==================== tt_lfsr_scrambler_flat
### config.mk
export PLATFORM = sky130hd
export DESIGN_NAME = tt_lfsr_scrambler_flat
export DESIGN_NICKNAME = d
export VERILOG_FILES = /design/src/rtl/tt_lfsr_scrambler_if.sv /design/src/rtl/tt_lfsr_scrambler.sv /design/src/flat_wrapper.sv
export SDC_FILE = /design/constraint.sdc
export NUM_CORES = 1
export LEC_CHECK = 0
export CAP_MARGIN = 20
export CORE_MARGIN = 10
export CORE_UTILIZATION = 25
export CTS_CLUSTER_DIAMETER = 60
export CTS_CLUSTER_SIZE = 25
export DETAILED_ROUTE_END_ITERATION = 16
export HOLD_SLACK_MARGIN = 0.15
export PLACE_DENSITY = 0.58
export SYNTH_ARGS = -nofsm -noshare
export SYNTH_HDL_FRONTEND = slang
export SYNTH_SLANG_ARGS = --single-unit
### constraint.sdc
create_clock -name bus_io_in -period 1.1 [get_ports bus_io_in]
set_input_delay 0.22 -clock bus_io_in [delete_from_list [all_inputs] [get_ports bus_io_in]]
set_output_delay 0.22 -clock bus_io_in [all_outputs]
set_load 0.01 [all_outputs]
### src/rtl/tt_lfsr_scrambler_if.sv
// tt_lfsr_scrambler_if
//   TinyTapeout tile pin bundle for the LFSR scrambler.
//   io_in  [7:0] : {bypass, load, dir, mode, valid, din, rst_n, clk}
//   io_out [7:0] : {state[4:0], frame_end, dout_valid, dout}
//   master drives io_in and observes io_out; slave is the scrambler tile.
interface tt_lfsr_scrambler_if;
  logic [7:0] io_in;
  logic [7:0] io_out;

  modport master (output io_in, input  io_out);
  modport slave  (input  io_in, output io_out);
endinterface

### src/rtl/tt_lfsr_scrambler.sv
// tt_lfsr_scrambler
//   Serial LFSR scrambler/descrambler for an 8-in/8-out tile. Supports
//   additive and self-synchronising modes, bypass, and an optional frame
//   counter enabled by defining TT_SCRAMBLER_FRAME_EN.
//   Ports (via tt_lfsr_scrambler_if.slave):
//     io_in[0] clk      io_in[1] rst_n (sync, active-low)
//     io_in[2] din      io_in[3] valid   io_in[4] mode (0 add, 1 self-sync)
//     io_in[5] dir      io_in[6] load    io_in[7] bypass
//     io_out[0] dout    io_out[1] dout_valid   io_out[2] frame_end
//     io_out[7:3] state (S[4:0], zero-extended when WIDTH < 5)
//   Priority: reset, then load, then valid, then idle.
module tt_lfsr_scrambler #(
  parameter int              WIDTH     = 5,
  parameter logic [WIDTH-1:0] TAPS      = 5'b10100,
  parameter logic [WIDTH-1:0] SEED      = 5'b00001,
  parameter int              FRAME_LEN = 8
) (
  tt_lfsr_scrambler_if.slave bus
);

  logic clk, rst_n, din, valid, mode, dir, load, bypass;
  assign {bypass, load, dir, mode, valid, din, rst_n, clk} = bus.io_in;

  logic [WIDTH-1:0] s_q, s_d;
  logic             dout_q, dout_d;
  logic             vld_q, vld_d;
  logic             fb, ss_bit;
  logic             frame_end;
  logic [4:0]       st5;

  assign fb     = ^(s_q & TAPS);
  assign ss_bit = din ^ fb;

  always_comb begin
    s_d    = s_q;
    dout_d = dout_q;
    vld_d  = 1'b0;
    if (load) begin
      s_d = SEED;                    // a same-cycle valid bit is dropped
    end else if (valid) begin
      vld_d = 1'b1;
      if (bypass) begin
        dout_d = din;
      end else if (!mode) begin
        if (s_q == '0) begin
          // all-zero state never leaves zero; reseed and pass data through
          s_d    = SEED;
          dout_d = din;
        end else begin
          dout_d = din ^ s_q[WIDTH-1];
          s_d    = {s_q[WIDTH-2:0], fb};
        end
      end else if (!dir) begin
        dout_d = ss_bit;
        s_d    = {s_q[WIDTH-2:0], ss_bit};
      end else begin
        // descrambler shifts in the received bit so it resyncs after WIDTH bits
        dout_d = ss_bit;
        s_d    = {s_q[WIDTH-2:0], din};
      end
    end
  end

  always_ff @(posedge clk) begin
    if (!rst_n) begin
      s_q    <= SEED;
      dout_q <= 1'b0;
      vld_q  <= 1'b0;
    end else begin
      s_q    <= s_d;
      dout_q <= dout_d;
      vld_q  <= vld_d;
    end
  end

`ifdef TT_SCRAMBLER_FRAME_EN
  localparam int CW = (FRAME_LEN > 2) ? $clog2(FRAME_LEN) : 1;

  logic [CW-1:0] cnt_q, cnt_d;
  logic          fe_q, fe_d;

  // counts every accepted bit, bypass included
  always_comb begin
    cnt_d = cnt_q;
    fe_d  = 1'b0;
    if (load) begin
      cnt_d = '0;
    end else if (valid) begin
      if (cnt_q == CW'(FRAME_LEN - 1)) begin
        cnt_d = '0;
        fe_d  = 1'b1;
      end else begin
        cnt_d = cnt_q + 1'b1;
      end
    end
  end

  always_ff @(posedge clk) begin
    if (!rst_n) begin
      cnt_q <= '0;
      fe_q  <= 1'b0;
    end else begin
      cnt_q <= cnt_d;
      fe_q  <= fe_d;
    end
  end

  assign frame_end = fe_q;
`else
  assign frame_end = 1'b0;
`endif

  generate
    if (WIDTH >= 5) begin : g_st_wide
      assign st5 = s_q[4:0];
    end else begin : g_st_narrow
      assign st5 = {{(5-WIDTH){1'b0}}, s_q};
    end
  endgenerate

  assign bus.io_out = {st5, frame_end, vld_q, dout_q};

endmodule

### src/flat_wrapper.sv
// flat-port wrapper written by rule: the top's interface ports become plain ports
module tt_lfsr_scrambler_flat 
#(
  parameter int              WIDTH     = 5,
  parameter logic [WIDTH-1:0] TAPS      = 5'b10100,
  parameter logic [WIDTH-1:0] SEED      = 5'b00001,
  parameter int              FRAME_LEN = 8
)
  (bus_io_in, bus_io_out);
  tt_lfsr_scrambler_if bus_i ();
  input wire logic [$bits(bus_i.io_in)-1:0] bus_io_in;
  output wire logic [$bits(bus_i.io_out)-1:0] bus_io_out;
  assign bus_i.io_in = bus_io_in;
  assign bus_io_out = bus_i.io_out;
  tt_lfsr_scrambler #(.WIDTH(WIDTH), .TAPS(TAPS), .SEED(SEED), .FRAME_LEN(FRAME_LEN)) u_core (.bus(bus_i));
endmodule
==================== mult_pipe_approx
--- config.mk ---
export PLATFORM = sky130hd
export DESIGN_NAME = mult_pipe_approx
export DESIGN_NICKNAME = d
export VERILOG_FILES = /design/src/rtl/mult_pkg.sv /design/src/rtl/mult_partial_products.sv /design/src/rtl/mult_pipe_approx.sv
export SDC_FILE = /design/constraint.sdc
export NUM_CORES = 2
export LEC_CHECK = 0
export CAP_MARGIN = 5
export CORE_MARGIN = 3
export CORE_UTILIZATION = 55
export DETAILED_ROUTE_END_ITERATION = 10
export PLACE_DENSITY_LB_ADDON = 0.05
export SLEW_MARGIN = 20
export SYNTH_ARGS = -nofsm -noshare
export SYNTH_HDL_FRONTEND = slang
export SYNTH_SLANG_ARGS = --single-unit
--- constraint.sdc ---
create_clock -name clk -period 7.4 [get_ports clk]
set_input_delay 0.74 -clock clk [delete_from_list [all_inputs] [get_ports clk]]
set_output_delay 0.74 -clock clk [all_outputs]
set_load 0.02 [all_outputs]
--- src/rtl/mult_pkg.sv ---
// Shared definitions for the approximate split multiplier.
// Latency: n/a (constants and types only).
// Backpressure: n/a.
//
// Contents: mode encoding and the default operand, split and counter widths.
package mult_pkg;

  typedef enum logic {
    MODE_EXACT  = 1'b0,
    MODE_APPROX = 1'b1
  } mode_e;

  localparam int DEF_W     = 32;
  localparam int DEF_L     = 18;
  localparam int DEF_CNT_W = 32;

endpackage

--- src/rtl/mult_partial_products.sv ---
// Splits both operands at bit L and forms the four partial products.
// Latency: 0 cycles (purely combinational).
// Backpressure: none; the caller registers the outputs when it can.
//
// Ports:
//   i_a, i_b : W-bit unsigned operands
//   o_p1     : AH*BH (2H bits)
//   o_p2     : AH*BL (H+L bits)
//   o_p3     : AL*BH (H+L bits)
//   o_p4     : AL*BL (2L bits)
module mult_partial_products
  import mult_pkg::*;
#(
  parameter int W = DEF_W,
  parameter int L = DEF_L
) (
  input  logic [W-1:0]       i_a,
  input  logic [W-1:0]       i_b,
  output logic [2*(W-L)-1:0] o_p1,
  output logic [W-1:0]       o_p2,
  output logic [W-1:0]       o_p3,
  output logic [2*L-1:0]     o_p4
);

  localparam int H = W - L;

  logic [H-1:0] w_ah;
  logic [H-1:0] w_bh;
  logic [L-1:0] w_al;
  logic [L-1:0] w_bl;

  assign w_ah = i_a[W-1:L];
  assign w_al = i_a[L-1:0];
  assign w_bh = i_b[W-1:L];
  assign w_bl = i_b[L-1:0];

  // Operands are zero-extended to the product width so every multiply is
  // evaluated at full precision without relying on context sizing.
  assign o_p1 = {{H{1'b0}}, w_ah} * {{H{1'b0}}, w_bh};
  assign o_p2 = {{L{1'b0}}, w_ah} * {{H{1'b0}}, w_bl};
  assign o_p3 = {{H{1'b0}}, w_al} * {{L{1'b0}}, w_bh};
  assign o_p4 = {{L{1'b0}}, w_al} * {{L{1'b0}}, w_bl};

endmodule

--- src/rtl/mult_pipe_approx.sv ---
// Two-stage unsigned multiplier with an exact mode and an approximate mode that drops AL*BL.
// Latency: result registered two edges after accept (accept edge loads S1, next edge loads S2).
// Backpressure: valid/ready; holds up to two results, in_ready falls combinationally when both stages are full and out_ready=0.
//
// Ports:
//   clk, rst_n           : clock, async active-low reset
//   in_valid/in_ready    : operand handshake; A, B, mode sampled on transfer
//   out_valid/out_ready  : product handshake; P, out_mode held while stalled
//   op_count             : completed output transfers, wrapping
module mult_pipe_approx
  import mult_pkg::*;
#(
  parameter int W     = DEF_W,
  parameter int L     = DEF_L,
  parameter int CNT_W = DEF_CNT_W
) (
  input  logic             clk,
  input  logic             rst_n,
  input  logic             in_valid,
  output logic             in_ready,
  input  logic [W-1:0]     A,
  input  logic [W-1:0]     B,
  input  logic             mode,
  output logic             out_valid,
  input  logic             out_ready,
  output logic [2*W-1:0]   P,
  output logic             out_mode,
  output logic [CNT_W-1:0] op_count
);

  localparam int H = W - L;

  // Partial products from the operand inputs
  logic [2*H-1:0] w_p1;
  logic [W-1:0]   w_p2;
  logic [W-1:0]   w_p3;
  logic [2*L-1:0] w_p4;

  // Stage 1 state
  logic           r_s1_vld;
  logic [2*H-1:0] r_p1;
  logic [W-1:0]   r_p2;
  logic [W-1:0]   r_p3;
  logic [2*L-1:0] r_p4;
  logic           r_s1_mode;

  // Stage 2 state
  logic           r_s2_vld;
  logic [2*W-1:0] r_p;
  logic           r_out_mode;
  logic [CNT_W-1:0] r_cnt;

  // Handshake / accumulation wires
  logic           w_s2_free;
  logic           w_in_xfer;
  logic           w_out_xfer;
  logic [2*L-1:0] w_p4_eff;
  logic [W:0]     w_mid;
  logic [2*W-1:0] w_t1;
  logic [2*W-1:0] w_t2;
  logic [2*W-1:0] w_t3;
  logic [2*W-1:0] w_sum;

  mult_partial_products #(
    .W (W),
    .L (L)
  ) u_pp (
    .i_a  (A),
    .i_b  (B),
    .o_p1 (w_p1),
    .o_p2 (w_p2),
    .o_p3 (w_p3),
    .o_p4 (w_p4)
  );

  // S2 can take new content when empty or when its result leaves this cycle.
  // S1 can take new content when empty or when it moves into S2; this keeps
  // full throughput with no bubble while out_ready stays high.
  assign w_s2_free  = !r_s2_vld || out_ready;
  assign in_ready   = !r_s1_vld || w_s2_free;
  assign w_in_xfer  = in_valid && in_ready;
  assign w_out_xfer = r_s2_vld && out_ready;

  // Accumulation: the middle term gets one extra bit so P2+P3 cannot wrap;
  // every term is widened to 2W before the final add.
  assign w_p4_eff = (r_s1_mode == MODE_APPROX) ? '0 : r_p4;
  assign w_mid    = {1'b0, r_p2} + {1'b0, r_p3};
  assign w_t1     = {r_p1, {(2*L){1'b0}}};
  assign w_t2     = {{(W-1){1'b0}}, w_mid} << L;
  assign w_t3     = {{(2*H){1'b0}}, w_p4_eff};
  assign w_sum    = w_t1 + w_t2 + w_t3;

  always_ff @(posedge clk or negedge rst_n) begin
    if (!rst_n) begin
      r_s1_vld  <= 1'b0;
      r_p1      <= '0;
      r_p2      <= '0;
      r_p3      <= '0;
      r_p4      <= '0;
      r_s1_mode <= 1'b0;
    end else begin
      if (in_ready) begin
        r_s1_vld <= in_valid;
      end
      // Operand registers only move on an actual transfer so stalled or idle
      // inputs never disturb held data.
      if (w_in_xfer) begin
        r_p1      <= w_p1;
        r_p2      <= w_p2;
        r_p3      <= w_p3;
        r_p4      <= w_p4;
        r_s1_mode <= mode;
      end
    end
  end

  always_ff @(posedge clk or negedge rst_n) begin
    if (!rst_n) begin
      r_s2_vld   <= 1'b0;
      r_p        <= '0;
      r_out_mode <= 1'b0;
    end else if (w_s2_free) begin
      r_s2_vld <= r_s1_vld;
      if (r_s1_vld) begin
        r_p        <= w_sum;
        r_out_mode <= r_s1_mode;
      end
    end
  end

  always_ff @(posedge clk or negedge rst_n) begin
    if (!rst_n) begin
      r_cnt <= '0;
    end else if (w_out_xfer) begin
      r_cnt <= r_cnt + CNT_W'(1);
    end
  end

  assign out_valid = r_s2_vld;
  assign P         = r_p;
  assign out_mode  = r_out_mode;
  assign op_count  = r_cnt;

endmodule

==================== controller_rom_loader
--- src/rtl/controller_rom_loader.sv ---
// Packs a big-endian byte download stream into 32-bit words for the controller ROM port,
// and passes the CPU straight through to the same port whenever no download is running.
module controller_rom_loader #(
  parameter int ADDR_WIDTH = 15
) (
  input  logic                  clk,
  input  logic                  reset_n,
  input  logic                  dl_start,
  input  logic [ADDR_WIDTH-1:0] dl_base,
  input  logic                  dl_valid,
  input  logic [7:0]            dl_data,
  output logic                  dl_ready,
  input  logic                  dl_end,
  output logic                  busy,
  output logic                  done,
  output logic                  cpu_hold,
  input  logic                  cpu_req,
  input  logic                  cpu_we,
  input  logic [3:0]            cpu_bytesel,
  input  logic [ADDR_WIDTH-1:0] cpu_addr,
  input  logic [31:0]           cpu_d,
  output logic [31:0]           cpu_q,
  output logic                  cpu_ack,
  output logic                  rom_we,
  output logic [3:0]            rom_bytesel,
  output logic [ADDR_WIDTH-1:0] rom_addr,
  output logic [31:0]           rom_d,
  input  logic [31:0]           rom_q
);

  typedef enum logic [2:0] {
    ST_IDLE    = 3'd0,
    ST_COLLECT = 3'd1,
    ST_WRITE   = 3'd2,
    ST_FLUSH   = 3'd3,
    ST_DONE    = 3'd4
  } state_t;

  state_t                state_r, state_s;
  logic [1:0]            cnt_r, cnt_s;
  logic [ADDR_WIDTH-1:0] addr_r, addr_s;
  logic [31:0]           data_r, data_s;
  logic [3:0]            sel_r, sel_s;
  logic                  end_pend_r, end_pend_s;
  logic                  cpu_ack_r;

  // Byte-lane mask covering the first n bytes of a word (lane 0 = d[31:24]).
  function automatic logic [3:0] lane_mask(input logic [2:0] n);
    logic [3:0] m;
    case (n)
      3'd1:    m = 4'b0001;
      3'd2:    m = 4'b0011;
      3'd3:    m = 4'b0111;
      3'd4:    m = 4'b1111;
      default: m = 4'b0000;
    endcase
    return m;
  endfunction

  // State and datapath registers.
  always_ff @(posedge clk or negedge reset_n) begin
    if (!reset_n) begin
      state_r    <= ST_IDLE;
      cnt_r      <= 2'd0;
      addr_r     <= '0;
      data_r     <= 32'd0;
      sel_r      <= 4'b0000;
      end_pend_r <= 1'b0;
      cpu_ack_r  <= 1'b0;
    end else begin
      state_r    <= state_s;
      cnt_r      <= cnt_s;
      addr_r     <= addr_s;
      data_r     <= data_s;
      sel_r      <= sel_s;
      end_pend_r <= end_pend_s;
      cpu_ack_r  <= (state_r == ST_IDLE) && cpu_req;
    end
  end

  // Next-state logic: byte packing, end-of-stream handling and address advance.
  always_comb begin
    state_s    = state_r;
    cnt_s      = cnt_r;
    addr_s     = addr_r;
    data_s     = data_r;
    sel_s      = sel_r;
    end_pend_s = end_pend_r;
    case (state_r)
      ST_IDLE: begin
        if (dl_start) begin
          addr_s     = dl_base;
          cnt_s      = 2'd0;
          data_s     = 32'd0;
          sel_s      = 4'b0000;
          end_pend_s = 1'b0;
          state_s    = ST_COLLECT;
        end else begin
          state_s = ST_IDLE;
        end
      end
      ST_COLLECT: begin
        if (dl_valid) begin
          case (cnt_r)
            2'd0:    data_s[31:24] = dl_data;
            2'd1:    data_s[23:16] = dl_data;
            2'd2:    data_s[15:8]  = dl_data;
            default: data_s[7:0]   = dl_data;
          endcase
          if (cnt_r == 2'd3) begin
            // A same-cycle dl_end still gets its full-word write before finishing.
            cnt_s      = 2'd0;
            end_pend_s = dl_end;
            state_s    = ST_WRITE;
          end else if (dl_end) begin
            cnt_s   = cnt_r + 2'd1;
            sel_s   = lane_mask({1'b0, cnt_r} + 3'd1);
            state_s = ST_FLUSH;
          end else begin
            cnt_s = cnt_r + 2'd1;
          end
        end else if (dl_end) begin
          if (cnt_r == 2'd0) begin
            state_s = ST_DONE;
          end else begin
            sel_s   = lane_mask({1'b0, cnt_r});
            state_s = ST_FLUSH;
          end
        end else begin
          state_s = ST_COLLECT;
        end
      end
      ST_WRITE: begin
        addr_s = addr_r + {{(ADDR_WIDTH-1){1'b0}}, 1'b1};
        cnt_s  = 2'd0;
        data_s = 32'd0;
        if (end_pend_r) begin
          end_pend_s = 1'b0;
          state_s    = ST_DONE;
        end else begin
          state_s = ST_COLLECT;
        end
      end
      ST_FLUSH: begin
        cnt_s   = 2'd0;
        data_s  = 32'd0;
        state_s = ST_DONE;
      end
      ST_DONE: begin
        state_s = ST_IDLE;
      end
      default: begin
        state_s = ST_IDLE;
      end
    endcase
  end

  // ROM port mux: CPU pass-through when idle, loader registers otherwise.
  always_comb begin
    rom_we      = 1'b0;
    rom_bytesel = 4'b0000;
    rom_addr    = addr_r;
    rom_d       = data_r;
    if (state_r == ST_IDLE) begin
      rom_we      = cpu_req & cpu_we;
      rom_bytesel = cpu_bytesel;
      rom_addr    = cpu_addr;
      rom_d       = cpu_d;
    end else if (state_r == ST_WRITE) begin
      rom_we      = 1'b1;
      rom_bytesel = 4'b1111;
    end else if (state_r == ST_FLUSH) begin
      rom_we      = 1'b1;
      rom_bytesel = sel_r;
    end else begin
      rom_we      = 1'b0;
      rom_bytesel = 4'b0000;
    end
  end

  assign dl_ready = (state_r == ST_COLLECT);
  assign busy     = (state_r != ST_IDLE);
  assign cpu_hold = (state_r != ST_IDLE);
  assign done     = (state_r == ST_DONE);
  assign cpu_ack  = cpu_ack_r;
  assign cpu_q    = rom_q;

endmodule

--- config.mk ---
export PLATFORM = sky130hd
export DESIGN_NAME = controller_rom_loader
export DESIGN_NICKNAME = d
export VERILOG_FILES = /design/src/rtl/controller_rom_loader.sv
export SDC_FILE = /design/constraint.sdc
export NUM_CORES = 1
export LEC_CHECK = 0
export CAP_MARGIN = 20
export CELL_PAD_IN_SITES_DETAIL_PLACEMENT = 1
export CELL_PAD_IN_SITES_GLOBAL_PLACEMENT = 1
export CORE_AREA = 2 2 123 125
export CTS_BUF_LIST = sky130_fd_sc_hd__clkbuf_2 sky130_fd_sc_hd__clkbuf_4 sky130_fd_sc_hd__clkbuf_8
export DETAILED_ROUTE_END_ITERATION = 10
export DIE_AREA = 0 0 125 127
export PLACE_DENSITY_LB_ADDON = 0.1
export SKIP_LAST_GASP = 1
export SYNTH_ARGS = -nofsm -noshare
export SYNTH_HDL_FRONTEND = slang
export SYNTH_SLANG_ARGS = --single-unit
--- constraint.sdc ---
create_clock -name clk -period 2.25 [get_ports clk]
set_input_delay 0.675 -clock clk [delete_from_list [all_inputs] [get_ports clk]]
set_output_delay 0.675 -clock clk [all_outputs]
set_load 0.005 [all_outputs]

==> screenshots <==
The metal 3 layer.
image #1
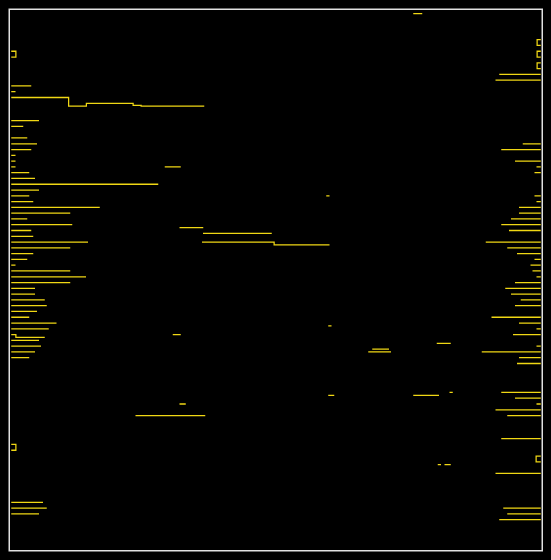
image #2
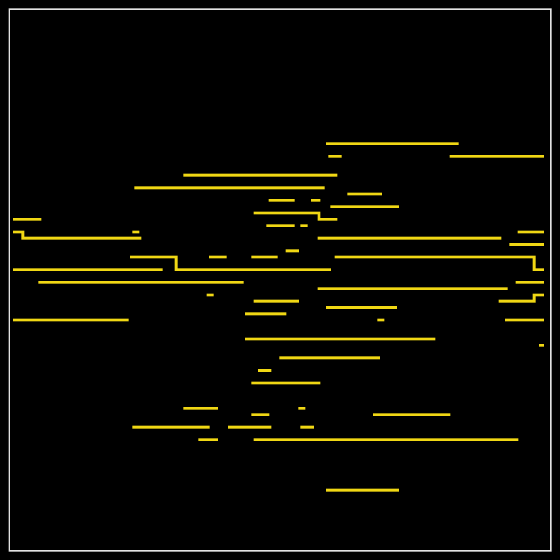
image #3
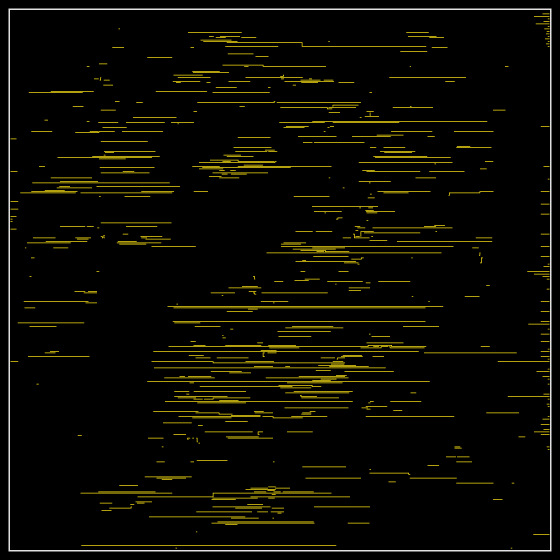
| picture | from |
|---|---|
| image #3 | mult_pipe_approx |
| image #2 | tt_lfsr_scrambler_flat |
| image #1 | controller_rom_loader |

Figure 1. Port wiring (tt_lfsr_scrambler_flat).
The bar under the picture is 20 um long.
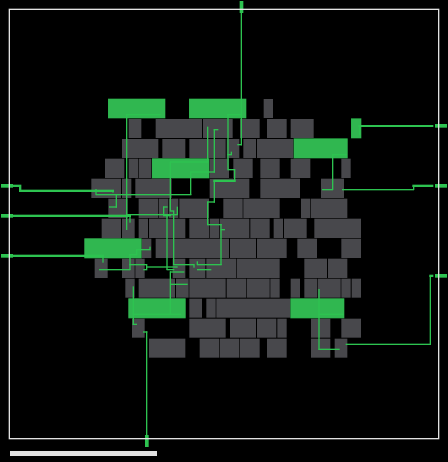
port	colour	direction	end cells	buffers	wire
`bus_io_out`	green	output	8	8	314 um
io pins: 16
PortBufs: 7

==> impl_metrics.csv, tt_lfsr_scrambler_flat <==
group,metric,value,unit
run_status,status,"complete, but fails checks",
run_status,failed_checks,"negative setup slack",
finish,layout.cells.non_filler,114,
finish,seqCellArea,146,um2
routing,vias_per_cell,5.26,
grt,track_usage,0.120,
routing,drt_wl_total,2060,um
cts,cts_setup_buffers,2,
yosys,synthCells,46,
worst_setup_path,worstReg2RegEnd,"u_core.s_q[0]",
yosys,ys_cells,46,
routing,routedWlPerCell,18.1,um
yosys,synth-simple-area-share,0.314,
worst_setup_path,rr_worst_depth,4,
routing,drc,0,
sta,setup-tns-final,-0.265,ns
finish,final_core_util,0.702,
cts,ctsResizeCount,37,
sta,setup_viol,5,
grt,grt-busiest-layer,"met4",
yosys,synth_xor_xnor_area_share,0.0478,
placement,dp.cells,68,
worst_setup_path,r2r_slack,-0.14,ns
die,placementRows,13,
worst_setup_path,cp-start-kind,"flip-flop",
finish,buf_share,0.0922,
finish,sh_seq_area,0.156,
yosys,aoi_share,0.184,
finish,lay_top_cells,"clkbuf_4, clkbuf_1, nand2_1",
worst_setup_path,cp_data_arrival_time,1.39,ns
sta,finalHoldViolations,0,
min_path,holdPathStages,3,
finish,nClkBuffers,42,
worst_setup_path,worstPathMaxFanout,4,
placement,hpwlAfterDp,749,um
routing,wl_met2,803,um
grt,grt.met1_usage,0.0219,
die,dieArea,0.00340,mm2
sta,post-route-min-period,1.24,ns
sta,postLayoutSetupSlackWorst,-0.144,ns
Figure 2. Where the registers sit (controller_rom_loader).
The bar under the picture is 50 um long.
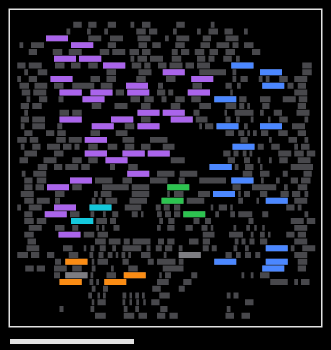
name in the netlist	colour	placed flops
`cnt_r`	cyan	2
`state_r`	green	3
`addr_r`	blue	15
`sel_r`	orange	4
`data_r`	purple	32
not coloured	2

==> impl_metrics.csv, controller_rom_loader <==
group,metric,value,unit
worst_setup_path,slowest_delay,0.42,ns
sta,postLayoutSetupSlackWorst,-0.313,ns
cts,clk_latency,0.33,ns
worst_setup_path,cp_cell_sequence,"nor3_4 -> buf_12 -> buf_12 -> buf_12 -> buf_4 -> mux2_4 -> buf_6",
grt,grt_max_degree,59,
yosys,ys_cells,357,
worst_setup_path,slowest_stage,"dfrtp_1",
worst_setup_path,worstPathMaxFanout,8,
routing,drt_wl_total,12300,um
finish,buf_share,0.317,
yosys,yosysTopAreaCellShare,0.379,
routing,wl_met2,5890,um
finish,logic_gate_count,237,
yosys,edf_count,0,
finish,diodes,0,
placement,gp_congestion,0.740,
yosys,ys_sh_adder,0.0229,
finish,largest_class,"multi-input combinational cells",
die,dieArea,0.0159,mm2
sta,setup_viol,48,
run_status,failed_checks,"negative setup slack",
routing,routedWlPerCell,17.7,um
finish,comb_area,0.00214,mm2
yosys,syn_avg_cell_area,10.7,um2
finish,drive_above_1_share,0.448,
finish,largest_reg_flops,32,
finish,largestRegisters,"data_r (32), addr_r (15), sel_r (4)",
run_status,status,"complete, but fails checks",
sta,worst_pin_slew,0.407,ns
placement,dp.cells,649,
yosys,yosysWarnings,0,
Figure 3. Logic cells by family (mult_pipe_approx).
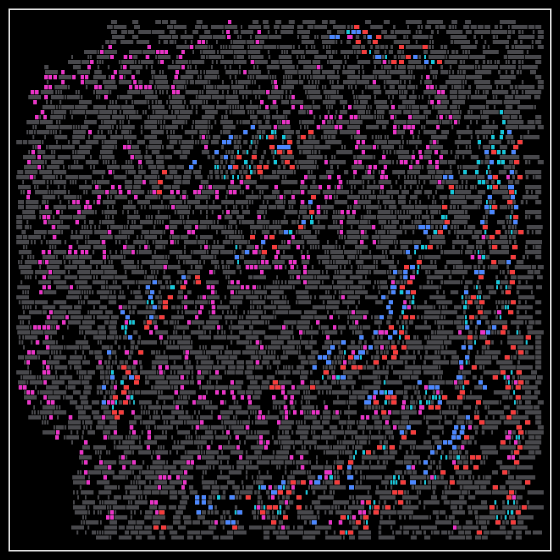
family	colour	cells
non-inverting ao/oa cells	blue	152
and/or cells	magenta	528
xor and xnor cells	red	215
nor cells	cyan	164
Comb/total area: 0.705
Cell Count, Final, Fillers Out: 6,342
Commonest Layout Cell: inv_1

==> impl_metrics.csv, mult_pipe_approx <==
group,metric,value,unit
routing,wl_met1,55400,um
cts,cts_buffer_depth,3,
routing,vias_per_cell,5.46,
sta,post-route-min-period,6.86,ns
yosys,synth_xor_xnor_area_share,0.0414,
grt,grt_pass1_wl,194000,um
finish,sh_seq_area,0.113,
yosys,ys_cells,5169,
placement,gp_congestion,0.903,
run_status,status,"completed",
yosys,synthCells,5169,
routing,drt_iter0_drc,2016,
cts,clock_sinks,228,
finish,diodes,2,
worst_setup_path,path_common_cell,"fa_1",
placement,hpwlAfterDp,95200,um
yosys,mux_share,0.00149,
routing,postRouteAntennaNets,0,
grt,grt_pass1_vias,35100,
yosys,synth_async_sr_flop_share,1.00,
placement,place_ws,-0.0245,ns
finish,largest_class,"multi-input combinational cells",
finish,lay_top_cells,"inv_1, nand2_1, fa_1",
finish,logic_gate_count,3799,
worst_setup_path,cp-start-kind,"input pin",
grt,track_usage,0.283,
sta,finalClockSkew,0.0398,ns
sta,setup-tns-final,0,ns
run,warnings,28,
worst_setup_path,r2r_start,"r_p2[0]",
cts,h-tree-depth,1,
yosys,ys_sh_adder,0.469,
worst_setup_path,critPathKind,"in -> reg",
cts,clockRootBuffer,"clkbuf_16",
worst_setup_path,worstPathMaxFanout,9,
die,core,0.0812,mm2
placement,portBuffers,167,
cts,clk_latency,0.58,ns
worst_setup_path,cp_data_arrival_time,7.25,ns
yosys,synthDistinctLibCells,73,
sta,max_freq,146,MHz
grt,globalRouteMet3Util,0.0434,
finish,ff_count,228,

==================== uart_rx_fifo
Figure 4. Metal 2 (uart_rx_fifo).
The bar under the picture is 20 um long.
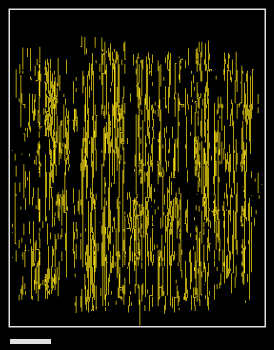

--- config.mk ---
export PLATFORM = sky130hd
export DESIGN_NAME = uart_rx_fifo
export DESIGN_NICKNAME = d
export VERILOG_FILES = /design/src/rtl/uart_pkg.sv /design/src/rtl/uart_rx_core.sv /design/src/rtl/uart_rx_fifo.sv
export SDC_FILE = /design/constraint.sdc
export NUM_CORES = 1
export LEC_CHECK = 0
export CORE_ASPECT_RATIO = 1.25
export CORE_MARGIN = 2
export CORE_UTILIZATION = 45
export CTS_BUF_LIST = sky130_fd_sc_hd__clkbuf_2 sky130_fd_sc_hd__clkbuf_4 sky130_fd_sc_hd__clkbuf_8
export DETAILED_ROUTE_END_ITERATION = 6
export PLACE_DENSITY_LB_ADDON = 0.15
export SYNTH_ARGS = -nofsm -noshare
export SYNTH_HDL_FRONTEND = slang
export SYNTH_SLANG_ARGS = --single-unit
--- constraint.sdc ---
create_clock -name clk -period 3.2 [get_ports clk]
set_input_delay 0.48 -clock clk [delete_from_list [all_inputs] [get_ports clk]]
set_output_delay 0.48 -clock clk [all_outputs]
set_load 0.01 [all_outputs]
--- src/rtl/uart_pkg.sv ---
// Shared UART definitions: receive FSM encoding, frame width and bit-timer sizing.
package uart_pkg;

    typedef enum logic [1:0] {
        ST_IDLE  = 2'd0,
        ST_START = 2'd1,
        ST_DATA  = 2'd2,
        ST_STOP  = 2'd3
    } uart_state_t;

    localparam int DATA_BITS = 8;

    // Width of a counter that must reach 2*half_bit-1 (one full bit period).
    function automatic int timer_w(input int half_bit);
        return $clog2(2 * half_bit);
    endfunction

endpackage

--- src/rtl/uart_rx_core.sv ---
// 8N1 receive engine: rxd synchronizer, frame FSM, bit timer and LSB-first shift register.
//
//  state    | meaning
//  ---------+---------------------------------------------------------------
//  ST_IDLE  | line idle, waiting for synchronized rxd to go low
//  ST_START | timing to mid start bit; high there means a glitch, go idle
//  ST_DATA  | one sample per bit period, 8 bits LSB first
//  ST_STOP  | sample mid stop bit, push or flag, and return to idle at once
module uart_rx_core
    import uart_pkg::*;
#(
    parameter int CLK_PER_HALF_BIT = 434
) (
    input  logic                 clk,
    input  logic                 rstn,
    input  logic                 rxd,
    output logic [DATA_BITS-1:0] rx_byte,
    output logic                 byte_valid,
    output logic                 ferr_pulse
);

    localparam int TW = timer_w(CLK_PER_HALF_BIT);
    localparam int BW = $clog2(DATA_BITS);
    localparam logic [TW-1:0] HALF_TC  = TW'(CLK_PER_HALF_BIT - 1);
    localparam logic [TW-1:0] FULL_TC  = TW'(2 * CLK_PER_HALF_BIT - 1);
    localparam logic [BW-1:0] LAST_BIT = BW'(DATA_BITS - 1);

    logic                 sync1;
    logic                 sync2;
    uart_state_t          state;
    uart_state_t          state_next;
    logic                 sample;
    logic [TW-1:0]        timer;
    logic [BW-1:0]        bit_idx;
    logic [DATA_BITS-1:0] shreg;

    // Two-flop synchronizer for the asynchronous serial line; idles high.
    always_ff @(posedge clk or negedge rstn) begin
        if (!rstn) begin
            sync1 <= 1'b1;
            sync2 <= 1'b1;
        end else begin
            sync1 <= rxd;
            sync2 <= sync1;
        end
    end

    // FSM state register.
    always_ff @(posedge clk or negedge rstn) begin
        if (!rstn) state <= ST_IDLE;
        else       state <= state_next;
    end

    // Next state, sample strobe and the one-cycle result pulses.
    always_comb begin
        state_next = state;
        sample     = 1'b0;
        byte_valid = 1'b0;
        ferr_pulse = 1'b0;
        case (state)
            ST_IDLE: begin
                if (!sync2) state_next = ST_START;
            end
            ST_START: begin
                if (timer == HALF_TC) begin
                    sample     = 1'b1;
                    state_next = sync2 ? ST_IDLE : ST_DATA;
                end
            end
            ST_DATA: begin
                if (timer == FULL_TC) begin
                    sample = 1'b1;
                    if (bit_idx == LAST_BIT) state_next = ST_STOP;
                end
            end
            ST_STOP: begin
                if (timer == FULL_TC) begin
                    sample     = 1'b1;
                    byte_valid = sync2;
                    ferr_pulse = !sync2;
                    state_next = ST_IDLE;
                end
            end
            default: state_next = ST_IDLE;
        endcase
    end

    // Bit timer restarts on every state change and every sample; datapath shifts on data samples.
    always_ff @(posedge clk or negedge rstn) begin
        if (!rstn) begin
            timer   <= '0;
            bit_idx <= '0;
            shreg   <= '0;
        end else begin
            if (state_next != state || sample) timer <= '0;
            else                               timer <= timer + TW'(1);
            if (state == ST_START && sample) bit_idx <= '0;
            if (state == ST_DATA && sample) begin
                shreg   <= {sync2, shreg[DATA_BITS-1:1]};
                bit_idx <= bit_idx + BW'(1);
            end
        end
    end

    assign rx_byte = shreg;

endmodule

--- src/rtl/uart_rx_fifo.sv ---
// UART receiver top: receive core feeding a first-word-fall-through byte FIFO,
// with occupancy count and sticky framing/overflow flags.
module uart_rx_fifo
    import uart_pkg::*;
#(
    parameter int CLK_PER_HALF_BIT = 434,
    parameter int ADDR_W           = 4
) (
    input  logic                 clk,
    input  logic                 rstn,
    input  logic                 rxd,
    output logic [DATA_BITS-1:0] rdata,
    output logic                 rvalid,
    input  logic                 rready,
    output logic [ADDR_W:0]      level,
    output logic                 frame_err,
    output logic                 overflow,
    input  logic                 clr_err
);

    localparam int DEPTH = 1 << ADDR_W;
    localparam logic [ADDR_W:0] LVL_FULL = {1'b1, {ADDR_W{1'b0}}};

    logic [DATA_BITS-1:0] rx_byte;
    logic                 byte_valid;
    logic                 ferr_pulse;
    logic [DATA_BITS-1:0] mem [DEPTH];
    logic [ADDR_W-1:0]    wr_ptr;
    logic [ADDR_W-1:0]    rd_ptr;
    logic                 pop;
    logic                 push_ok;
    logic                 drop;

    uart_rx_core #(
        .CLK_PER_HALF_BIT(CLK_PER_HALF_BIT)
    ) u_core (
        .clk        (clk),
        .rstn       (rstn),
        .rxd        (rxd),
        .rx_byte    (rx_byte),
        .byte_valid (byte_valid),
        .ferr_pulse (ferr_pulse)
    );

    // A full FIFO still accepts a byte when the head leaves in the same cycle.
    assign rvalid  = (level != '0);
    assign pop     = rvalid & rready;
    assign push_ok = byte_valid & ((level != LVL_FULL) | pop);
    assign drop    = byte_valid & ~push_ok;
    assign rdata   = mem[rd_ptr];

    // Storage is cleared on reset so rdata reads zero after an abort.
    always_ff @(posedge clk or negedge rstn) begin
        if (!rstn) begin
            for (int i = 0; i < DEPTH; i++) mem[i] <= '0;
        end else if (push_ok) begin
            mem[wr_ptr] <= rx_byte;
        end
    end

    // Pointers wrap naturally; level moves only when exactly one of push/pop happens.
    always_ff @(posedge clk or negedge rstn) begin
        if (!rstn) begin
            wr_ptr <= '0;
            rd_ptr <= '0;
            level  <= '0;
        end else begin
            if (push_ok) wr_ptr <= wr_ptr + ADDR_W'(1);
            if (pop)     rd_ptr <= rd_ptr + ADDR_W'(1);
            if (push_ok && !pop)      level <= level + (ADDR_W+1)'(1);
            else if (pop && !push_ok) level <= level - (ADDR_W+1)'(1);
        end
    end

    // Sticky flags: a new event outranks a clear in the same cycle.
    always_ff @(posedge clk or negedge rstn) begin
        if (!rstn) begin
            frame_err <= 1'b0;
            overflow  <= 1'b0;
        end else begin
            if (ferr_pulse)   frame_err <= 1'b1;
            else if (clr_err) frame_err <= 1'b0;
            if (drop)         overflow  <= 1'b1;
            else if (clr_err) overflow  <= 1'b0;
        end
    end

endmodule

==================== secded_decod_pipe
[config.mk]
export PLATFORM = sky130hd
export DESIGN_NAME = secded_decod_pipe
export DESIGN_NICKNAME = d
export VERILOG_FILES = /design/src/rtl/secded_decod_pipe.sv
export SDC_FILE = /design/constraint.sdc
export NUM_CORES = 1
export LEC_CHECK = 0
export CAP_MARGIN = 20
export CORE_MARGIN = 5
export CORE_UTILIZATION = 51
export CTS_CLUSTER_SIZE = 16
export DETAILED_ROUTE_END_ITERATION = 6
export GPL_TIMING_DRIVEN = 0
export HOLD_SLACK_MARGIN = 0.06
export PLACE_DENSITY = 0.8
export SYNTH_ARGS = -nofsm -noshare
export SYNTH_HDL_FRONTEND = slang
export SYNTH_SLANG_ARGS = --single-unit
[constraint.sdc]
create_clock -name clk -period 1.8 [get_ports clk]
set_input_delay 0.36 -clock clk [delete_from_list [all_inputs] [get_ports clk]]
set_output_delay 0.36 -clock clk [all_outputs]
set_load 0.02 [all_outputs]
[src/rtl/secded_decod_pipe.sv]
// Two-stage SECDED Hamming decoder with valid/ready flow control
// and saturating corrected/uncorrectable word counters.
module secded_decod_pipe #(
  parameter int n = 8,
  parameter int k = 4,
  parameter int cw = 16,
  localparam int r = n - 1 - k
) (
  input  logic          clk,
  input  logic          rst_n,
  input  logic [n-1:0]  in1,
  input  logic          in_valid,
  output logic          in_ready,
  input  logic          secded_en,
  output logic [n-1:0]  out1,
  output logic [k-1:0]  dout,
  output logic [r-1:0]  syndrome,
  output logic [1:0]    err,
  output logic          out_valid,
  input  logic          out_ready,
  input  logic          clr_cnt,
  output logic [cw-1:0] cnt_corr,
  output logic [cw-1:0] cnt_uncorr
);

  logic          s1_valid_q;
  logic [n-1:0]  s1_cw_q;
  logic          s1_sec_q;
  logic [r-1:0]  s1_syn_q;
  logic          s1_par_q;

  logic          s2_valid_q;
  logic [n-1:0]  out1_q;
  logic [k-1:0]  dout_q;
  logic [r-1:0]  syn_q;
  logic [1:0]    err_q;

  logic [cw-1:0] cnt_corr_q, cnt_corr_d;
  logic [cw-1:0] cnt_uncorr_q, cnt_uncorr_d;

  logic          s1_adv;
  logic          hs;
  logic [r-1:0]  syn_c;
  logic          par_c;
  logic [n-1:0]  mask;
  logic [n-1:0]  flip;
  logic          in_rng;
  logic          zs;
  logic          dbl;
  logic [1:0]    err_c;
  logic [n-1:0]  corr_c;
  logic [k-1:0]  dout_c;
  int            d;

  assign s1_adv   = !s2_valid_q || out_ready;
  assign in_ready = !s1_valid_q || s1_adv;
  assign hs       = s2_valid_q && out_ready;

  always_comb begin
    syn_c = '0;
    for (int j = 0; j < r; j++) begin
      for (int i = 0; i < n - 1; i++) begin
        if ((((i + 1) >> j) & 1) == 1) begin
          syn_c[j] = syn_c[j] ^ in1[i];
        end
      end
    end
  end

  assign par_c = ^in1;

  always_comb begin
    mask   = '0;
    in_rng = 1'b0;
    for (int i = 0; i < n - 1; i++) begin
      if (s1_syn_q == r'(i + 1)) begin
        mask[i] = 1'b1;
        in_rng  = 1'b1;
      end
    end
  end

  assign zs  = (s1_syn_q == '0);
  assign dbl = s1_sec_q && !s1_par_q;

  // Conditions are kept mutually exclusive for the unique decoder.
  always_comb begin
    flip  = '0;
    err_c = 2'b00;
    unique case (1'b1)
      zs && !(s1_sec_q && s1_par_q): begin
        err_c = 2'b00;
      end
      zs && s1_sec_q && s1_par_q: begin
        flip[n-1] = 1'b1;
        err_c     = 2'b01;
      end
      !zs && dbl: begin
        err_c = 2'b10;
      end
      !zs && !dbl && !in_rng: begin
        err_c = 2'b10;
      end
      !zs && !dbl && in_rng: begin
        flip  = mask;
        err_c = 2'b01;
      end
      default: begin
        err_c = 2'b00;
      end
    endcase
  end

  assign corr_c = s1_cw_q ^ flip;

  always_comb begin
    dout_c = '0;
    d      = 0;
    for (int i = 0; i < n - 1; i++) begin
      if (((i + 1) & i) != 0) begin
        if (d < k) begin
          dout_c[d] = corr_c[i];
        end
        d = d + 1;
      end
    end
  end

  always_ff @(posedge clk or negedge rst_n) begin
    if (!rst_n) begin
      s1_valid_q <= 1'b0;
      s1_cw_q    <= '0;
      s1_sec_q   <= 1'b0;
      s1_syn_q   <= '0;
      s1_par_q   <= 1'b0;
    end else if (in_ready) begin
      s1_valid_q <= in_valid;
      if (in_valid) begin
        s1_cw_q  <= in1;
        s1_sec_q <= secded_en;
        s1_syn_q <= syn_c;
        s1_par_q <= par_c;
      end
    end
  end

  always_ff @(posedge clk or negedge rst_n) begin
    if (!rst_n) begin
      s2_valid_q <= 1'b0;
      out1_q     <= '0;
      dout_q     <= '0;
      syn_q      <= '0;
      err_q      <= 2'b00;
    end else if (s1_adv) begin
      s2_valid_q <= s1_valid_q;
      if (s1_valid_q) begin
        out1_q <= corr_c;
        dout_q <= dout_c;
        syn_q  <= s1_syn_q;
        err_q  <= err_c;
      end
    end
  end

  // Clear takes priority over a same-cycle handshake.
  always_comb begin
    cnt_corr_d   = cnt_corr_q;
    cnt_uncorr_d = cnt_uncorr_q;
    if (clr_cnt) begin
      cnt_corr_d   = '0;
      cnt_uncorr_d = '0;
    end else if (hs) begin
      if (err_q == 2'b01 && cnt_corr_q != '1) begin
        cnt_corr_d = cnt_corr_q + cw'(1);
      end
      if (err_q == 2'b10 && cnt_uncorr_q != '1) begin
        cnt_uncorr_d = cnt_uncorr_q + cw'(1);
      end
    end
  end

  always_ff @(posedge clk or negedge rst_n) begin
    if (!rst_n) begin
      cnt_corr_q   <= '0;
      cnt_uncorr_q <= '0;
    end else begin
      cnt_corr_q   <= cnt_corr_d;
      cnt_uncorr_q <= cnt_uncorr_d;
    end
  end

  assign out_valid  = s2_valid_q;
  assign out1       = out1_q;
  assign dout       = dout_q;
  assign syndrome   = syn_q;
  assign err        = err_q;
  assign cnt_corr   = cnt_corr_q;
  assign cnt_uncorr = cnt_uncorr_q;

endmodule

Figure 5. The metal 3 layer (uart_rx_fifo).
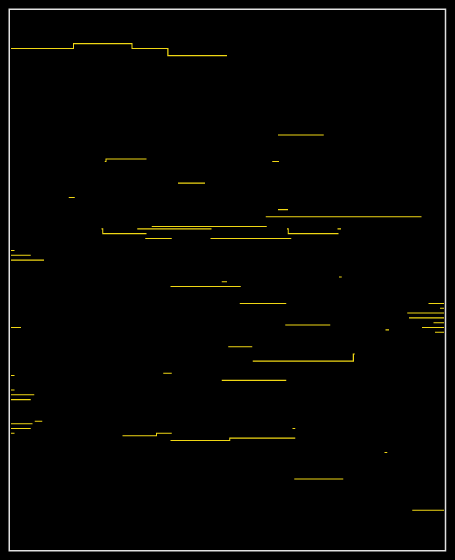
nets with wire on the layer	31
main direction	horizontal
wire length on this layer	515 um

Figure 6. Where the registers sit (uart_rx_fifo).
The bar under the picture is 20 um long.
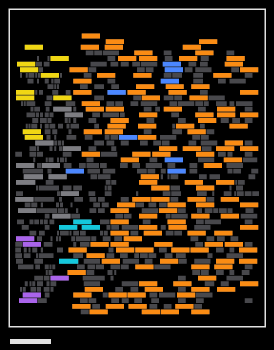
name in the netlist	colour	placed flops
`u_core.timer`	yellow	10
`mem`	orange	128
`rd_ptr`	cyan	4
`level`	purple	5
`u_core.rx_byte`	blue	8
not coloured	13
P_seq: 2.29 mW
Core Util, Final: 0.510
register area: 0.00421 mm2

About Figure 4:
share of all routed wire	51%
wire length on this layer	8,320 um
longest straight run	62.2 um
nets with wire on the layer	538

==> impl_metrics.csv, uart_rx_fifo <==
group,metric,value,unit
finish,buf_share,0.0391,
yosys,synth_area_leader_cell,"dfrtp_1",
power_and_ir_drop,leakagePower,4.15,nW
worst_setup_path,endpoint,"rdata[3]",
routing,wl_met1,7390,um
worst_setup_path,cp_cell_sequence,"buf_6 -> mux4_2 -> a22oi_1 -> nand2_1 -> clkdlybuf4s50_1",
sta,post-route-min-period,3.02,ns
sta,rsz0062_at_grt,"false",
yosys,synthCells,545,
worst_setup_path,cp.required,2.72,ns
yosys,yosys_area,0.00795,mm2
yosys,most_common_cell,"dfrtp_1",
die,die_height,153,um
cts,cts_setup_buffers,0,
run_status,status,"completed",
yosys,edf_count,0,
placement,place_ws,0.214,ns
worst_setup_path,worst-path-buf-inv,2,
worst_setup_path,path_depth,5,
min_path,hold_path.class,"in -> async",
power_and_ir_drop,pg_comb,1.00,mW
finish,largest_class,"registers",
sta,finalHoldViolations,0,
die,core,0.0174,mm2
sta,fin_hold_ws,0.0821,ns
worst_setup_path,cp_data_arrival_time,2.54,ns
yosys,top_logic_kind,"multiplexers",
finish,logic_gate_count,337,
power_and_ir_drop,p_per_area,535,mW/mm2
power_and_ir_drop,peakVddDrop,0.415,mV
routing,dr.pass1.iters,4,
cts,cts_buffers,17,
Figure 7. Metal 2 (secded_decod_pipe).
The bar under the picture is 20 um long.
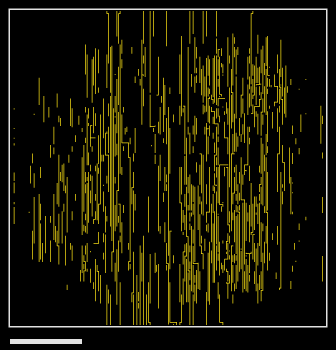
main direction	vertical
nets with wire on the layer	364
wire length on this layer	3,800 um
longest straight run	54.1 um
total wire length: 7380 um
GR Util met2: 0.327
Vias: 2,637

Figure 8. The metal 3 layer (secded_decod_pipe).
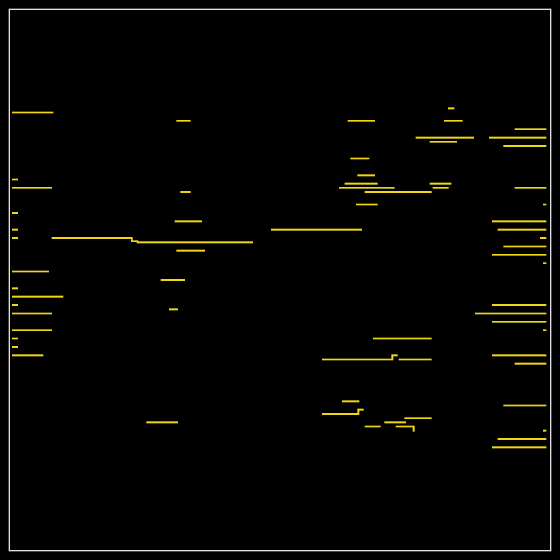
main direction	horizontal
longest straight run	18.6 um
share of all routed wire	4.7%
nets with wire on the layer	57
grt met3 use: 0.0452

==> impl_metrics.csv, secded_decod_pipe <==
group,metric,value,unit
run_status,status,"completed",
finish,nNetsFinal,413,
yosys,topCellsByArea,"dfrtp_1, xnor2_1, mux2_2",
yosys,synth_top_flop_cell,"dfrtp_1",
finish,final-clk-cell-share,0.0418,
sta,finalClockSkew,0.00912,ns
finish,seqCellArea,0.00151,mm2
finish,nClkBuffers,10,
grt,grt_max_degree,41,
sta,finalHoldViolations,0,
min_path,hold_path.class,"in -> reg",
yosys,synth-seq-cells,60,
worst_setup_path,slowest_stage,"dfrtp_2",
yosys,yosysTopAreaCellShare,0.488,
finish,nNonClkBuffers,93,
power_and_ir_drop,pg_comb,939,uW
sta,slew_headroom,0.663,
cts,clockRootBuffer,"clkbuf_8",
cts,cts_setup_buffers,0,
finish,sh_seq_area,0.356,
cts,cts_buffer_depth,2,
run,warnings,27,

==> notes/layouts.md <==
Pictures saved along the way, in no particular order.

Congestion heat map.
(a)
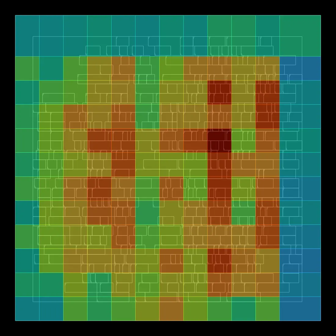
(b)
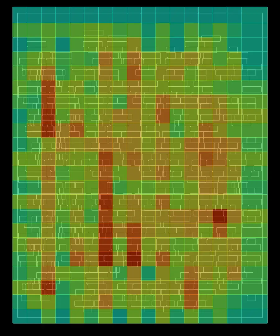
secded_decod_pipe: (a)
uart_rx_fifo: (b)
- highest utilization: (a)
- most wire per cell: (b)


==================== ctrl_flat
### src/rtl/ctrl_pkg.sv
// rtl/ctrl_pkg.sv - opcode, control-word field and encoding definitions for the main decoder
package ctrl_pkg;

  localparam int SIG_W = 14;

  // Opcode field IR[31:26]
  localparam logic [5:0] OP_RTYPE   = 6'h00;
  localparam logic [5:0] OP_J       = 6'h02;
  localparam logic [5:0] OP_JAL     = 6'h03;
  localparam logic [5:0] OP_BEQ     = 6'h04;
  localparam logic [5:0] OP_BNE     = 6'h05;
  localparam logic [5:0] OP_ALUI_LO = 6'h08;
  localparam logic [5:0] OP_ALUI_HI = 6'h0F;
  localparam logic [5:0] OP_COP0    = 6'h10;
  localparam logic [5:0] OP_LW      = 6'h23;
  localparam logic [5:0] OP_LBU     = 6'h24;
  localparam logic [5:0] OP_SB      = 6'h28;
  localparam logic [5:0] OP_SW      = 6'h2B;

  // Bit positions inside the control word
  localparam int SIG_MEMBYTE   = 13;
  localparam int SIG_ALUOP     = 12;
  localparam int SIG_SA        = 11;
  localparam int SIG_SB_HI     = 10;
  localparam int SIG_SB_LO     = 9;
  localparam int SIG_REGDST_HI = 8;
  localparam int SIG_REGDST_LO = 7;
  localparam int SIG_MEM2REG   = 6;
  localparam int SIG_REGW      = 5;
  localparam int SIG_MEMR      = 4;
  localparam int SIG_MEMW      = 3;
  localparam int SIG_PC_S      = 2;
  localparam int SIG_PCWC      = 1;
  localparam int SIG_PCW       = 0;

  typedef enum logic [1:0] {
    REGDST_RT  = 2'd0,
    REGDST_RD  = 2'd1,
    REGDST_R31 = 2'd2
  } regdst_e;

  typedef enum logic [1:0] {
    SB_RB      = 2'd0,
    SB_CONST4  = 2'd1,
    SB_IMM     = 2'd2,
    SB_IMM_SH2 = 2'd3
  } sb_e;

  function automatic logic is_alui(input logic [5:0] op);
    return (op >= OP_ALUI_LO) && (op <= OP_ALUI_HI);
  endfunction

endpackage

### src/rtl/ctrl_if.sv
// rtl/ctrl_if.sv - opcode load port and registered control-word outputs of the decoder
interface ctrl_if;
  logic        op_valid;
  logic [5:0]  op;
  logic [13:0] signal;
  logic        illegal;

  modport master (
    output op_valid,
    output op,
    input  signal,
    input  illegal
  );

  modport slave (
    input  op_valid,
    input  op,
    output signal,
    output illegal
  );
endinterface

### src/rtl/ctrl_decode.sv
// rtl/ctrl_decode.sv - combinational opcode to control-word decode; byte loads/stores under CTRL_BYTE_MEM_EN
module ctrl_decode
  import ctrl_pkg::*;
(
  input  logic [5:0]       op,
  output logic [SIG_W-1:0] signal,
  output logic             illegal
);

  // PC_S is reserved and never set; unlisted opcodes fall out as all-zero + illegal
  always_comb begin
    signal  = '0;
    illegal = 1'b0;
    if (is_alui(op)) begin
      signal[SIG_SA]                   = 1'b1;
      signal[SIG_SB_HI:SIG_SB_LO]      = SB_IMM;
      signal[SIG_REGW]                 = 1'b1;
    end else begin
      case (op)
        OP_RTYPE: begin
          signal[SIG_ALUOP]                = 1'b1;
          signal[SIG_SA]                   = 1'b1;
          signal[SIG_REGDST_HI:SIG_REGDST_LO] = REGDST_RD;
          signal[SIG_REGW]                 = 1'b1;
        end
        OP_J: begin
          signal[SIG_PCW] = 1'b1;
        end
        OP_JAL: begin
          signal[SIG_REGDST_HI:SIG_REGDST_LO] = REGDST_R31;
          signal[SIG_REGW]                 = 1'b1;
          signal[SIG_PCW]                  = 1'b1;
        end
        OP_BEQ, OP_BNE: begin
          signal[SIG_SB_HI:SIG_SB_LO] = SB_IMM_SH2;
          signal[SIG_PCWC]            = 1'b1;
        end
        OP_COP0: begin
          signal[SIG_SA]   = 1'b1;
          signal[SIG_REGW] = 1'b1;
        end
        OP_LW: begin
          signal[SIG_SA]              = 1'b1;
          signal[SIG_SB_HI:SIG_SB_LO] = SB_IMM;
          signal[SIG_MEM2REG]         = 1'b1;
          signal[SIG_REGW]            = 1'b1;
          signal[SIG_MEMR]            = 1'b1;
        end
        OP_SW: begin
          signal[SIG_SA]              = 1'b1;
          signal[SIG_SB_HI:SIG_SB_LO] = SB_IMM;
          signal[SIG_MEMW]            = 1'b1;
        end
`ifdef CTRL_BYTE_MEM_EN
        OP_LBU: begin
          signal[SIG_MEMBYTE]         = 1'b1;
          signal[SIG_SA]              = 1'b1;
          signal[SIG_SB_HI:SIG_SB_LO] = SB_IMM;
          signal[SIG_MEM2REG]         = 1'b1;
          signal[SIG_REGW]            = 1'b1;
          signal[SIG_MEMR]            = 1'b1;
        end
        OP_SB: begin
          signal[SIG_MEMBYTE]         = 1'b1;
          signal[SIG_SA]              = 1'b1;
          signal[SIG_SB_HI:SIG_SB_LO] = SB_IMM;
          signal[SIG_MEMW]            = 1'b1;
        end
`endif
        default: begin
          illegal = 1'b1;
        end
      endcase
    end
    signal[SIG_PC_S] = 1'b0;
  end

endmodule

### src/rtl/ctrl.sv
// rtl/ctrl.sv - registered main control decoder; CTRL_BYTE_MEM_EN adds LBU/SB decode
module ctrl
  import ctrl_pkg::*;
(
  input  logic clk,
  input  logic rst,
  ctrl_if.slave bus
);

  logic [SIG_W-1:0] dec_signal;
  logic             dec_illegal;
  logic [SIG_W-1:0] signal_q;
  logic             illegal_q;

  ctrl_decode u_decode (
    .op      (bus.op),
    .signal  (dec_signal),
    .illegal (dec_illegal)
  );

  // Async clear drops any held word the moment rst rises
  always_ff @(posedge clk or posedge rst) begin
    if (rst) begin
      signal_q  <= '0;
      illegal_q <= 1'b0;
    end else if (bus.op_valid) begin
      signal_q  <= dec_signal;
      illegal_q <= dec_illegal;
    end
  end

  assign bus.signal  = signal_q;
  assign bus.illegal = illegal_q;

endmodule

### src/flat_wrapper.sv
// flat-port wrapper written by rule: the top's interface ports become plain ports
module ctrl_flat import ctrl_pkg::*;
  (clk, rst, bus_op_valid, bus_op, bus_signal, bus_illegal);
  ctrl_if bus_i ();
  input  logic clk;
  input  logic rst;
  input wire logic [$bits(bus_i.op_valid)-1:0] bus_op_valid;
  input wire logic [$bits(bus_i.op)-1:0] bus_op;
  output wire logic [$bits(bus_i.signal)-1:0] bus_signal;
  output wire logic [$bits(bus_i.illegal)-1:0] bus_illegal;
  assign bus_i.op_valid = bus_op_valid;
  assign bus_i.op = bus_op;
  assign bus_signal = bus_i.signal;
  assign bus_illegal = bus_i.illegal;
  ctrl u_core (.clk(clk), .rst(rst), .bus(bus_i));
endmodule
### config.mk
export PLATFORM = sky130hd
export DESIGN_NAME = ctrl_flat
export DESIGN_NICKNAME = d
export VERILOG_FILES = /design/src/rtl/ctrl_pkg.sv /design/src/rtl/ctrl_if.sv /design/src/rtl/ctrl_decode.sv /design/src/rtl/ctrl.sv /design/src/flat_wrapper.sv
export SDC_FILE = /design/constraint.sdc
export NUM_CORES = 1
export LEC_CHECK = 0
export ABC_AREA = 1
export CAP_MARGIN = 20
export CORE_UTILIZATION = 40
export CTS_CLUSTER_SIZE = 30
export DETAILED_ROUTE_END_ITERATION = 10
export GPL_ROUTABILITY_DRIVEN = 0
export PLACE_DENSITY = 0.7
export SETUP_SLACK_MARGIN = 0.05
export SKIP_LAST_GASP = 1
export SLEW_MARGIN = 0
export SYNTH_ARGS = -nofsm -noshare
export SYNTH_HDL_FRONTEND = slang
export SYNTH_HIERARCHICAL = 1
export SYNTH_SLANG_ARGS = --single-unit
### constraint.sdc
create_clock -name clk -period 0.8 [get_ports clk]
set_input_delay 0.12 -clock clk [delete_from_list [all_inputs] [get_ports clk]]
set_output_delay 0.12 -clock clk [all_outputs]
set_load 0.005 [all_outputs]
==================== uart_rx_stream_flat
===== src/rtl/uart_rx_stream_pkg.sv =====
// Shared types and helpers for the parametrised UART receiver.
// Receiver FSM states, parity modes and FIFO entry sizing.
package uart_pkg;

  typedef enum logic [2:0] {
    IDLE,
    DATA,
    PARITY,
    STOP,
    PUSH,
    BREAK
  } rx_state_t;

  localparam int PAR_NONE = 0;
  localparam int PAR_ODD  = 1;
  localparam int PAR_EVEN = 2;

  // Each FIFO entry carries {frame_err, parity_err, data}.
  function automatic int fifo_entry_w(input int data_bits);
    return data_bits + 2;
  endfunction

endpackage


===== src/rtl/uart_rx_stream_if.sv =====
// Valid/ready pop interface between the UART receive FIFO and its consumer.
// The receiver drives the head entry and occupancy; the consumer drives ready.
interface uart_rx_stream_if #(
  parameter int DATA_BITS = 8,
  parameter int LVL_W     = 3
);
  logic                 valid;
  logic                 ready;
  logic [DATA_BITS-1:0] data;
  logic                 parity_err;
  logic                 frame_err;
  logic [LVL_W-1:0]     level;

  modport master (
    output valid, data, parity_err, frame_err, level,
    input  ready
  );

  modport slave (
    input  valid, data, parity_err, frame_err, level,
    output ready
  );
endinterface


===== src/rtl/uart_rx_stream_fifo.sv =====
// Synchronous FIFO for received UART frames; head is read combinationally
// from registered storage and forced to zero when empty.
module uart_rx_fifo #(
  parameter int WIDTH = 10,
  parameter int DEPTH = 4
) (
  input  logic                     clk,
  input  logic                     rst,
  input  logic                     push_i,
  input  logic [WIDTH-1:0]         data_i,
  input  logic                     pop_i,
  output logic [WIDTH-1:0]         data_o,
  output logic                     full_o,
  output logic                     empty_o,
  output logic [$clog2(DEPTH):0]   level_o
);

  localparam int PTR_W = $clog2(DEPTH);
  localparam int LVL_W = PTR_W + 1;

  logic [WIDTH-1:0] mem_q [DEPTH];
  logic [PTR_W-1:0] wr_q;
  logic [PTR_W-1:0] rd_q;
  logic [LVL_W-1:0] level_q;
  logic             do_push;
  logic             do_pop;

  assign empty_o = (level_q == '0);
  assign full_o  = (level_q == LVL_W'(DEPTH));
  assign level_o = level_q;
  assign do_pop  = pop_i && !empty_o;
  // A simultaneous pop frees the slot, so a push while full still lands.
  assign do_push = push_i && (!full_o || do_pop);
  assign data_o  = empty_o ? '0 : mem_q[rd_q];

  always_ff @(posedge clk) begin
    if (do_push) begin
      mem_q[wr_q] <= data_i;
    end
  end

  always_ff @(posedge clk) begin
    if (rst) begin
      wr_q    <= '0;
      rd_q    <= '0;
      level_q <= '0;
    end else begin
      if (do_push) wr_q <= wr_q + 1'b1;
      if (do_pop)  rd_q <= rd_q + 1'b1;
      case ({do_push, do_pop})
        2'b10:   level_q <= level_q + 1'b1;
        2'b01:   level_q <= level_q - 1'b1;
        default: ;
      endcase
    end
  end

endmodule


===== src/rtl/uart_rx_stream.sv =====
// Parametrised UART receiver with synchroniser, majority sampling, error flags
// and receive FIFO. Optional break detection: define UART_RX_BREAK_DET_EN.
module uart_rx_stream import uart_pkg::*; #(
  parameter int CLK_DIV    = 108,
  parameter int OVERSAMPLE = 4,
  parameter int DATA_BITS  = 8,
  parameter int PARITY     = PAR_NONE,
  parameter int STOP_BITS  = 1,
  parameter int FIFO_DEPTH = 4
) (
  input  logic             clk,
  input  logic             rst,
  input  logic             i_rx,
  uart_rx_stream_if.master rx_if,
  output logic             o_overrun,
  input  logic             i_overrun_clr
`ifdef UART_RX_BREAK_DET_EN
  ,
  output logic             o_break
`endif
);

  localparam int DIV_W   = (CLK_DIV > 1) ? $clog2(CLK_DIV) : 1;
  localparam int PH_W    = $clog2(OVERSAMPLE);
  localparam int BIT_W   = $clog2(DATA_BITS);
  localparam int ENTRY_W = fifo_entry_w(DATA_BITS);

  logic                 sync1_q, sync2_q;
  logic [DIV_W-1:0]     div_q;
  logic [5:0]           hist_q;
  logic                 tick;
  logic                 sample;
  logic                 start_det;
  logic                 bit_tick;
  logic                 last_stop;
  rx_state_t            state_q;
  logic [PH_W-1:0]      phase_q;
  logic [BIT_W-1:0]     bit_q;
  logic                 stop_q;
  logic [DATA_BITS-1:0] data_q;
  logic                 par_err_q;
  logic                 frm_err_q;
  logic                 overrun_q;
  logic                 push;
  logic                 pop;
  logic                 fifo_full;
  logic                 fifo_empty;
  logic [ENTRY_W-1:0]   head;

  assign tick      = (div_q == DIV_W'(CLK_DIV - 1));
  // hist_q[0] is the newest sample; the window below reads oldest first.
  assign sample    = (hist_q[1] & hist_q[0]) | (hist_q[1] & sync2_q) | (hist_q[0] & sync2_q);
  assign start_det = ({hist_q[4:0], sync2_q} == 6'b111000);
  assign bit_tick  = tick && (phase_q == PH_W'(OVERSAMPLE - 1));
  assign last_stop = (stop_q == 1'(STOP_BITS - 1));

  always_ff @(posedge clk) begin
    if (rst) begin
      sync1_q <= 1'b1;
      sync2_q <= 1'b1;
      div_q   <= '0;
      hist_q  <= '1;
    end else begin
      sync1_q <= i_rx;
      sync2_q <= sync1_q;
      div_q   <= tick ? '0 : div_q + 1'b1;
      if (tick) hist_q <= {hist_q[4:0], sync2_q};
    end
  end

`ifdef UART_RX_BREAK_DET_EN
  logic ones_q;
  logic break_q;

  always_ff @(posedge clk) begin
    if (rst) begin
      ones_q  <= 1'b0;
      break_q <= 1'b0;
    end else begin
      break_q <= 1'b0;
      if (state_q == IDLE) ones_q <= 1'b0;
      else if (bit_tick)   ones_q <= ones_q | sample;
      if (state_q == STOP && bit_tick && last_stop && !(ones_q | sample)) break_q <= 1'b1;
    end
  end

  assign o_break = break_q;
`endif

  always_ff @(posedge clk) begin
    if (rst) begin
      state_q   <= IDLE;
      phase_q   <= '0;
      bit_q     <= '0;
      stop_q    <= 1'b0;
      data_q    <= '0;
      par_err_q <= 1'b0;
      frm_err_q <= 1'b0;
    end else begin
      case (state_q)
        IDLE: begin
          if (tick && start_det) begin
            state_q   <= DATA;
            phase_q   <= '0;
            bit_q     <= '0;
            stop_q    <= 1'b0;
            par_err_q <= 1'b0;
            frm_err_q <= 1'b0;
          end
        end
        DATA: begin
          if (tick) phase_q <= phase_q + 1'b1;
          if (bit_tick) begin
            data_q <= {sample, data_q[DATA_BITS-1:1]};
            if (bit_q == BIT_W'(DATA_BITS - 1)) begin
              state_q <= (PARITY == PAR_NONE) ? STOP : uart_pkg::PARITY;
            end else begin
              bit_q <= bit_q + 1'b1;
            end
          end
        end
        uart_pkg::PARITY: begin
          if (tick) phase_q <= phase_q + 1'b1;
          if (bit_tick) begin
            par_err_q <= (((^data_q) ^ sample) != (PARITY == PAR_ODD));
            state_q   <= STOP;
          end
        end
        STOP: begin
          if (tick) phase_q <= phase_q + 1'b1;
          if (bit_tick) begin
            if (!sample) frm_err_q <= 1'b1;
            if (last_stop) begin
`ifdef UART_RX_BREAK_DET_EN
              state_q <= (ones_q | sample) ? PUSH : BREAK;
`else
              state_q <= PUSH;
`endif
            end else begin
              stop_q <= 1'b1;
            end
          end
        end
        PUSH:    state_q <= IDLE;
        BREAK:   if (tick && sample) state_q <= IDLE;
        default: state_q <= IDLE;
      endcase
    end
  end

  assign push = (state_q == PUSH);
  assign pop  = rx_if.ready;

  uart_rx_fifo #(
    .WIDTH (ENTRY_W),
    .DEPTH (FIFO_DEPTH)
  ) u_fifo (
    .clk     (clk),
    .rst     (rst),
    .push_i  (push),
    .data_i  ({frm_err_q, par_err_q, data_q}),
    .pop_i   (pop),
    .data_o  (head),
    .full_o  (fifo_full),
    .empty_o (fifo_empty),
    .level_o (rx_if.level)
  );

  always_ff @(posedge clk) begin
    if (rst) begin
      overrun_q <= 1'b0;
    end else if (push && fifo_full && !(pop && !fifo_empty)) begin
      overrun_q <= 1'b1;
    end else if (i_overrun_clr) begin
      overrun_q <= 1'b0;
    end
  end

  assign o_overrun        = overrun_q;
  assign rx_if.valid      = !fifo_empty;
  assign rx_if.data       = head[DATA_BITS-1:0];
  assign rx_if.parity_err = head[DATA_BITS];
  assign rx_if.frame_err  = head[DATA_BITS+1];

endmodule


===== src/flat_wrapper.sv =====
// flat-port wrapper written by rule: the top's interface ports become plain ports
module uart_rx_stream_flat import uart_pkg::*;
#(
  parameter int CLK_DIV    = 108,
  parameter int OVERSAMPLE = 4,
  parameter int DATA_BITS  = 8,
  parameter int PARITY     = PAR_NONE,
  parameter int STOP_BITS  = 1,
  parameter int FIFO_DEPTH = 4
)
  (clk, rst, i_rx, o_overrun, i_overrun_clr, rx_if_valid, rx_if_data, rx_if_parity_err, rx_if_frame_err, rx_if_level, rx_if_ready);
  uart_rx_stream_if #(.DATA_BITS(DATA_BITS), .LVL_W(3)) rx_if_i ();
  input  logic clk;
  input  logic rst;
  input  logic i_rx;
  output logic o_overrun;
  input  logic i_overrun_clr;
  output wire logic [$bits(rx_if_i.valid)-1:0] rx_if_valid;
  output wire logic [$bits(rx_if_i.data)-1:0] rx_if_data;
  output wire logic [$bits(rx_if_i.parity_err)-1:0] rx_if_parity_err;
  output wire logic [$bits(rx_if_i.frame_err)-1:0] rx_if_frame_err;
  output wire logic [$bits(rx_if_i.level)-1:0] rx_if_level;
  input wire logic [$bits(rx_if_i.ready)-1:0] rx_if_ready;
  assign rx_if_valid = rx_if_i.valid;
  assign rx_if_data = rx_if_i.data;
  assign rx_if_parity_err = rx_if_i.parity_err;
  assign rx_if_frame_err = rx_if_i.frame_err;
  assign rx_if_level = rx_if_i.level;
  assign rx_if_i.ready = rx_if_ready;
  uart_rx_stream #(.CLK_DIV(CLK_DIV), .OVERSAMPLE(OVERSAMPLE), .DATA_BITS(DATA_BITS), .PARITY(PARITY), .STOP_BITS(STOP_BITS), .FIFO_DEPTH(FIFO_DEPTH)) u_core (.clk(clk), .rst(rst), .i_rx(i_rx), .rx_if(rx_if_i), .o_overrun(o_overrun), .i_overrun_clr(i_overrun_clr));
endmodule

===== config.mk =====
export PLATFORM = sky130hd
export DESIGN_NAME = uart_rx_stream_flat
export DESIGN_NICKNAME = d
export VERILOG_FILES = /design/src/rtl/uart_rx_stream_pkg.sv /design/src/rtl/uart_rx_stream_if.sv /design/src/rtl/uart_rx_stream_fifo.sv /design/src/rtl/uart_rx_stream.sv /design/src/flat_wrapper.sv
export SDC_FILE = /design/constraint.sdc
export NUM_CORES = 1
export LEC_CHECK = 0
export ABC_AREA = 1
export CORE_MARGIN = 1.5
export CORE_UTILIZATION = 56
export CTS_BUF_LIST = sky130_fd_sc_hd__clkbuf_4
export CTS_CLUSTER_DIAMETER = 100
export DETAILED_ROUTE_END_ITERATION = 8
export HOLD_SLACK_MARGIN = 0.06
export PLACE_DENSITY = 0.75
export REMOVE_ABC_BUFFERS = 1
export SLEW_MARGIN = 20
export SYNTH_ARGS = -nofsm -noshare
export SYNTH_HDL_FRONTEND = slang
export SYNTH_HIERARCHICAL = 1
export SYNTH_SLANG_ARGS = --single-unit
export TNS_END_PERCENT = 10

===== constraint.sdc =====
create_clock -name clk -period 5 [get_ports clk]
set_input_delay 1 -clock clk [delete_from_list [all_inputs] [get_ports clk]]
set_output_delay 1 -clock clk [all_outputs]
set_load 0.02 [all_outputs]


==> notes/layouts.md <==
Pictures saved along the way, in no particular order.

Logic cells by family.
picture 1
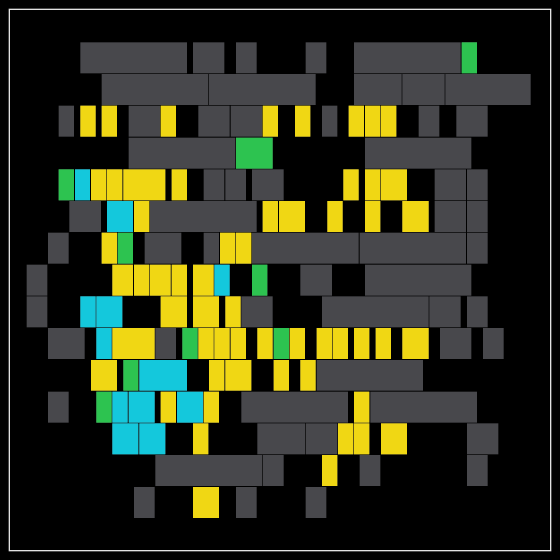
picture 2
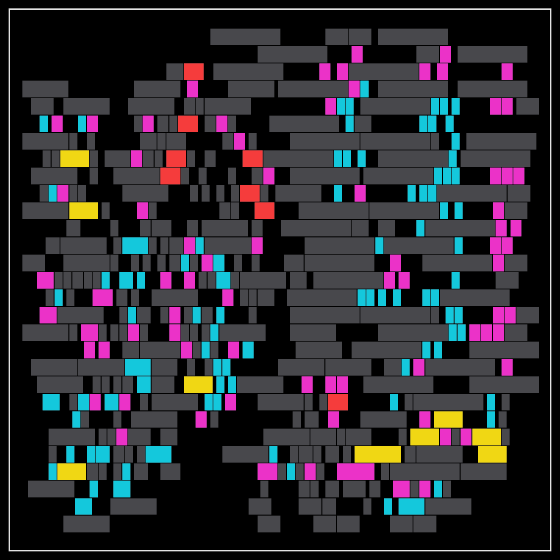
Of these, most cells: picture 2
Picture 2 is uart_rx_stream_flat.
Picture 1 is ctrl_flat.

Key to picture 1:
family	colour	cells
nand cells	yellow	57
nor cells	cyan	12
inv cells	green	9

Figure 9. Congestion heat map (ctrl_flat).
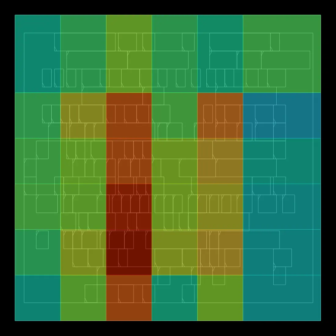
average wire per cell in the routed design: 9.74 um
grt met3 use: 0.0275
GRT Total Usage: 0.171
Most Crowded Layer GR: met2
GR Util met1: 0.208

==> impl_metrics.csv, ctrl_flat <==
group,metric,value,unit
finish,fillCellCount,162,
finish,comb_share,0.314,
die,die_w,46.3,um
routing,drt_wl_total,1590,um
routing,top_layer,"met4",
worst_setup_path,crit_start,"u_core/bus.signal[8]",
run_status,status,"complete, but fails checks",
yosys,edf_count,0,
routing,vias,688,
run_status,failed_checks,"negative setup slack",
finish,sh_seq_area,0.352,
sta,finalHoldViolations,0,
worst_setup_path,cp_cell_sequence,"buf_2",
sta,post-route-min-period,0.929,ns
grt,grt_max_degree,16,
finish,drive_above_1_share,0.413,
grt,grt_pass1_vias,600,
sta,setup_viol,15,
worst_setup_path,cp.required,0.68,ns
run,warnings,28,
placement,placed_cell_area,0.00107,mm2
finish,nClkBuffers,4,
yosys,synth-seq-cells,15,
finish,lay_top_cells,"nand2_1, buf_2, dfrtp_1",
cts,clk_latency,0.27,ns
sta,finalClockSkew,0,ns
yosys,synth_async_sr_flop_share,1.00,
sta,postLayoutSetupSlackWorst,-0.129,ns
sta,drv_slew,0,
placement,portBuffers,23,
grt,grt_pass1_wl,2550,um
cts,h-tree-depth,1,
yosys,yosysWarnings,6,
routing,dr.pass1.iters,4,
Figure 10. Metal 2 (uart_rx_stream_flat).
The bar under the picture is 20 um long.
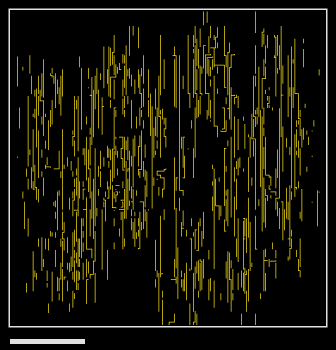
wire length on this layer	3,160 um
longest straight run	37.7 um

Figure 11. Congestion heat map (uart_rx_stream_flat).
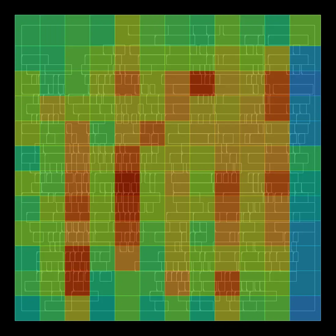
grt met3 use: 0.0531
GR Util met1: 0.250
GR Util met2: 0.351
Core Util, Final: 0.643
Most Crowded Layer GR: met2

==> impl_metrics.csv, uart_rx_stream_flat <==
group,metric,value,unit
yosys,topCellsByArea,"edfxtp_1, dfxtp_1, nor2_1",
power_and_ir_drop,sw_frac_of_total,0.391,
finish,seqCellArea,0.00204,mm2
die,die_w,84.4,um
worst_setup_path,cp.required,4.00,ns
cts,cts_setup_buffers,0,
run_status,status,"completed",
routing,wl_met2,3160,um
placement,portBuffers,19,
finish,nNetsFinal,450,
grt,grt_pass1_wl,11600,um
sta,setup_viol,0,
worst_setup_path,crit_family,"buffers and inverters",
placement,place_ws,1.86,ns
finish,largest_class,"registers",
power_and_ir_drop,p_clk,403,uW
cts,clock_sinks,82,
yosys,synth_xor_xnor_area_share,0.0189,
power_and_ir_drop,p_total,2.03,mW
worst_setup_path,cp-start-kind,"flip-flop",
min_path,holdPathStages,1,
yosys,ys_seq_frac,0.550,
power_and_ir_drop,peakVddDrop,0.277,mV
finish,largest_reg_flops,40,
power_and_ir_drop,leakagePower,1.63,nW
finish,lay_top_cells,"nor2_1, nand2_1, inv_1, dfxtp_1, edfxtp_1",
finish,sh_seq_area,0.497,
sta,post-route-min-period,3.60,ns
power_and_ir_drop,p_per_area,493,mW/mm2
routing,dr.pass1.iters,4,
finish,buf_share,0.0463,
grt,grt_max_degree,22,
worst_setup_path,r2r_start,"u_core/state_q[0]",
finish,diodes,0,
routing,drt_iter0_drc,145,
placement,dp.cells,502,
yosys,top_logic_kind,"simple AND/OR/NAND/NOR gates",
finish,layout_top_cell,"nor2_1",
grt,antenna_found_initial,0,
worst_setup_path,rr_worst_depth,5,
finish,layout.cells.non_filler,518,
yosys,ys_sh_adder,0.0323,
finish,area_growth,10.6,%
yosys,synth_area,0.00371,mm2
worst_setup_path,endpoint,"rx_if_data[4]",
yosys,synth_async_sr_flop_share,0,
power_and_ir_drop,intPower,1.23,mW

==================== alu_issue_stage
### src/rtl/alu_issue_stage.sv
// ID/EX stage register of the MIPS pipeline: decodes opcode/funct into the ALU
// control code, selects/extends operands and registers them for the EX-stage ALU.
module alu_issue_stage #(
    parameter int DATA_W = 32,
    parameter int CTRL_W = 4
) (
    input  logic              clk,
    input  logic              rst_n,
    input  logic              id_valid,
    input  logic [5:0]        opcode,
    input  logic [5:0]        funct,
    input  logic [4:0]        shamt_in,
    input  logic [15:0]       imm16,
    input  logic [DATA_W-1:0] rs_data,
    input  logic [DATA_W-1:0] rt_data,
    input  logic              stall,
    input  logic              flush,
    input  logic              clr_illegal,
    output logic [DATA_W-1:0] ALU_A,
    output logic [DATA_W-1:0] ALU_B,
    output logic [CTRL_W-1:0] ALU_Control,
    output logic [4:0]        shamt,
    output logic              ex_valid,
    output logic              ovf_en,
    output logic              illegal,
    output logic              illegal_seen
);
    localparam logic [CTRL_W-1:0] OP_ADD = CTRL_W'(4'b0000);
    localparam logic [CTRL_W-1:0] OP_SUB = CTRL_W'(4'b0001);
    localparam logic [CTRL_W-1:0] OP_AND = CTRL_W'(4'b0010);
    localparam logic [CTRL_W-1:0] OP_OR  = CTRL_W'(4'b0011);
    localparam logic [CTRL_W-1:0] OP_SLL = CTRL_W'(4'b0100);
    localparam logic [CTRL_W-1:0] OP_SRL = CTRL_W'(4'b0101);
    localparam logic [CTRL_W-1:0] OP_SRA = CTRL_W'(4'b0110);
    localparam logic [CTRL_W-1:0] OP_LUI = CTRL_W'(4'b0111);
    localparam logic [CTRL_W-1:0] OP_SLT = CTRL_W'(4'b1000);

    function automatic logic signed [DATA_W-1:0] sign_ext(input logic [15:0] v);
        return {{(DATA_W-16){v[15]}}, v};
    endfunction

    function automatic logic signed [DATA_W-1:0] zero_ext(input logic [15:0] v);
        return {{(DATA_W-16){1'b0}}, v};
    endfunction

    logic signed [DATA_W-1:0] dec_a, dec_b;
    logic [CTRL_W-1:0]        dec_ctrl;
    logic [4:0]               dec_shamt;
    logic                     dec_ovf, dec_illegal, legal;

    // Stage p0: combinational decode of the ID-stage instruction
    always_comb begin
        legal     = 1'b1;
        dec_ctrl  = OP_ADD;
        dec_a     = rs_data;
        dec_b     = rt_data;
        dec_shamt = 5'd0;
        dec_ovf   = 1'b0;
        case (opcode)
            6'h00: begin
                dec_shamt = shamt_in;
                case (funct)
                    6'h20: dec_ovf = 1'b1;
                    6'h21: ;
                    6'h22: begin dec_ctrl = OP_SUB; dec_ovf = 1'b1; end
                    6'h23: dec_ctrl = OP_SUB;
                    6'h24: dec_ctrl = OP_AND;
                    6'h25: dec_ctrl = OP_OR;
                    6'h2A: dec_ctrl = OP_SLT;
                    6'h00: dec_ctrl = OP_SLL;
                    6'h02: dec_ctrl = OP_SRL;
                    6'h03: dec_ctrl = OP_SRA;
                    6'h04: begin dec_ctrl = OP_SLL; dec_shamt = rs_data[4:0]; end
                    6'h06: begin dec_ctrl = OP_SRL; dec_shamt = rs_data[4:0]; end
                    6'h07: begin dec_ctrl = OP_SRA; dec_shamt = rs_data[4:0]; end
                    default: legal = 1'b0;
                endcase
            end
            6'h08: begin dec_b = sign_ext(imm16); dec_ovf = 1'b1; end
            6'h09, 6'h23, 6'h2B: dec_b = sign_ext(imm16);
            6'h0A: begin dec_ctrl = OP_SLT; dec_b = sign_ext(imm16); end
            6'h0C: begin dec_ctrl = OP_AND; dec_b = zero_ext(imm16); end
            6'h0D: begin dec_ctrl = OP_OR;  dec_b = zero_ext(imm16); end
            // lui: ALU computes B << 16 with A forced to zero
            6'h0F: begin dec_ctrl = OP_LUI; dec_a = '0; dec_b = zero_ext(imm16); end
            6'h04, 6'h05: dec_ctrl = OP_SUB;
            default: legal = 1'b0;
        endcase
        dec_illegal = !legal;
        if (!legal) begin
            dec_ctrl  = OP_ADD;
            dec_a     = '0;
            dec_b     = '0;
            dec_shamt = 5'd0;
            dec_ovf   = 1'b0;
        end
    end

    logic signed [DATA_W-1:0] alu_a_p1, alu_b_p1;
    logic [CTRL_W-1:0]        ctrl_p1;
    logic [4:0]               shamt_p1;
    logic                     vld_p1, ovf_p1, ill_p1, ill_seen_p1;
    logic                     load_real;

    assign load_real = id_valid;

    // Stage p1: ID/EX register; priority reset > flush > stall > load
    always_ff @(posedge clk) begin
        if (!rst_n) begin
            alu_a_p1    <= '0;
            alu_b_p1    <= '0;
            ctrl_p1     <= '0;
            shamt_p1    <= '0;
            vld_p1      <= 1'b0;
            ovf_p1      <= 1'b0;
            ill_p1      <= 1'b0;
            ill_seen_p1 <= 1'b0;
        end else if (flush) begin
            alu_a_p1 <= '0;
            alu_b_p1 <= '0;
            ctrl_p1  <= '0;
            shamt_p1 <= '0;
            vld_p1   <= 1'b0;
            ovf_p1   <= 1'b0;
            ill_p1   <= 1'b0;
        end else if (!stall) begin
            vld_p1   <= load_real;
            alu_a_p1 <= load_real ? dec_a : '0;
            alu_b_p1 <= load_real ? dec_b : '0;
            ctrl_p1  <= load_real ? dec_ctrl : '0;
            shamt_p1 <= load_real ? dec_shamt : 5'd0;
            ovf_p1   <= load_real & dec_ovf;
            ill_p1   <= load_real & dec_illegal;
            if (load_real && dec_illegal)
                ill_seen_p1 <= 1'b1;
            else if (clr_illegal)
                ill_seen_p1 <= 1'b0;
        end
    end

    assign ALU_A        = alu_a_p1;
    assign ALU_B        = alu_b_p1;
    assign ALU_Control  = ctrl_p1;
    assign shamt        = shamt_p1;
    assign ex_valid     = vld_p1;
    assign ovf_en       = ovf_p1;
    assign illegal      = ill_p1;
    assign illegal_seen = ill_seen_p1;
endmodule

### config.mk
export PLATFORM = sky130hd
export DESIGN_NAME = alu_issue_stage
export DESIGN_NICKNAME = d
export VERILOG_FILES = /design/src/rtl/alu_issue_stage.sv
export SDC_FILE = /design/constraint.sdc
export NUM_CORES = 1
export LEC_CHECK = 0
export CORE_ASPECT_RATIO = 0.7
export CORE_MARGIN = 2
export CORE_UTILIZATION = 38
export CTS_CLUSTER_DIAMETER = 200
export DETAILED_ROUTE_END_ITERATION = 10
export PLACE_DENSITY = 0.86
export REMOVE_ABC_BUFFERS = 1
export SLEW_MARGIN = 10
export SYNTH_ARGS = -nofsm -noshare
export SYNTH_HDL_FRONTEND = slang
export SYNTH_SLANG_ARGS = --single-unit
### constraint.sdc
create_clock -name clk -period 2.35 [get_ports clk]
set_clock_uncertainty 0.05 [all_clocks]
set_input_delay 0.3525 -clock clk [delete_from_list [all_inputs] [get_ports clk]]
set_output_delay 0.3525 -clock clk [all_outputs]
set_load 0.03 [all_outputs]
==================== conv_encoder_param
File: config.mk
export PLATFORM = sky130hd
export DESIGN_NAME = conv_encoder_param
export DESIGN_NICKNAME = d
export VERILOG_FILES = /design/src/rtl/conv_encoder_param.sv
export SDC_FILE = /design/constraint.sdc
export NUM_CORES = 1
export LEC_CHECK = 0
export CAP_MARGIN = 40
export CELL_PAD_IN_SITES_DETAIL_PLACEMENT = 1
export CELL_PAD_IN_SITES_GLOBAL_PLACEMENT = 1
export CORE_ASPECT_RATIO = 1.5
export CORE_MARGIN = 2
export CORE_UTILIZATION = 35
export CTS_CLUSTER_SIZE = 28
export DETAILED_ROUTE_END_ITERATION = 16
export GPL_TIMING_DRIVEN = 0
export PLACE_DENSITY = 0.81
export SLEW_MARGIN = 40
export SYNTH_ARGS = -nofsm -noshare
export SYNTH_HDL_FRONTEND = slang
export SYNTH_SLANG_ARGS = --single-unit
File: constraint.sdc
create_clock -name sys_clk -period 2.25 [get_ports sys_clk]
set_clock_uncertainty 0.2 [all_clocks]
set_input_delay 0.3375 -clock sys_clk [delete_from_list [all_inputs] [get_ports sys_clk]]
set_output_delay 0.3375 -clock sys_clk [all_outputs]
set_load 0.02 [all_outputs]
File: src/rtl/conv_encoder_param.sv
// Frame-based convolutional encoder with per-frame rate, constraint length and generators.
// Each accepted bit yields one symbol a cycle later; K-1 zero tail bits then flush the trellis.
module conv_encoder_param #(
  parameter int MAX_CODE_RATE = 3,
  parameter int MAX_K         = 7,
  parameter int FRAME_LEN     = 16
) (
  input  logic                               sys_clk,
  input  logic                               rst,
  input  logic                               en,
  input  logic [1:0]                         i_code_rate,
  input  logic [$clog2(MAX_K+1)-1:0]         i_k_sel,
  input  logic [MAX_CODE_RATE*MAX_K-1:0]     i_poly,
  input  logic                               i_start,
  input  logic                               i_encoder_bit,
  input  logic                               i_bit_valid,
  output logic                               o_bit_ready,
  output logic [MAX_CODE_RATE-1:0]           o_encoder_data,
  output logic                               o_data_valid,
  output logic                               o_encoder_done,
  output logic                               o_busy,
  output logic                               o_cfg_err
);
  localparam int KW = $clog2(MAX_K+1);
  localparam int CW = $clog2(FRAME_LEN+1);
  localparam int PW = MAX_CODE_RATE*MAX_K;

  typedef enum logic [1:0] {IDLE, DATA, TAIL, DONE} state_e;

  state_e                   state_q, state_d;
  logic [1:0]               n_q, n_d;
  logic [KW-1:0]            k_q, k_d;
  logic [PW-1:0]            poly_q, poly_d;
  logic [MAX_K-2:0]         shreg_q, shreg_d;
  logic [CW-1:0]            bit_cnt_q, bit_cnt_d;
  logic [KW-1:0]            tail_cnt_q, tail_cnt_d;
  logic [MAX_CODE_RATE-1:0] data_q, data_d;
  logic                     valid_q, valid_d;
  logic                     done_q, done_d;
  logic                     cfg_err_q, cfg_err_d;

  logic                     cfg_legal;
  logic                     accept;
  logic                     enc_in;
  logic [MAX_K-1:0]         k_mask;
  logic [MAX_K-1:0]         taps;
  logic [MAX_CODE_RATE-1:0] sym;

  assign cfg_legal = (i_code_rate >= 2'd2) && (int'(i_code_rate) <= MAX_CODE_RATE) &&
                     (int'(i_k_sel) >= 3) && (int'(i_k_sel) <= MAX_K);

  assign o_bit_ready = en && (state_q == DATA);
  assign accept      = o_bit_ready && i_bit_valid;
  assign enc_in      = (state_q == DATA) ? i_encoder_bit : 1'b0;
  assign taps        = {shreg_q, enc_in};

  // Generator taps at or beyond K are cleared when latched, so older history never leaks in.
  for (genvar gi = 0; gi < MAX_K; gi++) begin : g_kmask
    assign k_mask[gi] = (KW'(gi) < i_k_sel);
  end

  for (genvar gi = 0; gi < MAX_CODE_RATE; gi++) begin : g_sym
    assign sym[gi] = (2'(gi) < n_q) && (^(poly_q[gi*MAX_K +: MAX_K] & taps));
  end

  always_comb begin
    state_d    = state_q;
    n_d        = n_q;
    k_d        = k_q;
    poly_d     = poly_q;
    shreg_d    = shreg_q;
    bit_cnt_d  = bit_cnt_q;
    tail_cnt_d = tail_cnt_q;
    data_d     = data_q;
    valid_d    = 1'b0;
    done_d     = 1'b0;
    cfg_err_d  = cfg_err_q;
    case (state_q)
      IDLE: begin
        if (i_start) begin
          if (cfg_legal) begin
            n_d        = i_code_rate;
            k_d        = i_k_sel;
            poly_d     = i_poly & {MAX_CODE_RATE{k_mask}};
            shreg_d    = '0;
            bit_cnt_d  = '0;
            tail_cnt_d = '0;
            cfg_err_d  = 1'b0;
            state_d    = DATA;
          end else begin
            cfg_err_d = 1'b1;
          end
        end
      end
      DATA: begin
        if (accept) begin
          data_d    = sym;
          valid_d   = 1'b1;
          shreg_d   = taps[MAX_K-2:0];
          bit_cnt_d = bit_cnt_q + CW'(1);
          if (bit_cnt_q == CW'(FRAME_LEN-1)) state_d = TAIL;
        end
      end
      TAIL: begin
        data_d     = sym;
        valid_d    = 1'b1;
        shreg_d    = taps[MAX_K-2:0];
        tail_cnt_d = tail_cnt_q + KW'(1);
        if (tail_cnt_q == k_q - KW'(2)) begin
          done_d  = 1'b1;
          state_d = DONE;
        end
      end
      default: state_d = IDLE;
    endcase
  end

  always_ff @(posedge sys_clk) begin
    if (rst) begin
      state_q    <= IDLE;
      n_q        <= '0;
      k_q        <= '0;
      poly_q     <= '0;
      shreg_q    <= '0;
      bit_cnt_q  <= '0;
      tail_cnt_q <= '0;
      data_q     <= '0;
      valid_q    <= 1'b0;
      done_q     <= 1'b0;
      cfg_err_q  <= 1'b0;
    end else if (en) begin
      state_q    <= state_d;
      n_q        <= n_d;
      k_q        <= k_d;
      poly_q     <= poly_d;
      shreg_q    <= shreg_d;
      bit_cnt_q  <= bit_cnt_d;
      tail_cnt_q <= tail_cnt_d;
      data_q     <= data_d;
      valid_q    <= valid_d;
      done_q     <= done_d;
      cfg_err_q  <= cfg_err_d;
    end
  end

  // Pulses are masked while frozen so a held register cannot repeat a symbol.
  assign o_encoder_data = data_q;
  assign o_data_valid   = valid_q && en;
  assign o_encoder_done = done_q && en;
  assign o_busy         = (state_q != IDLE);
  assign o_cfg_err      = cfg_err_q;

endmodule
==================== serial_adder_flat
## config.mk

```make
export PLATFORM = sky130hd
export DESIGN_NAME = serial_adder_flat
export DESIGN_NICKNAME = d
export VERILOG_FILES = /design/src/rtl/serial_adder_pkg.sv /design/src/rtl/serial_adder_if.sv /design/src/rtl/serial_shift_reg.sv /design/src/rtl/serial_adder.sv /design/src/flat_wrapper.sv
export SDC_FILE = /design/constraint.sdc
export NUM_CORES = 1
export LEC_CHECK = 0
export ABC_AREA = 1
export CORE_UTILIZATION = 25
export CTS_BUF_LIST = sky130_fd_sc_hd__clkbuf_4 sky130_fd_sc_hd__clkbuf_8
export DETAILED_ROUTE_END_ITERATION = 10
export GPL_TIMING_DRIVEN = 0
export HOLD_SLACK_MARGIN = 0.06
export PLACE_DENSITY = 0.42
export SYNTH_ARGS = -nofsm -noshare
export SYNTH_HDL_FRONTEND = slang
export SYNTH_HIERARCHICAL = 1
export SYNTH_SLANG_ARGS = --single-unit
export TNS_END_PERCENT = 5
```

## constraint.sdc

```tcl
create_clock -name i_clk -period 1.51 [get_ports i_clk]
set_input_delay 0.151 -clock i_clk [delete_from_list [all_inputs] [get_ports i_clk]]
set_output_delay 0.151 -clock i_clk [all_outputs]
set_load 0.01 [all_outputs]
```

## src/rtl/serial_adder_pkg.sv

```systemverilog
// Shared types and limits for the bit-serial add sequencer.
package serial_adder_pkg;
    localparam int SA_MAX_WIDTH = 64;

    typedef enum logic [1:0] {
        IDLE = 2'd0,
        RUN  = 2'd1,
        DONE = 2'd2
    } sa_state_e;
endpackage

```

## src/rtl/serial_adder_if.sv

```systemverilog
// Operand/result handshakes and full-adder cell hookup for serial_adder.
// o_overflow exists only when SERIAL_ADDER_OVF_EN is defined.
interface serial_adder_if #(parameter int WIDTH = 8);
    logic             i_valid;
    logic             o_ready;
    logic [WIDTH-1:0] i_a;
    logic [WIDTH-1:0] i_b;
    logic             i_cin;
    logic             o_fa_bit1;
    logic             o_fa_bit2;
    logic             o_fa_cin;
    logic             i_fa_sum;
    logic             i_fa_carry;
    logic             o_valid;
    logic             i_ready;
    logic [WIDTH-1:0] o_sum;
    logic             o_cout;
`ifdef SERIAL_ADDER_OVF_EN
    logic             o_overflow;
`endif

    modport slave (
        input  i_valid, i_a, i_b, i_cin, i_fa_sum, i_fa_carry, i_ready,
        output o_ready, o_fa_bit1, o_fa_bit2, o_fa_cin, o_valid, o_sum, o_cout
`ifdef SERIAL_ADDER_OVF_EN
        , output o_overflow
`endif
    );

    modport master (
        output i_valid, i_a, i_b, i_cin, i_fa_sum, i_fa_carry, i_ready,
        input  o_ready, o_fa_bit1, o_fa_bit2, o_fa_cin, o_valid, o_sum, o_cout
`ifdef SERIAL_ADDER_OVF_EN
        , input o_overflow
`endif
    );
endinterface

```

## src/rtl/serial_shift_reg.sv

```systemverilog
// WIDTH-bit right-shift register with parallel load; load wins over shift.
module serial_shift_reg #(
    parameter int WIDTH = 8
) (
    input  logic             i_clk,
    input  logic             i_rst,
    input  logic             load_i,
    input  logic [WIDTH-1:0] load_val_i,
    input  logic             shift_i,
    input  logic             shin_i,
    output logic [WIDTH-1:0] q_o
);
    logic [WIDTH-1:0] q_q, q_d;

    always_comb begin
        q_d = q_q;
        if (load_i)
            q_d = load_val_i;
        else if (shift_i)
            q_d = WIDTH'({shin_i, q_q} >> 1);
    end

    always_ff @(posedge i_clk or posedge i_rst) begin
        if (i_rst) q_q <= '0;
        else       q_q <= q_d;
    end

    assign q_o = q_q;
endmodule

```

## src/rtl/serial_adder.sv

```systemverilog
// Bit-serial add sequencer driving an external one-bit full-adder cell, LSB first.
// Optional signed-overflow output: define SERIAL_ADDER_OVF_EN.
module serial_adder
    import serial_adder_pkg::*;
#(
    parameter int WIDTH = 8
) (
    input  logic         i_clk,
    input  logic         i_rst,
    serial_adder_if.slave bus
);
    localparam int             CW   = $clog2(WIDTH + 1);
    localparam logic [CW-1:0]  LAST = CW'(WIDTH - 1);

    sa_state_e        state_q, state_d;
    logic [CW-1:0]    cnt_q, cnt_d;
    logic             carry_q, carry_d;
    logic [WIDTH-1:0] a_q, b_q, sum_q;
    logic             accept, run, last;

    assign accept = (state_q == IDLE) && bus.i_valid;
    assign run    = (state_q == RUN);
    assign last   = run && (cnt_q == LAST);

    serial_shift_reg #(.WIDTH(WIDTH)) u_a (
        .i_clk(i_clk), .i_rst(i_rst), .load_i(accept), .load_val_i(bus.i_a),
        .shift_i(run), .shin_i(1'b0), .q_o(a_q)
    );
    serial_shift_reg #(.WIDTH(WIDTH)) u_b (
        .i_clk(i_clk), .i_rst(i_rst), .load_i(accept), .load_val_i(bus.i_b),
        .shift_i(run), .shin_i(1'b0), .q_o(b_q)
    );
    // Sum fills from the top, so after WIDTH shifts bit 0 sits at the LSB.
    serial_shift_reg #(.WIDTH(WIDTH)) u_sum (
        .i_clk(i_clk), .i_rst(i_rst), .load_i(accept), .load_val_i('0),
        .shift_i(run), .shin_i(bus.i_fa_sum), .q_o(sum_q)
    );

    logic unused_opnd_hi;
    assign unused_opnd_hi = ^{a_q, b_q};

    always_ff @(posedge i_clk or posedge i_rst) begin
        if (i_rst) begin
            state_q <= IDLE;
            cnt_q   <= '0;
            carry_q <= 1'b0;
        end else begin
            state_q <= state_d;
            cnt_q   <= cnt_d;
            carry_q <= carry_d;
        end
    end

    always_comb begin
        state_d = state_q;
        case (state_q)
            IDLE:    if (bus.i_valid) state_d = RUN;
            RUN:     if (last)        state_d = DONE;
            DONE:    if (bus.i_ready) state_d = IDLE;
            default: state_d = IDLE;
        endcase
    end

    always_comb begin
        cnt_d   = cnt_q;
        carry_d = carry_q;
        if (accept) begin
            cnt_d   = '0;
            carry_d = bus.i_cin;
        end else if (run) begin
            cnt_d   = cnt_q + CW'(1);
            carry_d = bus.i_fa_carry;
        end
    end

`ifdef SERIAL_ADDER_OVF_EN
    // Carry into the MSB; overflow is its disagreement with carry out of the MSB.
    logic carry_msb_q;
    always_ff @(posedge i_clk or posedge i_rst) begin
        if (i_rst)     carry_msb_q <= 1'b0;
        else if (last) carry_msb_q <= carry_q;
    end
`endif

    always_comb begin
        bus.o_ready   = 1'b0;
        bus.o_fa_bit1 = 1'b0;
        bus.o_fa_bit2 = 1'b0;
        bus.o_fa_cin  = 1'b0;
        bus.o_valid   = 1'b0;
        bus.o_sum     = '0;
        bus.o_cout    = 1'b0;
`ifdef SERIAL_ADDER_OVF_EN
        bus.o_overflow = 1'b0;
`endif
        case (state_q)
            IDLE: bus.o_ready = 1'b1;
            RUN: begin
                bus.o_fa_bit1 = a_q[0];
                bus.o_fa_bit2 = b_q[0];
                bus.o_fa_cin  = carry_q;
            end
            DONE: begin
                bus.o_valid = 1'b1;
                bus.o_sum   = sum_q;
                bus.o_cout  = carry_q;
`ifdef SERIAL_ADDER_OVF_EN
                bus.o_overflow = carry_msb_q ^ carry_q;
`endif
            end
            default: ;
        endcase
    end
endmodule

```

## src/flat_wrapper.sv

```systemverilog
// flat-port wrapper written by rule: the top's interface ports become plain ports
module serial_adder_flat import serial_adder_pkg::*;
#(
    parameter int WIDTH = 8
)
  (i_clk, i_rst, bus_i_valid, bus_i_a, bus_i_b, bus_i_cin, bus_i_fa_sum, bus_i_fa_carry, bus_i_ready, bus_o_ready, bus_o_fa_bit1, bus_o_fa_bit2, bus_o_fa_cin, bus_o_valid, bus_o_sum, bus_o_cout);
  serial_adder_if #(.WIDTH(WIDTH)) bus_i ();
  input  logic i_clk;
  input  logic i_rst;
  input wire logic [$bits(bus_i.i_valid)-1:0] bus_i_valid;
  input wire logic [$bits(bus_i.i_a)-1:0] bus_i_a;
  input wire logic [$bits(bus_i.i_b)-1:0] bus_i_b;
  input wire logic [$bits(bus_i.i_cin)-1:0] bus_i_cin;
  input wire logic [$bits(bus_i.i_fa_sum)-1:0] bus_i_fa_sum;
  input wire logic [$bits(bus_i.i_fa_carry)-1:0] bus_i_fa_carry;
  input wire logic [$bits(bus_i.i_ready)-1:0] bus_i_ready;
  output wire logic [$bits(bus_i.o_ready)-1:0] bus_o_ready;
  output wire logic [$bits(bus_i.o_fa_bit1)-1:0] bus_o_fa_bit1;
  output wire logic [$bits(bus_i.o_fa_bit2)-1:0] bus_o_fa_bit2;
  output wire logic [$bits(bus_i.o_fa_cin)-1:0] bus_o_fa_cin;
  output wire logic [$bits(bus_i.o_valid)-1:0] bus_o_valid;
  output wire logic [$bits(bus_i.o_sum)-1:0] bus_o_sum;
  output wire logic [$bits(bus_i.o_cout)-1:0] bus_o_cout;
  assign bus_i.i_valid = bus_i_valid;
  assign bus_i.i_a = bus_i_a;
  assign bus_i.i_b = bus_i_b;
  assign bus_i.i_cin = bus_i_cin;
  assign bus_i.i_fa_sum = bus_i_fa_sum;
  assign bus_i.i_fa_carry = bus_i_fa_carry;
  assign bus_i.i_ready = bus_i_ready;
  assign bus_o_ready = bus_i.o_ready;
  assign bus_o_fa_bit1 = bus_i.o_fa_bit1;
  assign bus_o_fa_bit2 = bus_i.o_fa_bit2;
  assign bus_o_fa_cin = bus_i.o_fa_cin;
  assign bus_o_valid = bus_i.o_valid;
  assign bus_o_sum = bus_i.o_sum;
  assign bus_o_cout = bus_i.o_cout;
  serial_adder #(.WIDTH(WIDTH)) u_core (.i_clk(i_clk), .i_rst(i_rst), .bus(bus_i));
endmodule
```

==================== rb_window_ctrl
$ cat src/rtl/rb_window_ctrl.sv
`default_nettype none
// ============================================================================
// rb_window_ctrl : sequencer for K-1 circular row buffers and the steer stage
// Revision       : 1.0
// ============================================================================
module rb_window_ctrl #(
  parameter  int KERNEL_SIZE = 9,
  parameter  int IMG_WIDTH   = 64,
  parameter  int IMG_HEIGHT  = 64,
  localparam int CW          = $clog2(IMG_WIDTH),
  localparam int RW          = $clog2(IMG_HEIGHT),
  localparam int SW          = $clog2(KERNEL_SIZE - 1)
) (
  input  logic          clk,
  input  logic          rst,
  input  logic          start,
  input  logic          in_valid,
  output logic          in_ready,
  output logic          rb_en,
  output logic [CW-1:0] rb_addr,
  output logic [SW-1:0] rb_wr_sel,
  output logic [SW-1:0] steer_sel,
  output logic          win_valid,
  output logic [CW-1:0] win_col,
  output logic [RW-1:0] win_row,
  output logic          busy,
  output logic          frame_done
);

  localparam int            RB_COUNT  = KERNEL_SIZE - 1;
  localparam logic [CW-1:0] COL_LAST  = CW'(IMG_WIDTH - 1);
  localparam logic [RW-1:0] FILL_LAST = RW'(KERNEL_SIZE - 2);
  localparam logic [RW-1:0] ROW_LAST  = RW'(IMG_HEIGHT - 1);
  localparam logic [SW-1:0] SEL_LAST  = SW'(RB_COUNT - 1);

  typedef enum logic [1:0] {
    IDLE   = 2'd0,
    FILL   = 2'd1,
    ACTIVE = 2'd2,
    DONE   = 2'd3
  } state_t;

  state_t        state_q, state_d;
  logic [CW-1:0] col_q, col_d;
  logic [RW-1:0] row_q, row_d;
  logic [SW-1:0] wr_sel_q, wr_sel_d;
  logic          drain_q, drain_d;
  logic [SW-1:0] steer_sel_q, steer_sel_d;
  logic          pv_q, pv_d;
  logic [CW-1:0] pcol_q, pcol_d;
  logic [RW-1:0] prow_q, prow_d;
  logic          win_valid_q, win_valid_d;
  logic [CW-1:0] win_col_q, win_col_d;
  logic [RW-1:0] win_row_q, win_row_d;
  logic          accept;

  always_comb begin
    state_d     = state_q;
    col_d       = col_q;
    row_d       = row_q;
    wr_sel_d    = wr_sel_q;
    drain_d     = drain_q;
    steer_sel_d = steer_sel_q;
    pcol_d      = pcol_q;
    prow_d      = prow_q;
    win_col_d   = win_col_q;
    win_row_d   = win_row_q;
    in_ready    = (state_q == FILL) || (state_q == ACTIVE);
    accept      = in_valid && in_ready;

    case (state_q)
      IDLE: begin
        if (start) begin
          state_d  = FILL;
          col_d    = '0;
          row_d    = '0;
          wr_sel_d = '0;
          drain_d  = 1'b0;
        end
      end
      FILL, ACTIVE: begin
        if (accept) begin
          if (col_q == COL_LAST) begin
            col_d    = '0;
            row_d    = row_q + RW'(1);
            wr_sel_d = (wr_sel_q == SEL_LAST) ? '0 : wr_sel_q + SW'(1);
            if (state_q == FILL && row_q == FILL_LAST) begin
              state_d = ACTIVE;
            end else if (state_q == ACTIVE && row_q == ROW_LAST) begin
              state_d = DONE;
            end
          end else begin
            col_d = col_q + CW'(1);
          end
        end
      end
      DONE: begin
        // Two drain cycles let the last accepted column reach win_valid.
        drain_d = ~drain_q;
        if (drain_q) begin
          state_d = IDLE;
        end
      end
      default: state_d = IDLE;
    endcase

    // The buffer being overwritten holds the oldest row, so it leads the rotation.
    if (accept) begin
      steer_sel_d = wr_sel_q;
      pcol_d      = col_q;
      prow_d      = row_q;
    end
    pv_d        = accept && (state_q == ACTIVE);
    win_valid_d = pv_q;
    if (pv_q) begin
      win_col_d = pcol_q;
      win_row_d = prow_q;
    end
  end

  always_ff @(posedge clk) begin
    if (rst) begin
      state_q     <= IDLE;
      col_q       <= '0;
      row_q       <= '0;
      wr_sel_q    <= '0;
      drain_q     <= 1'b0;
      steer_sel_q <= '0;
      pv_q        <= 1'b0;
      pcol_q      <= '0;
      prow_q      <= '0;
      win_valid_q <= 1'b0;
      win_col_q   <= '0;
      win_row_q   <= '0;
    end else begin
      state_q     <= state_d;
      col_q       <= col_d;
      row_q       <= row_d;
      wr_sel_q    <= wr_sel_d;
      drain_q     <= drain_d;
      steer_sel_q <= steer_sel_d;
      pv_q        <= pv_d;
      pcol_q      <= pcol_d;
      prow_q      <= prow_d;
      win_valid_q <= win_valid_d;
      win_col_q   <= win_col_d;
      win_row_q   <= win_row_d;
    end
  end

  assign rb_en      = accept;
  assign rb_addr    = col_q;
  assign rb_wr_sel  = wr_sel_q;
  assign steer_sel  = steer_sel_q;
  assign win_valid  = win_valid_q;
  assign win_col    = win_col_q;
  assign win_row    = win_row_q;
  assign busy       = (state_q != IDLE);
  assign frame_done = (state_q == DONE) && drain_q;

endmodule
`default_nettype wire

$ cat config.mk
export PLATFORM = sky130hd
export DESIGN_NAME = rb_window_ctrl
export DESIGN_NICKNAME = d
export VERILOG_FILES = /design/src/rtl/rb_window_ctrl.sv
export SDC_FILE = /design/constraint.sdc
export NUM_CORES = 1
export LEC_CHECK = 0
export CORE_MARGIN = 1.5
export CORE_UTILIZATION = 52
export CTS_CLUSTER_SIZE = 24
export DETAILED_ROUTE_END_ITERATION = 8
export GPL_ROUTABILITY_DRIVEN = 0
export HOLD_SLACK_MARGIN = 0.15
export PLACE_DENSITY = 0.78
export SYNTH_ARGS = -nofsm -noshare
export SYNTH_HDL_FRONTEND = slang
export SYNTH_SLANG_ARGS = --single-unit
export TNS_END_PERCENT = 5
$ cat constraint.sdc
create_clock -name clk -period 2.9 [get_ports clk]
set_clock_uncertainty 0.1 [all_clocks]
set_input_delay 0.58 -clock clk [delete_from_list [all_inputs] [get_ports clk]]
set_output_delay 0.58 -clock clk [all_outputs]
set_load 0.01 [all_outputs]
Figure 12. Where the registers sit (serial_adder_flat).
The bar under the picture is 20 um long.
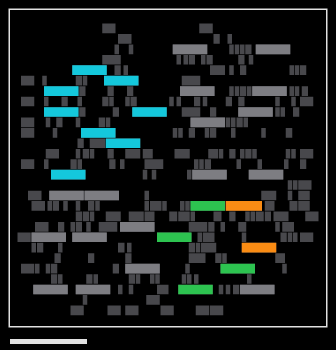
name in the netlist	colour	placed flops
`u_core/state_q`	orange	2
`u_core/cnt_q`	green	4
`u_core/u_b/q_o`	cyan	8
Core Util, Final: 0.359
flop share of the area: 0.357
P_seq: 1.46 mW

==> impl_metrics.csv, serial_adder_flat <==
group,metric,value,unit
run_status,status,"completed",
power_and_ir_drop,sw_frac_of_total,0.402,
worst_setup_path,cp_data_arrival_time,1.27,ns
yosys,synth_area_leader_cell,"dfrtp_1",
worst_setup_path,worstReg2RegEnd,"u_core/u_sum/q_o[3]",
finish,nNonClkBuffers,44,
die,placementRows,28,
cts,clk_latency,0.28,ns
placement,hpwlAfterDp,2530,um
power_and_ir_drop,clock_power_share,0.174,
power_and_ir_drop,peakVddDrop,0.567,mV
power_and_ir_drop,largestPowerGroup,"combinational logic",
finish,logic_gate_count,152,
die,die_height,82.3,um
sta,finalHoldViolations,0,
placement,place_ws,0.00615,ns
sta,finalClockSkew,0.00395,ns
routing,routedWlPerCell,10.5,um
worst_setup_path,path_depth,3,
yosys,synth_async_sr_flop_share,1.00,
yosys,yosysWarnings,6,
grt,grt_overflow_total,0,
placement,dp.cells,327,
finish,largest_class,"registers",
routing,top_layer,"met4",
sta,max_freq,702,MHz
cts,clockRootBuffer,"clkbuf_8",
worst_setup_path,r2r_start,"u_core/state_q[0]",
finish,nNetsFinal,285,
yosys,synth-seq-cells,31,
finish,fillCellCount,678,
routing,postRouteAntennaNets,0,
cts,cts_buffer_depth,2,
grt,grt_pass1_wl,6020,um
grt,globalRouteMet3Util,0.0396,
yosys,ys_cells,207,
yosys,top_cells_by_count,"nand2_1, nand3_1, dfrtp_1",
cts,hold_buffers,0,
grt,grt.met1_usage,0.161,
run,drv_cap,0,
cts,tritoncts,"done",
placement,gp_congestion,0.698,
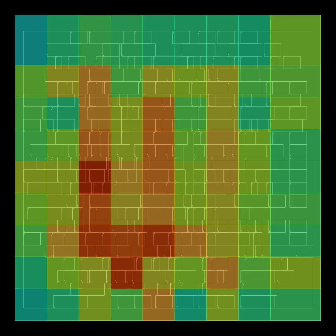
Figure 13: rb_window_ctrl, congestion heat map.
GRT Total Usage: 0.228
Core Util, Final: 0.673
grt met3 use: 0.0579
GR Util met1: 0.292

Figure 14. Logic cells by family (rb_window_ctrl).
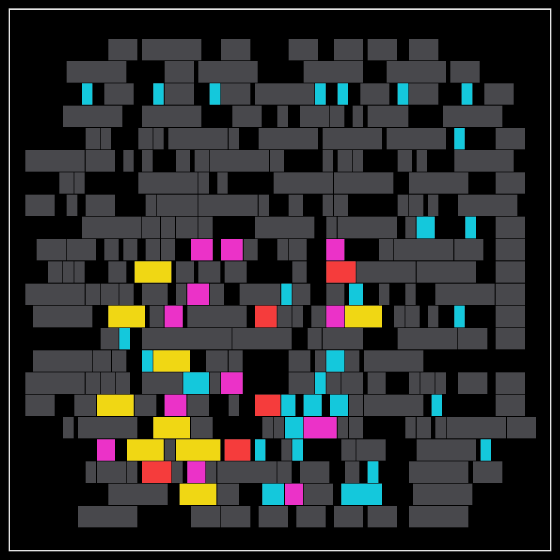
family	colour	cells
nor cells	cyan	29
non-inverting ao/oa cells	red	5
fa/ha/maj cells	yellow	9
and/or cells	magenta	12
Commonest Layout Cell: dfxtp_1
Cell Count, Final, Fillers Out: 317
Comb/total area: 0.405

==> impl_metrics.csv, rb_window_ctrl <==
group,metric,value,unit
run_status,status,"completed",
routing,wl_met2,2020,um
die,well_tap_count,48,
grt,grt_pass1_wl,7490,um
finish,nNonClkBuffers,37,
power_and_ir_drop,sw_frac_of_total,0.365,
sta,slew_headroom,0.478,
yosys,synthDistinctLibCells,37,
cts,tritoncts,"done",
die,die_height,66.0,um
worst_setup_path,crit_start,"state_q[1]",
yosys,syn-num-nets,252,
finish,largest_class,"multi-input combinational cells",
worst_setup_path,worstPathMaxFanout,12,
power_and_ir_drop,p_total,1.88,mW
sta,period_used_share,0.923,
power_and_ir_drop,p_switching,687,uW
power_and_ir_drop,combPwrFrac,0.371,
routing,drt_iter0_drc,119,
power_and_ir_drop,p_clk,461,uW
yosys,synthCells,239,
yosys,edf_count,0,
yosys,syn_avg_cell_area,8.65,um2
worst_setup_path,slowest_stage,"clkdlybuf4s50_1",
finish,nNonClkInverters,9,
worst_setup_path,critPathCaptureType,"primary output",
worst_setup_path,cp_data_arrival_time,2.00,ns
grt,grt_pass1_vias,1615,
yosys,synth-seq-cells,47,
cts,ctsResizeCount,0,
run,drv_cap,0,
die,pin_count,33,
yosys,synth_area_leader_cell,"dfxtp_1",
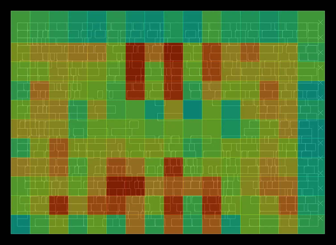
Figure 15: alu_issue_stage, congestion heat map.
grt met3 use: 0.0853
GRT Total Usage: 0.226
Most Crowded Layer GR: met2
Core Util, Final: 0.689

==> impl_metrics.csv, alu_issue_stage <==
group,metric,value,unit
sta,fin_hold_ws,0.402,ns
yosys,most_common_cell,"dfxtp_1",
worst_setup_path,slowest_stage,"clkdlybuf4s50_1",
finish,final-clk-cell-share,0.0606,
run_status,failed_checks,"design-rule violations",
finish,nNonClkInverters,7,
cts,hold_buffers,0,
cts,ctsResizeCount,0,
cts,cts_setup_buffers,0,
grt,grt_max_degree,33,
run,drv_cap,0,
yosys,synth-seq-cells,77,
yosys,syn_avg_cell_area,9.79,um2
yosys,synthCells,324,
finish,comb_area,0.00148,mm2
worst_setup_path,worst-path-buf-inv,3,
min_path,holdPathStages,2,
yosys,synth-simple-area-share,0.120,
run,warnings,25,
yosys,edf_count,0,
yosys,yosys_area,0.00317,mm2
worst_setup_path,critPathKind,"in -> reg",
die,core,0.00797,mm2
finish,nNonClkBuffers,198,
die,pin_count,180,
routing,drc,14,
routing,vias,3276,
grt,gr-usage-met2,0.363,
routing,drt_iter0_drc,306,
routing,postRouteAntennaNets,0,
worst_setup_path,endpoint,"ALU_B[11]",
routing,top_layer,"met4",
power_and_ir_drop,intPower,2.52,mW
yosys,top_logic_kind,"AND-OR/OR-AND gates",
run_status,status,"complete, but fails checks",
placement,hpwlAfterDp,7750,um
yosys,aoi_share,0.272,
power_and_ir_drop,p_switching,725,uW
power_and_ir_drop,combPwrFrac,0.123,
yosys,synthDistinctLibCells,39,
worst_setup_path,cp_cell_sequence,"clkdlybuf4s50_1 -> inv_2 -> or3_4 -> a31o_2 -> buf_12 -> mux2i_1 -> o21ai_0",
worst_setup_path,rr_worst_depth,2,
finish,layout.cells.non_filler,616,
sta,slew_headroom,0.753,
placement,gp_congestion,0.811,
Figure 16. The metal 3 layer (conv_encoder_param).
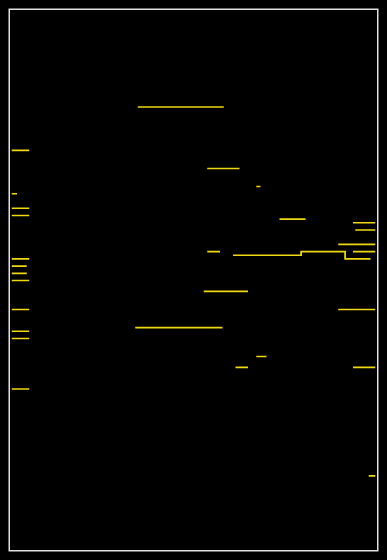
main direction	horizontal
nets with wire on the layer	23

==> impl_metrics.csv, conv_encoder_param <==
group,metric,value,unit
finish,lay_top_cells,"dfxtp_1, nand2_1, clkdlybuf4s50_1",
finish,final_area,0.00295,mm2
cts,tritoncts,"done",
placement,portBuffers,39,
yosys,synthDistinctLibCells,40,
power_and_ir_drop,pg_comb,265,uW
sta,rsz0062_at_grt,"true",
cts,cts_buffer_depth,2,
cts,hold_buffers,0,
routing,postRouteAntennaNets,0,
worst_setup_path,r2r_slack,0.06,ns
finish,layout_top_cell,"dfxtp_1",
routing,wl_met3,146,um
worst_setup_path,rr_worst_depth,7,
sta,max_freq,456,MHz
worst_setup_path,slowest_delay,0.50,ns
power_and_ir_drop,seqPwrFrac,0.440,
yosys,yosysTopAreaCellShare,0.433,
worst_setup_path,path_depth,7,
power_and_ir_drop,p_total,2.00,mW
worst_setup_path,endpoint,"bit_cnt_q[3]",
die,well_tap_count,74,
power_and_ir_drop,p_switching,449,uW
run_status,status,"completed",
power_and_ir_drop,intPower,1.55,mW
cts,cts_buffers,5,
worst_setup_path,cp_data_arrival_time,2.23,ns
routing,top_layer,"met4",
finish,sh_seq_area,0.326,
grt,grt.met1_usage,0.183,
power_and_ir_drop,combPwrFrac,0.133,
run,warnings,32,
yosys,topCellsByArea,"dfxtp_1, a22o_1, nand2_1",
placement,place_ws,-0.513,ns
yosys,synth_area,0.00222,mm2
placement,dp.cells,353,
grt,grt_overflow_total,0,
yosys,aoi_share,0.208,
finish,final-clk-cell-share,0.0539,
finish,logic_gate_count,175,
yosys,synth_area_leader_cell,"dfxtp_1",
yosys,most_common_cell,"dfxtp_1",

==================== imem_loader
Figure 17. Metal 2 (imem_loader).
The bar under the picture is 20 um long.
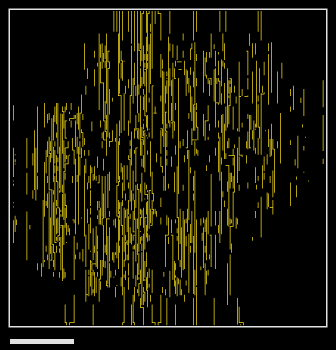

==> config.mk <==
export PLATFORM = sky130hd
export DESIGN_NAME = imem_loader
export DESIGN_NICKNAME = d
export VERILOG_FILES = /design/src/rtl/imem_loader.sv
export SDC_FILE = /design/constraint.sdc
export NUM_CORES = 1
export LEC_CHECK = 0
export ABC_AREA = 1
export CORE_MARGIN = 5
export CORE_UTILIZATION = 45
export CTS_CLUSTER_DIAMETER = 150
export CTS_CLUSTER_SIZE = 10
export DETAILED_ROUTE_END_ITERATION = 12
export HOLD_SLACK_MARGIN = 0.05
export PLACE_DENSITY = 0.78
export SLEW_MARGIN = 25
export SYNTH_ARGS = -nofsm -noshare
export SYNTH_HDL_FRONTEND = slang
export SYNTH_SLANG_ARGS = --single-unit
==> constraint.sdc <==
create_clock -name clock -period 3 [get_ports clock]
set_input_delay 0.45 -clock clock [delete_from_list [all_inputs] [get_ports clock]]
set_output_delay 0.45 -clock clock [all_outputs]
set_load 0.01 [all_outputs]
==> src/rtl/imem_loader.sv <==
// imem_loader: write side of the instruction memory.
// Assembles a little-endian byte stream into 32-bit words and issues one
// memory write per word at consecutive addresses, holding the CPU meanwhile.
module imem_loader #(
  parameter int ADDR_W = 9,
  parameter int DATA_W = 32
) (
  input  logic              clock,
  input  logic              r,
  input  logic              start,
  input  logic [ADDR_W-1:0] base_addr,
  input  logic [ADDR_W-1:0] word_count,
  input  logic              in_valid,
  input  logic [7:0]        in_data,
  output logic              in_ready,
  output logic              mem_wr,
  output logic [ADDR_W-1:0] mem_addr,
  output logic [DATA_W-1:0] mem_data,
  output logic              busy,
  output logic              cpu_hold,
  output logic              done,
  output logic              wrap_err
);

  typedef enum logic [1:0] {
    IDLE  = 2'd0,
    RECV  = 2'd1,
    WRITE = 2'd2,
    DONE  = 2'd3
  } state_t;

  state_t              state_reg;
  state_t              state_next;
  logic [1:0]          byte_cnt_reg;
  logic [ADDR_W-1:0]   remaining_reg;
  logic [ADDR_W-1:0]   addr_reg;
  logic [DATA_W-1:0]   data_reg;
  // Holds bytes 0..2 of the word in progress; byte 0 ends up in the low lane.
  logic [DATA_W-9:0]   shift_reg;
  logic                mem_wr_reg;
  logic                busy_reg;
  logic                done_reg;
  logic                wrap_err_reg;
  logic                accept;

  assign in_ready = (state_reg == RECV);
  assign cpu_hold = (state_reg == RECV) || (state_reg == WRITE);
  assign accept   = in_ready && in_valid;

  assign mem_wr   = mem_wr_reg;
  assign mem_addr = addr_reg;
  assign mem_data = data_reg;
  assign busy     = busy_reg;
  assign done     = done_reg;
  assign wrap_err = wrap_err_reg;

  // Next-state decode for the load sequencer.
  always_comb begin
    state_next = state_reg;
    case (state_reg)
      IDLE: begin
        if (start) begin
          state_next = (word_count == '0) ? DONE : RECV;
        end
      end
      RECV: begin
        if (accept && (byte_cnt_reg == 2'd3)) begin
          state_next = WRITE;
        end
      end
      WRITE: begin
        state_next = (remaining_reg == ADDR_W'(1)) ? DONE : RECV;
      end
      DONE: begin
        state_next = IDLE;
      end
      default: begin
        state_next = IDLE;
      end
    endcase
  end

  // State, datapath and registered outputs; strobes are registered from the next state.
  always_ff @(posedge clock) begin
    if (!r) begin
      state_reg     <= IDLE;
      byte_cnt_reg  <= '0;
      remaining_reg <= '0;
      addr_reg      <= '0;
      data_reg      <= '0;
      shift_reg     <= '0;
      mem_wr_reg    <= 1'b0;
      busy_reg      <= 1'b0;
      done_reg      <= 1'b0;
      wrap_err_reg  <= 1'b0;
    end else begin
      state_reg  <= state_next;
      mem_wr_reg <= (state_next == WRITE);
      done_reg   <= (state_next == DONE);
      busy_reg   <= (state_next == RECV) || (state_next == WRITE);
      case (state_reg)
        IDLE: begin
          if (start) begin
            addr_reg      <= base_addr;
            remaining_reg <= word_count;
            wrap_err_reg  <= 1'b0;
            byte_cnt_reg  <= '0;
          end
        end
        RECV: begin
          if (accept) begin
            byte_cnt_reg <= byte_cnt_reg + 2'd1;
            shift_reg    <= {in_data, shift_reg[DATA_W-9:8]};
            // The output word only changes when a complete word is ready.
            if (byte_cnt_reg == 2'd3) begin
              data_reg <= {in_data, shift_reg};
            end
          end
        end
        WRITE: begin
          addr_reg      <= addr_reg + ADDR_W'(1);
          remaining_reg <= remaining_reg - ADDR_W'(1);
          byte_cnt_reg  <= '0;
          if (addr_reg == '1) begin
            wrap_err_reg <= 1'b1;
          end
        end
        default: begin
        end
      endcase
    end
  end

endmodule

==================== alien_hit_scan
## src/rtl/alien_hit_scan.sv

```systemverilog
// Per-frame bullet-vs-alien overlap scanner: walks the grid one alien per cycle, owns the alive bitmap, emits a score event.
// Optional `ALIEN_RESPAWN_EN: a frame arriving with every alien dead reloads the wave and adds the wave_o counter.
module alien_hit_scan #(
  parameter int rows_p    = 5,
  parameter int cols_p    = 11,
  parameter int alien_w_p = 16,
  parameter int alien_h_p = 16,
  parameter int gap_x_p   = 8,
  parameter int gap_y_p   = 8
) (
  input  logic                       clk_i,
  input  logic                       reset_i,
  input  logic                       frame_i,
  input  logic [9:0]                 grid_left_i,
  input  logic [9:0]                 grid_top_i,
  input  logic                       bullet_active_i,
  input  logic [9:0]                 bullet_left_i,
  input  logic [9:0]                 bullet_right_i,
  input  logic [9:0]                 bullet_top_i,
  input  logic [9:0]                 bullet_bot_i,
  output logic                       enemy_was_hit_o,
  output logic [6:0]                 hit_index_o,
  output logic [rows_p*cols_p-1:0]   alive_o,
  output logic [6:0]                 alive_count_o,
  output logic                       all_dead_o,
  output logic                       busy_o,
  output logic [7:0]                 points_o,
  output logic                       valid_o,
  input  logic                       ready_i
`ifdef ALIEN_RESPAWN_EN
  ,
  output logic [3:0]                 wave_o
`endif
);

  localparam int          n_lp          = rows_p * cols_p;
  localparam logic [10:0] pitch_x_lp    = 11'(alien_w_p + gap_x_p);
  localparam logic [10:0] pitch_y_lp    = 11'(alien_h_p + gap_y_p);
  localparam logic [10:0] w_m1_lp       = 11'(alien_w_p - 1);
  localparam logic [10:0] h_m1_lp       = 11'(alien_h_p - 1);
  localparam logic [6:0]  count_full_lp = 7'(n_lp);
  localparam logic [6:0]  last_idx_lp   = 7'(n_lp - 1);
  localparam logic [6:0]  last_col_lp   = 7'(cols_p - 1);
  localparam logic [7:0]  top_pts_lp    = 8'(10 * rows_p);
  localparam logic [7:0]  row_pts_lp    = 8'd10;

  typedef enum logic [1:0] {
    st_idle,
    st_scan,
    st_report
  } state_e;

  state_e            state_q;
  logic [10:0]       bl_q, br_q, bt_q, bb_q;
  logic [10:0]       grid_left_q;
  logic [10:0]       ax_q, ay_q;
  logic [6:0]        col_q;
  logic [6:0]        idx_q;
  logic [7:0]        row_pts_q;
  logic [n_lp-1:0]   sel_q;
  logic              hit_q;

  // Current alien box, derived from the running origin rather than row/col products.
  logic [10:0] a_right, a_bot;
  logic        overlap, cur_alive, hit_now;

  assign a_right   = ax_q + w_m1_lp;
  assign a_bot     = ay_q + h_m1_lp;
  assign overlap   = (bl_q <= a_right) && (br_q >= ax_q) &&
                     (bt_q <= a_bot)   && (bb_q >= ay_q);
  assign cur_alive = |(alive_o & sel_q);
  assign hit_now   = cur_alive && overlap;

  always_ff @(posedge clk_i) begin
    // NOTE: the alive bitmap is ordinary flops, so it is reset along with the rest; a RAM here would need an explicit clear sweep instead.
    if (!reset_i) begin
      state_q         <= st_idle;
      alive_o         <= '1;
      alive_count_o   <= count_full_lp;
      enemy_was_hit_o <= 1'b0;
      hit_index_o     <= '0;
      points_o        <= '0;
      valid_o         <= 1'b0;
      busy_o          <= 1'b0;
      all_dead_o      <= 1'b0;
      bl_q            <= '0;
      br_q            <= '0;
      bt_q            <= '0;
      bb_q            <= '0;
      grid_left_q     <= '0;
      ax_q            <= '0;
      ay_q            <= '0;
      col_q           <= '0;
      idx_q           <= '0;
      row_pts_q       <= '0;
      sel_q           <= '0;
      hit_q           <= 1'b0;
`ifdef ALIEN_RESPAWN_EN
      wave_o          <= '0;
`endif
    end else begin
      enemy_was_hit_o <= 1'b0;
      hit_q           <= 1'b0;
      // Tracks the registered count, so it trails the final kill by one cycle.
      all_dead_o      <= (alive_count_o == 7'd0);

      case (state_q)
        st_idle: begin
          if (frame_i && bullet_active_i && !all_dead_o) begin
            bl_q        <= {1'b0, bullet_left_i};
            br_q        <= {1'b0, bullet_right_i};
            bt_q        <= {1'b0, bullet_top_i};
            bb_q        <= {1'b0, bullet_bot_i};
            grid_left_q <= {1'b0, grid_left_i};
            ax_q        <= {1'b0, grid_left_i};
            ay_q        <= {1'b0, grid_top_i};
            col_q       <= '0;
            idx_q       <= '0;
            row_pts_q   <= top_pts_lp;
            sel_q       <= {{(n_lp-1){1'b0}}, 1'b1};
            busy_o      <= 1'b1;
            state_q     <= st_scan;
          end
`ifdef ALIEN_RESPAWN_EN
          else if (frame_i && all_dead_o) begin
            alive_o       <= '1;
            alive_count_o <= count_full_lp;
            if (wave_o != 4'd15) wave_o <= wave_o + 4'd1;
          end
`endif
        end

        st_scan: begin
          if (hit_now) begin
            alive_o       <= alive_o & ~sel_q;
            alive_count_o <= alive_count_o - 7'd1;
            hit_index_o   <= idx_q;
            points_o      <= row_pts_q;
            hit_q         <= 1'b1;
            state_q       <= st_report;
          end else if (idx_q == last_idx_lp) begin
            busy_o  <= 1'b0;
            state_q <= st_idle;
          end else begin
            idx_q <= idx_q + 7'd1;
            sel_q <= sel_q << 1;
            if (col_q == last_col_lp) begin
              col_q     <= '0;
              ax_q      <= grid_left_q;
              ay_q      <= ay_q + pitch_y_lp;
              row_pts_q <= row_pts_q - row_pts_lp;
            end else begin
              col_q <= col_q + 7'd1;
              ax_q  <= ax_q + pitch_x_lp;
            end
          end
        end

        st_report: begin
          // The pulse and the score event go out one cycle after the bitmap update.
          if (hit_q) begin
            enemy_was_hit_o <= 1'b1;
            valid_o         <= 1'b1;
          end else if (valid_o && ready_i) begin
            valid_o <= 1'b0;
            busy_o  <= 1'b0;
            state_q <= st_idle;
          end
        end

        default: begin
          busy_o  <= 1'b0;
          valid_o <= 1'b0;
          state_q <= st_idle;
        end
      endcase
    end
  end

endmodule

```

## config.mk

```make
export PLATFORM = sky130hd
export DESIGN_NAME = alien_hit_scan
export DESIGN_NICKNAME = d
export VERILOG_FILES = /design/src/rtl/alien_hit_scan.sv
export SDC_FILE = /design/constraint.sdc
export NUM_CORES = 1
export LEC_CHECK = 0
export ABC_AREA = 1
export CAP_MARGIN = 20
export CELL_PAD_IN_SITES_DETAIL_PLACEMENT = 0
export CELL_PAD_IN_SITES_GLOBAL_PLACEMENT = 2
export CORE_ASPECT_RATIO = 0.75
export CORE_UTILIZATION = 28
export DETAILED_ROUTE_END_ITERATION = 8
export PLACE_DENSITY = 0.78
export SLEW_MARGIN = 20
export SYNTH_ARGS = -nofsm -noshare
export SYNTH_HDL_FRONTEND = slang
export SYNTH_SLANG_ARGS = --single-unit
```

## constraint.sdc

```tcl
create_clock -name clk_i -period 2.94 [get_ports clk_i]
set_clock_uncertainty 0.15 [all_clocks]
set_input_delay 0.882 -clock clk_i [delete_from_list [all_inputs] [get_ports clk_i]]
set_output_delay 0.882 -clock clk_i [all_outputs]
set_load 0.02 [all_outputs]
```


==> notes/layouts.md <==
Pictures saved along the way, in no particular order.

Logic cells by family.
shot_01.png
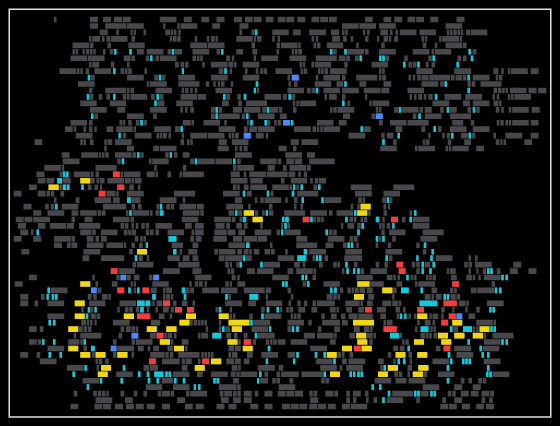
shot_02.png
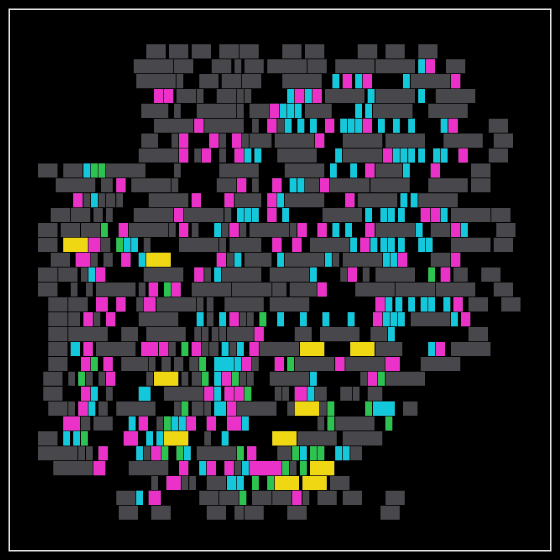
shot_01.png is alien_hit_scan.
shot_02.png is imem_loader.
Of these, most cells: shot_01.png

Figure 18. Congestion heat map (imem_loader).
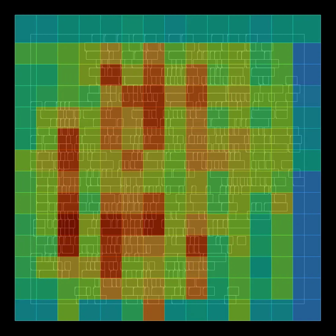
GRT Total Usage: 0.180
GR Util met1: 0.209
Core Util, Final: 0.589
grt met3 use: 0.0538

Figure 19. The metal 3 layer (imem_loader).
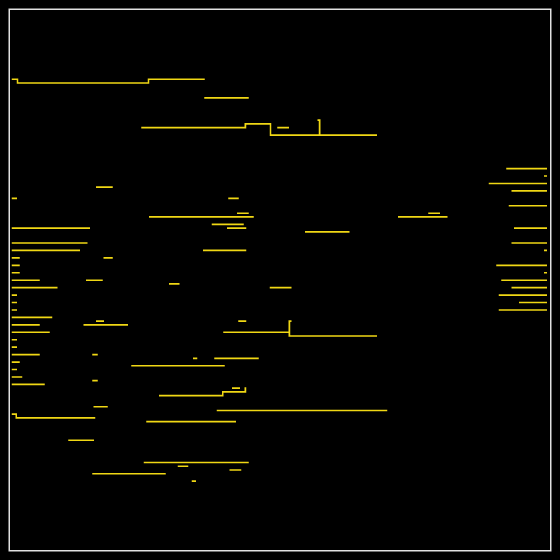
share of all routed wire	6.1%
wire length on this layer	535 um
Vias: 3,374
total wire length: 8820 um

## Picture notes: Figure 17
share of all routed wire	49%
longest straight run	36.0 um
wire length on this layer	4,300 um
GR Util met2: 0.316

==> impl_metrics.csv, imem_loader <==
group,metric,value,unit
power_and_ir_drop,intPower,1.58,mW
sta,slew_headroom,0.510,
finish,lay_top_cells,"nor2_1, nand2_1, dfxtp_1",
run_status,status,"completed",
min_path,holdPathStages,2,
worst_setup_path,r2r_start,"state_reg[1]",
run,warnings,31,
cts,clockRootBuffer,"clkbuf_8",
yosys,yosys_area,0.00354,mm2
grt,grt_max_degree,52,
routing,vias_per_cell,5.08,
finish,ff_count,82,
yosys,mux_share,0,
worst_setup_path,cp_data_arrival_time,2.34,ns
sta,post-route-min-period,2.10,ns
die,die_height,98.7,um
routing,postRouteAntennaNets,0,
sta,fin_hold_ws,0.469,ns
placement,portBuffers,76,
sta,period_used_share,0.698,
placement,dp.cells,648,
power_and_ir_drop,p_per_area,491,mW/mm2
routing,routedWlPerCell,13.3,um
grt,grt_overflow_total,0,
worst_setup_path,critPathCaptureType,"flip-flop",
grt,antenna_found_initial,0,
cts,clock_sinks,82,
yosys,synthDistinctLibCells,28,
placement,placed_cell_area,0.00433,mm2
power_and_ir_drop,p_clk,763,uW
sta,rsz0062_at_grt,"false",
finish,fillCellCount,734,
yosys,yosysWarnings,0,
power_and_ir_drop,pg_comb,283,uW
finish,logic_gate_count,349,
power_and_ir_drop,sw_frac_of_total,0.287,
die,initCoreUtil,0.460,
finish,seqCellArea,0.00164,mm2
yosys,top_cells_by_count,"nor2_1, nand2_1, dfxtp_1",
min_path,hold_path.class,"reg -> reg",
Figure 20. Congestion heat map (alien_hit_scan).
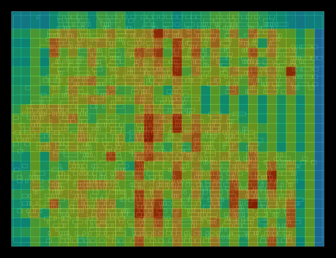
GR Util met2: 0.246
grt met3 use: 0.0293
Most Crowded Layer GR: met2

==> impl_metrics.csv, alien_hit_scan <==
group,metric,value,unit
placement,dp.cells,2121,
cts,ctsResizeCount,80,
sta,setup_viol,166,
grt,track_usage,0.163,
yosys,syn_avg_cell_area,7.25,um2
power_and_ir_drop,pg_comb,2.45,mW
sta,postLayoutSetupSlackWorst,-0.136,ns
sta,max_freq,325,MHz
yosys,mux_share,0,
run_status,status,"complete, but fails checks",
sta,post-route-min-period,3.08,ns
worst_setup_path,worstPathMaxFanout,35,
cts,cts_setup_buffers,13,
run_status,failed_checks,"negative setup slack",
finish,largestRegisters,"alive_o (55), sel_q (55)",

==================== mul8_seq
Figure 21. Metal 2 (mul8_seq).
The bar under the picture is 20 um long.
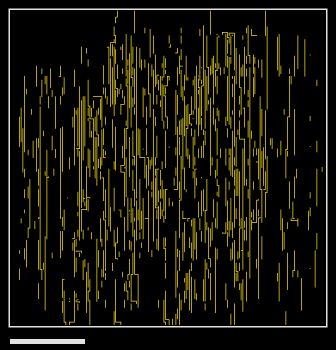

===== config.mk =====
export PLATFORM = sky130hd
export DESIGN_NAME = mul8_seq
export DESIGN_NICKNAME = d
export VERILOG_FILES = /design/src/rtl/mul8_pkg.sv /design/src/rtl/mul8_pp_row.sv /design/src/rtl/mul8_seq.sv
export SDC_FILE = /design/constraint.sdc
export NUM_CORES = 1
export LEC_CHECK = 0
export ABC_AREA = 1
export CAP_MARGIN = 0
export CORE_MARGIN = 2
export CORE_UTILIZATION = 50
export DETAILED_ROUTE_END_ITERATION = 8
export PLACE_DENSITY = 0.75
export SLEW_MARGIN = 40
export SYNTH_ARGS = -nofsm -noshare
export SYNTH_HDL_FRONTEND = slang
export SYNTH_SLANG_ARGS = --single-unit

===== constraint.sdc =====
create_clock -name clk -period 3.7 [get_ports clk]
set_clock_uncertainty 0.2 [all_clocks]
set_input_delay 0.74 -clock clk [delete_from_list [all_inputs] [get_ports clk]]
set_output_delay 0.74 -clock clk [all_outputs]
set_load 0.01 [all_outputs]

===== src/rtl/mul8_pkg.sv =====
// Shared definitions for the sequential 8x8 shift-and-add multiplier.
package mul8_pkg;
    localparam int W     = 8;
    localparam int RW    = 2 * W;
    localparam int CNT_W = 3;

    typedef enum logic [1:0] {
        IDLE = 2'd0,
        RUN  = 2'd1,
        DONE = 2'd2
    } mul8_state_t;
endpackage


===== src/rtl/mul8_pp_row.sv =====
// One partial-product row: b_r gated by a single multiplicand bit, placed at its weight.
module mul8_pp_row
    import mul8_pkg::*;
(
    input  logic [W-1:0]     b_r,
    input  logic             a_i,
    input  logic [CNT_W-1:0] idx,
    output logic [RW-1:0]    row
);
    logic [RW-1:0] row_ext;

    assign row_ext = {{(RW - W){1'b0}}, b_r & {W{a_i}}};
    assign row     = row_ext << idx;
endmodule


===== src/rtl/mul8_seq.sv =====
// Sequential 8x8 unsigned multiplier: one partial-product row per cycle into a 16-bit accumulator.
module mul8_seq
    import mul8_pkg::*;
(
    input  logic          clk,
    input  logic          rst,
    input  logic          start,
    input  logic          abort,
    input  logic [W-1:0]  a,
    input  logic [W-1:0]  b,
    output logic          ready,
    output logic          busy,
    output logic          done,
    output logic [RW-1:0] y
);
    localparam logic [CNT_W-1:0] CNT_LAST = CNT_W'(W - 1);

    mul8_state_t      state, state_nxt;
    logic [CNT_W-1:0] cnt;
    logic [RW-1:0]    acc;
    logic [RW-1:0]    row;
    logic [RW-1:0]    sum;
    logic [W-1:0]     a_r;
    logic [W-1:0]     b_r;
    logic             accept;

    mul8_pp_row u_pp_row (
        .b_r (b_r),
        .a_i (a_r[cnt]),
        .idx (cnt),
        .row (row)
    );

    assign sum = acc + row;

    // abort outranks start everywhere; DONE falls back to IDLE unless a new request arrives
    always_comb begin
        state_nxt = state;
        accept    = 1'b0;
        case (state)
            IDLE: begin
                if (start && !abort) begin
                    accept    = 1'b1;
                    state_nxt = RUN;
                end
            end
            RUN: begin
                if (abort)
                    state_nxt = IDLE;
                else if (cnt == CNT_LAST)
                    state_nxt = DONE;
            end
            DONE: begin
                if (start && !abort) begin
                    accept    = 1'b1;
                    state_nxt = RUN;
                end else begin
                    state_nxt = IDLE;
                end
            end
            default: state_nxt = IDLE;
        endcase
    end

    assign ready = (state == IDLE) || (state == DONE);
    assign busy  = (state == RUN);
    assign done  = (state == DONE);

    always_ff @(posedge clk or posedge rst) begin
        if (rst) begin
            state <= IDLE;
            cnt   <= '0;
            acc   <= '0;
            a_r   <= '0;
            b_r   <= '0;
            y     <= '0;
        end else begin
            state <= state_nxt;
            if (accept) begin
                a_r <= a;
                b_r <= b;
                acc <= '0;
                cnt <= '0;
            end else if (state == RUN && !abort) begin
                acc <= sum;
                cnt <= cnt + 1'b1;
                // last row lands straight in y so the product is visible with done
                if (cnt == CNT_LAST)
                    y <= sum;
            end
        end
    end
endmodule


==================== dpram_port_arbiter
File: src/rtl/dpram_arb_pkg.sv
// Shared types and helpers for the dual-port RAM port arbiter.
// rr_pick gives the round-robin winner index for a request vector and pointer.
package dpram_arb_pkg;

  typedef enum logic [1:0] {
    IDLE  = 2'd0,
    ISSUE = 2'd1,
    WAIT  = 2'd2,
    RESP  = 2'd3
  } arb_state_e;

  localparam int DEF_NUM_REQ = 4;
  localparam int DEF_ADDR_W  = 8;
  localparam int DEF_DATA_W  = 8;
  localparam int DEF_RD_LAT  = 1;
  localparam int MAX_REQ     = 32;

  // First valid index strictly after ptr, wrapping; 0 when nothing is valid.
  function automatic int rr_pick(input logic [MAX_REQ-1:0] valid, input int ptr, input int n);
    int   pick;
    int   idx;
    logic found;
    pick  = 0;
    found = 1'b0;
    for (int k = 1; k <= MAX_REQ; k++) begin
      idx = ptr + k;
      if (idx >= n) idx = idx - n;
      if (k <= n && !found && valid[idx[4:0]]) begin
        pick  = idx;
        found = 1'b1;
      end
    end
    return pick;
  endfunction

endpackage

File: src/rtl/dpram_port_arbiter_rr.sv
// Round-robin arbiter: one-hot grant from a request vector plus the
// last-winner pointer, updated only when the owner accepts the grant.
module rr_arbiter
  import dpram_arb_pkg::*;
#(
  parameter int N = 4
) (
  input  logic                 clk,
  input  logic                 rst,
  input  logic [N-1:0]         req,
  input  logic                 upd,
  output logic [N-1:0]         gnt,
  output logic [$clog2(N)-1:0] gnt_id
);

  localparam int ID_W = $clog2(N);

  logic [ID_W-1:0]    ptr;
  logic [MAX_REQ-1:0] req_ext;

  always_comb begin
    req_ext        = '0;
    req_ext[N-1:0] = req;
    gnt_id         = ID_W'(rr_pick(req_ext, int'(ptr), N));
    gnt            = '0;
    if (|req) gnt[gnt_id] = 1'b1;
  end

  // Pointer starts at N-1 so requester 0 wins the first arbitration.
  always_ff @(posedge clk) begin
    if (rst) ptr <= ID_W'(N - 1);
    else if (upd && |req) ptr <= gnt_id;
  end

endmodule

File: src/rtl/dpram_port_arbiter.sv
// Shares one RAM port among NUM_REQ requesters, one transaction at a time,
// returning read data after the fixed RAM read latency.
module dpram_port_arbiter
  import dpram_arb_pkg::*;
#(
  parameter int NUM_REQ = DEF_NUM_REQ,
  parameter int ADDR_W  = DEF_ADDR_W,
  parameter int DATA_W  = DEF_DATA_W,
  parameter int RD_LAT  = DEF_RD_LAT
) (
  input  logic                       clk,
  input  logic                       rst,
  input  logic [NUM_REQ-1:0]         req_valid,
  output logic [NUM_REQ-1:0]         req_ready,
  input  logic [NUM_REQ-1:0]         req_we,
  input  logic [NUM_REQ*ADDR_W-1:0]  req_addr,
  input  logic [NUM_REQ*DATA_W-1:0]  req_wdata,
  output logic [NUM_REQ-1:0]         rsp_valid,
  output logic [DATA_W-1:0]          rsp_rdata,
  output logic                       mem_valid,
  input  logic                       mem_ready,
  output logic                       mem_we,
  output logic [ADDR_W-1:0]          mem_addr,
  output logic [DATA_W-1:0]          mem_wdata,
  input  logic [DATA_W-1:0]          mem_q,
  output logic                       busy,
  output logic [$clog2(NUM_REQ)-1:0] grant_id
);

  localparam int ID_W  = $clog2(NUM_REQ);
  localparam int CNT_W = (RD_LAT > 1) ? $clog2(RD_LAT) : 1;

  arb_state_e         state, state_nx;
  logic [NUM_REQ-1:0] gnt;
  logic [ID_W-1:0]    win_id;
  logic               take;
  logic               lat_we;
  logic [ADDR_W-1:0]  lat_addr;
  logic [DATA_W-1:0]  lat_wdata;
  logic [ID_W-1:0]    lat_id;
  logic [CNT_W-1:0]   cnt;
  logic [DATA_W-1:0]  rdata;

  assign take = (state == IDLE) && (|req_valid) && !rst;

  rr_arbiter #(.N(NUM_REQ)) u_rr (
    .clk    (clk),
    .rst    (rst),
    .req    (req_valid),
    .upd    (take),
    .gnt    (gnt),
    .gnt_id (win_id)
  );

  always_comb begin
    state_nx  = state;
    req_ready = '0;
    rsp_valid = '0;
    rsp_rdata = '0;
    mem_valid = 1'b0;
    mem_we    = 1'b0;
    mem_addr  = '0;
    mem_wdata = '0;
    case (state)
      IDLE: begin
        if (take) begin
          req_ready = gnt;
          state_nx  = ISSUE;
        end
      end
      ISSUE: begin
        mem_valid = 1'b1;
        mem_we    = lat_we;
        mem_addr  = lat_addr;
        mem_wdata = lat_wdata;
        if (mem_ready) state_nx = lat_we ? RESP : WAIT;
      end
      WAIT: begin
        if (cnt == '0) state_nx = RESP;
      end
      RESP: begin
        rsp_valid[lat_id] = 1'b1;
        rsp_rdata         = rdata;
        state_nx          = IDLE;
      end
      default: state_nx = IDLE;
    endcase
  end

  assign busy     = (state != IDLE);
  assign grant_id = lat_id;

  always_ff @(posedge clk) begin
    if (rst) state <= IDLE;
    else     state <= state_nx;
  end

  // rdata is cleared at the RAM handshake so a write responds with zero.
  always_ff @(posedge clk) begin
    if (rst) begin
      lat_we    <= 1'b0;
      lat_addr  <= '0;
      lat_wdata <= '0;
      lat_id    <= '0;
      cnt       <= '0;
      rdata     <= '0;
    end else begin
      if (take) begin
        lat_we    <= req_we[win_id];
        lat_addr  <= req_addr[int'(win_id)*ADDR_W +: ADDR_W];
        lat_wdata <= req_wdata[int'(win_id)*DATA_W +: DATA_W];
        lat_id    <= win_id;
      end
      if (state == ISSUE && mem_ready) begin
        cnt   <= CNT_W'(RD_LAT - 1);
        rdata <= '0;
      end
      if (state == WAIT) begin
        if (cnt == '0) rdata <= mem_q;
        else           cnt   <= cnt - CNT_W'(1);
      end
    end
  end

endmodule

File: config.mk
export PLATFORM = sky130hd
export DESIGN_NAME = dpram_port_arbiter
export DESIGN_NICKNAME = d
export VERILOG_FILES = /design/src/rtl/dpram_arb_pkg.sv /design/src/rtl/dpram_port_arbiter_rr.sv /design/src/rtl/dpram_port_arbiter.sv
export SDC_FILE = /design/constraint.sdc
export NUM_CORES = 1
export LEC_CHECK = 0
export CORE_MARGIN = 10
export CORE_UTILIZATION = 41
export CTS_BUF_LIST = sky130_fd_sc_hd__clkbuf_8
export CTS_CLUSTER_SIZE = 14
export DETAILED_ROUTE_END_ITERATION = 10
export MAX_ROUTING_LAYER = met4
export PLACE_DENSITY = 0.78
export SLEW_MARGIN = 5
export SYNTH_ARGS = -nofsm -noshare
export SYNTH_HDL_FRONTEND = slang
export SYNTH_HIERARCHICAL = 1
export SYNTH_SLANG_ARGS = --single-unit
File: constraint.sdc
create_clock -name clk -period 4.2 [get_ports clk]
set_input_delay 1.05 -clock clk [delete_from_list [all_inputs] [get_ports clk]]
set_output_delay 1.05 -clock clk [all_outputs]
set_load 0.01 [all_outputs]
==================== tdc_measure_ctrl
[config.mk]
export PLATFORM = sky130hd
export DESIGN_NAME = tdc_measure_ctrl
export DESIGN_NICKNAME = d
export VERILOG_FILES = /design/src/rtl/tdc_measure_ctrl.sv
export SDC_FILE = /design/constraint.sdc
export NUM_CORES = 1
export LEC_CHECK = 0
export ABC_AREA = 1
export ABC_CLOCK_PERIOD_IN_PS = 13900
export CAP_MARGIN = 40
export CORE_MARGIN = 3
export CORE_UTILIZATION = 54
export DETAILED_ROUTE_END_ITERATION = 10
export GPL_TIMING_DRIVEN = 0
export PLACE_DENSITY = 0.84
export SYNTH_ARGS = -nofsm -noshare
export SYNTH_HDL_FRONTEND = slang
export SYNTH_SLANG_ARGS = --single-unit
[constraint.sdc]
create_clock -name clock_i -period 13.9 [get_ports clock_i]
set_input_delay 1.39 -clock clock_i [delete_from_list [all_inputs] [get_ports clock_i]]
set_output_delay 1.39 -clock clock_i [all_outputs]
set_load 0.01 [all_outputs]
[src/rtl/tdc_measure_ctrl.sv]
// ============================================================================
// tdc_measure_ctrl : carry-chain TDC sequencer, emits one {coarse,fine} stamp per arm.
// Optional calibration statistics enabled with macro TDC_CAL_EN.   Rev 1.0
// ============================================================================
`default_nettype none

module tdc_measure_ctrl #(
  parameter  int THERM_W  = 63,
  parameter  int COARSE_W = 16,
  parameter  int PIPE_LAT = 2,
  parameter  int TIMEOUT  = 1000,
  localparam int FINE_W   = $clog2(THERM_W + 1)
) (
  input  logic                clock_i,
  input  logic                reset_i,
  input  logic                arm_i,
  input  logic [THERM_W-1:0]  therm_i,
  input  logic                ts_ready_i,
`ifdef TDC_CAL_EN
  input  logic                cal_clear_i,
  output logic [FINE_W-1:0]   cal_min_o,
  output logic [FINE_W-1:0]   cal_max_o,
  output logic [15:0]         cal_count_o,
`endif
  output logic                trig_en_o,
  output logic                tdc_reset_o,
  output logic                busy_o,
  output logic                ts_valid_o,
  output logic [COARSE_W-1:0] ts_coarse_o,
  output logic [FINE_W-1:0]   ts_fine_o,
  output logic [1:0]          ts_flags_o
);

  localparam int CLR_W = $clog2(PIPE_LAT + 2);

  typedef enum logic [1:0] {S_IDLE, S_ARMED, S_HOLD, S_CLEAR} state_t;

  state_t              state_q;
  logic [COARSE_W-1:0] cnt_q;
  logic [CLR_W-1:0]    clr_q;
  logic                trig_en_q, tdc_reset_q, busy_q, ts_valid_q;
  logic [COARSE_W-1:0] ts_coarse_q;
  logic [FINE_W-1:0]   ts_fine_q;
  logic [1:0]          ts_flags_q;

  logic [FINE_W-1:0]   pop_d;
  logic                hit_d;
  logic                early_d;

  // Plain popcount rather than leading-one search so bubbles in the code are absorbed.
  always_comb begin
    pop_d = '0;
    for (int i = 0; i < THERM_W; i++) begin
      pop_d = pop_d + FINE_W'(therm_i[i]);
    end
  end

  assign hit_d   = (therm_i != '0);
  assign early_d = (cnt_q < COARSE_W'(PIPE_LAT));

  always_ff @(posedge clock_i) begin
    if (reset_i) begin
      state_q     <= S_IDLE;
      cnt_q       <= '0;
      clr_q       <= '0;
      trig_en_q   <= 1'b0;
      tdc_reset_q <= 1'b1;
      busy_q      <= 1'b0;
      ts_valid_q  <= 1'b0;
      ts_coarse_q <= '0;
      ts_fine_q   <= '0;
      ts_flags_q  <= 2'b00;
    end else begin
      case (state_q)
        S_IDLE: begin
          if (arm_i) begin
            state_q     <= S_ARMED;
            cnt_q       <= '0;
            trig_en_q   <= 1'b1;
            tdc_reset_q <= 1'b0;
            busy_q      <= 1'b1;
          end
        end
        S_ARMED: begin
          cnt_q <= cnt_q + 1'b1;
          if (hit_d) begin
            state_q    <= S_HOLD;
            trig_en_q  <= 1'b0;
            ts_valid_q <= 1'b1;
            ts_fine_q  <= pop_d;
            if (early_d) begin
              ts_coarse_q <= '0;
              ts_flags_q  <= 2'b10;
            end else begin
              ts_coarse_q <= cnt_q - COARSE_W'(PIPE_LAT);
              ts_flags_q  <= 2'b00;
            end
          end else if (cnt_q == COARSE_W'(TIMEOUT - 1)) begin
            state_q     <= S_HOLD;
            trig_en_q   <= 1'b0;
            ts_valid_q  <= 1'b1;
            ts_coarse_q <= COARSE_W'(TIMEOUT);
            ts_fine_q   <= '0;
            ts_flags_q  <= 2'b01;
          end
        end
        S_HOLD: begin
          if (ts_ready_i) begin
            state_q     <= S_CLEAR;
            ts_valid_q  <= 1'b0;
            tdc_reset_q <= 1'b1;
            clr_q       <= '0;
          end
        end
        S_CLEAR: begin
          // Hold the sample flops in reset long enough to flush both sync stages.
          if (clr_q == CLR_W'(PIPE_LAT)) begin
            state_q <= S_IDLE;
            busy_q  <= 1'b0;
          end else begin
            clr_q <= clr_q + 1'b1;
          end
        end
        default: state_q <= S_IDLE;
      endcase
    end
  end

  assign trig_en_o   = trig_en_q;
  assign tdc_reset_o = tdc_reset_q;
  assign busy_o      = busy_q;
  assign ts_valid_o  = ts_valid_q;
  assign ts_coarse_o = ts_coarse_q;
  assign ts_fine_o   = ts_fine_q;
  assign ts_flags_o  = ts_flags_q;

`ifdef TDC_CAL_EN
  logic [FINE_W-1:0] cal_min_q, cal_max_q;
  logic [15:0]       cal_count_q;

  always_ff @(posedge clock_i) begin
    if (reset_i || cal_clear_i) begin
      cal_min_q   <= '1;
      cal_max_q   <= '0;
      cal_count_q <= '0;
    end else if (state_q == S_ARMED && hit_d && !early_d) begin
      if (pop_d < cal_min_q) cal_min_q <= pop_d;
      if (pop_d > cal_max_q) cal_max_q <= pop_d;
      if (cal_count_q != 16'hFFFF) cal_count_q <= cal_count_q + 16'd1;
    end
  end

  assign cal_min_o   = cal_min_q;
  assign cal_max_o   = cal_max_q;
  assign cal_count_o = cal_count_q;
`endif

endmodule

`default_nettype wire

==================== vector_scan_seq
[config.mk]
export PLATFORM = sky130hd
export DESIGN_NAME = vector_scan_seq
export DESIGN_NICKNAME = d
export VERILOG_FILES = /design/src/rtl/vector_scan_seq.sv
export SDC_FILE = /design/constraint.sdc
export NUM_CORES = 1
export LEC_CHECK = 0
export CORE_ASPECT_RATIO = 2
export CORE_MARGIN = 3
export CORE_UTILIZATION = 35
export CTS_BUF_LIST = sky130_fd_sc_hd__clkbuf_16
export CTS_CLUSTER_SIZE = 16
export DETAILED_ROUTE_END_ITERATION = 16
export PLACE_DENSITY_LB_ADDON = 0.25
export SLEW_MARGIN = 40
export SYNTH_ARGS = -nofsm -noshare
export SYNTH_HDL_FRONTEND = slang
export SYNTH_SLANG_ARGS = --single-unit
[constraint.sdc]
create_clock -name clk -period 2.6 [get_ports clk]
set_input_delay 0.39 -clock clk [delete_from_list [all_inputs] [get_ports clk]]
set_output_delay 0.39 -clock clk [all_outputs]
set_load 0.005 [all_outputs]
[src/rtl/vector_scan_seq.sv]
// ----------------------------------------------------------------------------
// vector_scan_seq
//
// Sequential first-match scanner. A DATA_W-bit vector is accepted over a
// valid/ready handshake and examined SEG_W bits per clock. The scan stops on
// the first segment that holds a match and reports the position of the match.
// If no bit matches, it reports DATA_W with found_out=0.
//
// mode_in[0] : 0 = look for the first 1, 1 = look for the first 0
// mode_in[1] : 0 = scan from the MSB (pos = number of non-matching bits above
//                  the match), 1 = scan from the LSB (pos = bit index)
//
// Ports
//   clk        in   clock, rising edge
//   rst        in   asynchronous active-high reset
//   in_valid   in   data_in / mode_in valid
//   in_ready   out  high only while idle
//   data_in    in   DATA_W vector to scan
//   mode_in    in   target value and scan direction
//   out_valid  out  result valid, held until out_ready
//   out_ready  in   consumer accepts the result
//   pos_out    out  POS_W position of the first match (DATA_W if none)
//   found_out  out  1 if a match exists
// ----------------------------------------------------------------------------
module vector_scan_seq #(
    parameter int DATA_W = 64,
    parameter int SEG_W  = 8,
    localparam int POS_W = $clog2(DATA_W) + 1
) (
    input  logic              clk,
    input  logic              rst,
    input  logic              in_valid,
    output logic              in_ready,
    input  logic [DATA_W-1:0] data_in,
    input  logic [1:0]        mode_in,
    output logic              out_valid,
    input  logic              out_ready,
    output logic [POS_W-1:0]  pos_out,
    output logic              found_out
);

    localparam int NSEG      = DATA_W / SEG_W;
    localparam int SEG_IDX_W = (NSEG > 1) ? $clog2(NSEG) : 1;
    localparam int SEG_POS_W = (SEG_W > 1) ? $clog2(SEG_W) : 1;

    typedef enum logic [1:0] {
        S_IDLE = 2'd0,
        S_SCAN = 2'd1,
        S_DONE = 2'd2
    } state_t;

    // ------------------------------------------------------------------------
    // Helpers
    // ------------------------------------------------------------------------

    // Fold the mode into the vector at acceptance: after this, a match is
    // always a 1 and bit i is the i-th bit counted from the scan origin. Both
    // scan directions then share one encoder and pos = s*SEG_W + k holds for
    // either direction.
    function automatic logic [DATA_W-1:0] orient(input logic [DATA_W-1:0] d,
                                                 input logic [1:0]        m);
        logic [DATA_W-1:0] norm;
        logic [DATA_W-1:0] rev;
        norm = d ^ {DATA_W{m[0]}};
        for (int i = 0; i < DATA_W; i++) begin
            rev[i] = norm[DATA_W-1-i];
        end
        return m[1] ? norm : rev;
    endfunction

    // Lowest set bit of a segment (lowest = nearest the scan origin).
    // Returns {hit, index}.
    function automatic logic [SEG_POS_W:0] first_one(input logic [SEG_W-1:0] seg);
        logic                 hit;
        logic [SEG_POS_W-1:0] idx;
        hit = 1'b0;
        idx = '0;
        for (int k = SEG_W - 1; k >= 0; k--) begin
            if (seg[k]) begin
                hit = 1'b1;
                idx = SEG_POS_W'(k);
            end
        end
        return {hit, idx};
    endfunction

    // ------------------------------------------------------------------------
    // State
    // ------------------------------------------------------------------------
    state_t                state_q,   state_d;
    logic [DATA_W-1:0]     vec_q,     vec_d;
    logic [SEG_IDX_W-1:0]  seg_idx_q, seg_idx_d;
    logic [POS_W-1:0]      pos_q,     pos_d;
    logic                  found_q,   found_d;

    // ------------------------------------------------------------------------
    // Segment evaluation
    // ------------------------------------------------------------------------
    logic [POS_W-1:0]     seg_base;
    logic [SEG_W-1:0]     seg_bits;
    logic [SEG_POS_W:0]   enc;
    logic                 seg_hit;
    logic [SEG_POS_W-1:0] seg_off;
    logic [POS_W-1:0]     match_pos;
    logic                 last_seg;
    logic                 accept;

    always_comb begin
        seg_base  = POS_W'(seg_idx_q) * POS_W'(SEG_W);
        seg_bits  = SEG_W'(vec_q >> seg_base);
        enc       = first_one(seg_bits);
        seg_hit   = enc[SEG_POS_W];
        seg_off   = enc[SEG_POS_W-1:0];
        match_pos = seg_base + POS_W'(seg_off);
        last_seg  = (seg_idx_q == SEG_IDX_W'(NSEG - 1));
        accept    = in_valid && (state_q == S_IDLE);
    end

    // ------------------------------------------------------------------------
    // State register
    // ------------------------------------------------------------------------
    always_ff @(posedge clk or posedge rst) begin
        if (rst) begin
            state_q   <= S_IDLE;
            vec_q     <= '0;
            seg_idx_q <= '0;
            pos_q     <= '0;
            found_q   <= 1'b0;
        end else begin
            state_q   <= state_d;
            vec_q     <= vec_d;
            seg_idx_q <= seg_idx_d;
            pos_q     <= pos_d;
            found_q   <= found_d;
        end
    end

    // ------------------------------------------------------------------------
    // Next-state logic
    // ------------------------------------------------------------------------
    always_comb begin
        state_d = state_q;
        case (state_q)
            S_IDLE: if (in_valid)            state_d = S_SCAN;
            S_SCAN: if (seg_hit || last_seg) state_d = S_DONE;
            S_DONE: if (out_ready)           state_d = S_IDLE;
            default:                         state_d = S_IDLE;
        endcase
    end

    // ------------------------------------------------------------------------
    // Datapath next values
    // ------------------------------------------------------------------------
    always_comb begin
        vec_d     = vec_q;
        seg_idx_d = seg_idx_q;
        pos_d     = pos_q;
        found_d   = found_q;
        if (accept) begin
            // Data and mode are captured once here; later changes on the
            // inputs cannot affect the running scan.
            vec_d     = orient(data_in, mode_in);
            seg_idx_d = '0;
        end else if (state_q == S_SCAN) begin
            if (seg_hit) begin
                pos_d   = match_pos;
                found_d = 1'b1;
            end else if (last_seg) begin
                pos_d   = POS_W'(DATA_W);
                found_d = 1'b0;
            end else begin
                seg_idx_d = seg_idx_q + SEG_IDX_W'(1);
            end
        end
    end

    // ------------------------------------------------------------------------
    // Outputs (decoded from the registered state so reset clears them at once)
    // ------------------------------------------------------------------------
    always_comb begin
        in_ready  = (state_q == S_IDLE);
        out_valid = (state_q == S_DONE);
        pos_out   = pos_q;
        found_out = found_q;
    end

endmodule

==================== bus_timer_slave
==> config.mk <==
export PLATFORM = sky130hd
export DESIGN_NAME = bus_timer_slave
export DESIGN_NICKNAME = d
export VERILOG_FILES = /design/src/rtl/bus_timer_pkg.sv /design/src/rtl/timer_prescaler.sv /design/src/rtl/bus_timer_slave.sv
export SDC_FILE = /design/constraint.sdc
export NUM_CORES = 1
export LEC_CHECK = 0
export CAP_MARGIN = 40
export CORE_UTILIZATION = 55
export DETAILED_ROUTE_END_ITERATION = 7
export PLACE_DENSITY_LB_ADDON = 0.08
export SYNTH_ARGS = -nofsm -noshare
export SYNTH_HDL_FRONTEND = slang
export SYNTH_SLANG_ARGS = --single-unit
==> constraint.sdc <==
create_clock -name clk -period 5.3 [get_ports clk]
set_input_delay 0.53 -clock clk [delete_from_list [all_inputs] [get_ports clk]]
set_output_delay 0.53 -clock clk [all_outputs]
set_load 0.005 [all_outputs]
==> src/rtl/bus_timer_pkg.sv <==
// Shared definitions for the memory-mapped countdown timer slave:
// register offsets (s_addr[5:3] index), FSM encoding and STATUS bit positions.
package bus_timer_pkg;

  localparam logic [2:0] OFF_START    = 3'd0;
  localparam logic [2:0] OFF_CLEAR    = 3'd1;
  localparam logic [2:0] OFF_INTR_EN  = 3'd2;
  localparam logic [2:0] OFF_LOAD     = 3'd3;
  localparam logic [2:0] OFF_PRESCALE = 3'd4;
  localparam logic [2:0] OFF_COUNT    = 3'd5;
  localparam logic [2:0] OFF_STATUS   = 3'd6;
  localparam logic [2:0] OFF_CTRL     = 3'd7;

  localparam int STAT_DONE_BIT = 0;
  localparam int STAT_BUSY_BIT = 1;

  typedef enum logic [1:0] {
    IDLE = 2'd0,
    RUN  = 2'd1,
    DONE = 2'd2
  } state_e;

endpackage

==> src/rtl/timer_prescaler.sv <==
// Prescale divider: reloads on load or when it wraps, ticks while at zero.
module timer_prescaler #(
  parameter int PRE_W = 16
) (
  input  logic             clk,
  input  logic             clr_i,
  input  logic             load_i,
  input  logic             en_i,
  input  logic [PRE_W-1:0] reload_i,
  output logic             tick_o
);

  logic [PRE_W-1:0] pre_q;
  logic [PRE_W-1:0] pre_d;

  always_comb begin
    pre_d = pre_q;
    if (load_i) begin
      pre_d = reload_i;
    end else if (en_i) begin
      if (pre_q == '0) pre_d = reload_i;
      else             pre_d = pre_q - PRE_W'(1);
    end
  end

  always_ff @(posedge clk) begin
    if (clr_i) pre_q <= '0;
    else       pre_q <= pre_d;
  end

  assign tick_o = (pre_q == '0);

endmodule

==> src/rtl/bus_timer_slave.sv <==
// 64-bit countdown timer bus slave: register file, IDLE/RUN/DONE FSM and
// combinational read mux; the prescale divider lives in timer_prescaler.
module bus_timer_slave
  import bus_timer_pkg::*;
#(
  parameter int DATA_W = 64,
  parameter int ADDR_W = 16,
  parameter int PRE_W  = 16
) (
  input  logic              clk,
  input  logic              reset,
  input  logic              s_sel,
  input  logic              s_wr,
  input  logic [ADDR_W-1:0] s_addr,
  input  logic [DATA_W-1:0] s_din,
  output logic [DATA_W-1:0] s_dout,
  output logic              interrupt
);

  state_e            state_q, state_d;
  logic [DATA_W-1:0] count_q, count_d;
  logic              done_q, done_d;
  logic [DATA_W-1:0] load_q;
  logic [PRE_W-1:0]  prescale_q;
  logic              intr_en_q;
  logic              auto_reload_q;

  logic [2:0]        reg_sel;
  logic              wr_en, start_req, clear_req, done_w1c, clr;
  logic              pre_load, pre_en, pre_tick;
  logic [DATA_W-1:0] rd_data;
  logic              unused_addr;

  assign reg_sel     = s_addr[5:3];
  assign unused_addr = ^{s_addr[ADDR_W-1:6], s_addr[2:0]};
  assign wr_en       = s_sel & s_wr;
  assign start_req   = wr_en && (reg_sel == OFF_START)  && s_din[0];
  assign clear_req   = wr_en && (reg_sel == OFF_CLEAR)  && s_din[0];
  assign done_w1c    = wr_en && (reg_sel == OFF_STATUS) && s_din[0];
  assign clr         = reset | clear_req;

  timer_prescaler #(.PRE_W(PRE_W)) u_prescaler (
    .clk      (clk),
    .clr_i    (clr),
    .load_i   (pre_load),
    .en_i     (pre_en),
    .reload_i (prescale_q),
    .tick_o   (pre_tick)
  );

  // Expiry is evaluated after the W1C so a coincident expiry keeps done set.
  always_comb begin
    state_d  = state_q;
    count_d  = count_q;
    done_d   = done_q;
    pre_load = 1'b0;
    pre_en   = 1'b0;
    if (done_w1c) done_d = 1'b0;
    case (state_q)
      IDLE, DONE: begin
        if (start_req) begin
          if (load_q != '0) begin
            count_d  = load_q;
            pre_load = 1'b1;
            state_d  = RUN;
          end else begin
            count_d = '0;
            done_d  = 1'b1;
            state_d = DONE;
          end
        end
      end
      RUN: begin
        pre_en = 1'b1;
        if (pre_tick && (count_q != '0)) begin
          count_d = count_q - DATA_W'(1);
          if (count_q == DATA_W'(1)) begin
            done_d = 1'b1;
            if (auto_reload_q && (load_q != '0)) count_d = load_q;
            else                                 state_d = DONE;
          end
        end
      end
      default: state_d = IDLE;
    endcase
  end

  always_ff @(posedge clk) begin
    if (clr) begin
      state_q <= IDLE;
      count_q <= '0;
      done_q  <= 1'b0;
    end else begin
      state_q <= state_d;
      count_q <= count_d;
      done_q  <= done_d;
    end
  end

  always_ff @(posedge clk) begin
    if (clr) begin
      load_q        <= '0;
      prescale_q    <= '0;
      intr_en_q     <= 1'b0;
      auto_reload_q <= 1'b0;
    end else if (wr_en) begin
      case (reg_sel)
        OFF_INTR_EN:  intr_en_q     <= s_din[0];
        OFF_LOAD:     load_q        <= s_din;
        OFF_PRESCALE: prescale_q    <= s_din[PRE_W-1:0];
        OFF_CTRL:     auto_reload_q <= s_din[0];
        default: ;
      endcase
    end
  end

  always_comb begin
    rd_data = '0;
    if (s_sel && !s_wr) begin
      case (reg_sel)
        OFF_INTR_EN:  rd_data[0] = intr_en_q;
        OFF_LOAD:     rd_data = load_q;
        OFF_PRESCALE: rd_data[PRE_W-1:0] = prescale_q;
        OFF_COUNT:    rd_data = count_q;
        OFF_STATUS: begin
          rd_data[STAT_DONE_BIT] = done_q;
          rd_data[STAT_BUSY_BIT] = (state_q == RUN);
        end
        OFF_CTRL:     rd_data[0] = auto_reload_q;
        default: ;
      endcase
    end
  end

  assign s_dout    = rd_data;
  assign interrupt = done_q & intr_en_q;

endmodule

Figure 22. Where the registers sit (mul8_seq).
The bar under the picture is 20 um long.
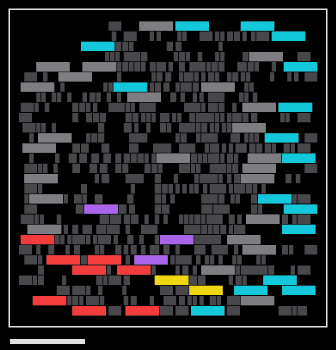
name in the netlist	colour	placed flops
`state`	yellow	2
`y`	cyan	16
`a_r`	red	8
`cnt`	purple	3
not coloured	24
Core Util, Final: 0.596
P_seq: 768 uW

Figure 23. Congestion heat map (mul8_seq).
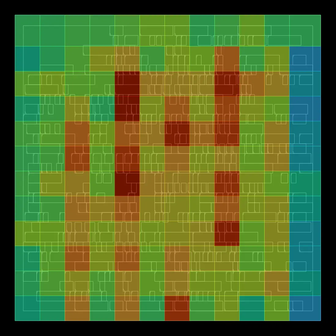
average wire per cell in the routed design: 13.4 um
GRT Total Usage: 0.224
GR Util met2: 0.388
GR Util met1: 0.299
Most Crowded Layer GR: met2

About Figure 21:
main direction	vertical
longest straight run	56.4 um
share of all routed wire	47%
Vias: 2,886
total wire length: 7360 um

==> impl_metrics.csv, mul8_seq <==
group,metric,value,unit
run_status,status,"completed",
finish,fillCellCount,609,
power_and_ir_drop,peakVddDrop,0.287,mV
cts,clockRootBuffer,"clkbuf_8",
finish,nClkBuffers,7,
power_and_ir_drop,clock_power_share,0.155,
yosys,ys_cells,435,
placement,hpwlAfterDp,5540,um
cts,cts_setup_buffers,0,
power_and_ir_drop,pg_comb,1.00,mW
power_and_ir_drop,largestPowerGroup,"combinational logic",
grt,grt_overflow_total,0,
sta,drv_slew,0,
finish,ff_count,53,
routing,top_layer,"met4",
finish,largestRegisters,"acc (16), y (16)",
sta,post-route-min-period,3.33,ns
yosys,synth-seq-cells,53,
yosys,yosysWarnings,0,
grt,grt_pass1_vias,2861,
finish,layout.cells.non_filler,549,
placement,placed_cell_area,0.00368,mm2
placement,gp_congestion,0.902,
yosys,synth_area,0.00324,mm2
finish,drive_above_1_share,0.0445,
cts,clkSlewWorstSetupHoldPaths,0.10,ns
yosys,synthDistinctLibCells,27,
worst_setup_path,rr_worst_depth,17,
yosys,yosysTopAreaCellShare,0.409,
grt,grt_pass1_wl,13100,um
yosys,synth-simple-area-share,0.347,
die,placementRows,29,
finish,final_area,0.00376,mm2
yosys,syn_avg_cell_area,7.46,um2
yosys,aoi_share,0.0779,
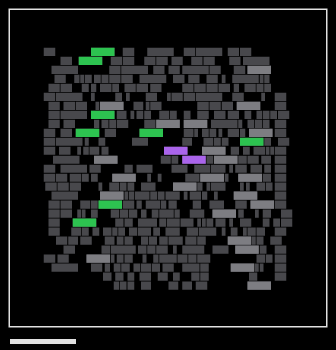
Figure 24: dpram_port_arbiter, where the registers sit.
The bar under the picture is 20 um long.
name in the netlist	colour	placed flops
`grant_id`	purple	2
`lat_wdata`	green	8
P_seq: 461 uW
Core Util, Final: 0.677

==> impl_metrics.csv, dpram_port_arbiter <==
group,metric,value,unit
grt,grt.met1_usage,0.165,
sta,fin_hold_ws,0.461,ns
die,well_tap_count,72,
worst_setup_path,crit_start,"req_valid[1]",
power_and_ir_drop,intPower,1.49,mW
placement,gp_congestion,0.817,
yosys,yosysWarnings,6,
yosys,syn_avg_cell_area,9.58,um2
run,warnings,34,
die,placementRows,27,
sta,post-route-min-period,4.06,ns
grt,gr-usage-met2,0.267,
grt,grt_pass1_wl,10900,um
placement,place_ws,-0.308,ns
die,die_w,95.6,um
run_status,status,"completed",
yosys,synth-simple-area-share,0.261,
finish,buf_share,0.354,
finish,nClkBuffers,5,
worst_setup_path,rr_worst_depth,11,
routing,drt_wl_total,7160,um
Figure 25. Congestion heat map (vector_scan_seq).
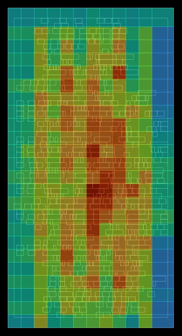
GR Util met1: 0.184
Core Util, Final: 0.470
GR Util met2: 0.317
grt met3 use: 0.0219
GRT Total Usage: 0.167

Figure 26. Metal 2 (vector_scan_seq).
The bar under the picture is 20 um long.
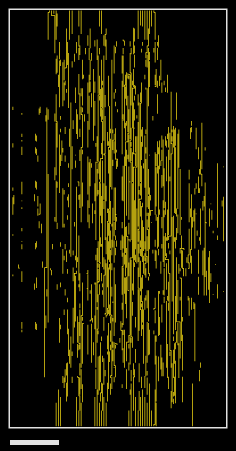
main direction	vertical
nets with wire on the layer	507
longest straight run	64.6 um

==> impl_metrics.csv, vector_scan_seq <==
group,metric,value,unit
worst_setup_path,cp_data_arrival_time,2.74,ns
routing,wl_met1,4330,um
sta,slew_headroom,0.683,
yosys,synth_xor_xnor_area_share,0.121,
power_and_ir_drop,pg_comb,1.82,mW
run_status,status,"completed",
power_and_ir_drop,combPwrFrac,0.351,
die,die_height,169,um
worst_setup_path,r2r_start,"seg_idx_q[1]",
cts,h-tree-depth,3,
power_and_ir_drop,p_per_area,862,mW/mm2
sta,setup-tns-final,0,ns
worst_setup_path,crit_family,"simple AND/OR/NAND/NOR gates",
cts,cts_setup_buffers,0,
yosys,mux_share,0.239,
yosys,most_common_cell,"dfrtp_1",
placement,portBuffers,79,
cts,clock_sinks,77,
yosys,synthDistinctLibCells,33,
sta,postLayoutSetupSlackWorst,0.105,ns
die,well_tap_count,150,
finish,layout.cells.non_filler,678,
power_and_ir_drop,seqPwrFrac,0.419,
routing,postRouteAntennaNets,0,
cts,cts_buffer_depth,2,
worst_setup_path,slowest_stage,"or4b_4",
worst_setup_path,worst-path-buf-inv,0,
finish,final_area,0.00601,mm2
power_and_ir_drop,p_total,5.18,mW
yosys,synthCells,442,
worst_setup_path,critPathKind,"reg -> reg",
die,placementRows,58,
yosys,synth-seq-cells,77,
routing,wl_met2,6720,um
grt,grt-busiest-layer,"met2",
grt,grt_pass1_vias,3609,
grt,grt_pass1_wl,18800,um
yosys,top_logic_kind,"multiplexers",
worst_setup_path,cp_cell_sequence,"mux4_2 -> mux2_4 -> or4b_4 -> or4_1 -> a21oi_1",
yosys,aoi_share,0.104,
sta,rsz0062_at_grt,"false",
sta,max_freq,401,MHz
worst_setup_path,r2r_slack,0.10,ns
sta,setup_viol,0,
Figure 27. Where the registers sit (bus_timer_slave).
The bar under the picture is 50 um long.
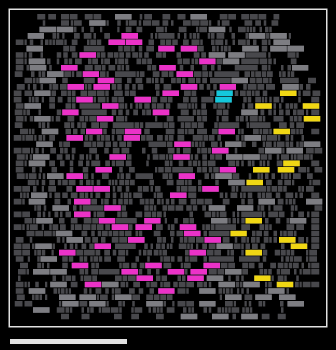
name in the netlist	colour	placed flops
`count_q`	magenta	64
`u_prescaler.pre_q`	yellow	16
`state_q`	cyan	2
not coloured	83

==> impl_metrics.csv, bus_timer_slave <==
group,metric,value,unit
power_and_ir_drop,p_total,2.89,mW
run_status,status,"completed",
yosys,synth_top_flop_cell,"dfxtp_1",
finish,fillCellCount,1509,
cts,clockRootBuffer,"clkbuf_16",
yosys,ys_sh_adder,0.00516,
grt,track_usage,0.364,
placement,dp.cells,1587,
routing,vias,10800,
worst_setup_path,crit_start,"s_addr[3]",
routing,routedWlPerCell,20.2,um
sta,postLayoutSetupSlackWorst,1.51,ns
worst_setup_path,critPathCaptureType,"primary output",
finish,area_growth,21.8,%
min_path,hold_path.class,"reg -> reg",
yosys,ys_seq_frac,0.341,
run,drv_cap,0,
power_and_ir_drop,seqPwrFrac,0.436,
die,core,0.0172,mm2
worst_setup_path,r2r_slack,1.60,ns
worst_setup_path,rr_worst_depth,8,
yosys,most_common_cell,"nand2_1",
power_and_ir_drop,p_per_area,245,mW/mm2
grt,grt_max_degree,64,
yosys,yosys_area,0.00970,mm2
finish,nNonClkBuffers,168,
sta,finalHoldViolations,0,
yosys,mux_share,0.0359,
finish,seqCellArea,0.00330,mm2
routing,drc,0,
finish,nNonClkInverters,13,
sta,worst_pin_slew,0.842,ns
finish,logic_gate_count,1016,
yosys,synth_async_sr_flop_share,0,
die,placementRows,48,
sta,setup-tns-final,0,ns
sta,period_used_share,0.714,
worst_setup_path,cp_cell_sequence,"clkdlybuf4s50_1 -> buf_4 -> and2_2 -> buf_4 -> a22oi_1 -> nor2_1 -> clkdlybuf4s50_1",
worst_setup_path,endpoint,"s_dout[23]",
die,pin_count,149,
worst_setup_path,cp_data_arrival_time,3.26,ns
routing,dr.pass1.iters,6,
routing,wl_met3,3160,um
yosys,synthDistinctLibCells,74,
worst_setup_path,worstPathMaxFanout,30,
routing,top_layer,"met4",
placement,hpwlAfterDp,22400,um
Figure 28. Metal 2 (tdc_measure_ctrl).
The bar under the picture is 20 um long.
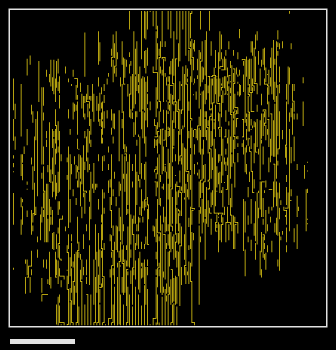
nets with wire on the layer	709
wire length on this layer	5,800 um
main direction	vertical
share of all routed wire	52%
total wire length: 11,200 um
Vias: 4,057
GR Util met2: 0.439

==> impl_metrics.csv, tdc_measure_ctrl <==
group,metric,value,unit
finish,buf_share,0.185,
finish,layout_top_cell,"inv_1",
sta,worst_pin_slew,0.552,ns
routing,wl_met3,420,um
finish,sh_seq_area,0.167,
grt,antenna_found_initial,0,
finish,final_area,0.00576,mm2
finish,layout.cells.non_filler,805,
yosys,yosys_area,0.00457,mm2
sta,postLayoutSetupSlackWorst,6.46,ns
yosys,ys_cells,602,
worst_setup_path,cp_cell_sequence,"clkdlybuf4s50_1 -> inv_1 -> fa_1 -> inv_1 -> fa_1 -> inv_1 -> fa_1 -> fa_1 -> fa_1 -> fa_1 -> fa_1 -> fa_1 -> fa_1 -> fa_1 -> o21ai_0 -> a21oi_1 -> xor2_1 -> or2_2 -> a21oi_1",
finish,ff_count,48,
worst_setup_path,worst-path-buf-inv,4,
yosys,most_common_cell,"inv_1",
worst_setup_path,cp_data_arrival_time,7.68,ns
routing,routedWlPerCell,13.9,um
sta,slew_headroom,0.632,
run,drv_cap,0,
worst_setup_path,critPathCaptureType,"flip-flop",
sta,setup-tns-final,0,ns
cts,clockRootBuffer,"clkbuf_8",
yosys,yosysWarnings,0,
die,initCoreUtil,0.573,
finish,final_core_util,0.723,
routing,dr.pass1.iters,5,
routing,wl_met2,5800,um
routing,drc,0,
routing,postRouteAntennaNets,0,
worst_setup_path,path_common_cell,"fa_1",
min_path,hold_path.class,"reg -> reg",
power_and_ir_drop,p_switching,862,uW
worst_setup_path,crit_start,"therm_i[35]",
power_and_ir_drop,largestPowerGroup,"combinational logic",
yosys,topCellsByArea,"fa_1, dfxtp_1, inv_1",
worst_setup_path,worstReg2RegEnd,"cnt_q[13]",
finish,lay_top_cells,"inv_1, clkdlybuf4s50_1, nand2_1",
die,core,0.00797,mm2
worst_setup_path,crit_family,"adder cells",
run_status,status,"completed",
cts,h-tree-depth,2,

==> gallery <==
Logic cells by family.
Plate I
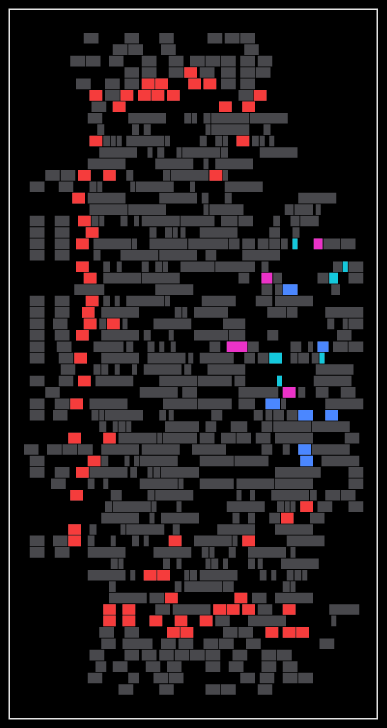
Plate II
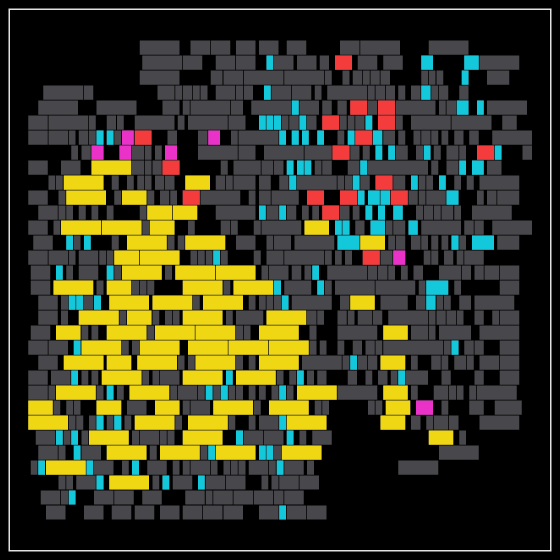
Plate III
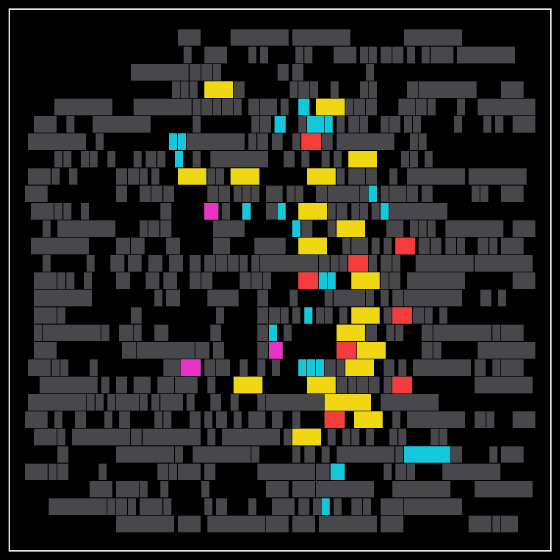
Plate IV
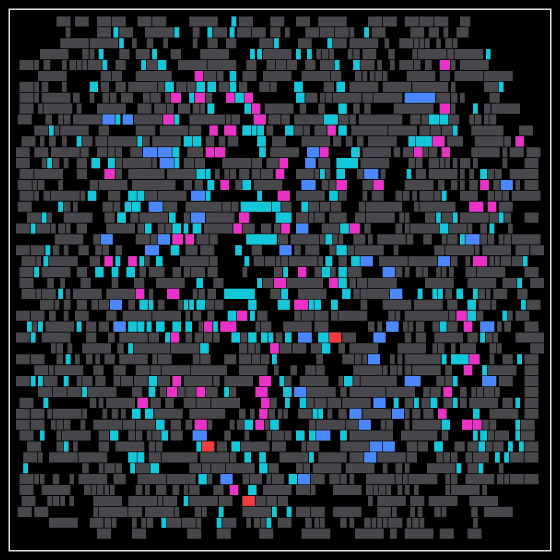
Plate V
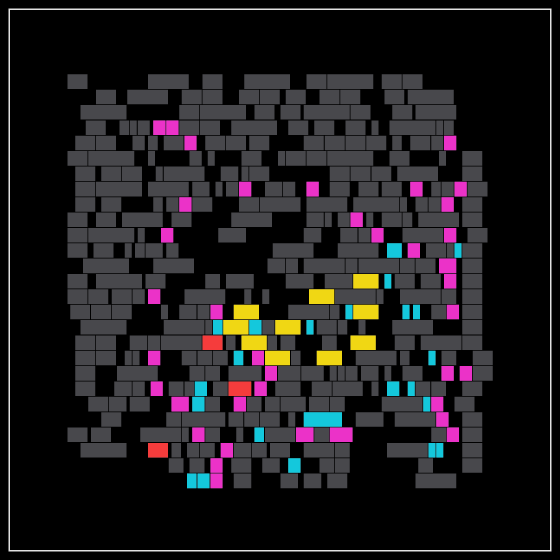
Plate IV -> bus_timer_slave
Plate II -> tdc_measure_ctrl
Plate V -> dpram_port_arbiter
Plate III -> mul8_seq
Plate I -> vector_scan_seq
Of these, most cells: Plate IV
Of these, fewest cells: Plate V


==================== roi_perf_monitor
Figure 29. Congestion heat map (roi_perf_monitor).
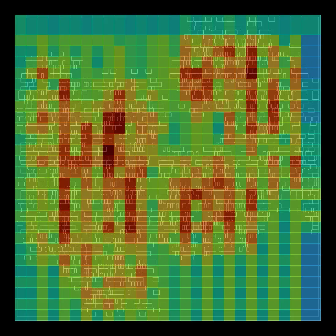

## src/rtl/roi_perf_monitor.sv

```systemverilog
// Region-of-interest performance monitor: counts cycles and retired instructions
// between a start PC and an end PC, with saturation and a watchdog.
module roi_perf_monitor #(
  parameter logic [31:0] START_PC = 32'h00000170,
  parameter logic [31:0] END_PC   = 32'h00000264,
  parameter int          CNT_W    = 32,
  parameter int unsigned TIMEOUT  = 2000000
) (
  input  logic             clk_i,
  input  logic             rst_i,
  input  logic             arm_i,
  input  logic [31:0]      pc_i,
  input  logic [31:0]      retire_cnt_i,
  output logic [1:0]       state_o,
  output logic             busy_o,
  output logic             done_o,
  output logic             timeout_o,
  output logic             ovf_o,
  output logic [CNT_W-1:0] roi_cycles_o,
  output logic [CNT_W-1:0] roi_retired_o
);

  typedef enum logic [1:0] {
    IDLE   = 2'd0,
    ARMED  = 2'd1,
    ACTIVE = 2'd2,
    DONE   = 2'd3
  } state_t;

  localparam logic [CNT_W-1:0] CNT_MAX = '1;
  localparam logic [31:0]      WD_LIM  = TIMEOUT;

  state_t      state;
  logic [31:0] prev_ret;
  logic [31:0] wd;
  logic [31:0] wd_next;
  logic        wd_hit;
  logic [CNT_W:0] cyc_sum;
  logic [CNT_W:0] ret_sum;

  // Returns {overflow, clamped sum}; the MSB flags that the sum was pinned.
  function automatic logic [CNT_W:0] sat_add(input logic [CNT_W-1:0] acc,
                                             input logic [31:0] inc);
    logic [32:0] sum;
    sum = 33'(acc) + 33'(inc);
    if (sum > 33'(CNT_MAX)) return {1'b1, CNT_MAX};
    else                    return {1'b0, sum[CNT_W-1:0]};
  endfunction

  // Modular subtraction absorbs wraps of the free-running retire count.
  always_comb begin
    wd_next = wd + 32'd1;
    wd_hit  = (WD_LIM != 32'd0) && (wd_next == WD_LIM);
    cyc_sum = sat_add(roi_cycles_o, 32'd1);
    ret_sum = sat_add(roi_retired_o, retire_cnt_i - prev_ret);
  end

  assign state_o = state;

  always_ff @(posedge clk_i) begin
    if (rst_i) begin
      state         <= IDLE;
      busy_o        <= 1'b0;
      done_o        <= 1'b0;
      timeout_o     <= 1'b0;
      ovf_o         <= 1'b0;
      roi_cycles_o  <= '0;
      roi_retired_o <= '0;
      prev_ret      <= '0;
      wd            <= '0;
    end else if (arm_i) begin
      state         <= ARMED;
      busy_o        <= 1'b1;
      done_o        <= 1'b0;
      timeout_o     <= 1'b0;
      ovf_o         <= 1'b0;
      roi_cycles_o  <= '0;
      roi_retired_o <= '0;
      wd            <= '0;
    end else begin
      case (state)
        ARMED: begin
          wd <= wd_next;
          if (wd_hit) begin
            state     <= DONE;
            busy_o    <= 1'b0;
            done_o    <= 1'b1;
            timeout_o <= 1'b1;
          end else if (pc_i == START_PC) begin
            state    <= ACTIVE;
            prev_ret <= retire_cnt_i;
          end
        end
        ACTIVE: begin
          wd            <= wd_next;
          roi_cycles_o  <= cyc_sum[CNT_W-1:0];
          roi_retired_o <= ret_sum[CNT_W-1:0];
          ovf_o         <= ovf_o | cyc_sum[CNT_W] | ret_sum[CNT_W];
          prev_ret      <= retire_cnt_i;
          // END takes precedence over a watchdog expiry on the same edge.
          if (pc_i == END_PC) begin
            state  <= DONE;
            busy_o <= 1'b0;
            done_o <= 1'b1;
          end else if (wd_hit) begin
            state     <= DONE;
            busy_o    <= 1'b0;
            done_o    <= 1'b1;
            timeout_o <= 1'b1;
          end
        end
        default: ;
      endcase
    end
  end

endmodule

```

## config.mk

```make
export PLATFORM = sky130hd
export DESIGN_NAME = roi_perf_monitor
export DESIGN_NICKNAME = d
export VERILOG_FILES = /design/src/rtl/roi_perf_monitor.sv
export SDC_FILE = /design/constraint.sdc
export NUM_CORES = 1
export LEC_CHECK = 0
export ABC_AREA = 1
export ABC_CLOCK_PERIOD_IN_PS = 8470
export CAP_MARGIN = 15
export CORE_MARGIN = 1
export CORE_UTILIZATION = 30
export CTS_BUF_LIST = sky130_fd_sc_hd__clkbuf_16
export CTS_CLUSTER_SIZE = 8
export DETAILED_ROUTE_END_ITERATION = 7
export SETUP_SLACK_MARGIN = 0.4
export SYNTH_ARGS = -nofsm -noshare
export SYNTH_HDL_FRONTEND = slang
export SYNTH_SLANG_ARGS = --single-unit
```

## constraint.sdc

```tcl
create_clock -name clk_i -period 8.47 [get_ports clk_i]
set_input_delay 1.2705 -clock clk_i [delete_from_list [all_inputs] [get_ports clk_i]]
set_output_delay 1.2705 -clock clk_i [all_outputs]
set_load 0.01 [all_outputs]
```

==================== fetch_stage
==> config.mk <==
export PLATFORM = sky130hd
export DESIGN_NAME = fetch_stage
export DESIGN_NICKNAME = d
export VERILOG_FILES = /design/src/rtl/fetch_stage.sv
export SDC_FILE = /design/constraint.sdc
export NUM_CORES = 1
export LEC_CHECK = 0
export CAP_MARGIN = 20
export CORE_MARGIN = 1.5
export CORE_UTILIZATION = 48
export CTS_CLUSTER_DIAMETER = 150
export DETAILED_ROUTE_END_ITERATION = 12
export PLACE_DENSITY = 0.9
export REMOVE_ABC_BUFFERS = 1
export SETUP_SLACK_MARGIN = 0.2
export SLEW_MARGIN = 30
export SYNTH_ARGS = -nofsm -noshare
export SYNTH_HDL_FRONTEND = slang
export SYNTH_SLANG_ARGS = --single-unit
==> constraint.sdc <==
create_clock -name clk -period 7.6 [get_ports clk]
set_input_delay 2.28 -clock clk [delete_from_list [all_inputs] [get_ports clk]]
set_output_delay 2.28 -clock clk [all_outputs]
set_load 0.01 [all_outputs]
==> src/rtl/fetch_stage.sv <==
// Instruction fetch stage: keeps one imem read outstanding, handles redirects/flushes,
// and hands each fetched word to decode through a registered valid/ready slot.
module fetch_stage #(
   parameter logic [31:0] RESET_PC = 32'h0000_0000
) (
   input  logic        clk,
   input  logic        rst,
   output logic        imem_req,
   output logic [31:0] imem_addr,
   input  logic        imem_ack,
   input  logic [31:0] imem_rdata,
   input  logic        redirect_valid,
   input  logic [31:0] redirect_pc,
   input  logic        id_ready,
   output logic        id_valid,
   output logic [31:0] id_instr,
   output logic [31:0] id_pc,
   output logic [31:0] id_pcplus4,
   output logic [6:0]  Op
);

   localparam logic [31:0] NOP_INSTR = 32'h0000_0013;

   typedef enum logic [1:0] {
      S_FETCH   = 2'd0,
      S_DISCARD = 2'd1,
      S_HOLD    = 2'd2
   } state_t;

   state_t      state_q, state_d;
   logic [31:0] pc_q, pc_d;
   logic [31:0] fetch_addr_q, fetch_addr_d;
   logic [31:0] id_instr_q, id_instr_d;
   logic [31:0] id_pc_q, id_pc_d;
   logic [31:0] id_pcplus4_q, id_pcplus4_d;
   logic        imem_req_q, imem_req_d;
   logic        id_valid_q, id_valid_d;
   logic        ack_s;
   logic [31:0] target_s;
   logic [31:0] seq_pc_s;

   // An ack only counts once our request is visible on the bus (drops stale acks after reset).
   assign ack_s    = imem_ack & imem_req_q;
   assign target_s = {redirect_pc[31:2], 2'b00};
   assign seq_pc_s = fetch_addr_q + 32'd4;

   // Next-state and next-output computation; redirect outranks every other event.
   always_comb begin
      state_d      = state_q;
      pc_d         = pc_q;
      fetch_addr_d = fetch_addr_q;
      id_instr_d   = id_instr_q;
      id_pc_d      = id_pc_q;
      id_pcplus4_d = id_pcplus4_q;
      case (state_q)
         S_FETCH: begin
            if (redirect_valid) begin
               pc_d = target_s;
               if (ack_s) begin
                  state_d      = S_FETCH;
                  fetch_addr_d = target_s;
               end else begin
                  state_d = S_DISCARD;
               end
            end else if (ack_s) begin
               id_instr_d   = imem_rdata;
               id_pc_d      = fetch_addr_q;
               id_pcplus4_d = seq_pc_s;
               pc_d         = seq_pc_s;
               state_d      = S_HOLD;
            end else begin
               state_d = S_FETCH;
            end
         end
         S_DISCARD: begin
            // With no ack pending after the drop, the newest target must be issued directly.
            if (redirect_valid) begin
               pc_d = target_s;
               if (ack_s) begin
                  state_d      = S_FETCH;
                  fetch_addr_d = target_s;
               end else begin
                  state_d = S_DISCARD;
               end
            end else if (ack_s) begin
               state_d      = S_FETCH;
               fetch_addr_d = pc_q;
            end else begin
               state_d = S_DISCARD;
            end
         end
         S_HOLD: begin
            if (redirect_valid) begin
               pc_d         = target_s;
               fetch_addr_d = target_s;
               state_d      = S_FETCH;
            end else if (id_ready) begin
               fetch_addr_d = pc_q;
               state_d      = S_FETCH;
            end else begin
               state_d = S_HOLD;
            end
         end
         default: begin
            state_d      = S_FETCH;
            fetch_addr_d = pc_q;
         end
      endcase
      imem_req_d = (state_d != S_HOLD);
      id_valid_d = (state_d == S_HOLD);
   end

   // State and registered outputs.
   always_ff @(posedge clk or posedge rst) begin
      if (rst) begin
         state_q      <= S_FETCH;
         pc_q         <= RESET_PC;
         fetch_addr_q <= RESET_PC;
         imem_req_q   <= 1'b0;
         id_valid_q   <= 1'b0;
         id_instr_q   <= NOP_INSTR;
         id_pc_q      <= 32'h0000_0000;
         id_pcplus4_q <= 32'h0000_0000;
      end else begin
         state_q      <= state_d;
         pc_q         <= pc_d;
         fetch_addr_q <= fetch_addr_d;
         imem_req_q   <= imem_req_d;
         id_valid_q   <= id_valid_d;
         id_instr_q   <= id_instr_d;
         id_pc_q      <= id_pc_d;
         id_pcplus4_q <= id_pcplus4_d;
      end
   end

   assign imem_req   = imem_req_q;
   assign imem_addr  = fetch_addr_q;
   assign id_valid   = id_valid_q;
   assign id_instr   = id_instr_q;
   assign id_pc      = id_pc_q;
   assign id_pcplus4 = id_pcplus4_q;
   assign Op         = id_instr_q[6:0];

endmodule
==================== weight_ram_arbiter_flat
`config.mk`:
```
export PLATFORM = sky130hd
export DESIGN_NAME = weight_ram_arbiter_flat
export DESIGN_NICKNAME = d
export VERILOG_FILES = /design/src/rtl/weight_mem_pkg.sv /design/src/rtl/weight_ram_arbiter_if.sv /design/src/rtl/rr_arbiter2.sv /design/src/rtl/weight_ram_arbiter.sv /design/src/flat_wrapper.sv
export SDC_FILE = /design/constraint.sdc
export NUM_CORES = 1
export LEC_CHECK = 0
export ABC_CLOCK_PERIOD_IN_PS = 2600
export CAP_MARGIN = 20
export CORE_MARGIN = 2
export CORE_UTILIZATION = 42
export CTS_CLUSTER_DIAMETER = 150
export DETAILED_ROUTE_END_ITERATION = 10
export GPL_TIMING_DRIVEN = 0
export PLACE_DENSITY = 0.87
export SLEW_MARGIN = 20
export SYNTH_ARGS = -nofsm -noshare
export SYNTH_HDL_FRONTEND = slang
export SYNTH_SLANG_ARGS = --single-unit
```
`constraint.sdc`:
```
create_clock -name Clock -period 2.6 [get_ports Clock]
set_input_delay 0.52 -clock Clock [delete_from_list [all_inputs] [get_ports Clock]]
set_output_delay 0.52 -clock Clock [all_outputs]
set_load 0.01 [all_outputs]
```
`src/rtl/weight_mem_pkg.sv`:
```
// Shared types for the synaptic-weight RAM arbiter.
// Defaults, port IDs, RAM command and read-tag records.
package weight_mem_pkg;

    localparam int DEF_WORD_WIDTH = 48;
    localparam int DEF_ADDR_WIDTH = 23;

    typedef enum logic {
        PORT_A = 1'b0,
        PORT_B = 1'b1
    } port_t;

    typedef struct packed {
        logic                      ce;
        logic                      we;
        logic [DEF_ADDR_WIDTH-1:0] addr;
        logic [DEF_WORD_WIDTH-1:0] wdata;
    } ram_cmd_t;

    typedef struct packed {
        logic  valid;
        port_t port;
    } rd_tag_t;

endpackage

```
`src/rtl/weight_ram_arbiter_if.sv`:
```
// Request/response and RAM bus of the weight RAM arbiter.
// slave: arbiter side; master: requesters plus RAM side.
interface weight_ram_arbiter_if #(
    parameter int WORD_WIDTH = weight_mem_pkg::DEF_WORD_WIDTH,
    parameter int ADDR_WIDTH = weight_mem_pkg::DEF_ADDR_WIDTH
);
    logic                  A_Req;
    logic [ADDR_WIDTH-1:0] A_Addr;
    logic                  A_Gnt;
    logic                  A_RValid;
    logic [WORD_WIDTH-1:0] A_RData;

    logic                  B_Req;
    logic                  B_Write;
    logic                  B_Lock;
    logic [ADDR_WIDTH-1:0] B_Addr;
    logic [WORD_WIDTH-1:0] B_WData;
    logic                  B_Gnt;
    logic                  B_RValid;
    logic [WORD_WIDTH-1:0] B_RData;

    logic                  RamChipEnable;
    logic                  RamWriteEnable;
    logic [ADDR_WIDTH-1:0] RamAddress;
    logic [WORD_WIDTH-1:0] RamWriteData;
    logic [WORD_WIDTH-1:0] RamReadData;

    modport slave (
        input  A_Req, A_Addr,
        input  B_Req, B_Write, B_Lock, B_Addr, B_WData,
        input  RamReadData,
        output A_Gnt, A_RValid, A_RData,
        output B_Gnt, B_RValid, B_RData,
        output RamChipEnable, RamWriteEnable,
        output RamAddress, RamWriteData
    );

    modport master (
        output A_Req, A_Addr,
        output B_Req, B_Write, B_Lock, B_Addr, B_WData,
        output RamReadData,
        input  A_Gnt, A_RValid, A_RData,
        input  B_Gnt, B_RValid, B_RData,
        input  RamChipEnable, RamWriteEnable,
        input  RamAddress, RamWriteData
    );

endinterface

```
`src/rtl/rr_arbiter2.sv`:
```
// Two-way round-robin arbiter with a bounded burst lock for B.
// Ports: clk, rst_n, req_a/req_b, lock_b in; one-hot gnt_a/gnt_b out.
module rr_arbiter2 #(
    parameter int MAX_BURST = 16
) (
    input  logic clk,
    input  logic rst_n,
    input  logic req_a,
    input  logic req_b,
    input  logic lock_b,
    output logic gnt_a,
    output logic gnt_b
);
    import weight_mem_pkg::*;

    localparam int CW = $clog2(MAX_BURST + 1);

    logic [CW-1:0] burst_cnt;
    port_t         last_gnt;
    logic          burst_full;

    assign burst_full = (burst_cnt == CW'(MAX_BURST));

    // Grants are combinational and forced low during reset.
    always_comb begin
        gnt_a = 1'b0;
        gnt_b = 1'b0;
        if (rst_n) begin
            if (req_a && req_b) begin
                if (lock_b) begin
                    // Locked burst yields to A only once full.
                    gnt_a = burst_full;
                    gnt_b = !burst_full;
                end else if (last_gnt == PORT_B) begin
                    gnt_a = 1'b1;
                end else begin
                    gnt_b = 1'b1;
                end
            end else begin
                gnt_a = req_a;
                gnt_b = req_b;
            end
        end
    end

    always_ff @(posedge clk or negedge rst_n) begin
        if (!rst_n) begin
            last_gnt  <= PORT_B;
            burst_cnt <= '0;
        end else if (gnt_a) begin
            last_gnt  <= PORT_A;
            burst_cnt <= '0;
        end else if (gnt_b) begin
            last_gnt <= PORT_B;
            if (!lock_b)
                burst_cnt <= '0;
            else if (!burst_full)
                burst_cnt <= burst_cnt + CW'(1);
        end else begin
            burst_cnt <= '0;
        end
    end

endmodule

```
`src/rtl/weight_ram_arbiter.sv`:
```
// Shares the single-port weight RAM between fetch (A) and learning (B).
// Ports: Clock, Reset (async low), bus (slave modport: A/B and RAM).
module weight_ram_arbiter #(
    parameter int WORD_WIDTH = weight_mem_pkg::DEF_WORD_WIDTH,
    parameter int ADDR_WIDTH = weight_mem_pkg::DEF_ADDR_WIDTH,
    parameter int MAX_BURST  = 16
) (
    input  logic                 Clock,
    input  logic                 Reset,
    weight_ram_arbiter_if.slave  bus
);
    import weight_mem_pkg::*;

    logic a_gnt;
    logic b_gnt;
    logic acc;
    logic b_wr;

    rr_arbiter2 #(
        .MAX_BURST (MAX_BURST)
    ) u_arb (
        .clk    (Clock),
        .rst_n  (Reset),
        .req_a  (bus.A_Req),
        .req_b  (bus.B_Req),
        .lock_b (bus.B_Lock),
        .gnt_a  (a_gnt),
        .gnt_b  (b_gnt)
    );

    assign bus.A_Gnt = a_gnt;
    assign bus.B_Gnt = b_gnt;
    assign acc       = a_gnt | b_gnt;
    assign b_wr      = b_gnt & bus.B_Write;

    logic                  ram_ce;
    logic                  ram_we;
    logic [ADDR_WIDTH-1:0] ram_addr;
    logic [WORD_WIDTH-1:0] ram_wdata;

    // Command stage; address and data hold when idle.
    always_ff @(posedge Clock or negedge Reset) begin
        if (!Reset) begin
            ram_ce    <= 1'b0;
            ram_we    <= 1'b0;
            ram_addr  <= '0;
            ram_wdata <= '0;
        end else begin
            ram_ce <= acc;
            ram_we <= b_wr;
            if (a_gnt) begin
                ram_addr <= bus.A_Addr;
            end else if (b_gnt) begin
                ram_addr  <= bus.B_Addr;
                ram_wdata <= bus.B_WData;
            end
        end
    end

    assign bus.RamChipEnable  = ram_ce;
    assign bus.RamWriteEnable = ram_we;
    assign bus.RamAddress     = ram_addr;
    assign bus.RamWriteData   = ram_wdata;

    // s1 rides with the command, s2 with the RAM's address latch.
    rd_tag_t s1;
    rd_tag_t s2;

    always_ff @(posedge Clock or negedge Reset) begin
        if (!Reset) begin
            s1 <= '{valid: 1'b0, port: PORT_B};
            s2 <= '{valid: 1'b0, port: PORT_B};
        end else begin
            s1.valid <= acc & ~b_wr;
            s1.port  <= b_gnt ? PORT_B : PORT_A;
            s2       <= s1;
        end
    end

    logic                  a_rvalid;
    logic                  b_rvalid;
    logic [WORD_WIDTH-1:0] a_rdata;
    logic [WORD_WIDTH-1:0] b_rdata;

    always_ff @(posedge Clock or negedge Reset) begin
        if (!Reset) begin
            a_rvalid <= 1'b0;
            b_rvalid <= 1'b0;
            a_rdata  <= '0;
            b_rdata  <= '0;
        end else begin
            a_rvalid <= s2.valid && (s2.port == PORT_A);
            b_rvalid <= s2.valid && (s2.port == PORT_B);
            if (s2.valid && (s2.port == PORT_A))
                a_rdata <= bus.RamReadData;
            if (s2.valid && (s2.port == PORT_B))
                b_rdata <= bus.RamReadData;
        end
    end

    assign bus.A_RValid = a_rvalid;
    assign bus.B_RValid = b_rvalid;
    assign bus.A_RData  = a_rdata;
    assign bus.B_RData  = b_rdata;

endmodule

```
`src/flat_wrapper.sv`:
```
// flat-port wrapper written by rule: the top's interface ports become plain ports
module weight_ram_arbiter_flat import weight_mem_pkg::*;
#(
    parameter int WORD_WIDTH = weight_mem_pkg::DEF_WORD_WIDTH,
    parameter int ADDR_WIDTH = weight_mem_pkg::DEF_ADDR_WIDTH,
    parameter int MAX_BURST  = 16
)
  (Clock, Reset, bus_A_Req, bus_A_Addr, bus_B_Req, bus_B_Write, bus_B_Lock, bus_B_Addr, bus_B_WData, bus_RamReadData, bus_A_Gnt, bus_A_RValid, bus_A_RData, bus_B_Gnt, bus_B_RValid, bus_B_RData, bus_RamChipEnable, bus_RamWriteEnable, bus_RamAddress, bus_RamWriteData);
  weight_ram_arbiter_if #(.WORD_WIDTH(WORD_WIDTH), .ADDR_WIDTH(ADDR_WIDTH)) bus_i ();
  input  logic Clock;
  input  logic Reset;
  input wire logic [$bits(bus_i.A_Req)-1:0] bus_A_Req;
  input wire logic [$bits(bus_i.A_Addr)-1:0] bus_A_Addr;
  input wire logic [$bits(bus_i.B_Req)-1:0] bus_B_Req;
  input wire logic [$bits(bus_i.B_Write)-1:0] bus_B_Write;
  input wire logic [$bits(bus_i.B_Lock)-1:0] bus_B_Lock;
  input wire logic [$bits(bus_i.B_Addr)-1:0] bus_B_Addr;
  input wire logic [$bits(bus_i.B_WData)-1:0] bus_B_WData;
  input wire logic [$bits(bus_i.RamReadData)-1:0] bus_RamReadData;
  output wire logic [$bits(bus_i.A_Gnt)-1:0] bus_A_Gnt;
  output wire logic [$bits(bus_i.A_RValid)-1:0] bus_A_RValid;
  output wire logic [$bits(bus_i.A_RData)-1:0] bus_A_RData;
  output wire logic [$bits(bus_i.B_Gnt)-1:0] bus_B_Gnt;
  output wire logic [$bits(bus_i.B_RValid)-1:0] bus_B_RValid;
  output wire logic [$bits(bus_i.B_RData)-1:0] bus_B_RData;
  output wire logic [$bits(bus_i.RamChipEnable)-1:0] bus_RamChipEnable;
  output wire logic [$bits(bus_i.RamWriteEnable)-1:0] bus_RamWriteEnable;
  output wire logic [$bits(bus_i.RamAddress)-1:0] bus_RamAddress;
  output wire logic [$bits(bus_i.RamWriteData)-1:0] bus_RamWriteData;
  assign bus_i.A_Req = bus_A_Req;
  assign bus_i.A_Addr = bus_A_Addr;
  assign bus_i.B_Req = bus_B_Req;
  assign bus_i.B_Write = bus_B_Write;
  assign bus_i.B_Lock = bus_B_Lock;
  assign bus_i.B_Addr = bus_B_Addr;
  assign bus_i.B_WData = bus_B_WData;
  assign bus_i.RamReadData = bus_RamReadData;
  assign bus_A_Gnt = bus_i.A_Gnt;
  assign bus_A_RValid = bus_i.A_RValid;
  assign bus_A_RData = bus_i.A_RData;
  assign bus_B_Gnt = bus_i.B_Gnt;
  assign bus_B_RValid = bus_i.B_RValid;
  assign bus_B_RData = bus_i.B_RData;
  assign bus_RamChipEnable = bus_i.RamChipEnable;
  assign bus_RamWriteEnable = bus_i.RamWriteEnable;
  assign bus_RamAddress = bus_i.RamAddress;
  assign bus_RamWriteData = bus_i.RamWriteData;
  weight_ram_arbiter #(.WORD_WIDTH(WORD_WIDTH), .ADDR_WIDTH(ADDR_WIDTH), .MAX_BURST(MAX_BURST)) u_core (.Clock(Clock), .Reset(Reset), .bus(bus_i));
endmodule
```
==================== dmem_port_arbiter
## config.mk

```make
export PLATFORM = sky130hd
export DESIGN_NAME = dmem_port_arbiter
export DESIGN_NICKNAME = d
export VERILOG_FILES = /design/src/rtl/dmem_port_arbiter.sv
export SDC_FILE = /design/constraint.sdc
export NUM_CORES = 1
export LEC_CHECK = 0
export CORE_MARGIN = 2
export CORE_UTILIZATION = 38
export DETAILED_ROUTE_END_ITERATION = 6
export HOLD_SLACK_MARGIN = 0.02
export PLACE_DENSITY_LB_ADDON = 0.25
export SYNTH_ARGS = -nofsm -noshare
export SYNTH_HDL_FRONTEND = slang
export SYNTH_SLANG_ARGS = --single-unit
```

## constraint.sdc

```tcl
create_clock -name clock -period 1.7 [get_ports clock]
set_input_delay 0.34 -clock clock [delete_from_list [all_inputs] [get_ports clock]]
set_output_delay 0.34 -clock clock [all_outputs]
set_load 0.01 [all_outputs]
```

## src/rtl/dmem_port_arbiter.sv

```systemverilog
// dmem_port_arbiter: shares one data-memory/IO port between the CPU
// load/store path and a debug/loader engine.
//
// Ports:
//   clock, reset        rising-edge clock, synchronous active-high reset
//   cpu_req/write/addr/wdata -> cpu_rdata, cpu_ack   CPU requester
//   dbg_req/write/addr/wdata -> dbg_rdata, dbg_ack   debug requester
//   draddr, dwdata, dwrite, dread, drdata            memory side
//   owner               00 none, 01 cpu, 10 dbg (current transaction)
//
// The CPU has fixed priority; after STARVE_MAX consecutive losses the
// debug port wins one arbitration. Fields are latched at grant, so a
// requester changing them mid-transaction has no effect.
module dmem_port_arbiter #(
    parameter int AW         = 16,
    parameter int DW         = 16,
    parameter int RD_LAT     = 1,
    parameter int STARVE_MAX = 4
) (
    input  logic          clock,
    input  logic          reset,
    input  logic          cpu_req,
    input  logic          cpu_write,
    input  logic [AW-1:0] cpu_addr,
    input  logic [DW-1:0] cpu_wdata,
    output logic [DW-1:0] cpu_rdata,
    output logic          cpu_ack,
    input  logic          dbg_req,
    input  logic          dbg_write,
    input  logic [AW-1:0] dbg_addr,
    input  logic [DW-1:0] dbg_wdata,
    output logic [DW-1:0] dbg_rdata,
    output logic          dbg_ack,
    output logic [AW-1:0] draddr,
    output logic [DW-1:0] dwdata,
    output logic          dwrite,
    output logic          dread,
    input  logic [DW-1:0] drdata,
    output logic [1:0]    owner
);

    typedef enum logic [1:0] {
        IDLE   = 2'd0,
        ACCESS = 2'd1,
        DONE   = 2'd2
    } state_t;

    localparam logic [1:0] OWN_NONE   = 2'b00;
    localparam logic [1:0] OWN_CPU    = 2'b01;
    localparam logic [1:0] OWN_DBG    = 2'b10;
    localparam logic [1:0] LAT_LAST   = 2'(RD_LAT - 1);
    localparam logic [3:0] STARVE_LIM = 4'(STARVE_MAX);

    state_t        state;
    logic [3:0]    starve_cnt;
    logic [1:0]    lat_cnt;
    logic [AW-1:0] addr_q;
    logic [DW-1:0] wdata_q;
    logic          write_q;
    logic [1:0]    owner_q;
    logic [DW-1:0] cpu_rdata_q;
    logic [DW-1:0] dbg_rdata_q;

    logic grant_any;
    logic grant_dbg;
    logic in_access;
    logic in_done;

    // dbg wins when alone, or when it has lost STARVE_MAX times in a row.
    always_comb begin
        grant_any = cpu_req | dbg_req;
        grant_dbg = dbg_req & (~cpu_req | (starve_cnt == STARVE_LIM));
    end

    always_ff @(posedge clock) begin
        if (reset) begin
            state       <= IDLE;
            starve_cnt  <= '0;
            lat_cnt     <= '0;
            addr_q      <= '0;
            wdata_q     <= '0;
            write_q     <= 1'b0;
            owner_q     <= OWN_NONE;
            cpu_rdata_q <= '0;
            dbg_rdata_q <= '0;
        end else begin
            unique case (state)
                IDLE: begin
                    if (grant_any) begin
                        state   <= ACCESS;
                        lat_cnt <= '0;
                        if (grant_dbg) begin
                            addr_q     <= dbg_addr;
                            wdata_q    <= dbg_wdata;
                            write_q    <= dbg_write;
                            owner_q    <= OWN_DBG;
                            starve_cnt <= '0;
                        end else begin
                            addr_q  <= cpu_addr;
                            wdata_q <= cpu_wdata;
                            write_q <= cpu_write;
                            owner_q <= OWN_CPU;
                            // Only a contested CPU win counts as a dbg loss.
                            if (dbg_req && starve_cnt != 4'hf)
                                starve_cnt <= starve_cnt + 4'd1;
                        end
                    end
                end
                ACCESS: begin
                    if (write_q || lat_cnt == LAT_LAST) begin
                        state <= DONE;
                        if (!write_q) begin
                            if (owner_q == OWN_DBG)
                                dbg_rdata_q <= drdata;
                            else
                                cpu_rdata_q <= drdata;
                        end
                    end else begin
                        lat_cnt <= lat_cnt + 2'd1;
                    end
                end
                DONE: begin
                    state   <= IDLE;
                    owner_q <= OWN_NONE;
                end
                default: begin
                    state   <= IDLE;
                    owner_q <= OWN_NONE;
                end
            endcase
        end
    end

    // Strobes and acks are gated with reset so a reset cycle never
    // touches memory or completes a transaction.
    always_comb begin
        in_access = (state == ACCESS);
        in_done   = (state == DONE) & ~reset;
        dwrite    = in_access & write_q & ~reset;
        dread     = in_access & ~write_q & ~reset;
        draddr    = in_access ? addr_q : '0;
        dwdata    = (in_access & write_q) ? wdata_q : '0;
        cpu_ack   = in_done & (owner_q == OWN_CPU);
        dbg_ack   = in_done & (owner_q == OWN_DBG);
        cpu_rdata = cpu_rdata_q;
        dbg_rdata = dbg_rdata_q;
        owner     = owner_q;
    end

endmodule

```


==> screenshots <==
Where the registers sit.
panel A
The bar under the picture is 50 um long.
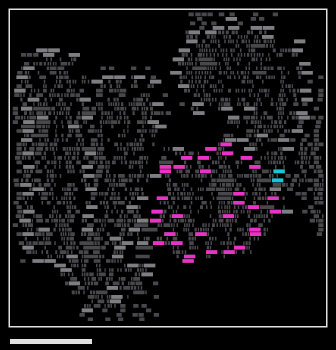
panel B
The bar under the picture is 20 um long.
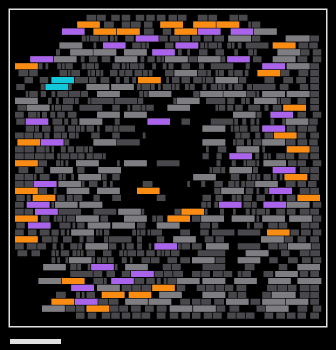
panel C
The bar under the picture is 20 um long.
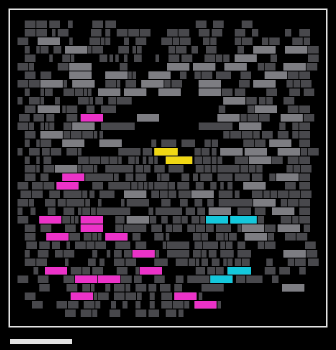
panel D
The bar under the picture is 50 um long.
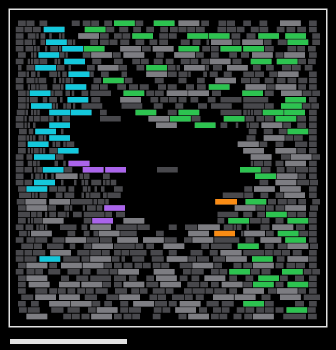
For weight_ram_arbiter_flat, see panel D.
For roi_perf_monitor, see panel A.
For dmem_port_arbiter, see panel C.
For fetch_stage, see panel B.
The one with the largest die is panel A.

Figure 30. Metal 2 (fetch_stage).
The bar under the picture is 20 um long.
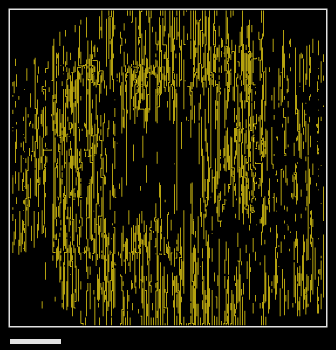
main direction	vertical
wire length on this layer	8,960 um
nets with wire on the layer	760
longest straight run	46.2 um

==> impl_metrics.csv, fetch_stage <==
group,metric,value,unit
sta,slew_headroom,0.358,
finish,nNonClkInverters,38,
yosys,ys_sh_adder,0.00889,
power_and_ir_drop,p_per_area,412,mW/mm2
sta,post-route-min-period,5.13,ns
die,die_height,124,um
min_path,min_to,"pc_q[0]",
grt,gr-usage-met2,0.401,
finish,logic_gate_count,355,
grt,antenna_found_initial,0,
yosys,synth_top_flop_cell,"dfrtp_1",
placement,gp_congestion,0.793,
yosys,most_common_cell,"dfrtp_1",
yosys,synthCells,603,
yosys,yosysWarnings,0,
routing,top_layer,"met4",
finish,lay_top_cells,"clkdlybuf4s50_1, dfrtp_1, mux2_2",
cts,ctsResizeCount,0,
min_path,min_from,"pc_q[0]",
finish,nNonClkBuffers,210,
grt,globalRouteMet3Util,0.0508,
finish,buf_share,0.215,
grt,track_usage,0.241,
yosys,syn_avg_cell_area,11.7,um2
yosys,topCellsByArea,"dfrtp_1, mux2_2, a222oi_1",
sta,finalHoldViolations,0,
worst_setup_path,slowest_stage,"clkinv_1",
die,core,0.0144,mm2
power_and_ir_drop,p_total,4.00,mW
cts,cts_setup_buffers,0,
power_and_ir_drop,clock_power_share,0.201,
grt,grt_pass1_vias,5540,
cts,tritoncts,"done",
power_and_ir_drop,leakagePower,4.20,nW
routing,wl_met1,7320,um
finish,seqCellArea,0.00406,mm2
die,initCoreUtil,0.488,
run_status,status,"completed",
cts,clk_latency,0.42,ns
grt,grt.met1_usage,0.313,
run,warnings,32,
grt,grt_overflow_total,0,
cts,hold_buffers,0,
worst_setup_path,r2r_slack,4.58,ns
finish,final_area,0.00971,mm2
run,drv_cap,0,
routing,wl_met2,8960,um
yosys,synth_async_sr_flop_share,1.00,
sta,setup-tns-final,0,ns
yosys,edf_count,0,
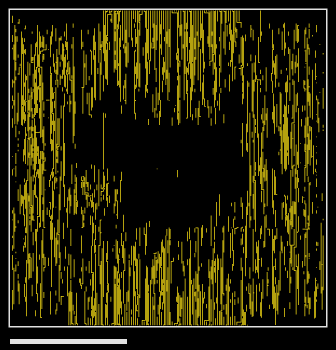
Figure 31: weight_ram_arbiter_flat, metal 2.
The bar under the picture is 50 um long.
nets with wire on the layer	895
longest straight run	49.0 um
total wire length: 18,400 um
Vias: 5,094
GR Util met2: 0.375

==> impl_metrics.csv, weight_ram_arbiter_flat <==
group,metric,value,unit
die,dieArea,0.0182,mm2
finish,lay_top_cells,"clkdlybuf4s50_1, dfrtp_1, mux2_2",
cts,hold_buffers,0,
die,placementRows,47,
sta,setup_viol,0,
yosys,synth_area,0.00719,mm2
finish,comb_area,0.00247,mm2
placement,dp.cells,1021,
power_and_ir_drop,pg_comb,2.44,mW
power_and_ir_drop,combPwrFrac,0.282,
power_and_ir_drop,clock_power_share,0.301,
finish,layout_top_cell,"clkdlybuf4s50_1",
grt,grt_pass1_wl,28800,um
cts,clk_latency,0.42,ns
min_path,hold_path.class,"in -> async",
finish,diodes,0,
yosys,synth_top_flop_cell,"dfrtp_1",
power_and_ir_drop,sw_frac_of_total,0.260,
worst_setup_path,r2r_start,"u_core.u_arb.burst_cnt[1]",
routing,drc,0,
worst_setup_path,critPathCaptureType,"primary output",
placement,gp_congestion,0.896,
cts,cts_buffers,17,
power_and_ir_drop,leakagePower,4.82,nW
power_and_ir_drop,p_switching,2.25,mW
finish,ff_count,181,
finish,final_core_util,0.682,
routing,wl_met1,6920,um
finish,final_area,0.0114,mm2
run_status,status,"completed",
finish,nNetsFinal,975,
power_and_ir_drop,p_clk,2.61,mW
yosys,synth_async_sr_flop_share,1.00,
yosys,top_cells_by_count,"dfrtp_1, mux2_2, nand2_1",
placement,portBuffers,320,
finish,sh_seq_area,0.399,
yosys,yosysTopAreaCellShare,0.620,
die,pin_count,321,
routing,wl_met2,9790,um
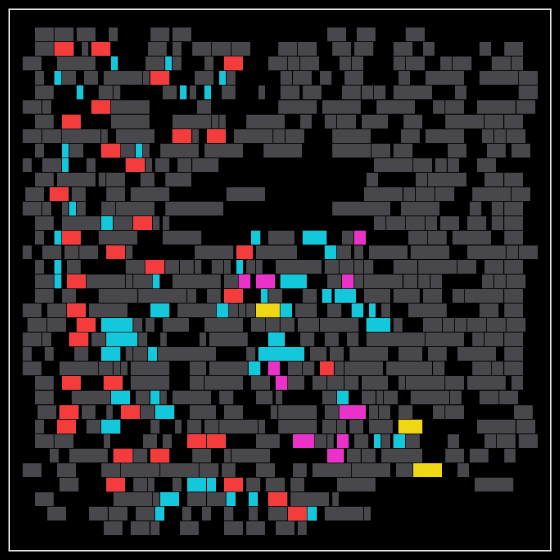
Figure 32: dmem_port_arbiter, logic cells by family.
family	colour	cells
fa/ha/maj cells	yellow	3
nor cells	cyan	51
and/or cells	magenta	10
non-inverting ao/oa cells	red	35

==> impl_metrics.csv, dmem_port_arbiter <==
group,metric,value,unit
sta,post-route-min-period,1.71,ns
cts,clkSlewWorstSetupHoldPaths,0.08,ns
placement,portBuffers,155,
routing,wl_met2,5000,um
power_and_ir_drop,largestPowerGroup,"sequential cells",
die,pin_count,156,
power_and_ir_drop,combPwrFrac,0.202,
yosys,topCellsByArea,"dfxtp_1, a221o_1, mux2i_1",
die,die_height,101,um
sta,setup_viol,12,
worst_setup_path,slowest_stage,"or3b_4",
grt,grt.met1_usage,0.250,
cts,tritoncts,"done",
worst_setup_path,cp_cell_sequence,"buf_6 -> or3b_4 -> a211oi_4 -> buf_12 -> clkbuf_16 -> a221o_1",
die,dieArea,0.0102,mm2
run_status,failed_checks,"negative setup slack",
yosys,synth_area,0.00358,mm2
grt,grt_max_degree,53,
cts,cts_buffer_depth,2,
sta,drv_slew,0,
finish,comb_area,0.00188,mm2
finish,ff_count,75,
routing,top_layer,"met4",
yosys,synth_area_leader_cell,"dfxtp_1",
routing,postRouteAntennaNets,0,
yosys,synth_top_flop_cell,"dfxtp_1",
finish,logic_gate_count,240,
yosys,yosys_area,0.00358,mm2
yosys,yosysWarnings,0,
grt,globalRouteMet3Util,0.0479,
cts,hold_buffers,0,
yosys,syn-num-nets,479,
power_and_ir_drop,p_total,4.68,mW
finish,buf_share,0.316,
sta,postLayoutSetupSlackWorst,-0.0146,ns
worst_setup_path,cp.required,1.98,ns
worst_setup_path,cp_data_arrival_time,2.00,ns
run_status,status,"complete, but fails checks",
grt,gr-usage-met2,0.333,
yosys,synthCells,390,
worst_setup_path,worst-path-buf-inv,3,
finish,layout_top_cell,"clkdlybuf4s50_1",
yosys,most_common_cell,"dfxtp_1",
finish,nNetsFinal,650,
Figure 33. Metal 2 (roi_perf_monitor).
The bar under the picture is 50 um long.
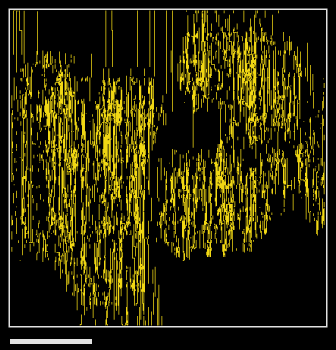
longest straight run	83.3 um
nets with wire on the layer	1,586
main direction	vertical
share of all routed wire	47%

## Picture notes: Figure 29
GRT Total Usage: 0.179
Most Crowded Layer GR: met2
GR Util met1: 0.224
Core Util, Final: 0.373

==> impl_metrics.csv, roi_perf_monitor <==
group,metric,value,unit
run_status,status,"completed",
finish,seqCellArea,0.00268,mm2
power_and_ir_drop,seqPwrFrac,0.316,
worst_setup_path,cp_data_arrival_time,6.40,ns
cts,clk_latency,0.45,ns
finish,comb_area,0.00695,mm2
cts,clock_sinks,134,
sta,finalClockSkew,0.0128,ns
sta,setup-tns-final,0,ns
grt,grt_overflow_total,0,
finish,ff_count,134,
power_and_ir_drop,p_total,2.22,mW
finish,fillCellCount,3799,
worst_setup_path,slowest_stage,"inv_2",
yosys,synth_xor_xnor_area_share,0.0535,
worst_setup_path,slowest_delay,0.50,ns
min_path,hold_path.class,"reg -> reg",
min_path,holdPathStages,2,
grt,grt_max_degree,101,
yosys,mux_share,0,
routing,drt_iter0_drc,610,
yosys,synthCells,1727,
sta,rsz0062_at_grt,"false",
yosys,syn_avg_cell_area,6.25,um2
finish,final_area,0.0132,mm2
yosys,most_common_cell,"nand2_1",
placement,placed_cell_area,0.0125,mm2
sta,max_freq,165,MHz
cts,clkSlewWorstSetupHoldPaths,0.06,ns
routing,routedWlPerCell,14.0,um
cts,cts_buffer_depth,2,
worst_setup_path,r2r_slack,3.32,ns
grt,gr-usage-met2,0.309,
yosys,ys_sh_adder,0.0883,
run,warnings,35,
yosys,yosysTopAreaCellShare,0.248,
routing,top_layer,"met4",
grt,grt_pass1_wl,52600,um
power_and_ir_drop,peakVddDrop,0.159,mV
die,well_tap_count,461,
placement,gp_congestion,0.932,
finish,drive_above_1_share,0.0507,
sta,setup_viol,0,
cts,cts_buffers,17,
cts,h-tree-depth,4,
power_and_ir_drop,combPwrFrac,0.293,
cts,ctsResizeCount,0,
power_and_ir_drop,intPower,1.47,mW
yosys,yosysWarnings,0,
power_and_ir_drop,p_seq,701,uW
yosys,synth_async_sr_flop_share,0,
finish,buf_share,0.106,
placement,portBuffers,136,
power_and_ir_drop,sw_frac_of_total,0.340,
routing,postRouteAntennaNets,0,
sta,slew_headroom,0.242,
finish,lay_top_cells,"nand2_1, nor2_1, inv_1",
yosys,syn-num-nets,1869,
yosys,top_logic_kind,"simple AND/OR/NAND/NOR gates",
yosys,synth_top_flop_cell,"dfxtp_1",
finish,nClkBuffers,17,
die,dieArea,0.0368,mm2


## Gallery

Logic cells by family.
picture 1
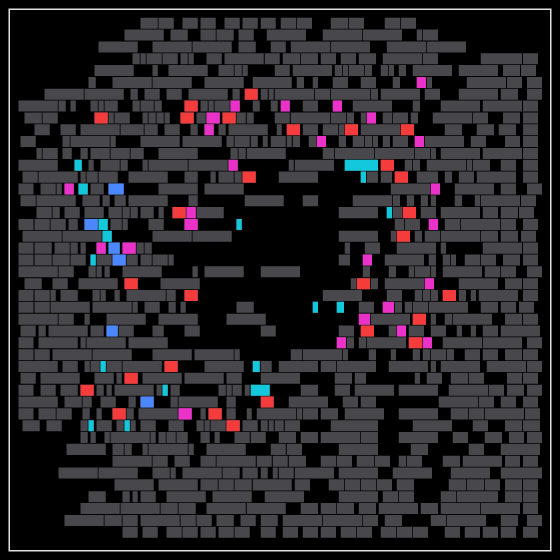
picture 2
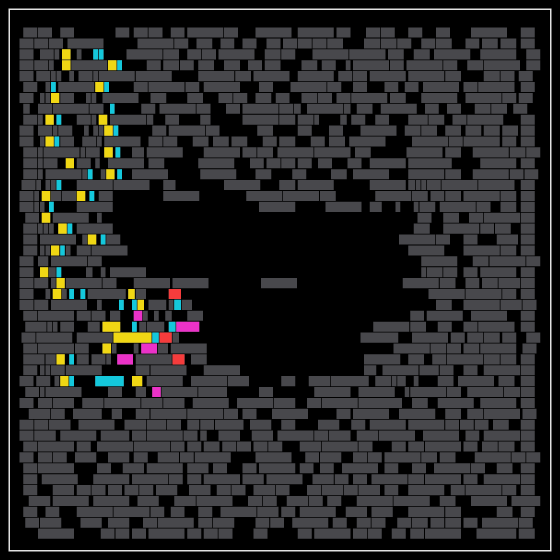
picture 3
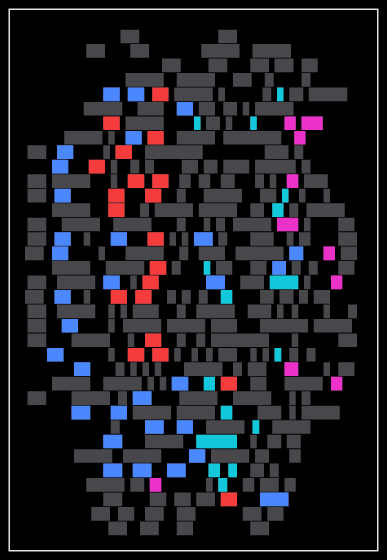
picture 4
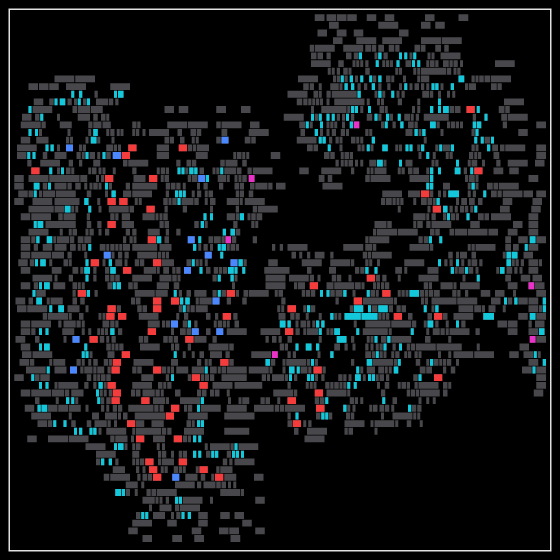
picture 5
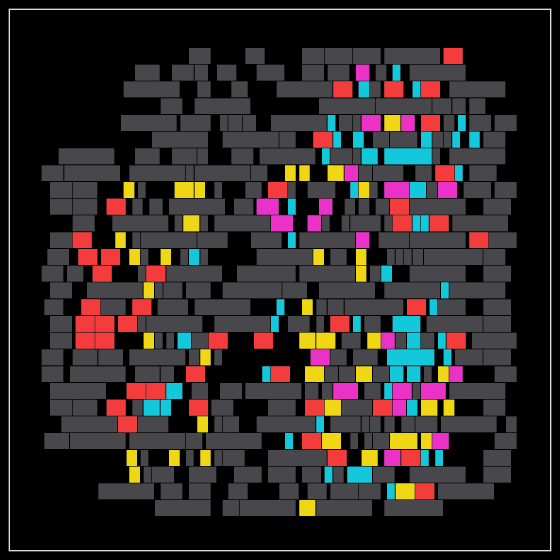
picture 6
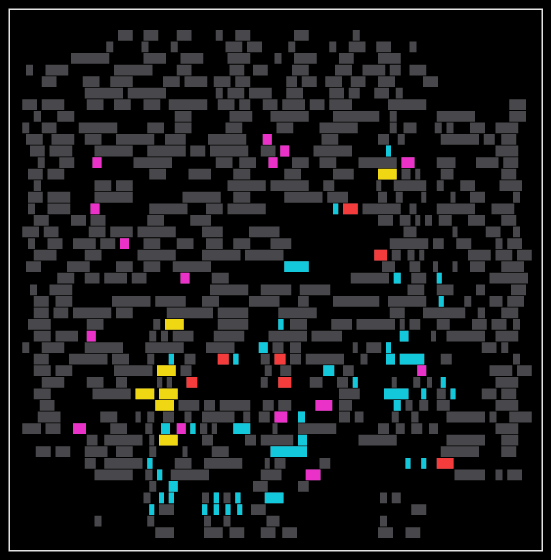
The one with the fewest cells is picture 3.
| picture | from |
|---|---|
| picture 4 | roi_perf_monitor |
| picture 2 | weight_ram_arbiter_flat |
| picture 6 | controller_rom_loader |
| picture 5 | secded_decod_pipe |
| picture 1 | fetch_stage |
| picture 3 | conv_encoder_param |


==> screenshots <==
Logic cells by family.
image #1
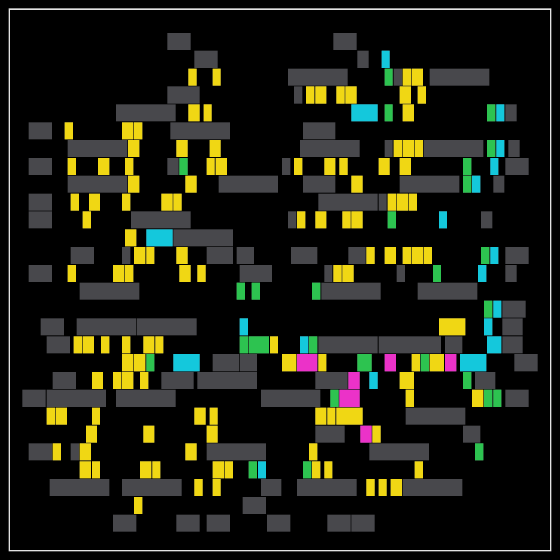
image #2
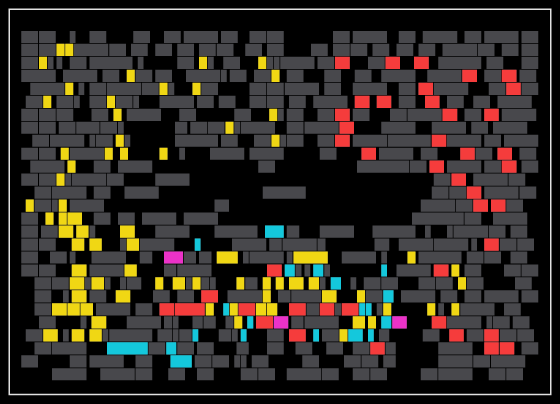
image #3
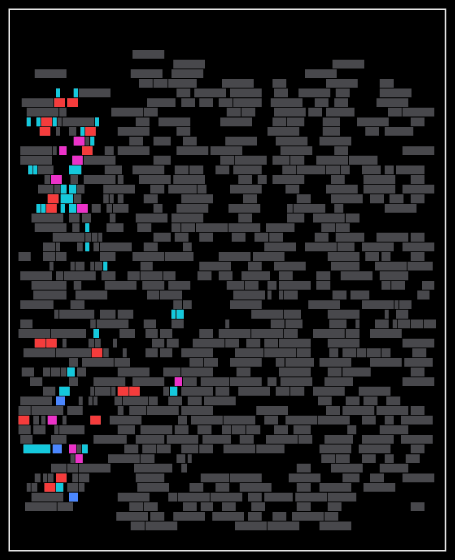
image #2: alu_issue_stage
image #3: uart_rx_fifo
image #1: serial_adder_flat

Power is estimated from default activity; no workload was simulated.
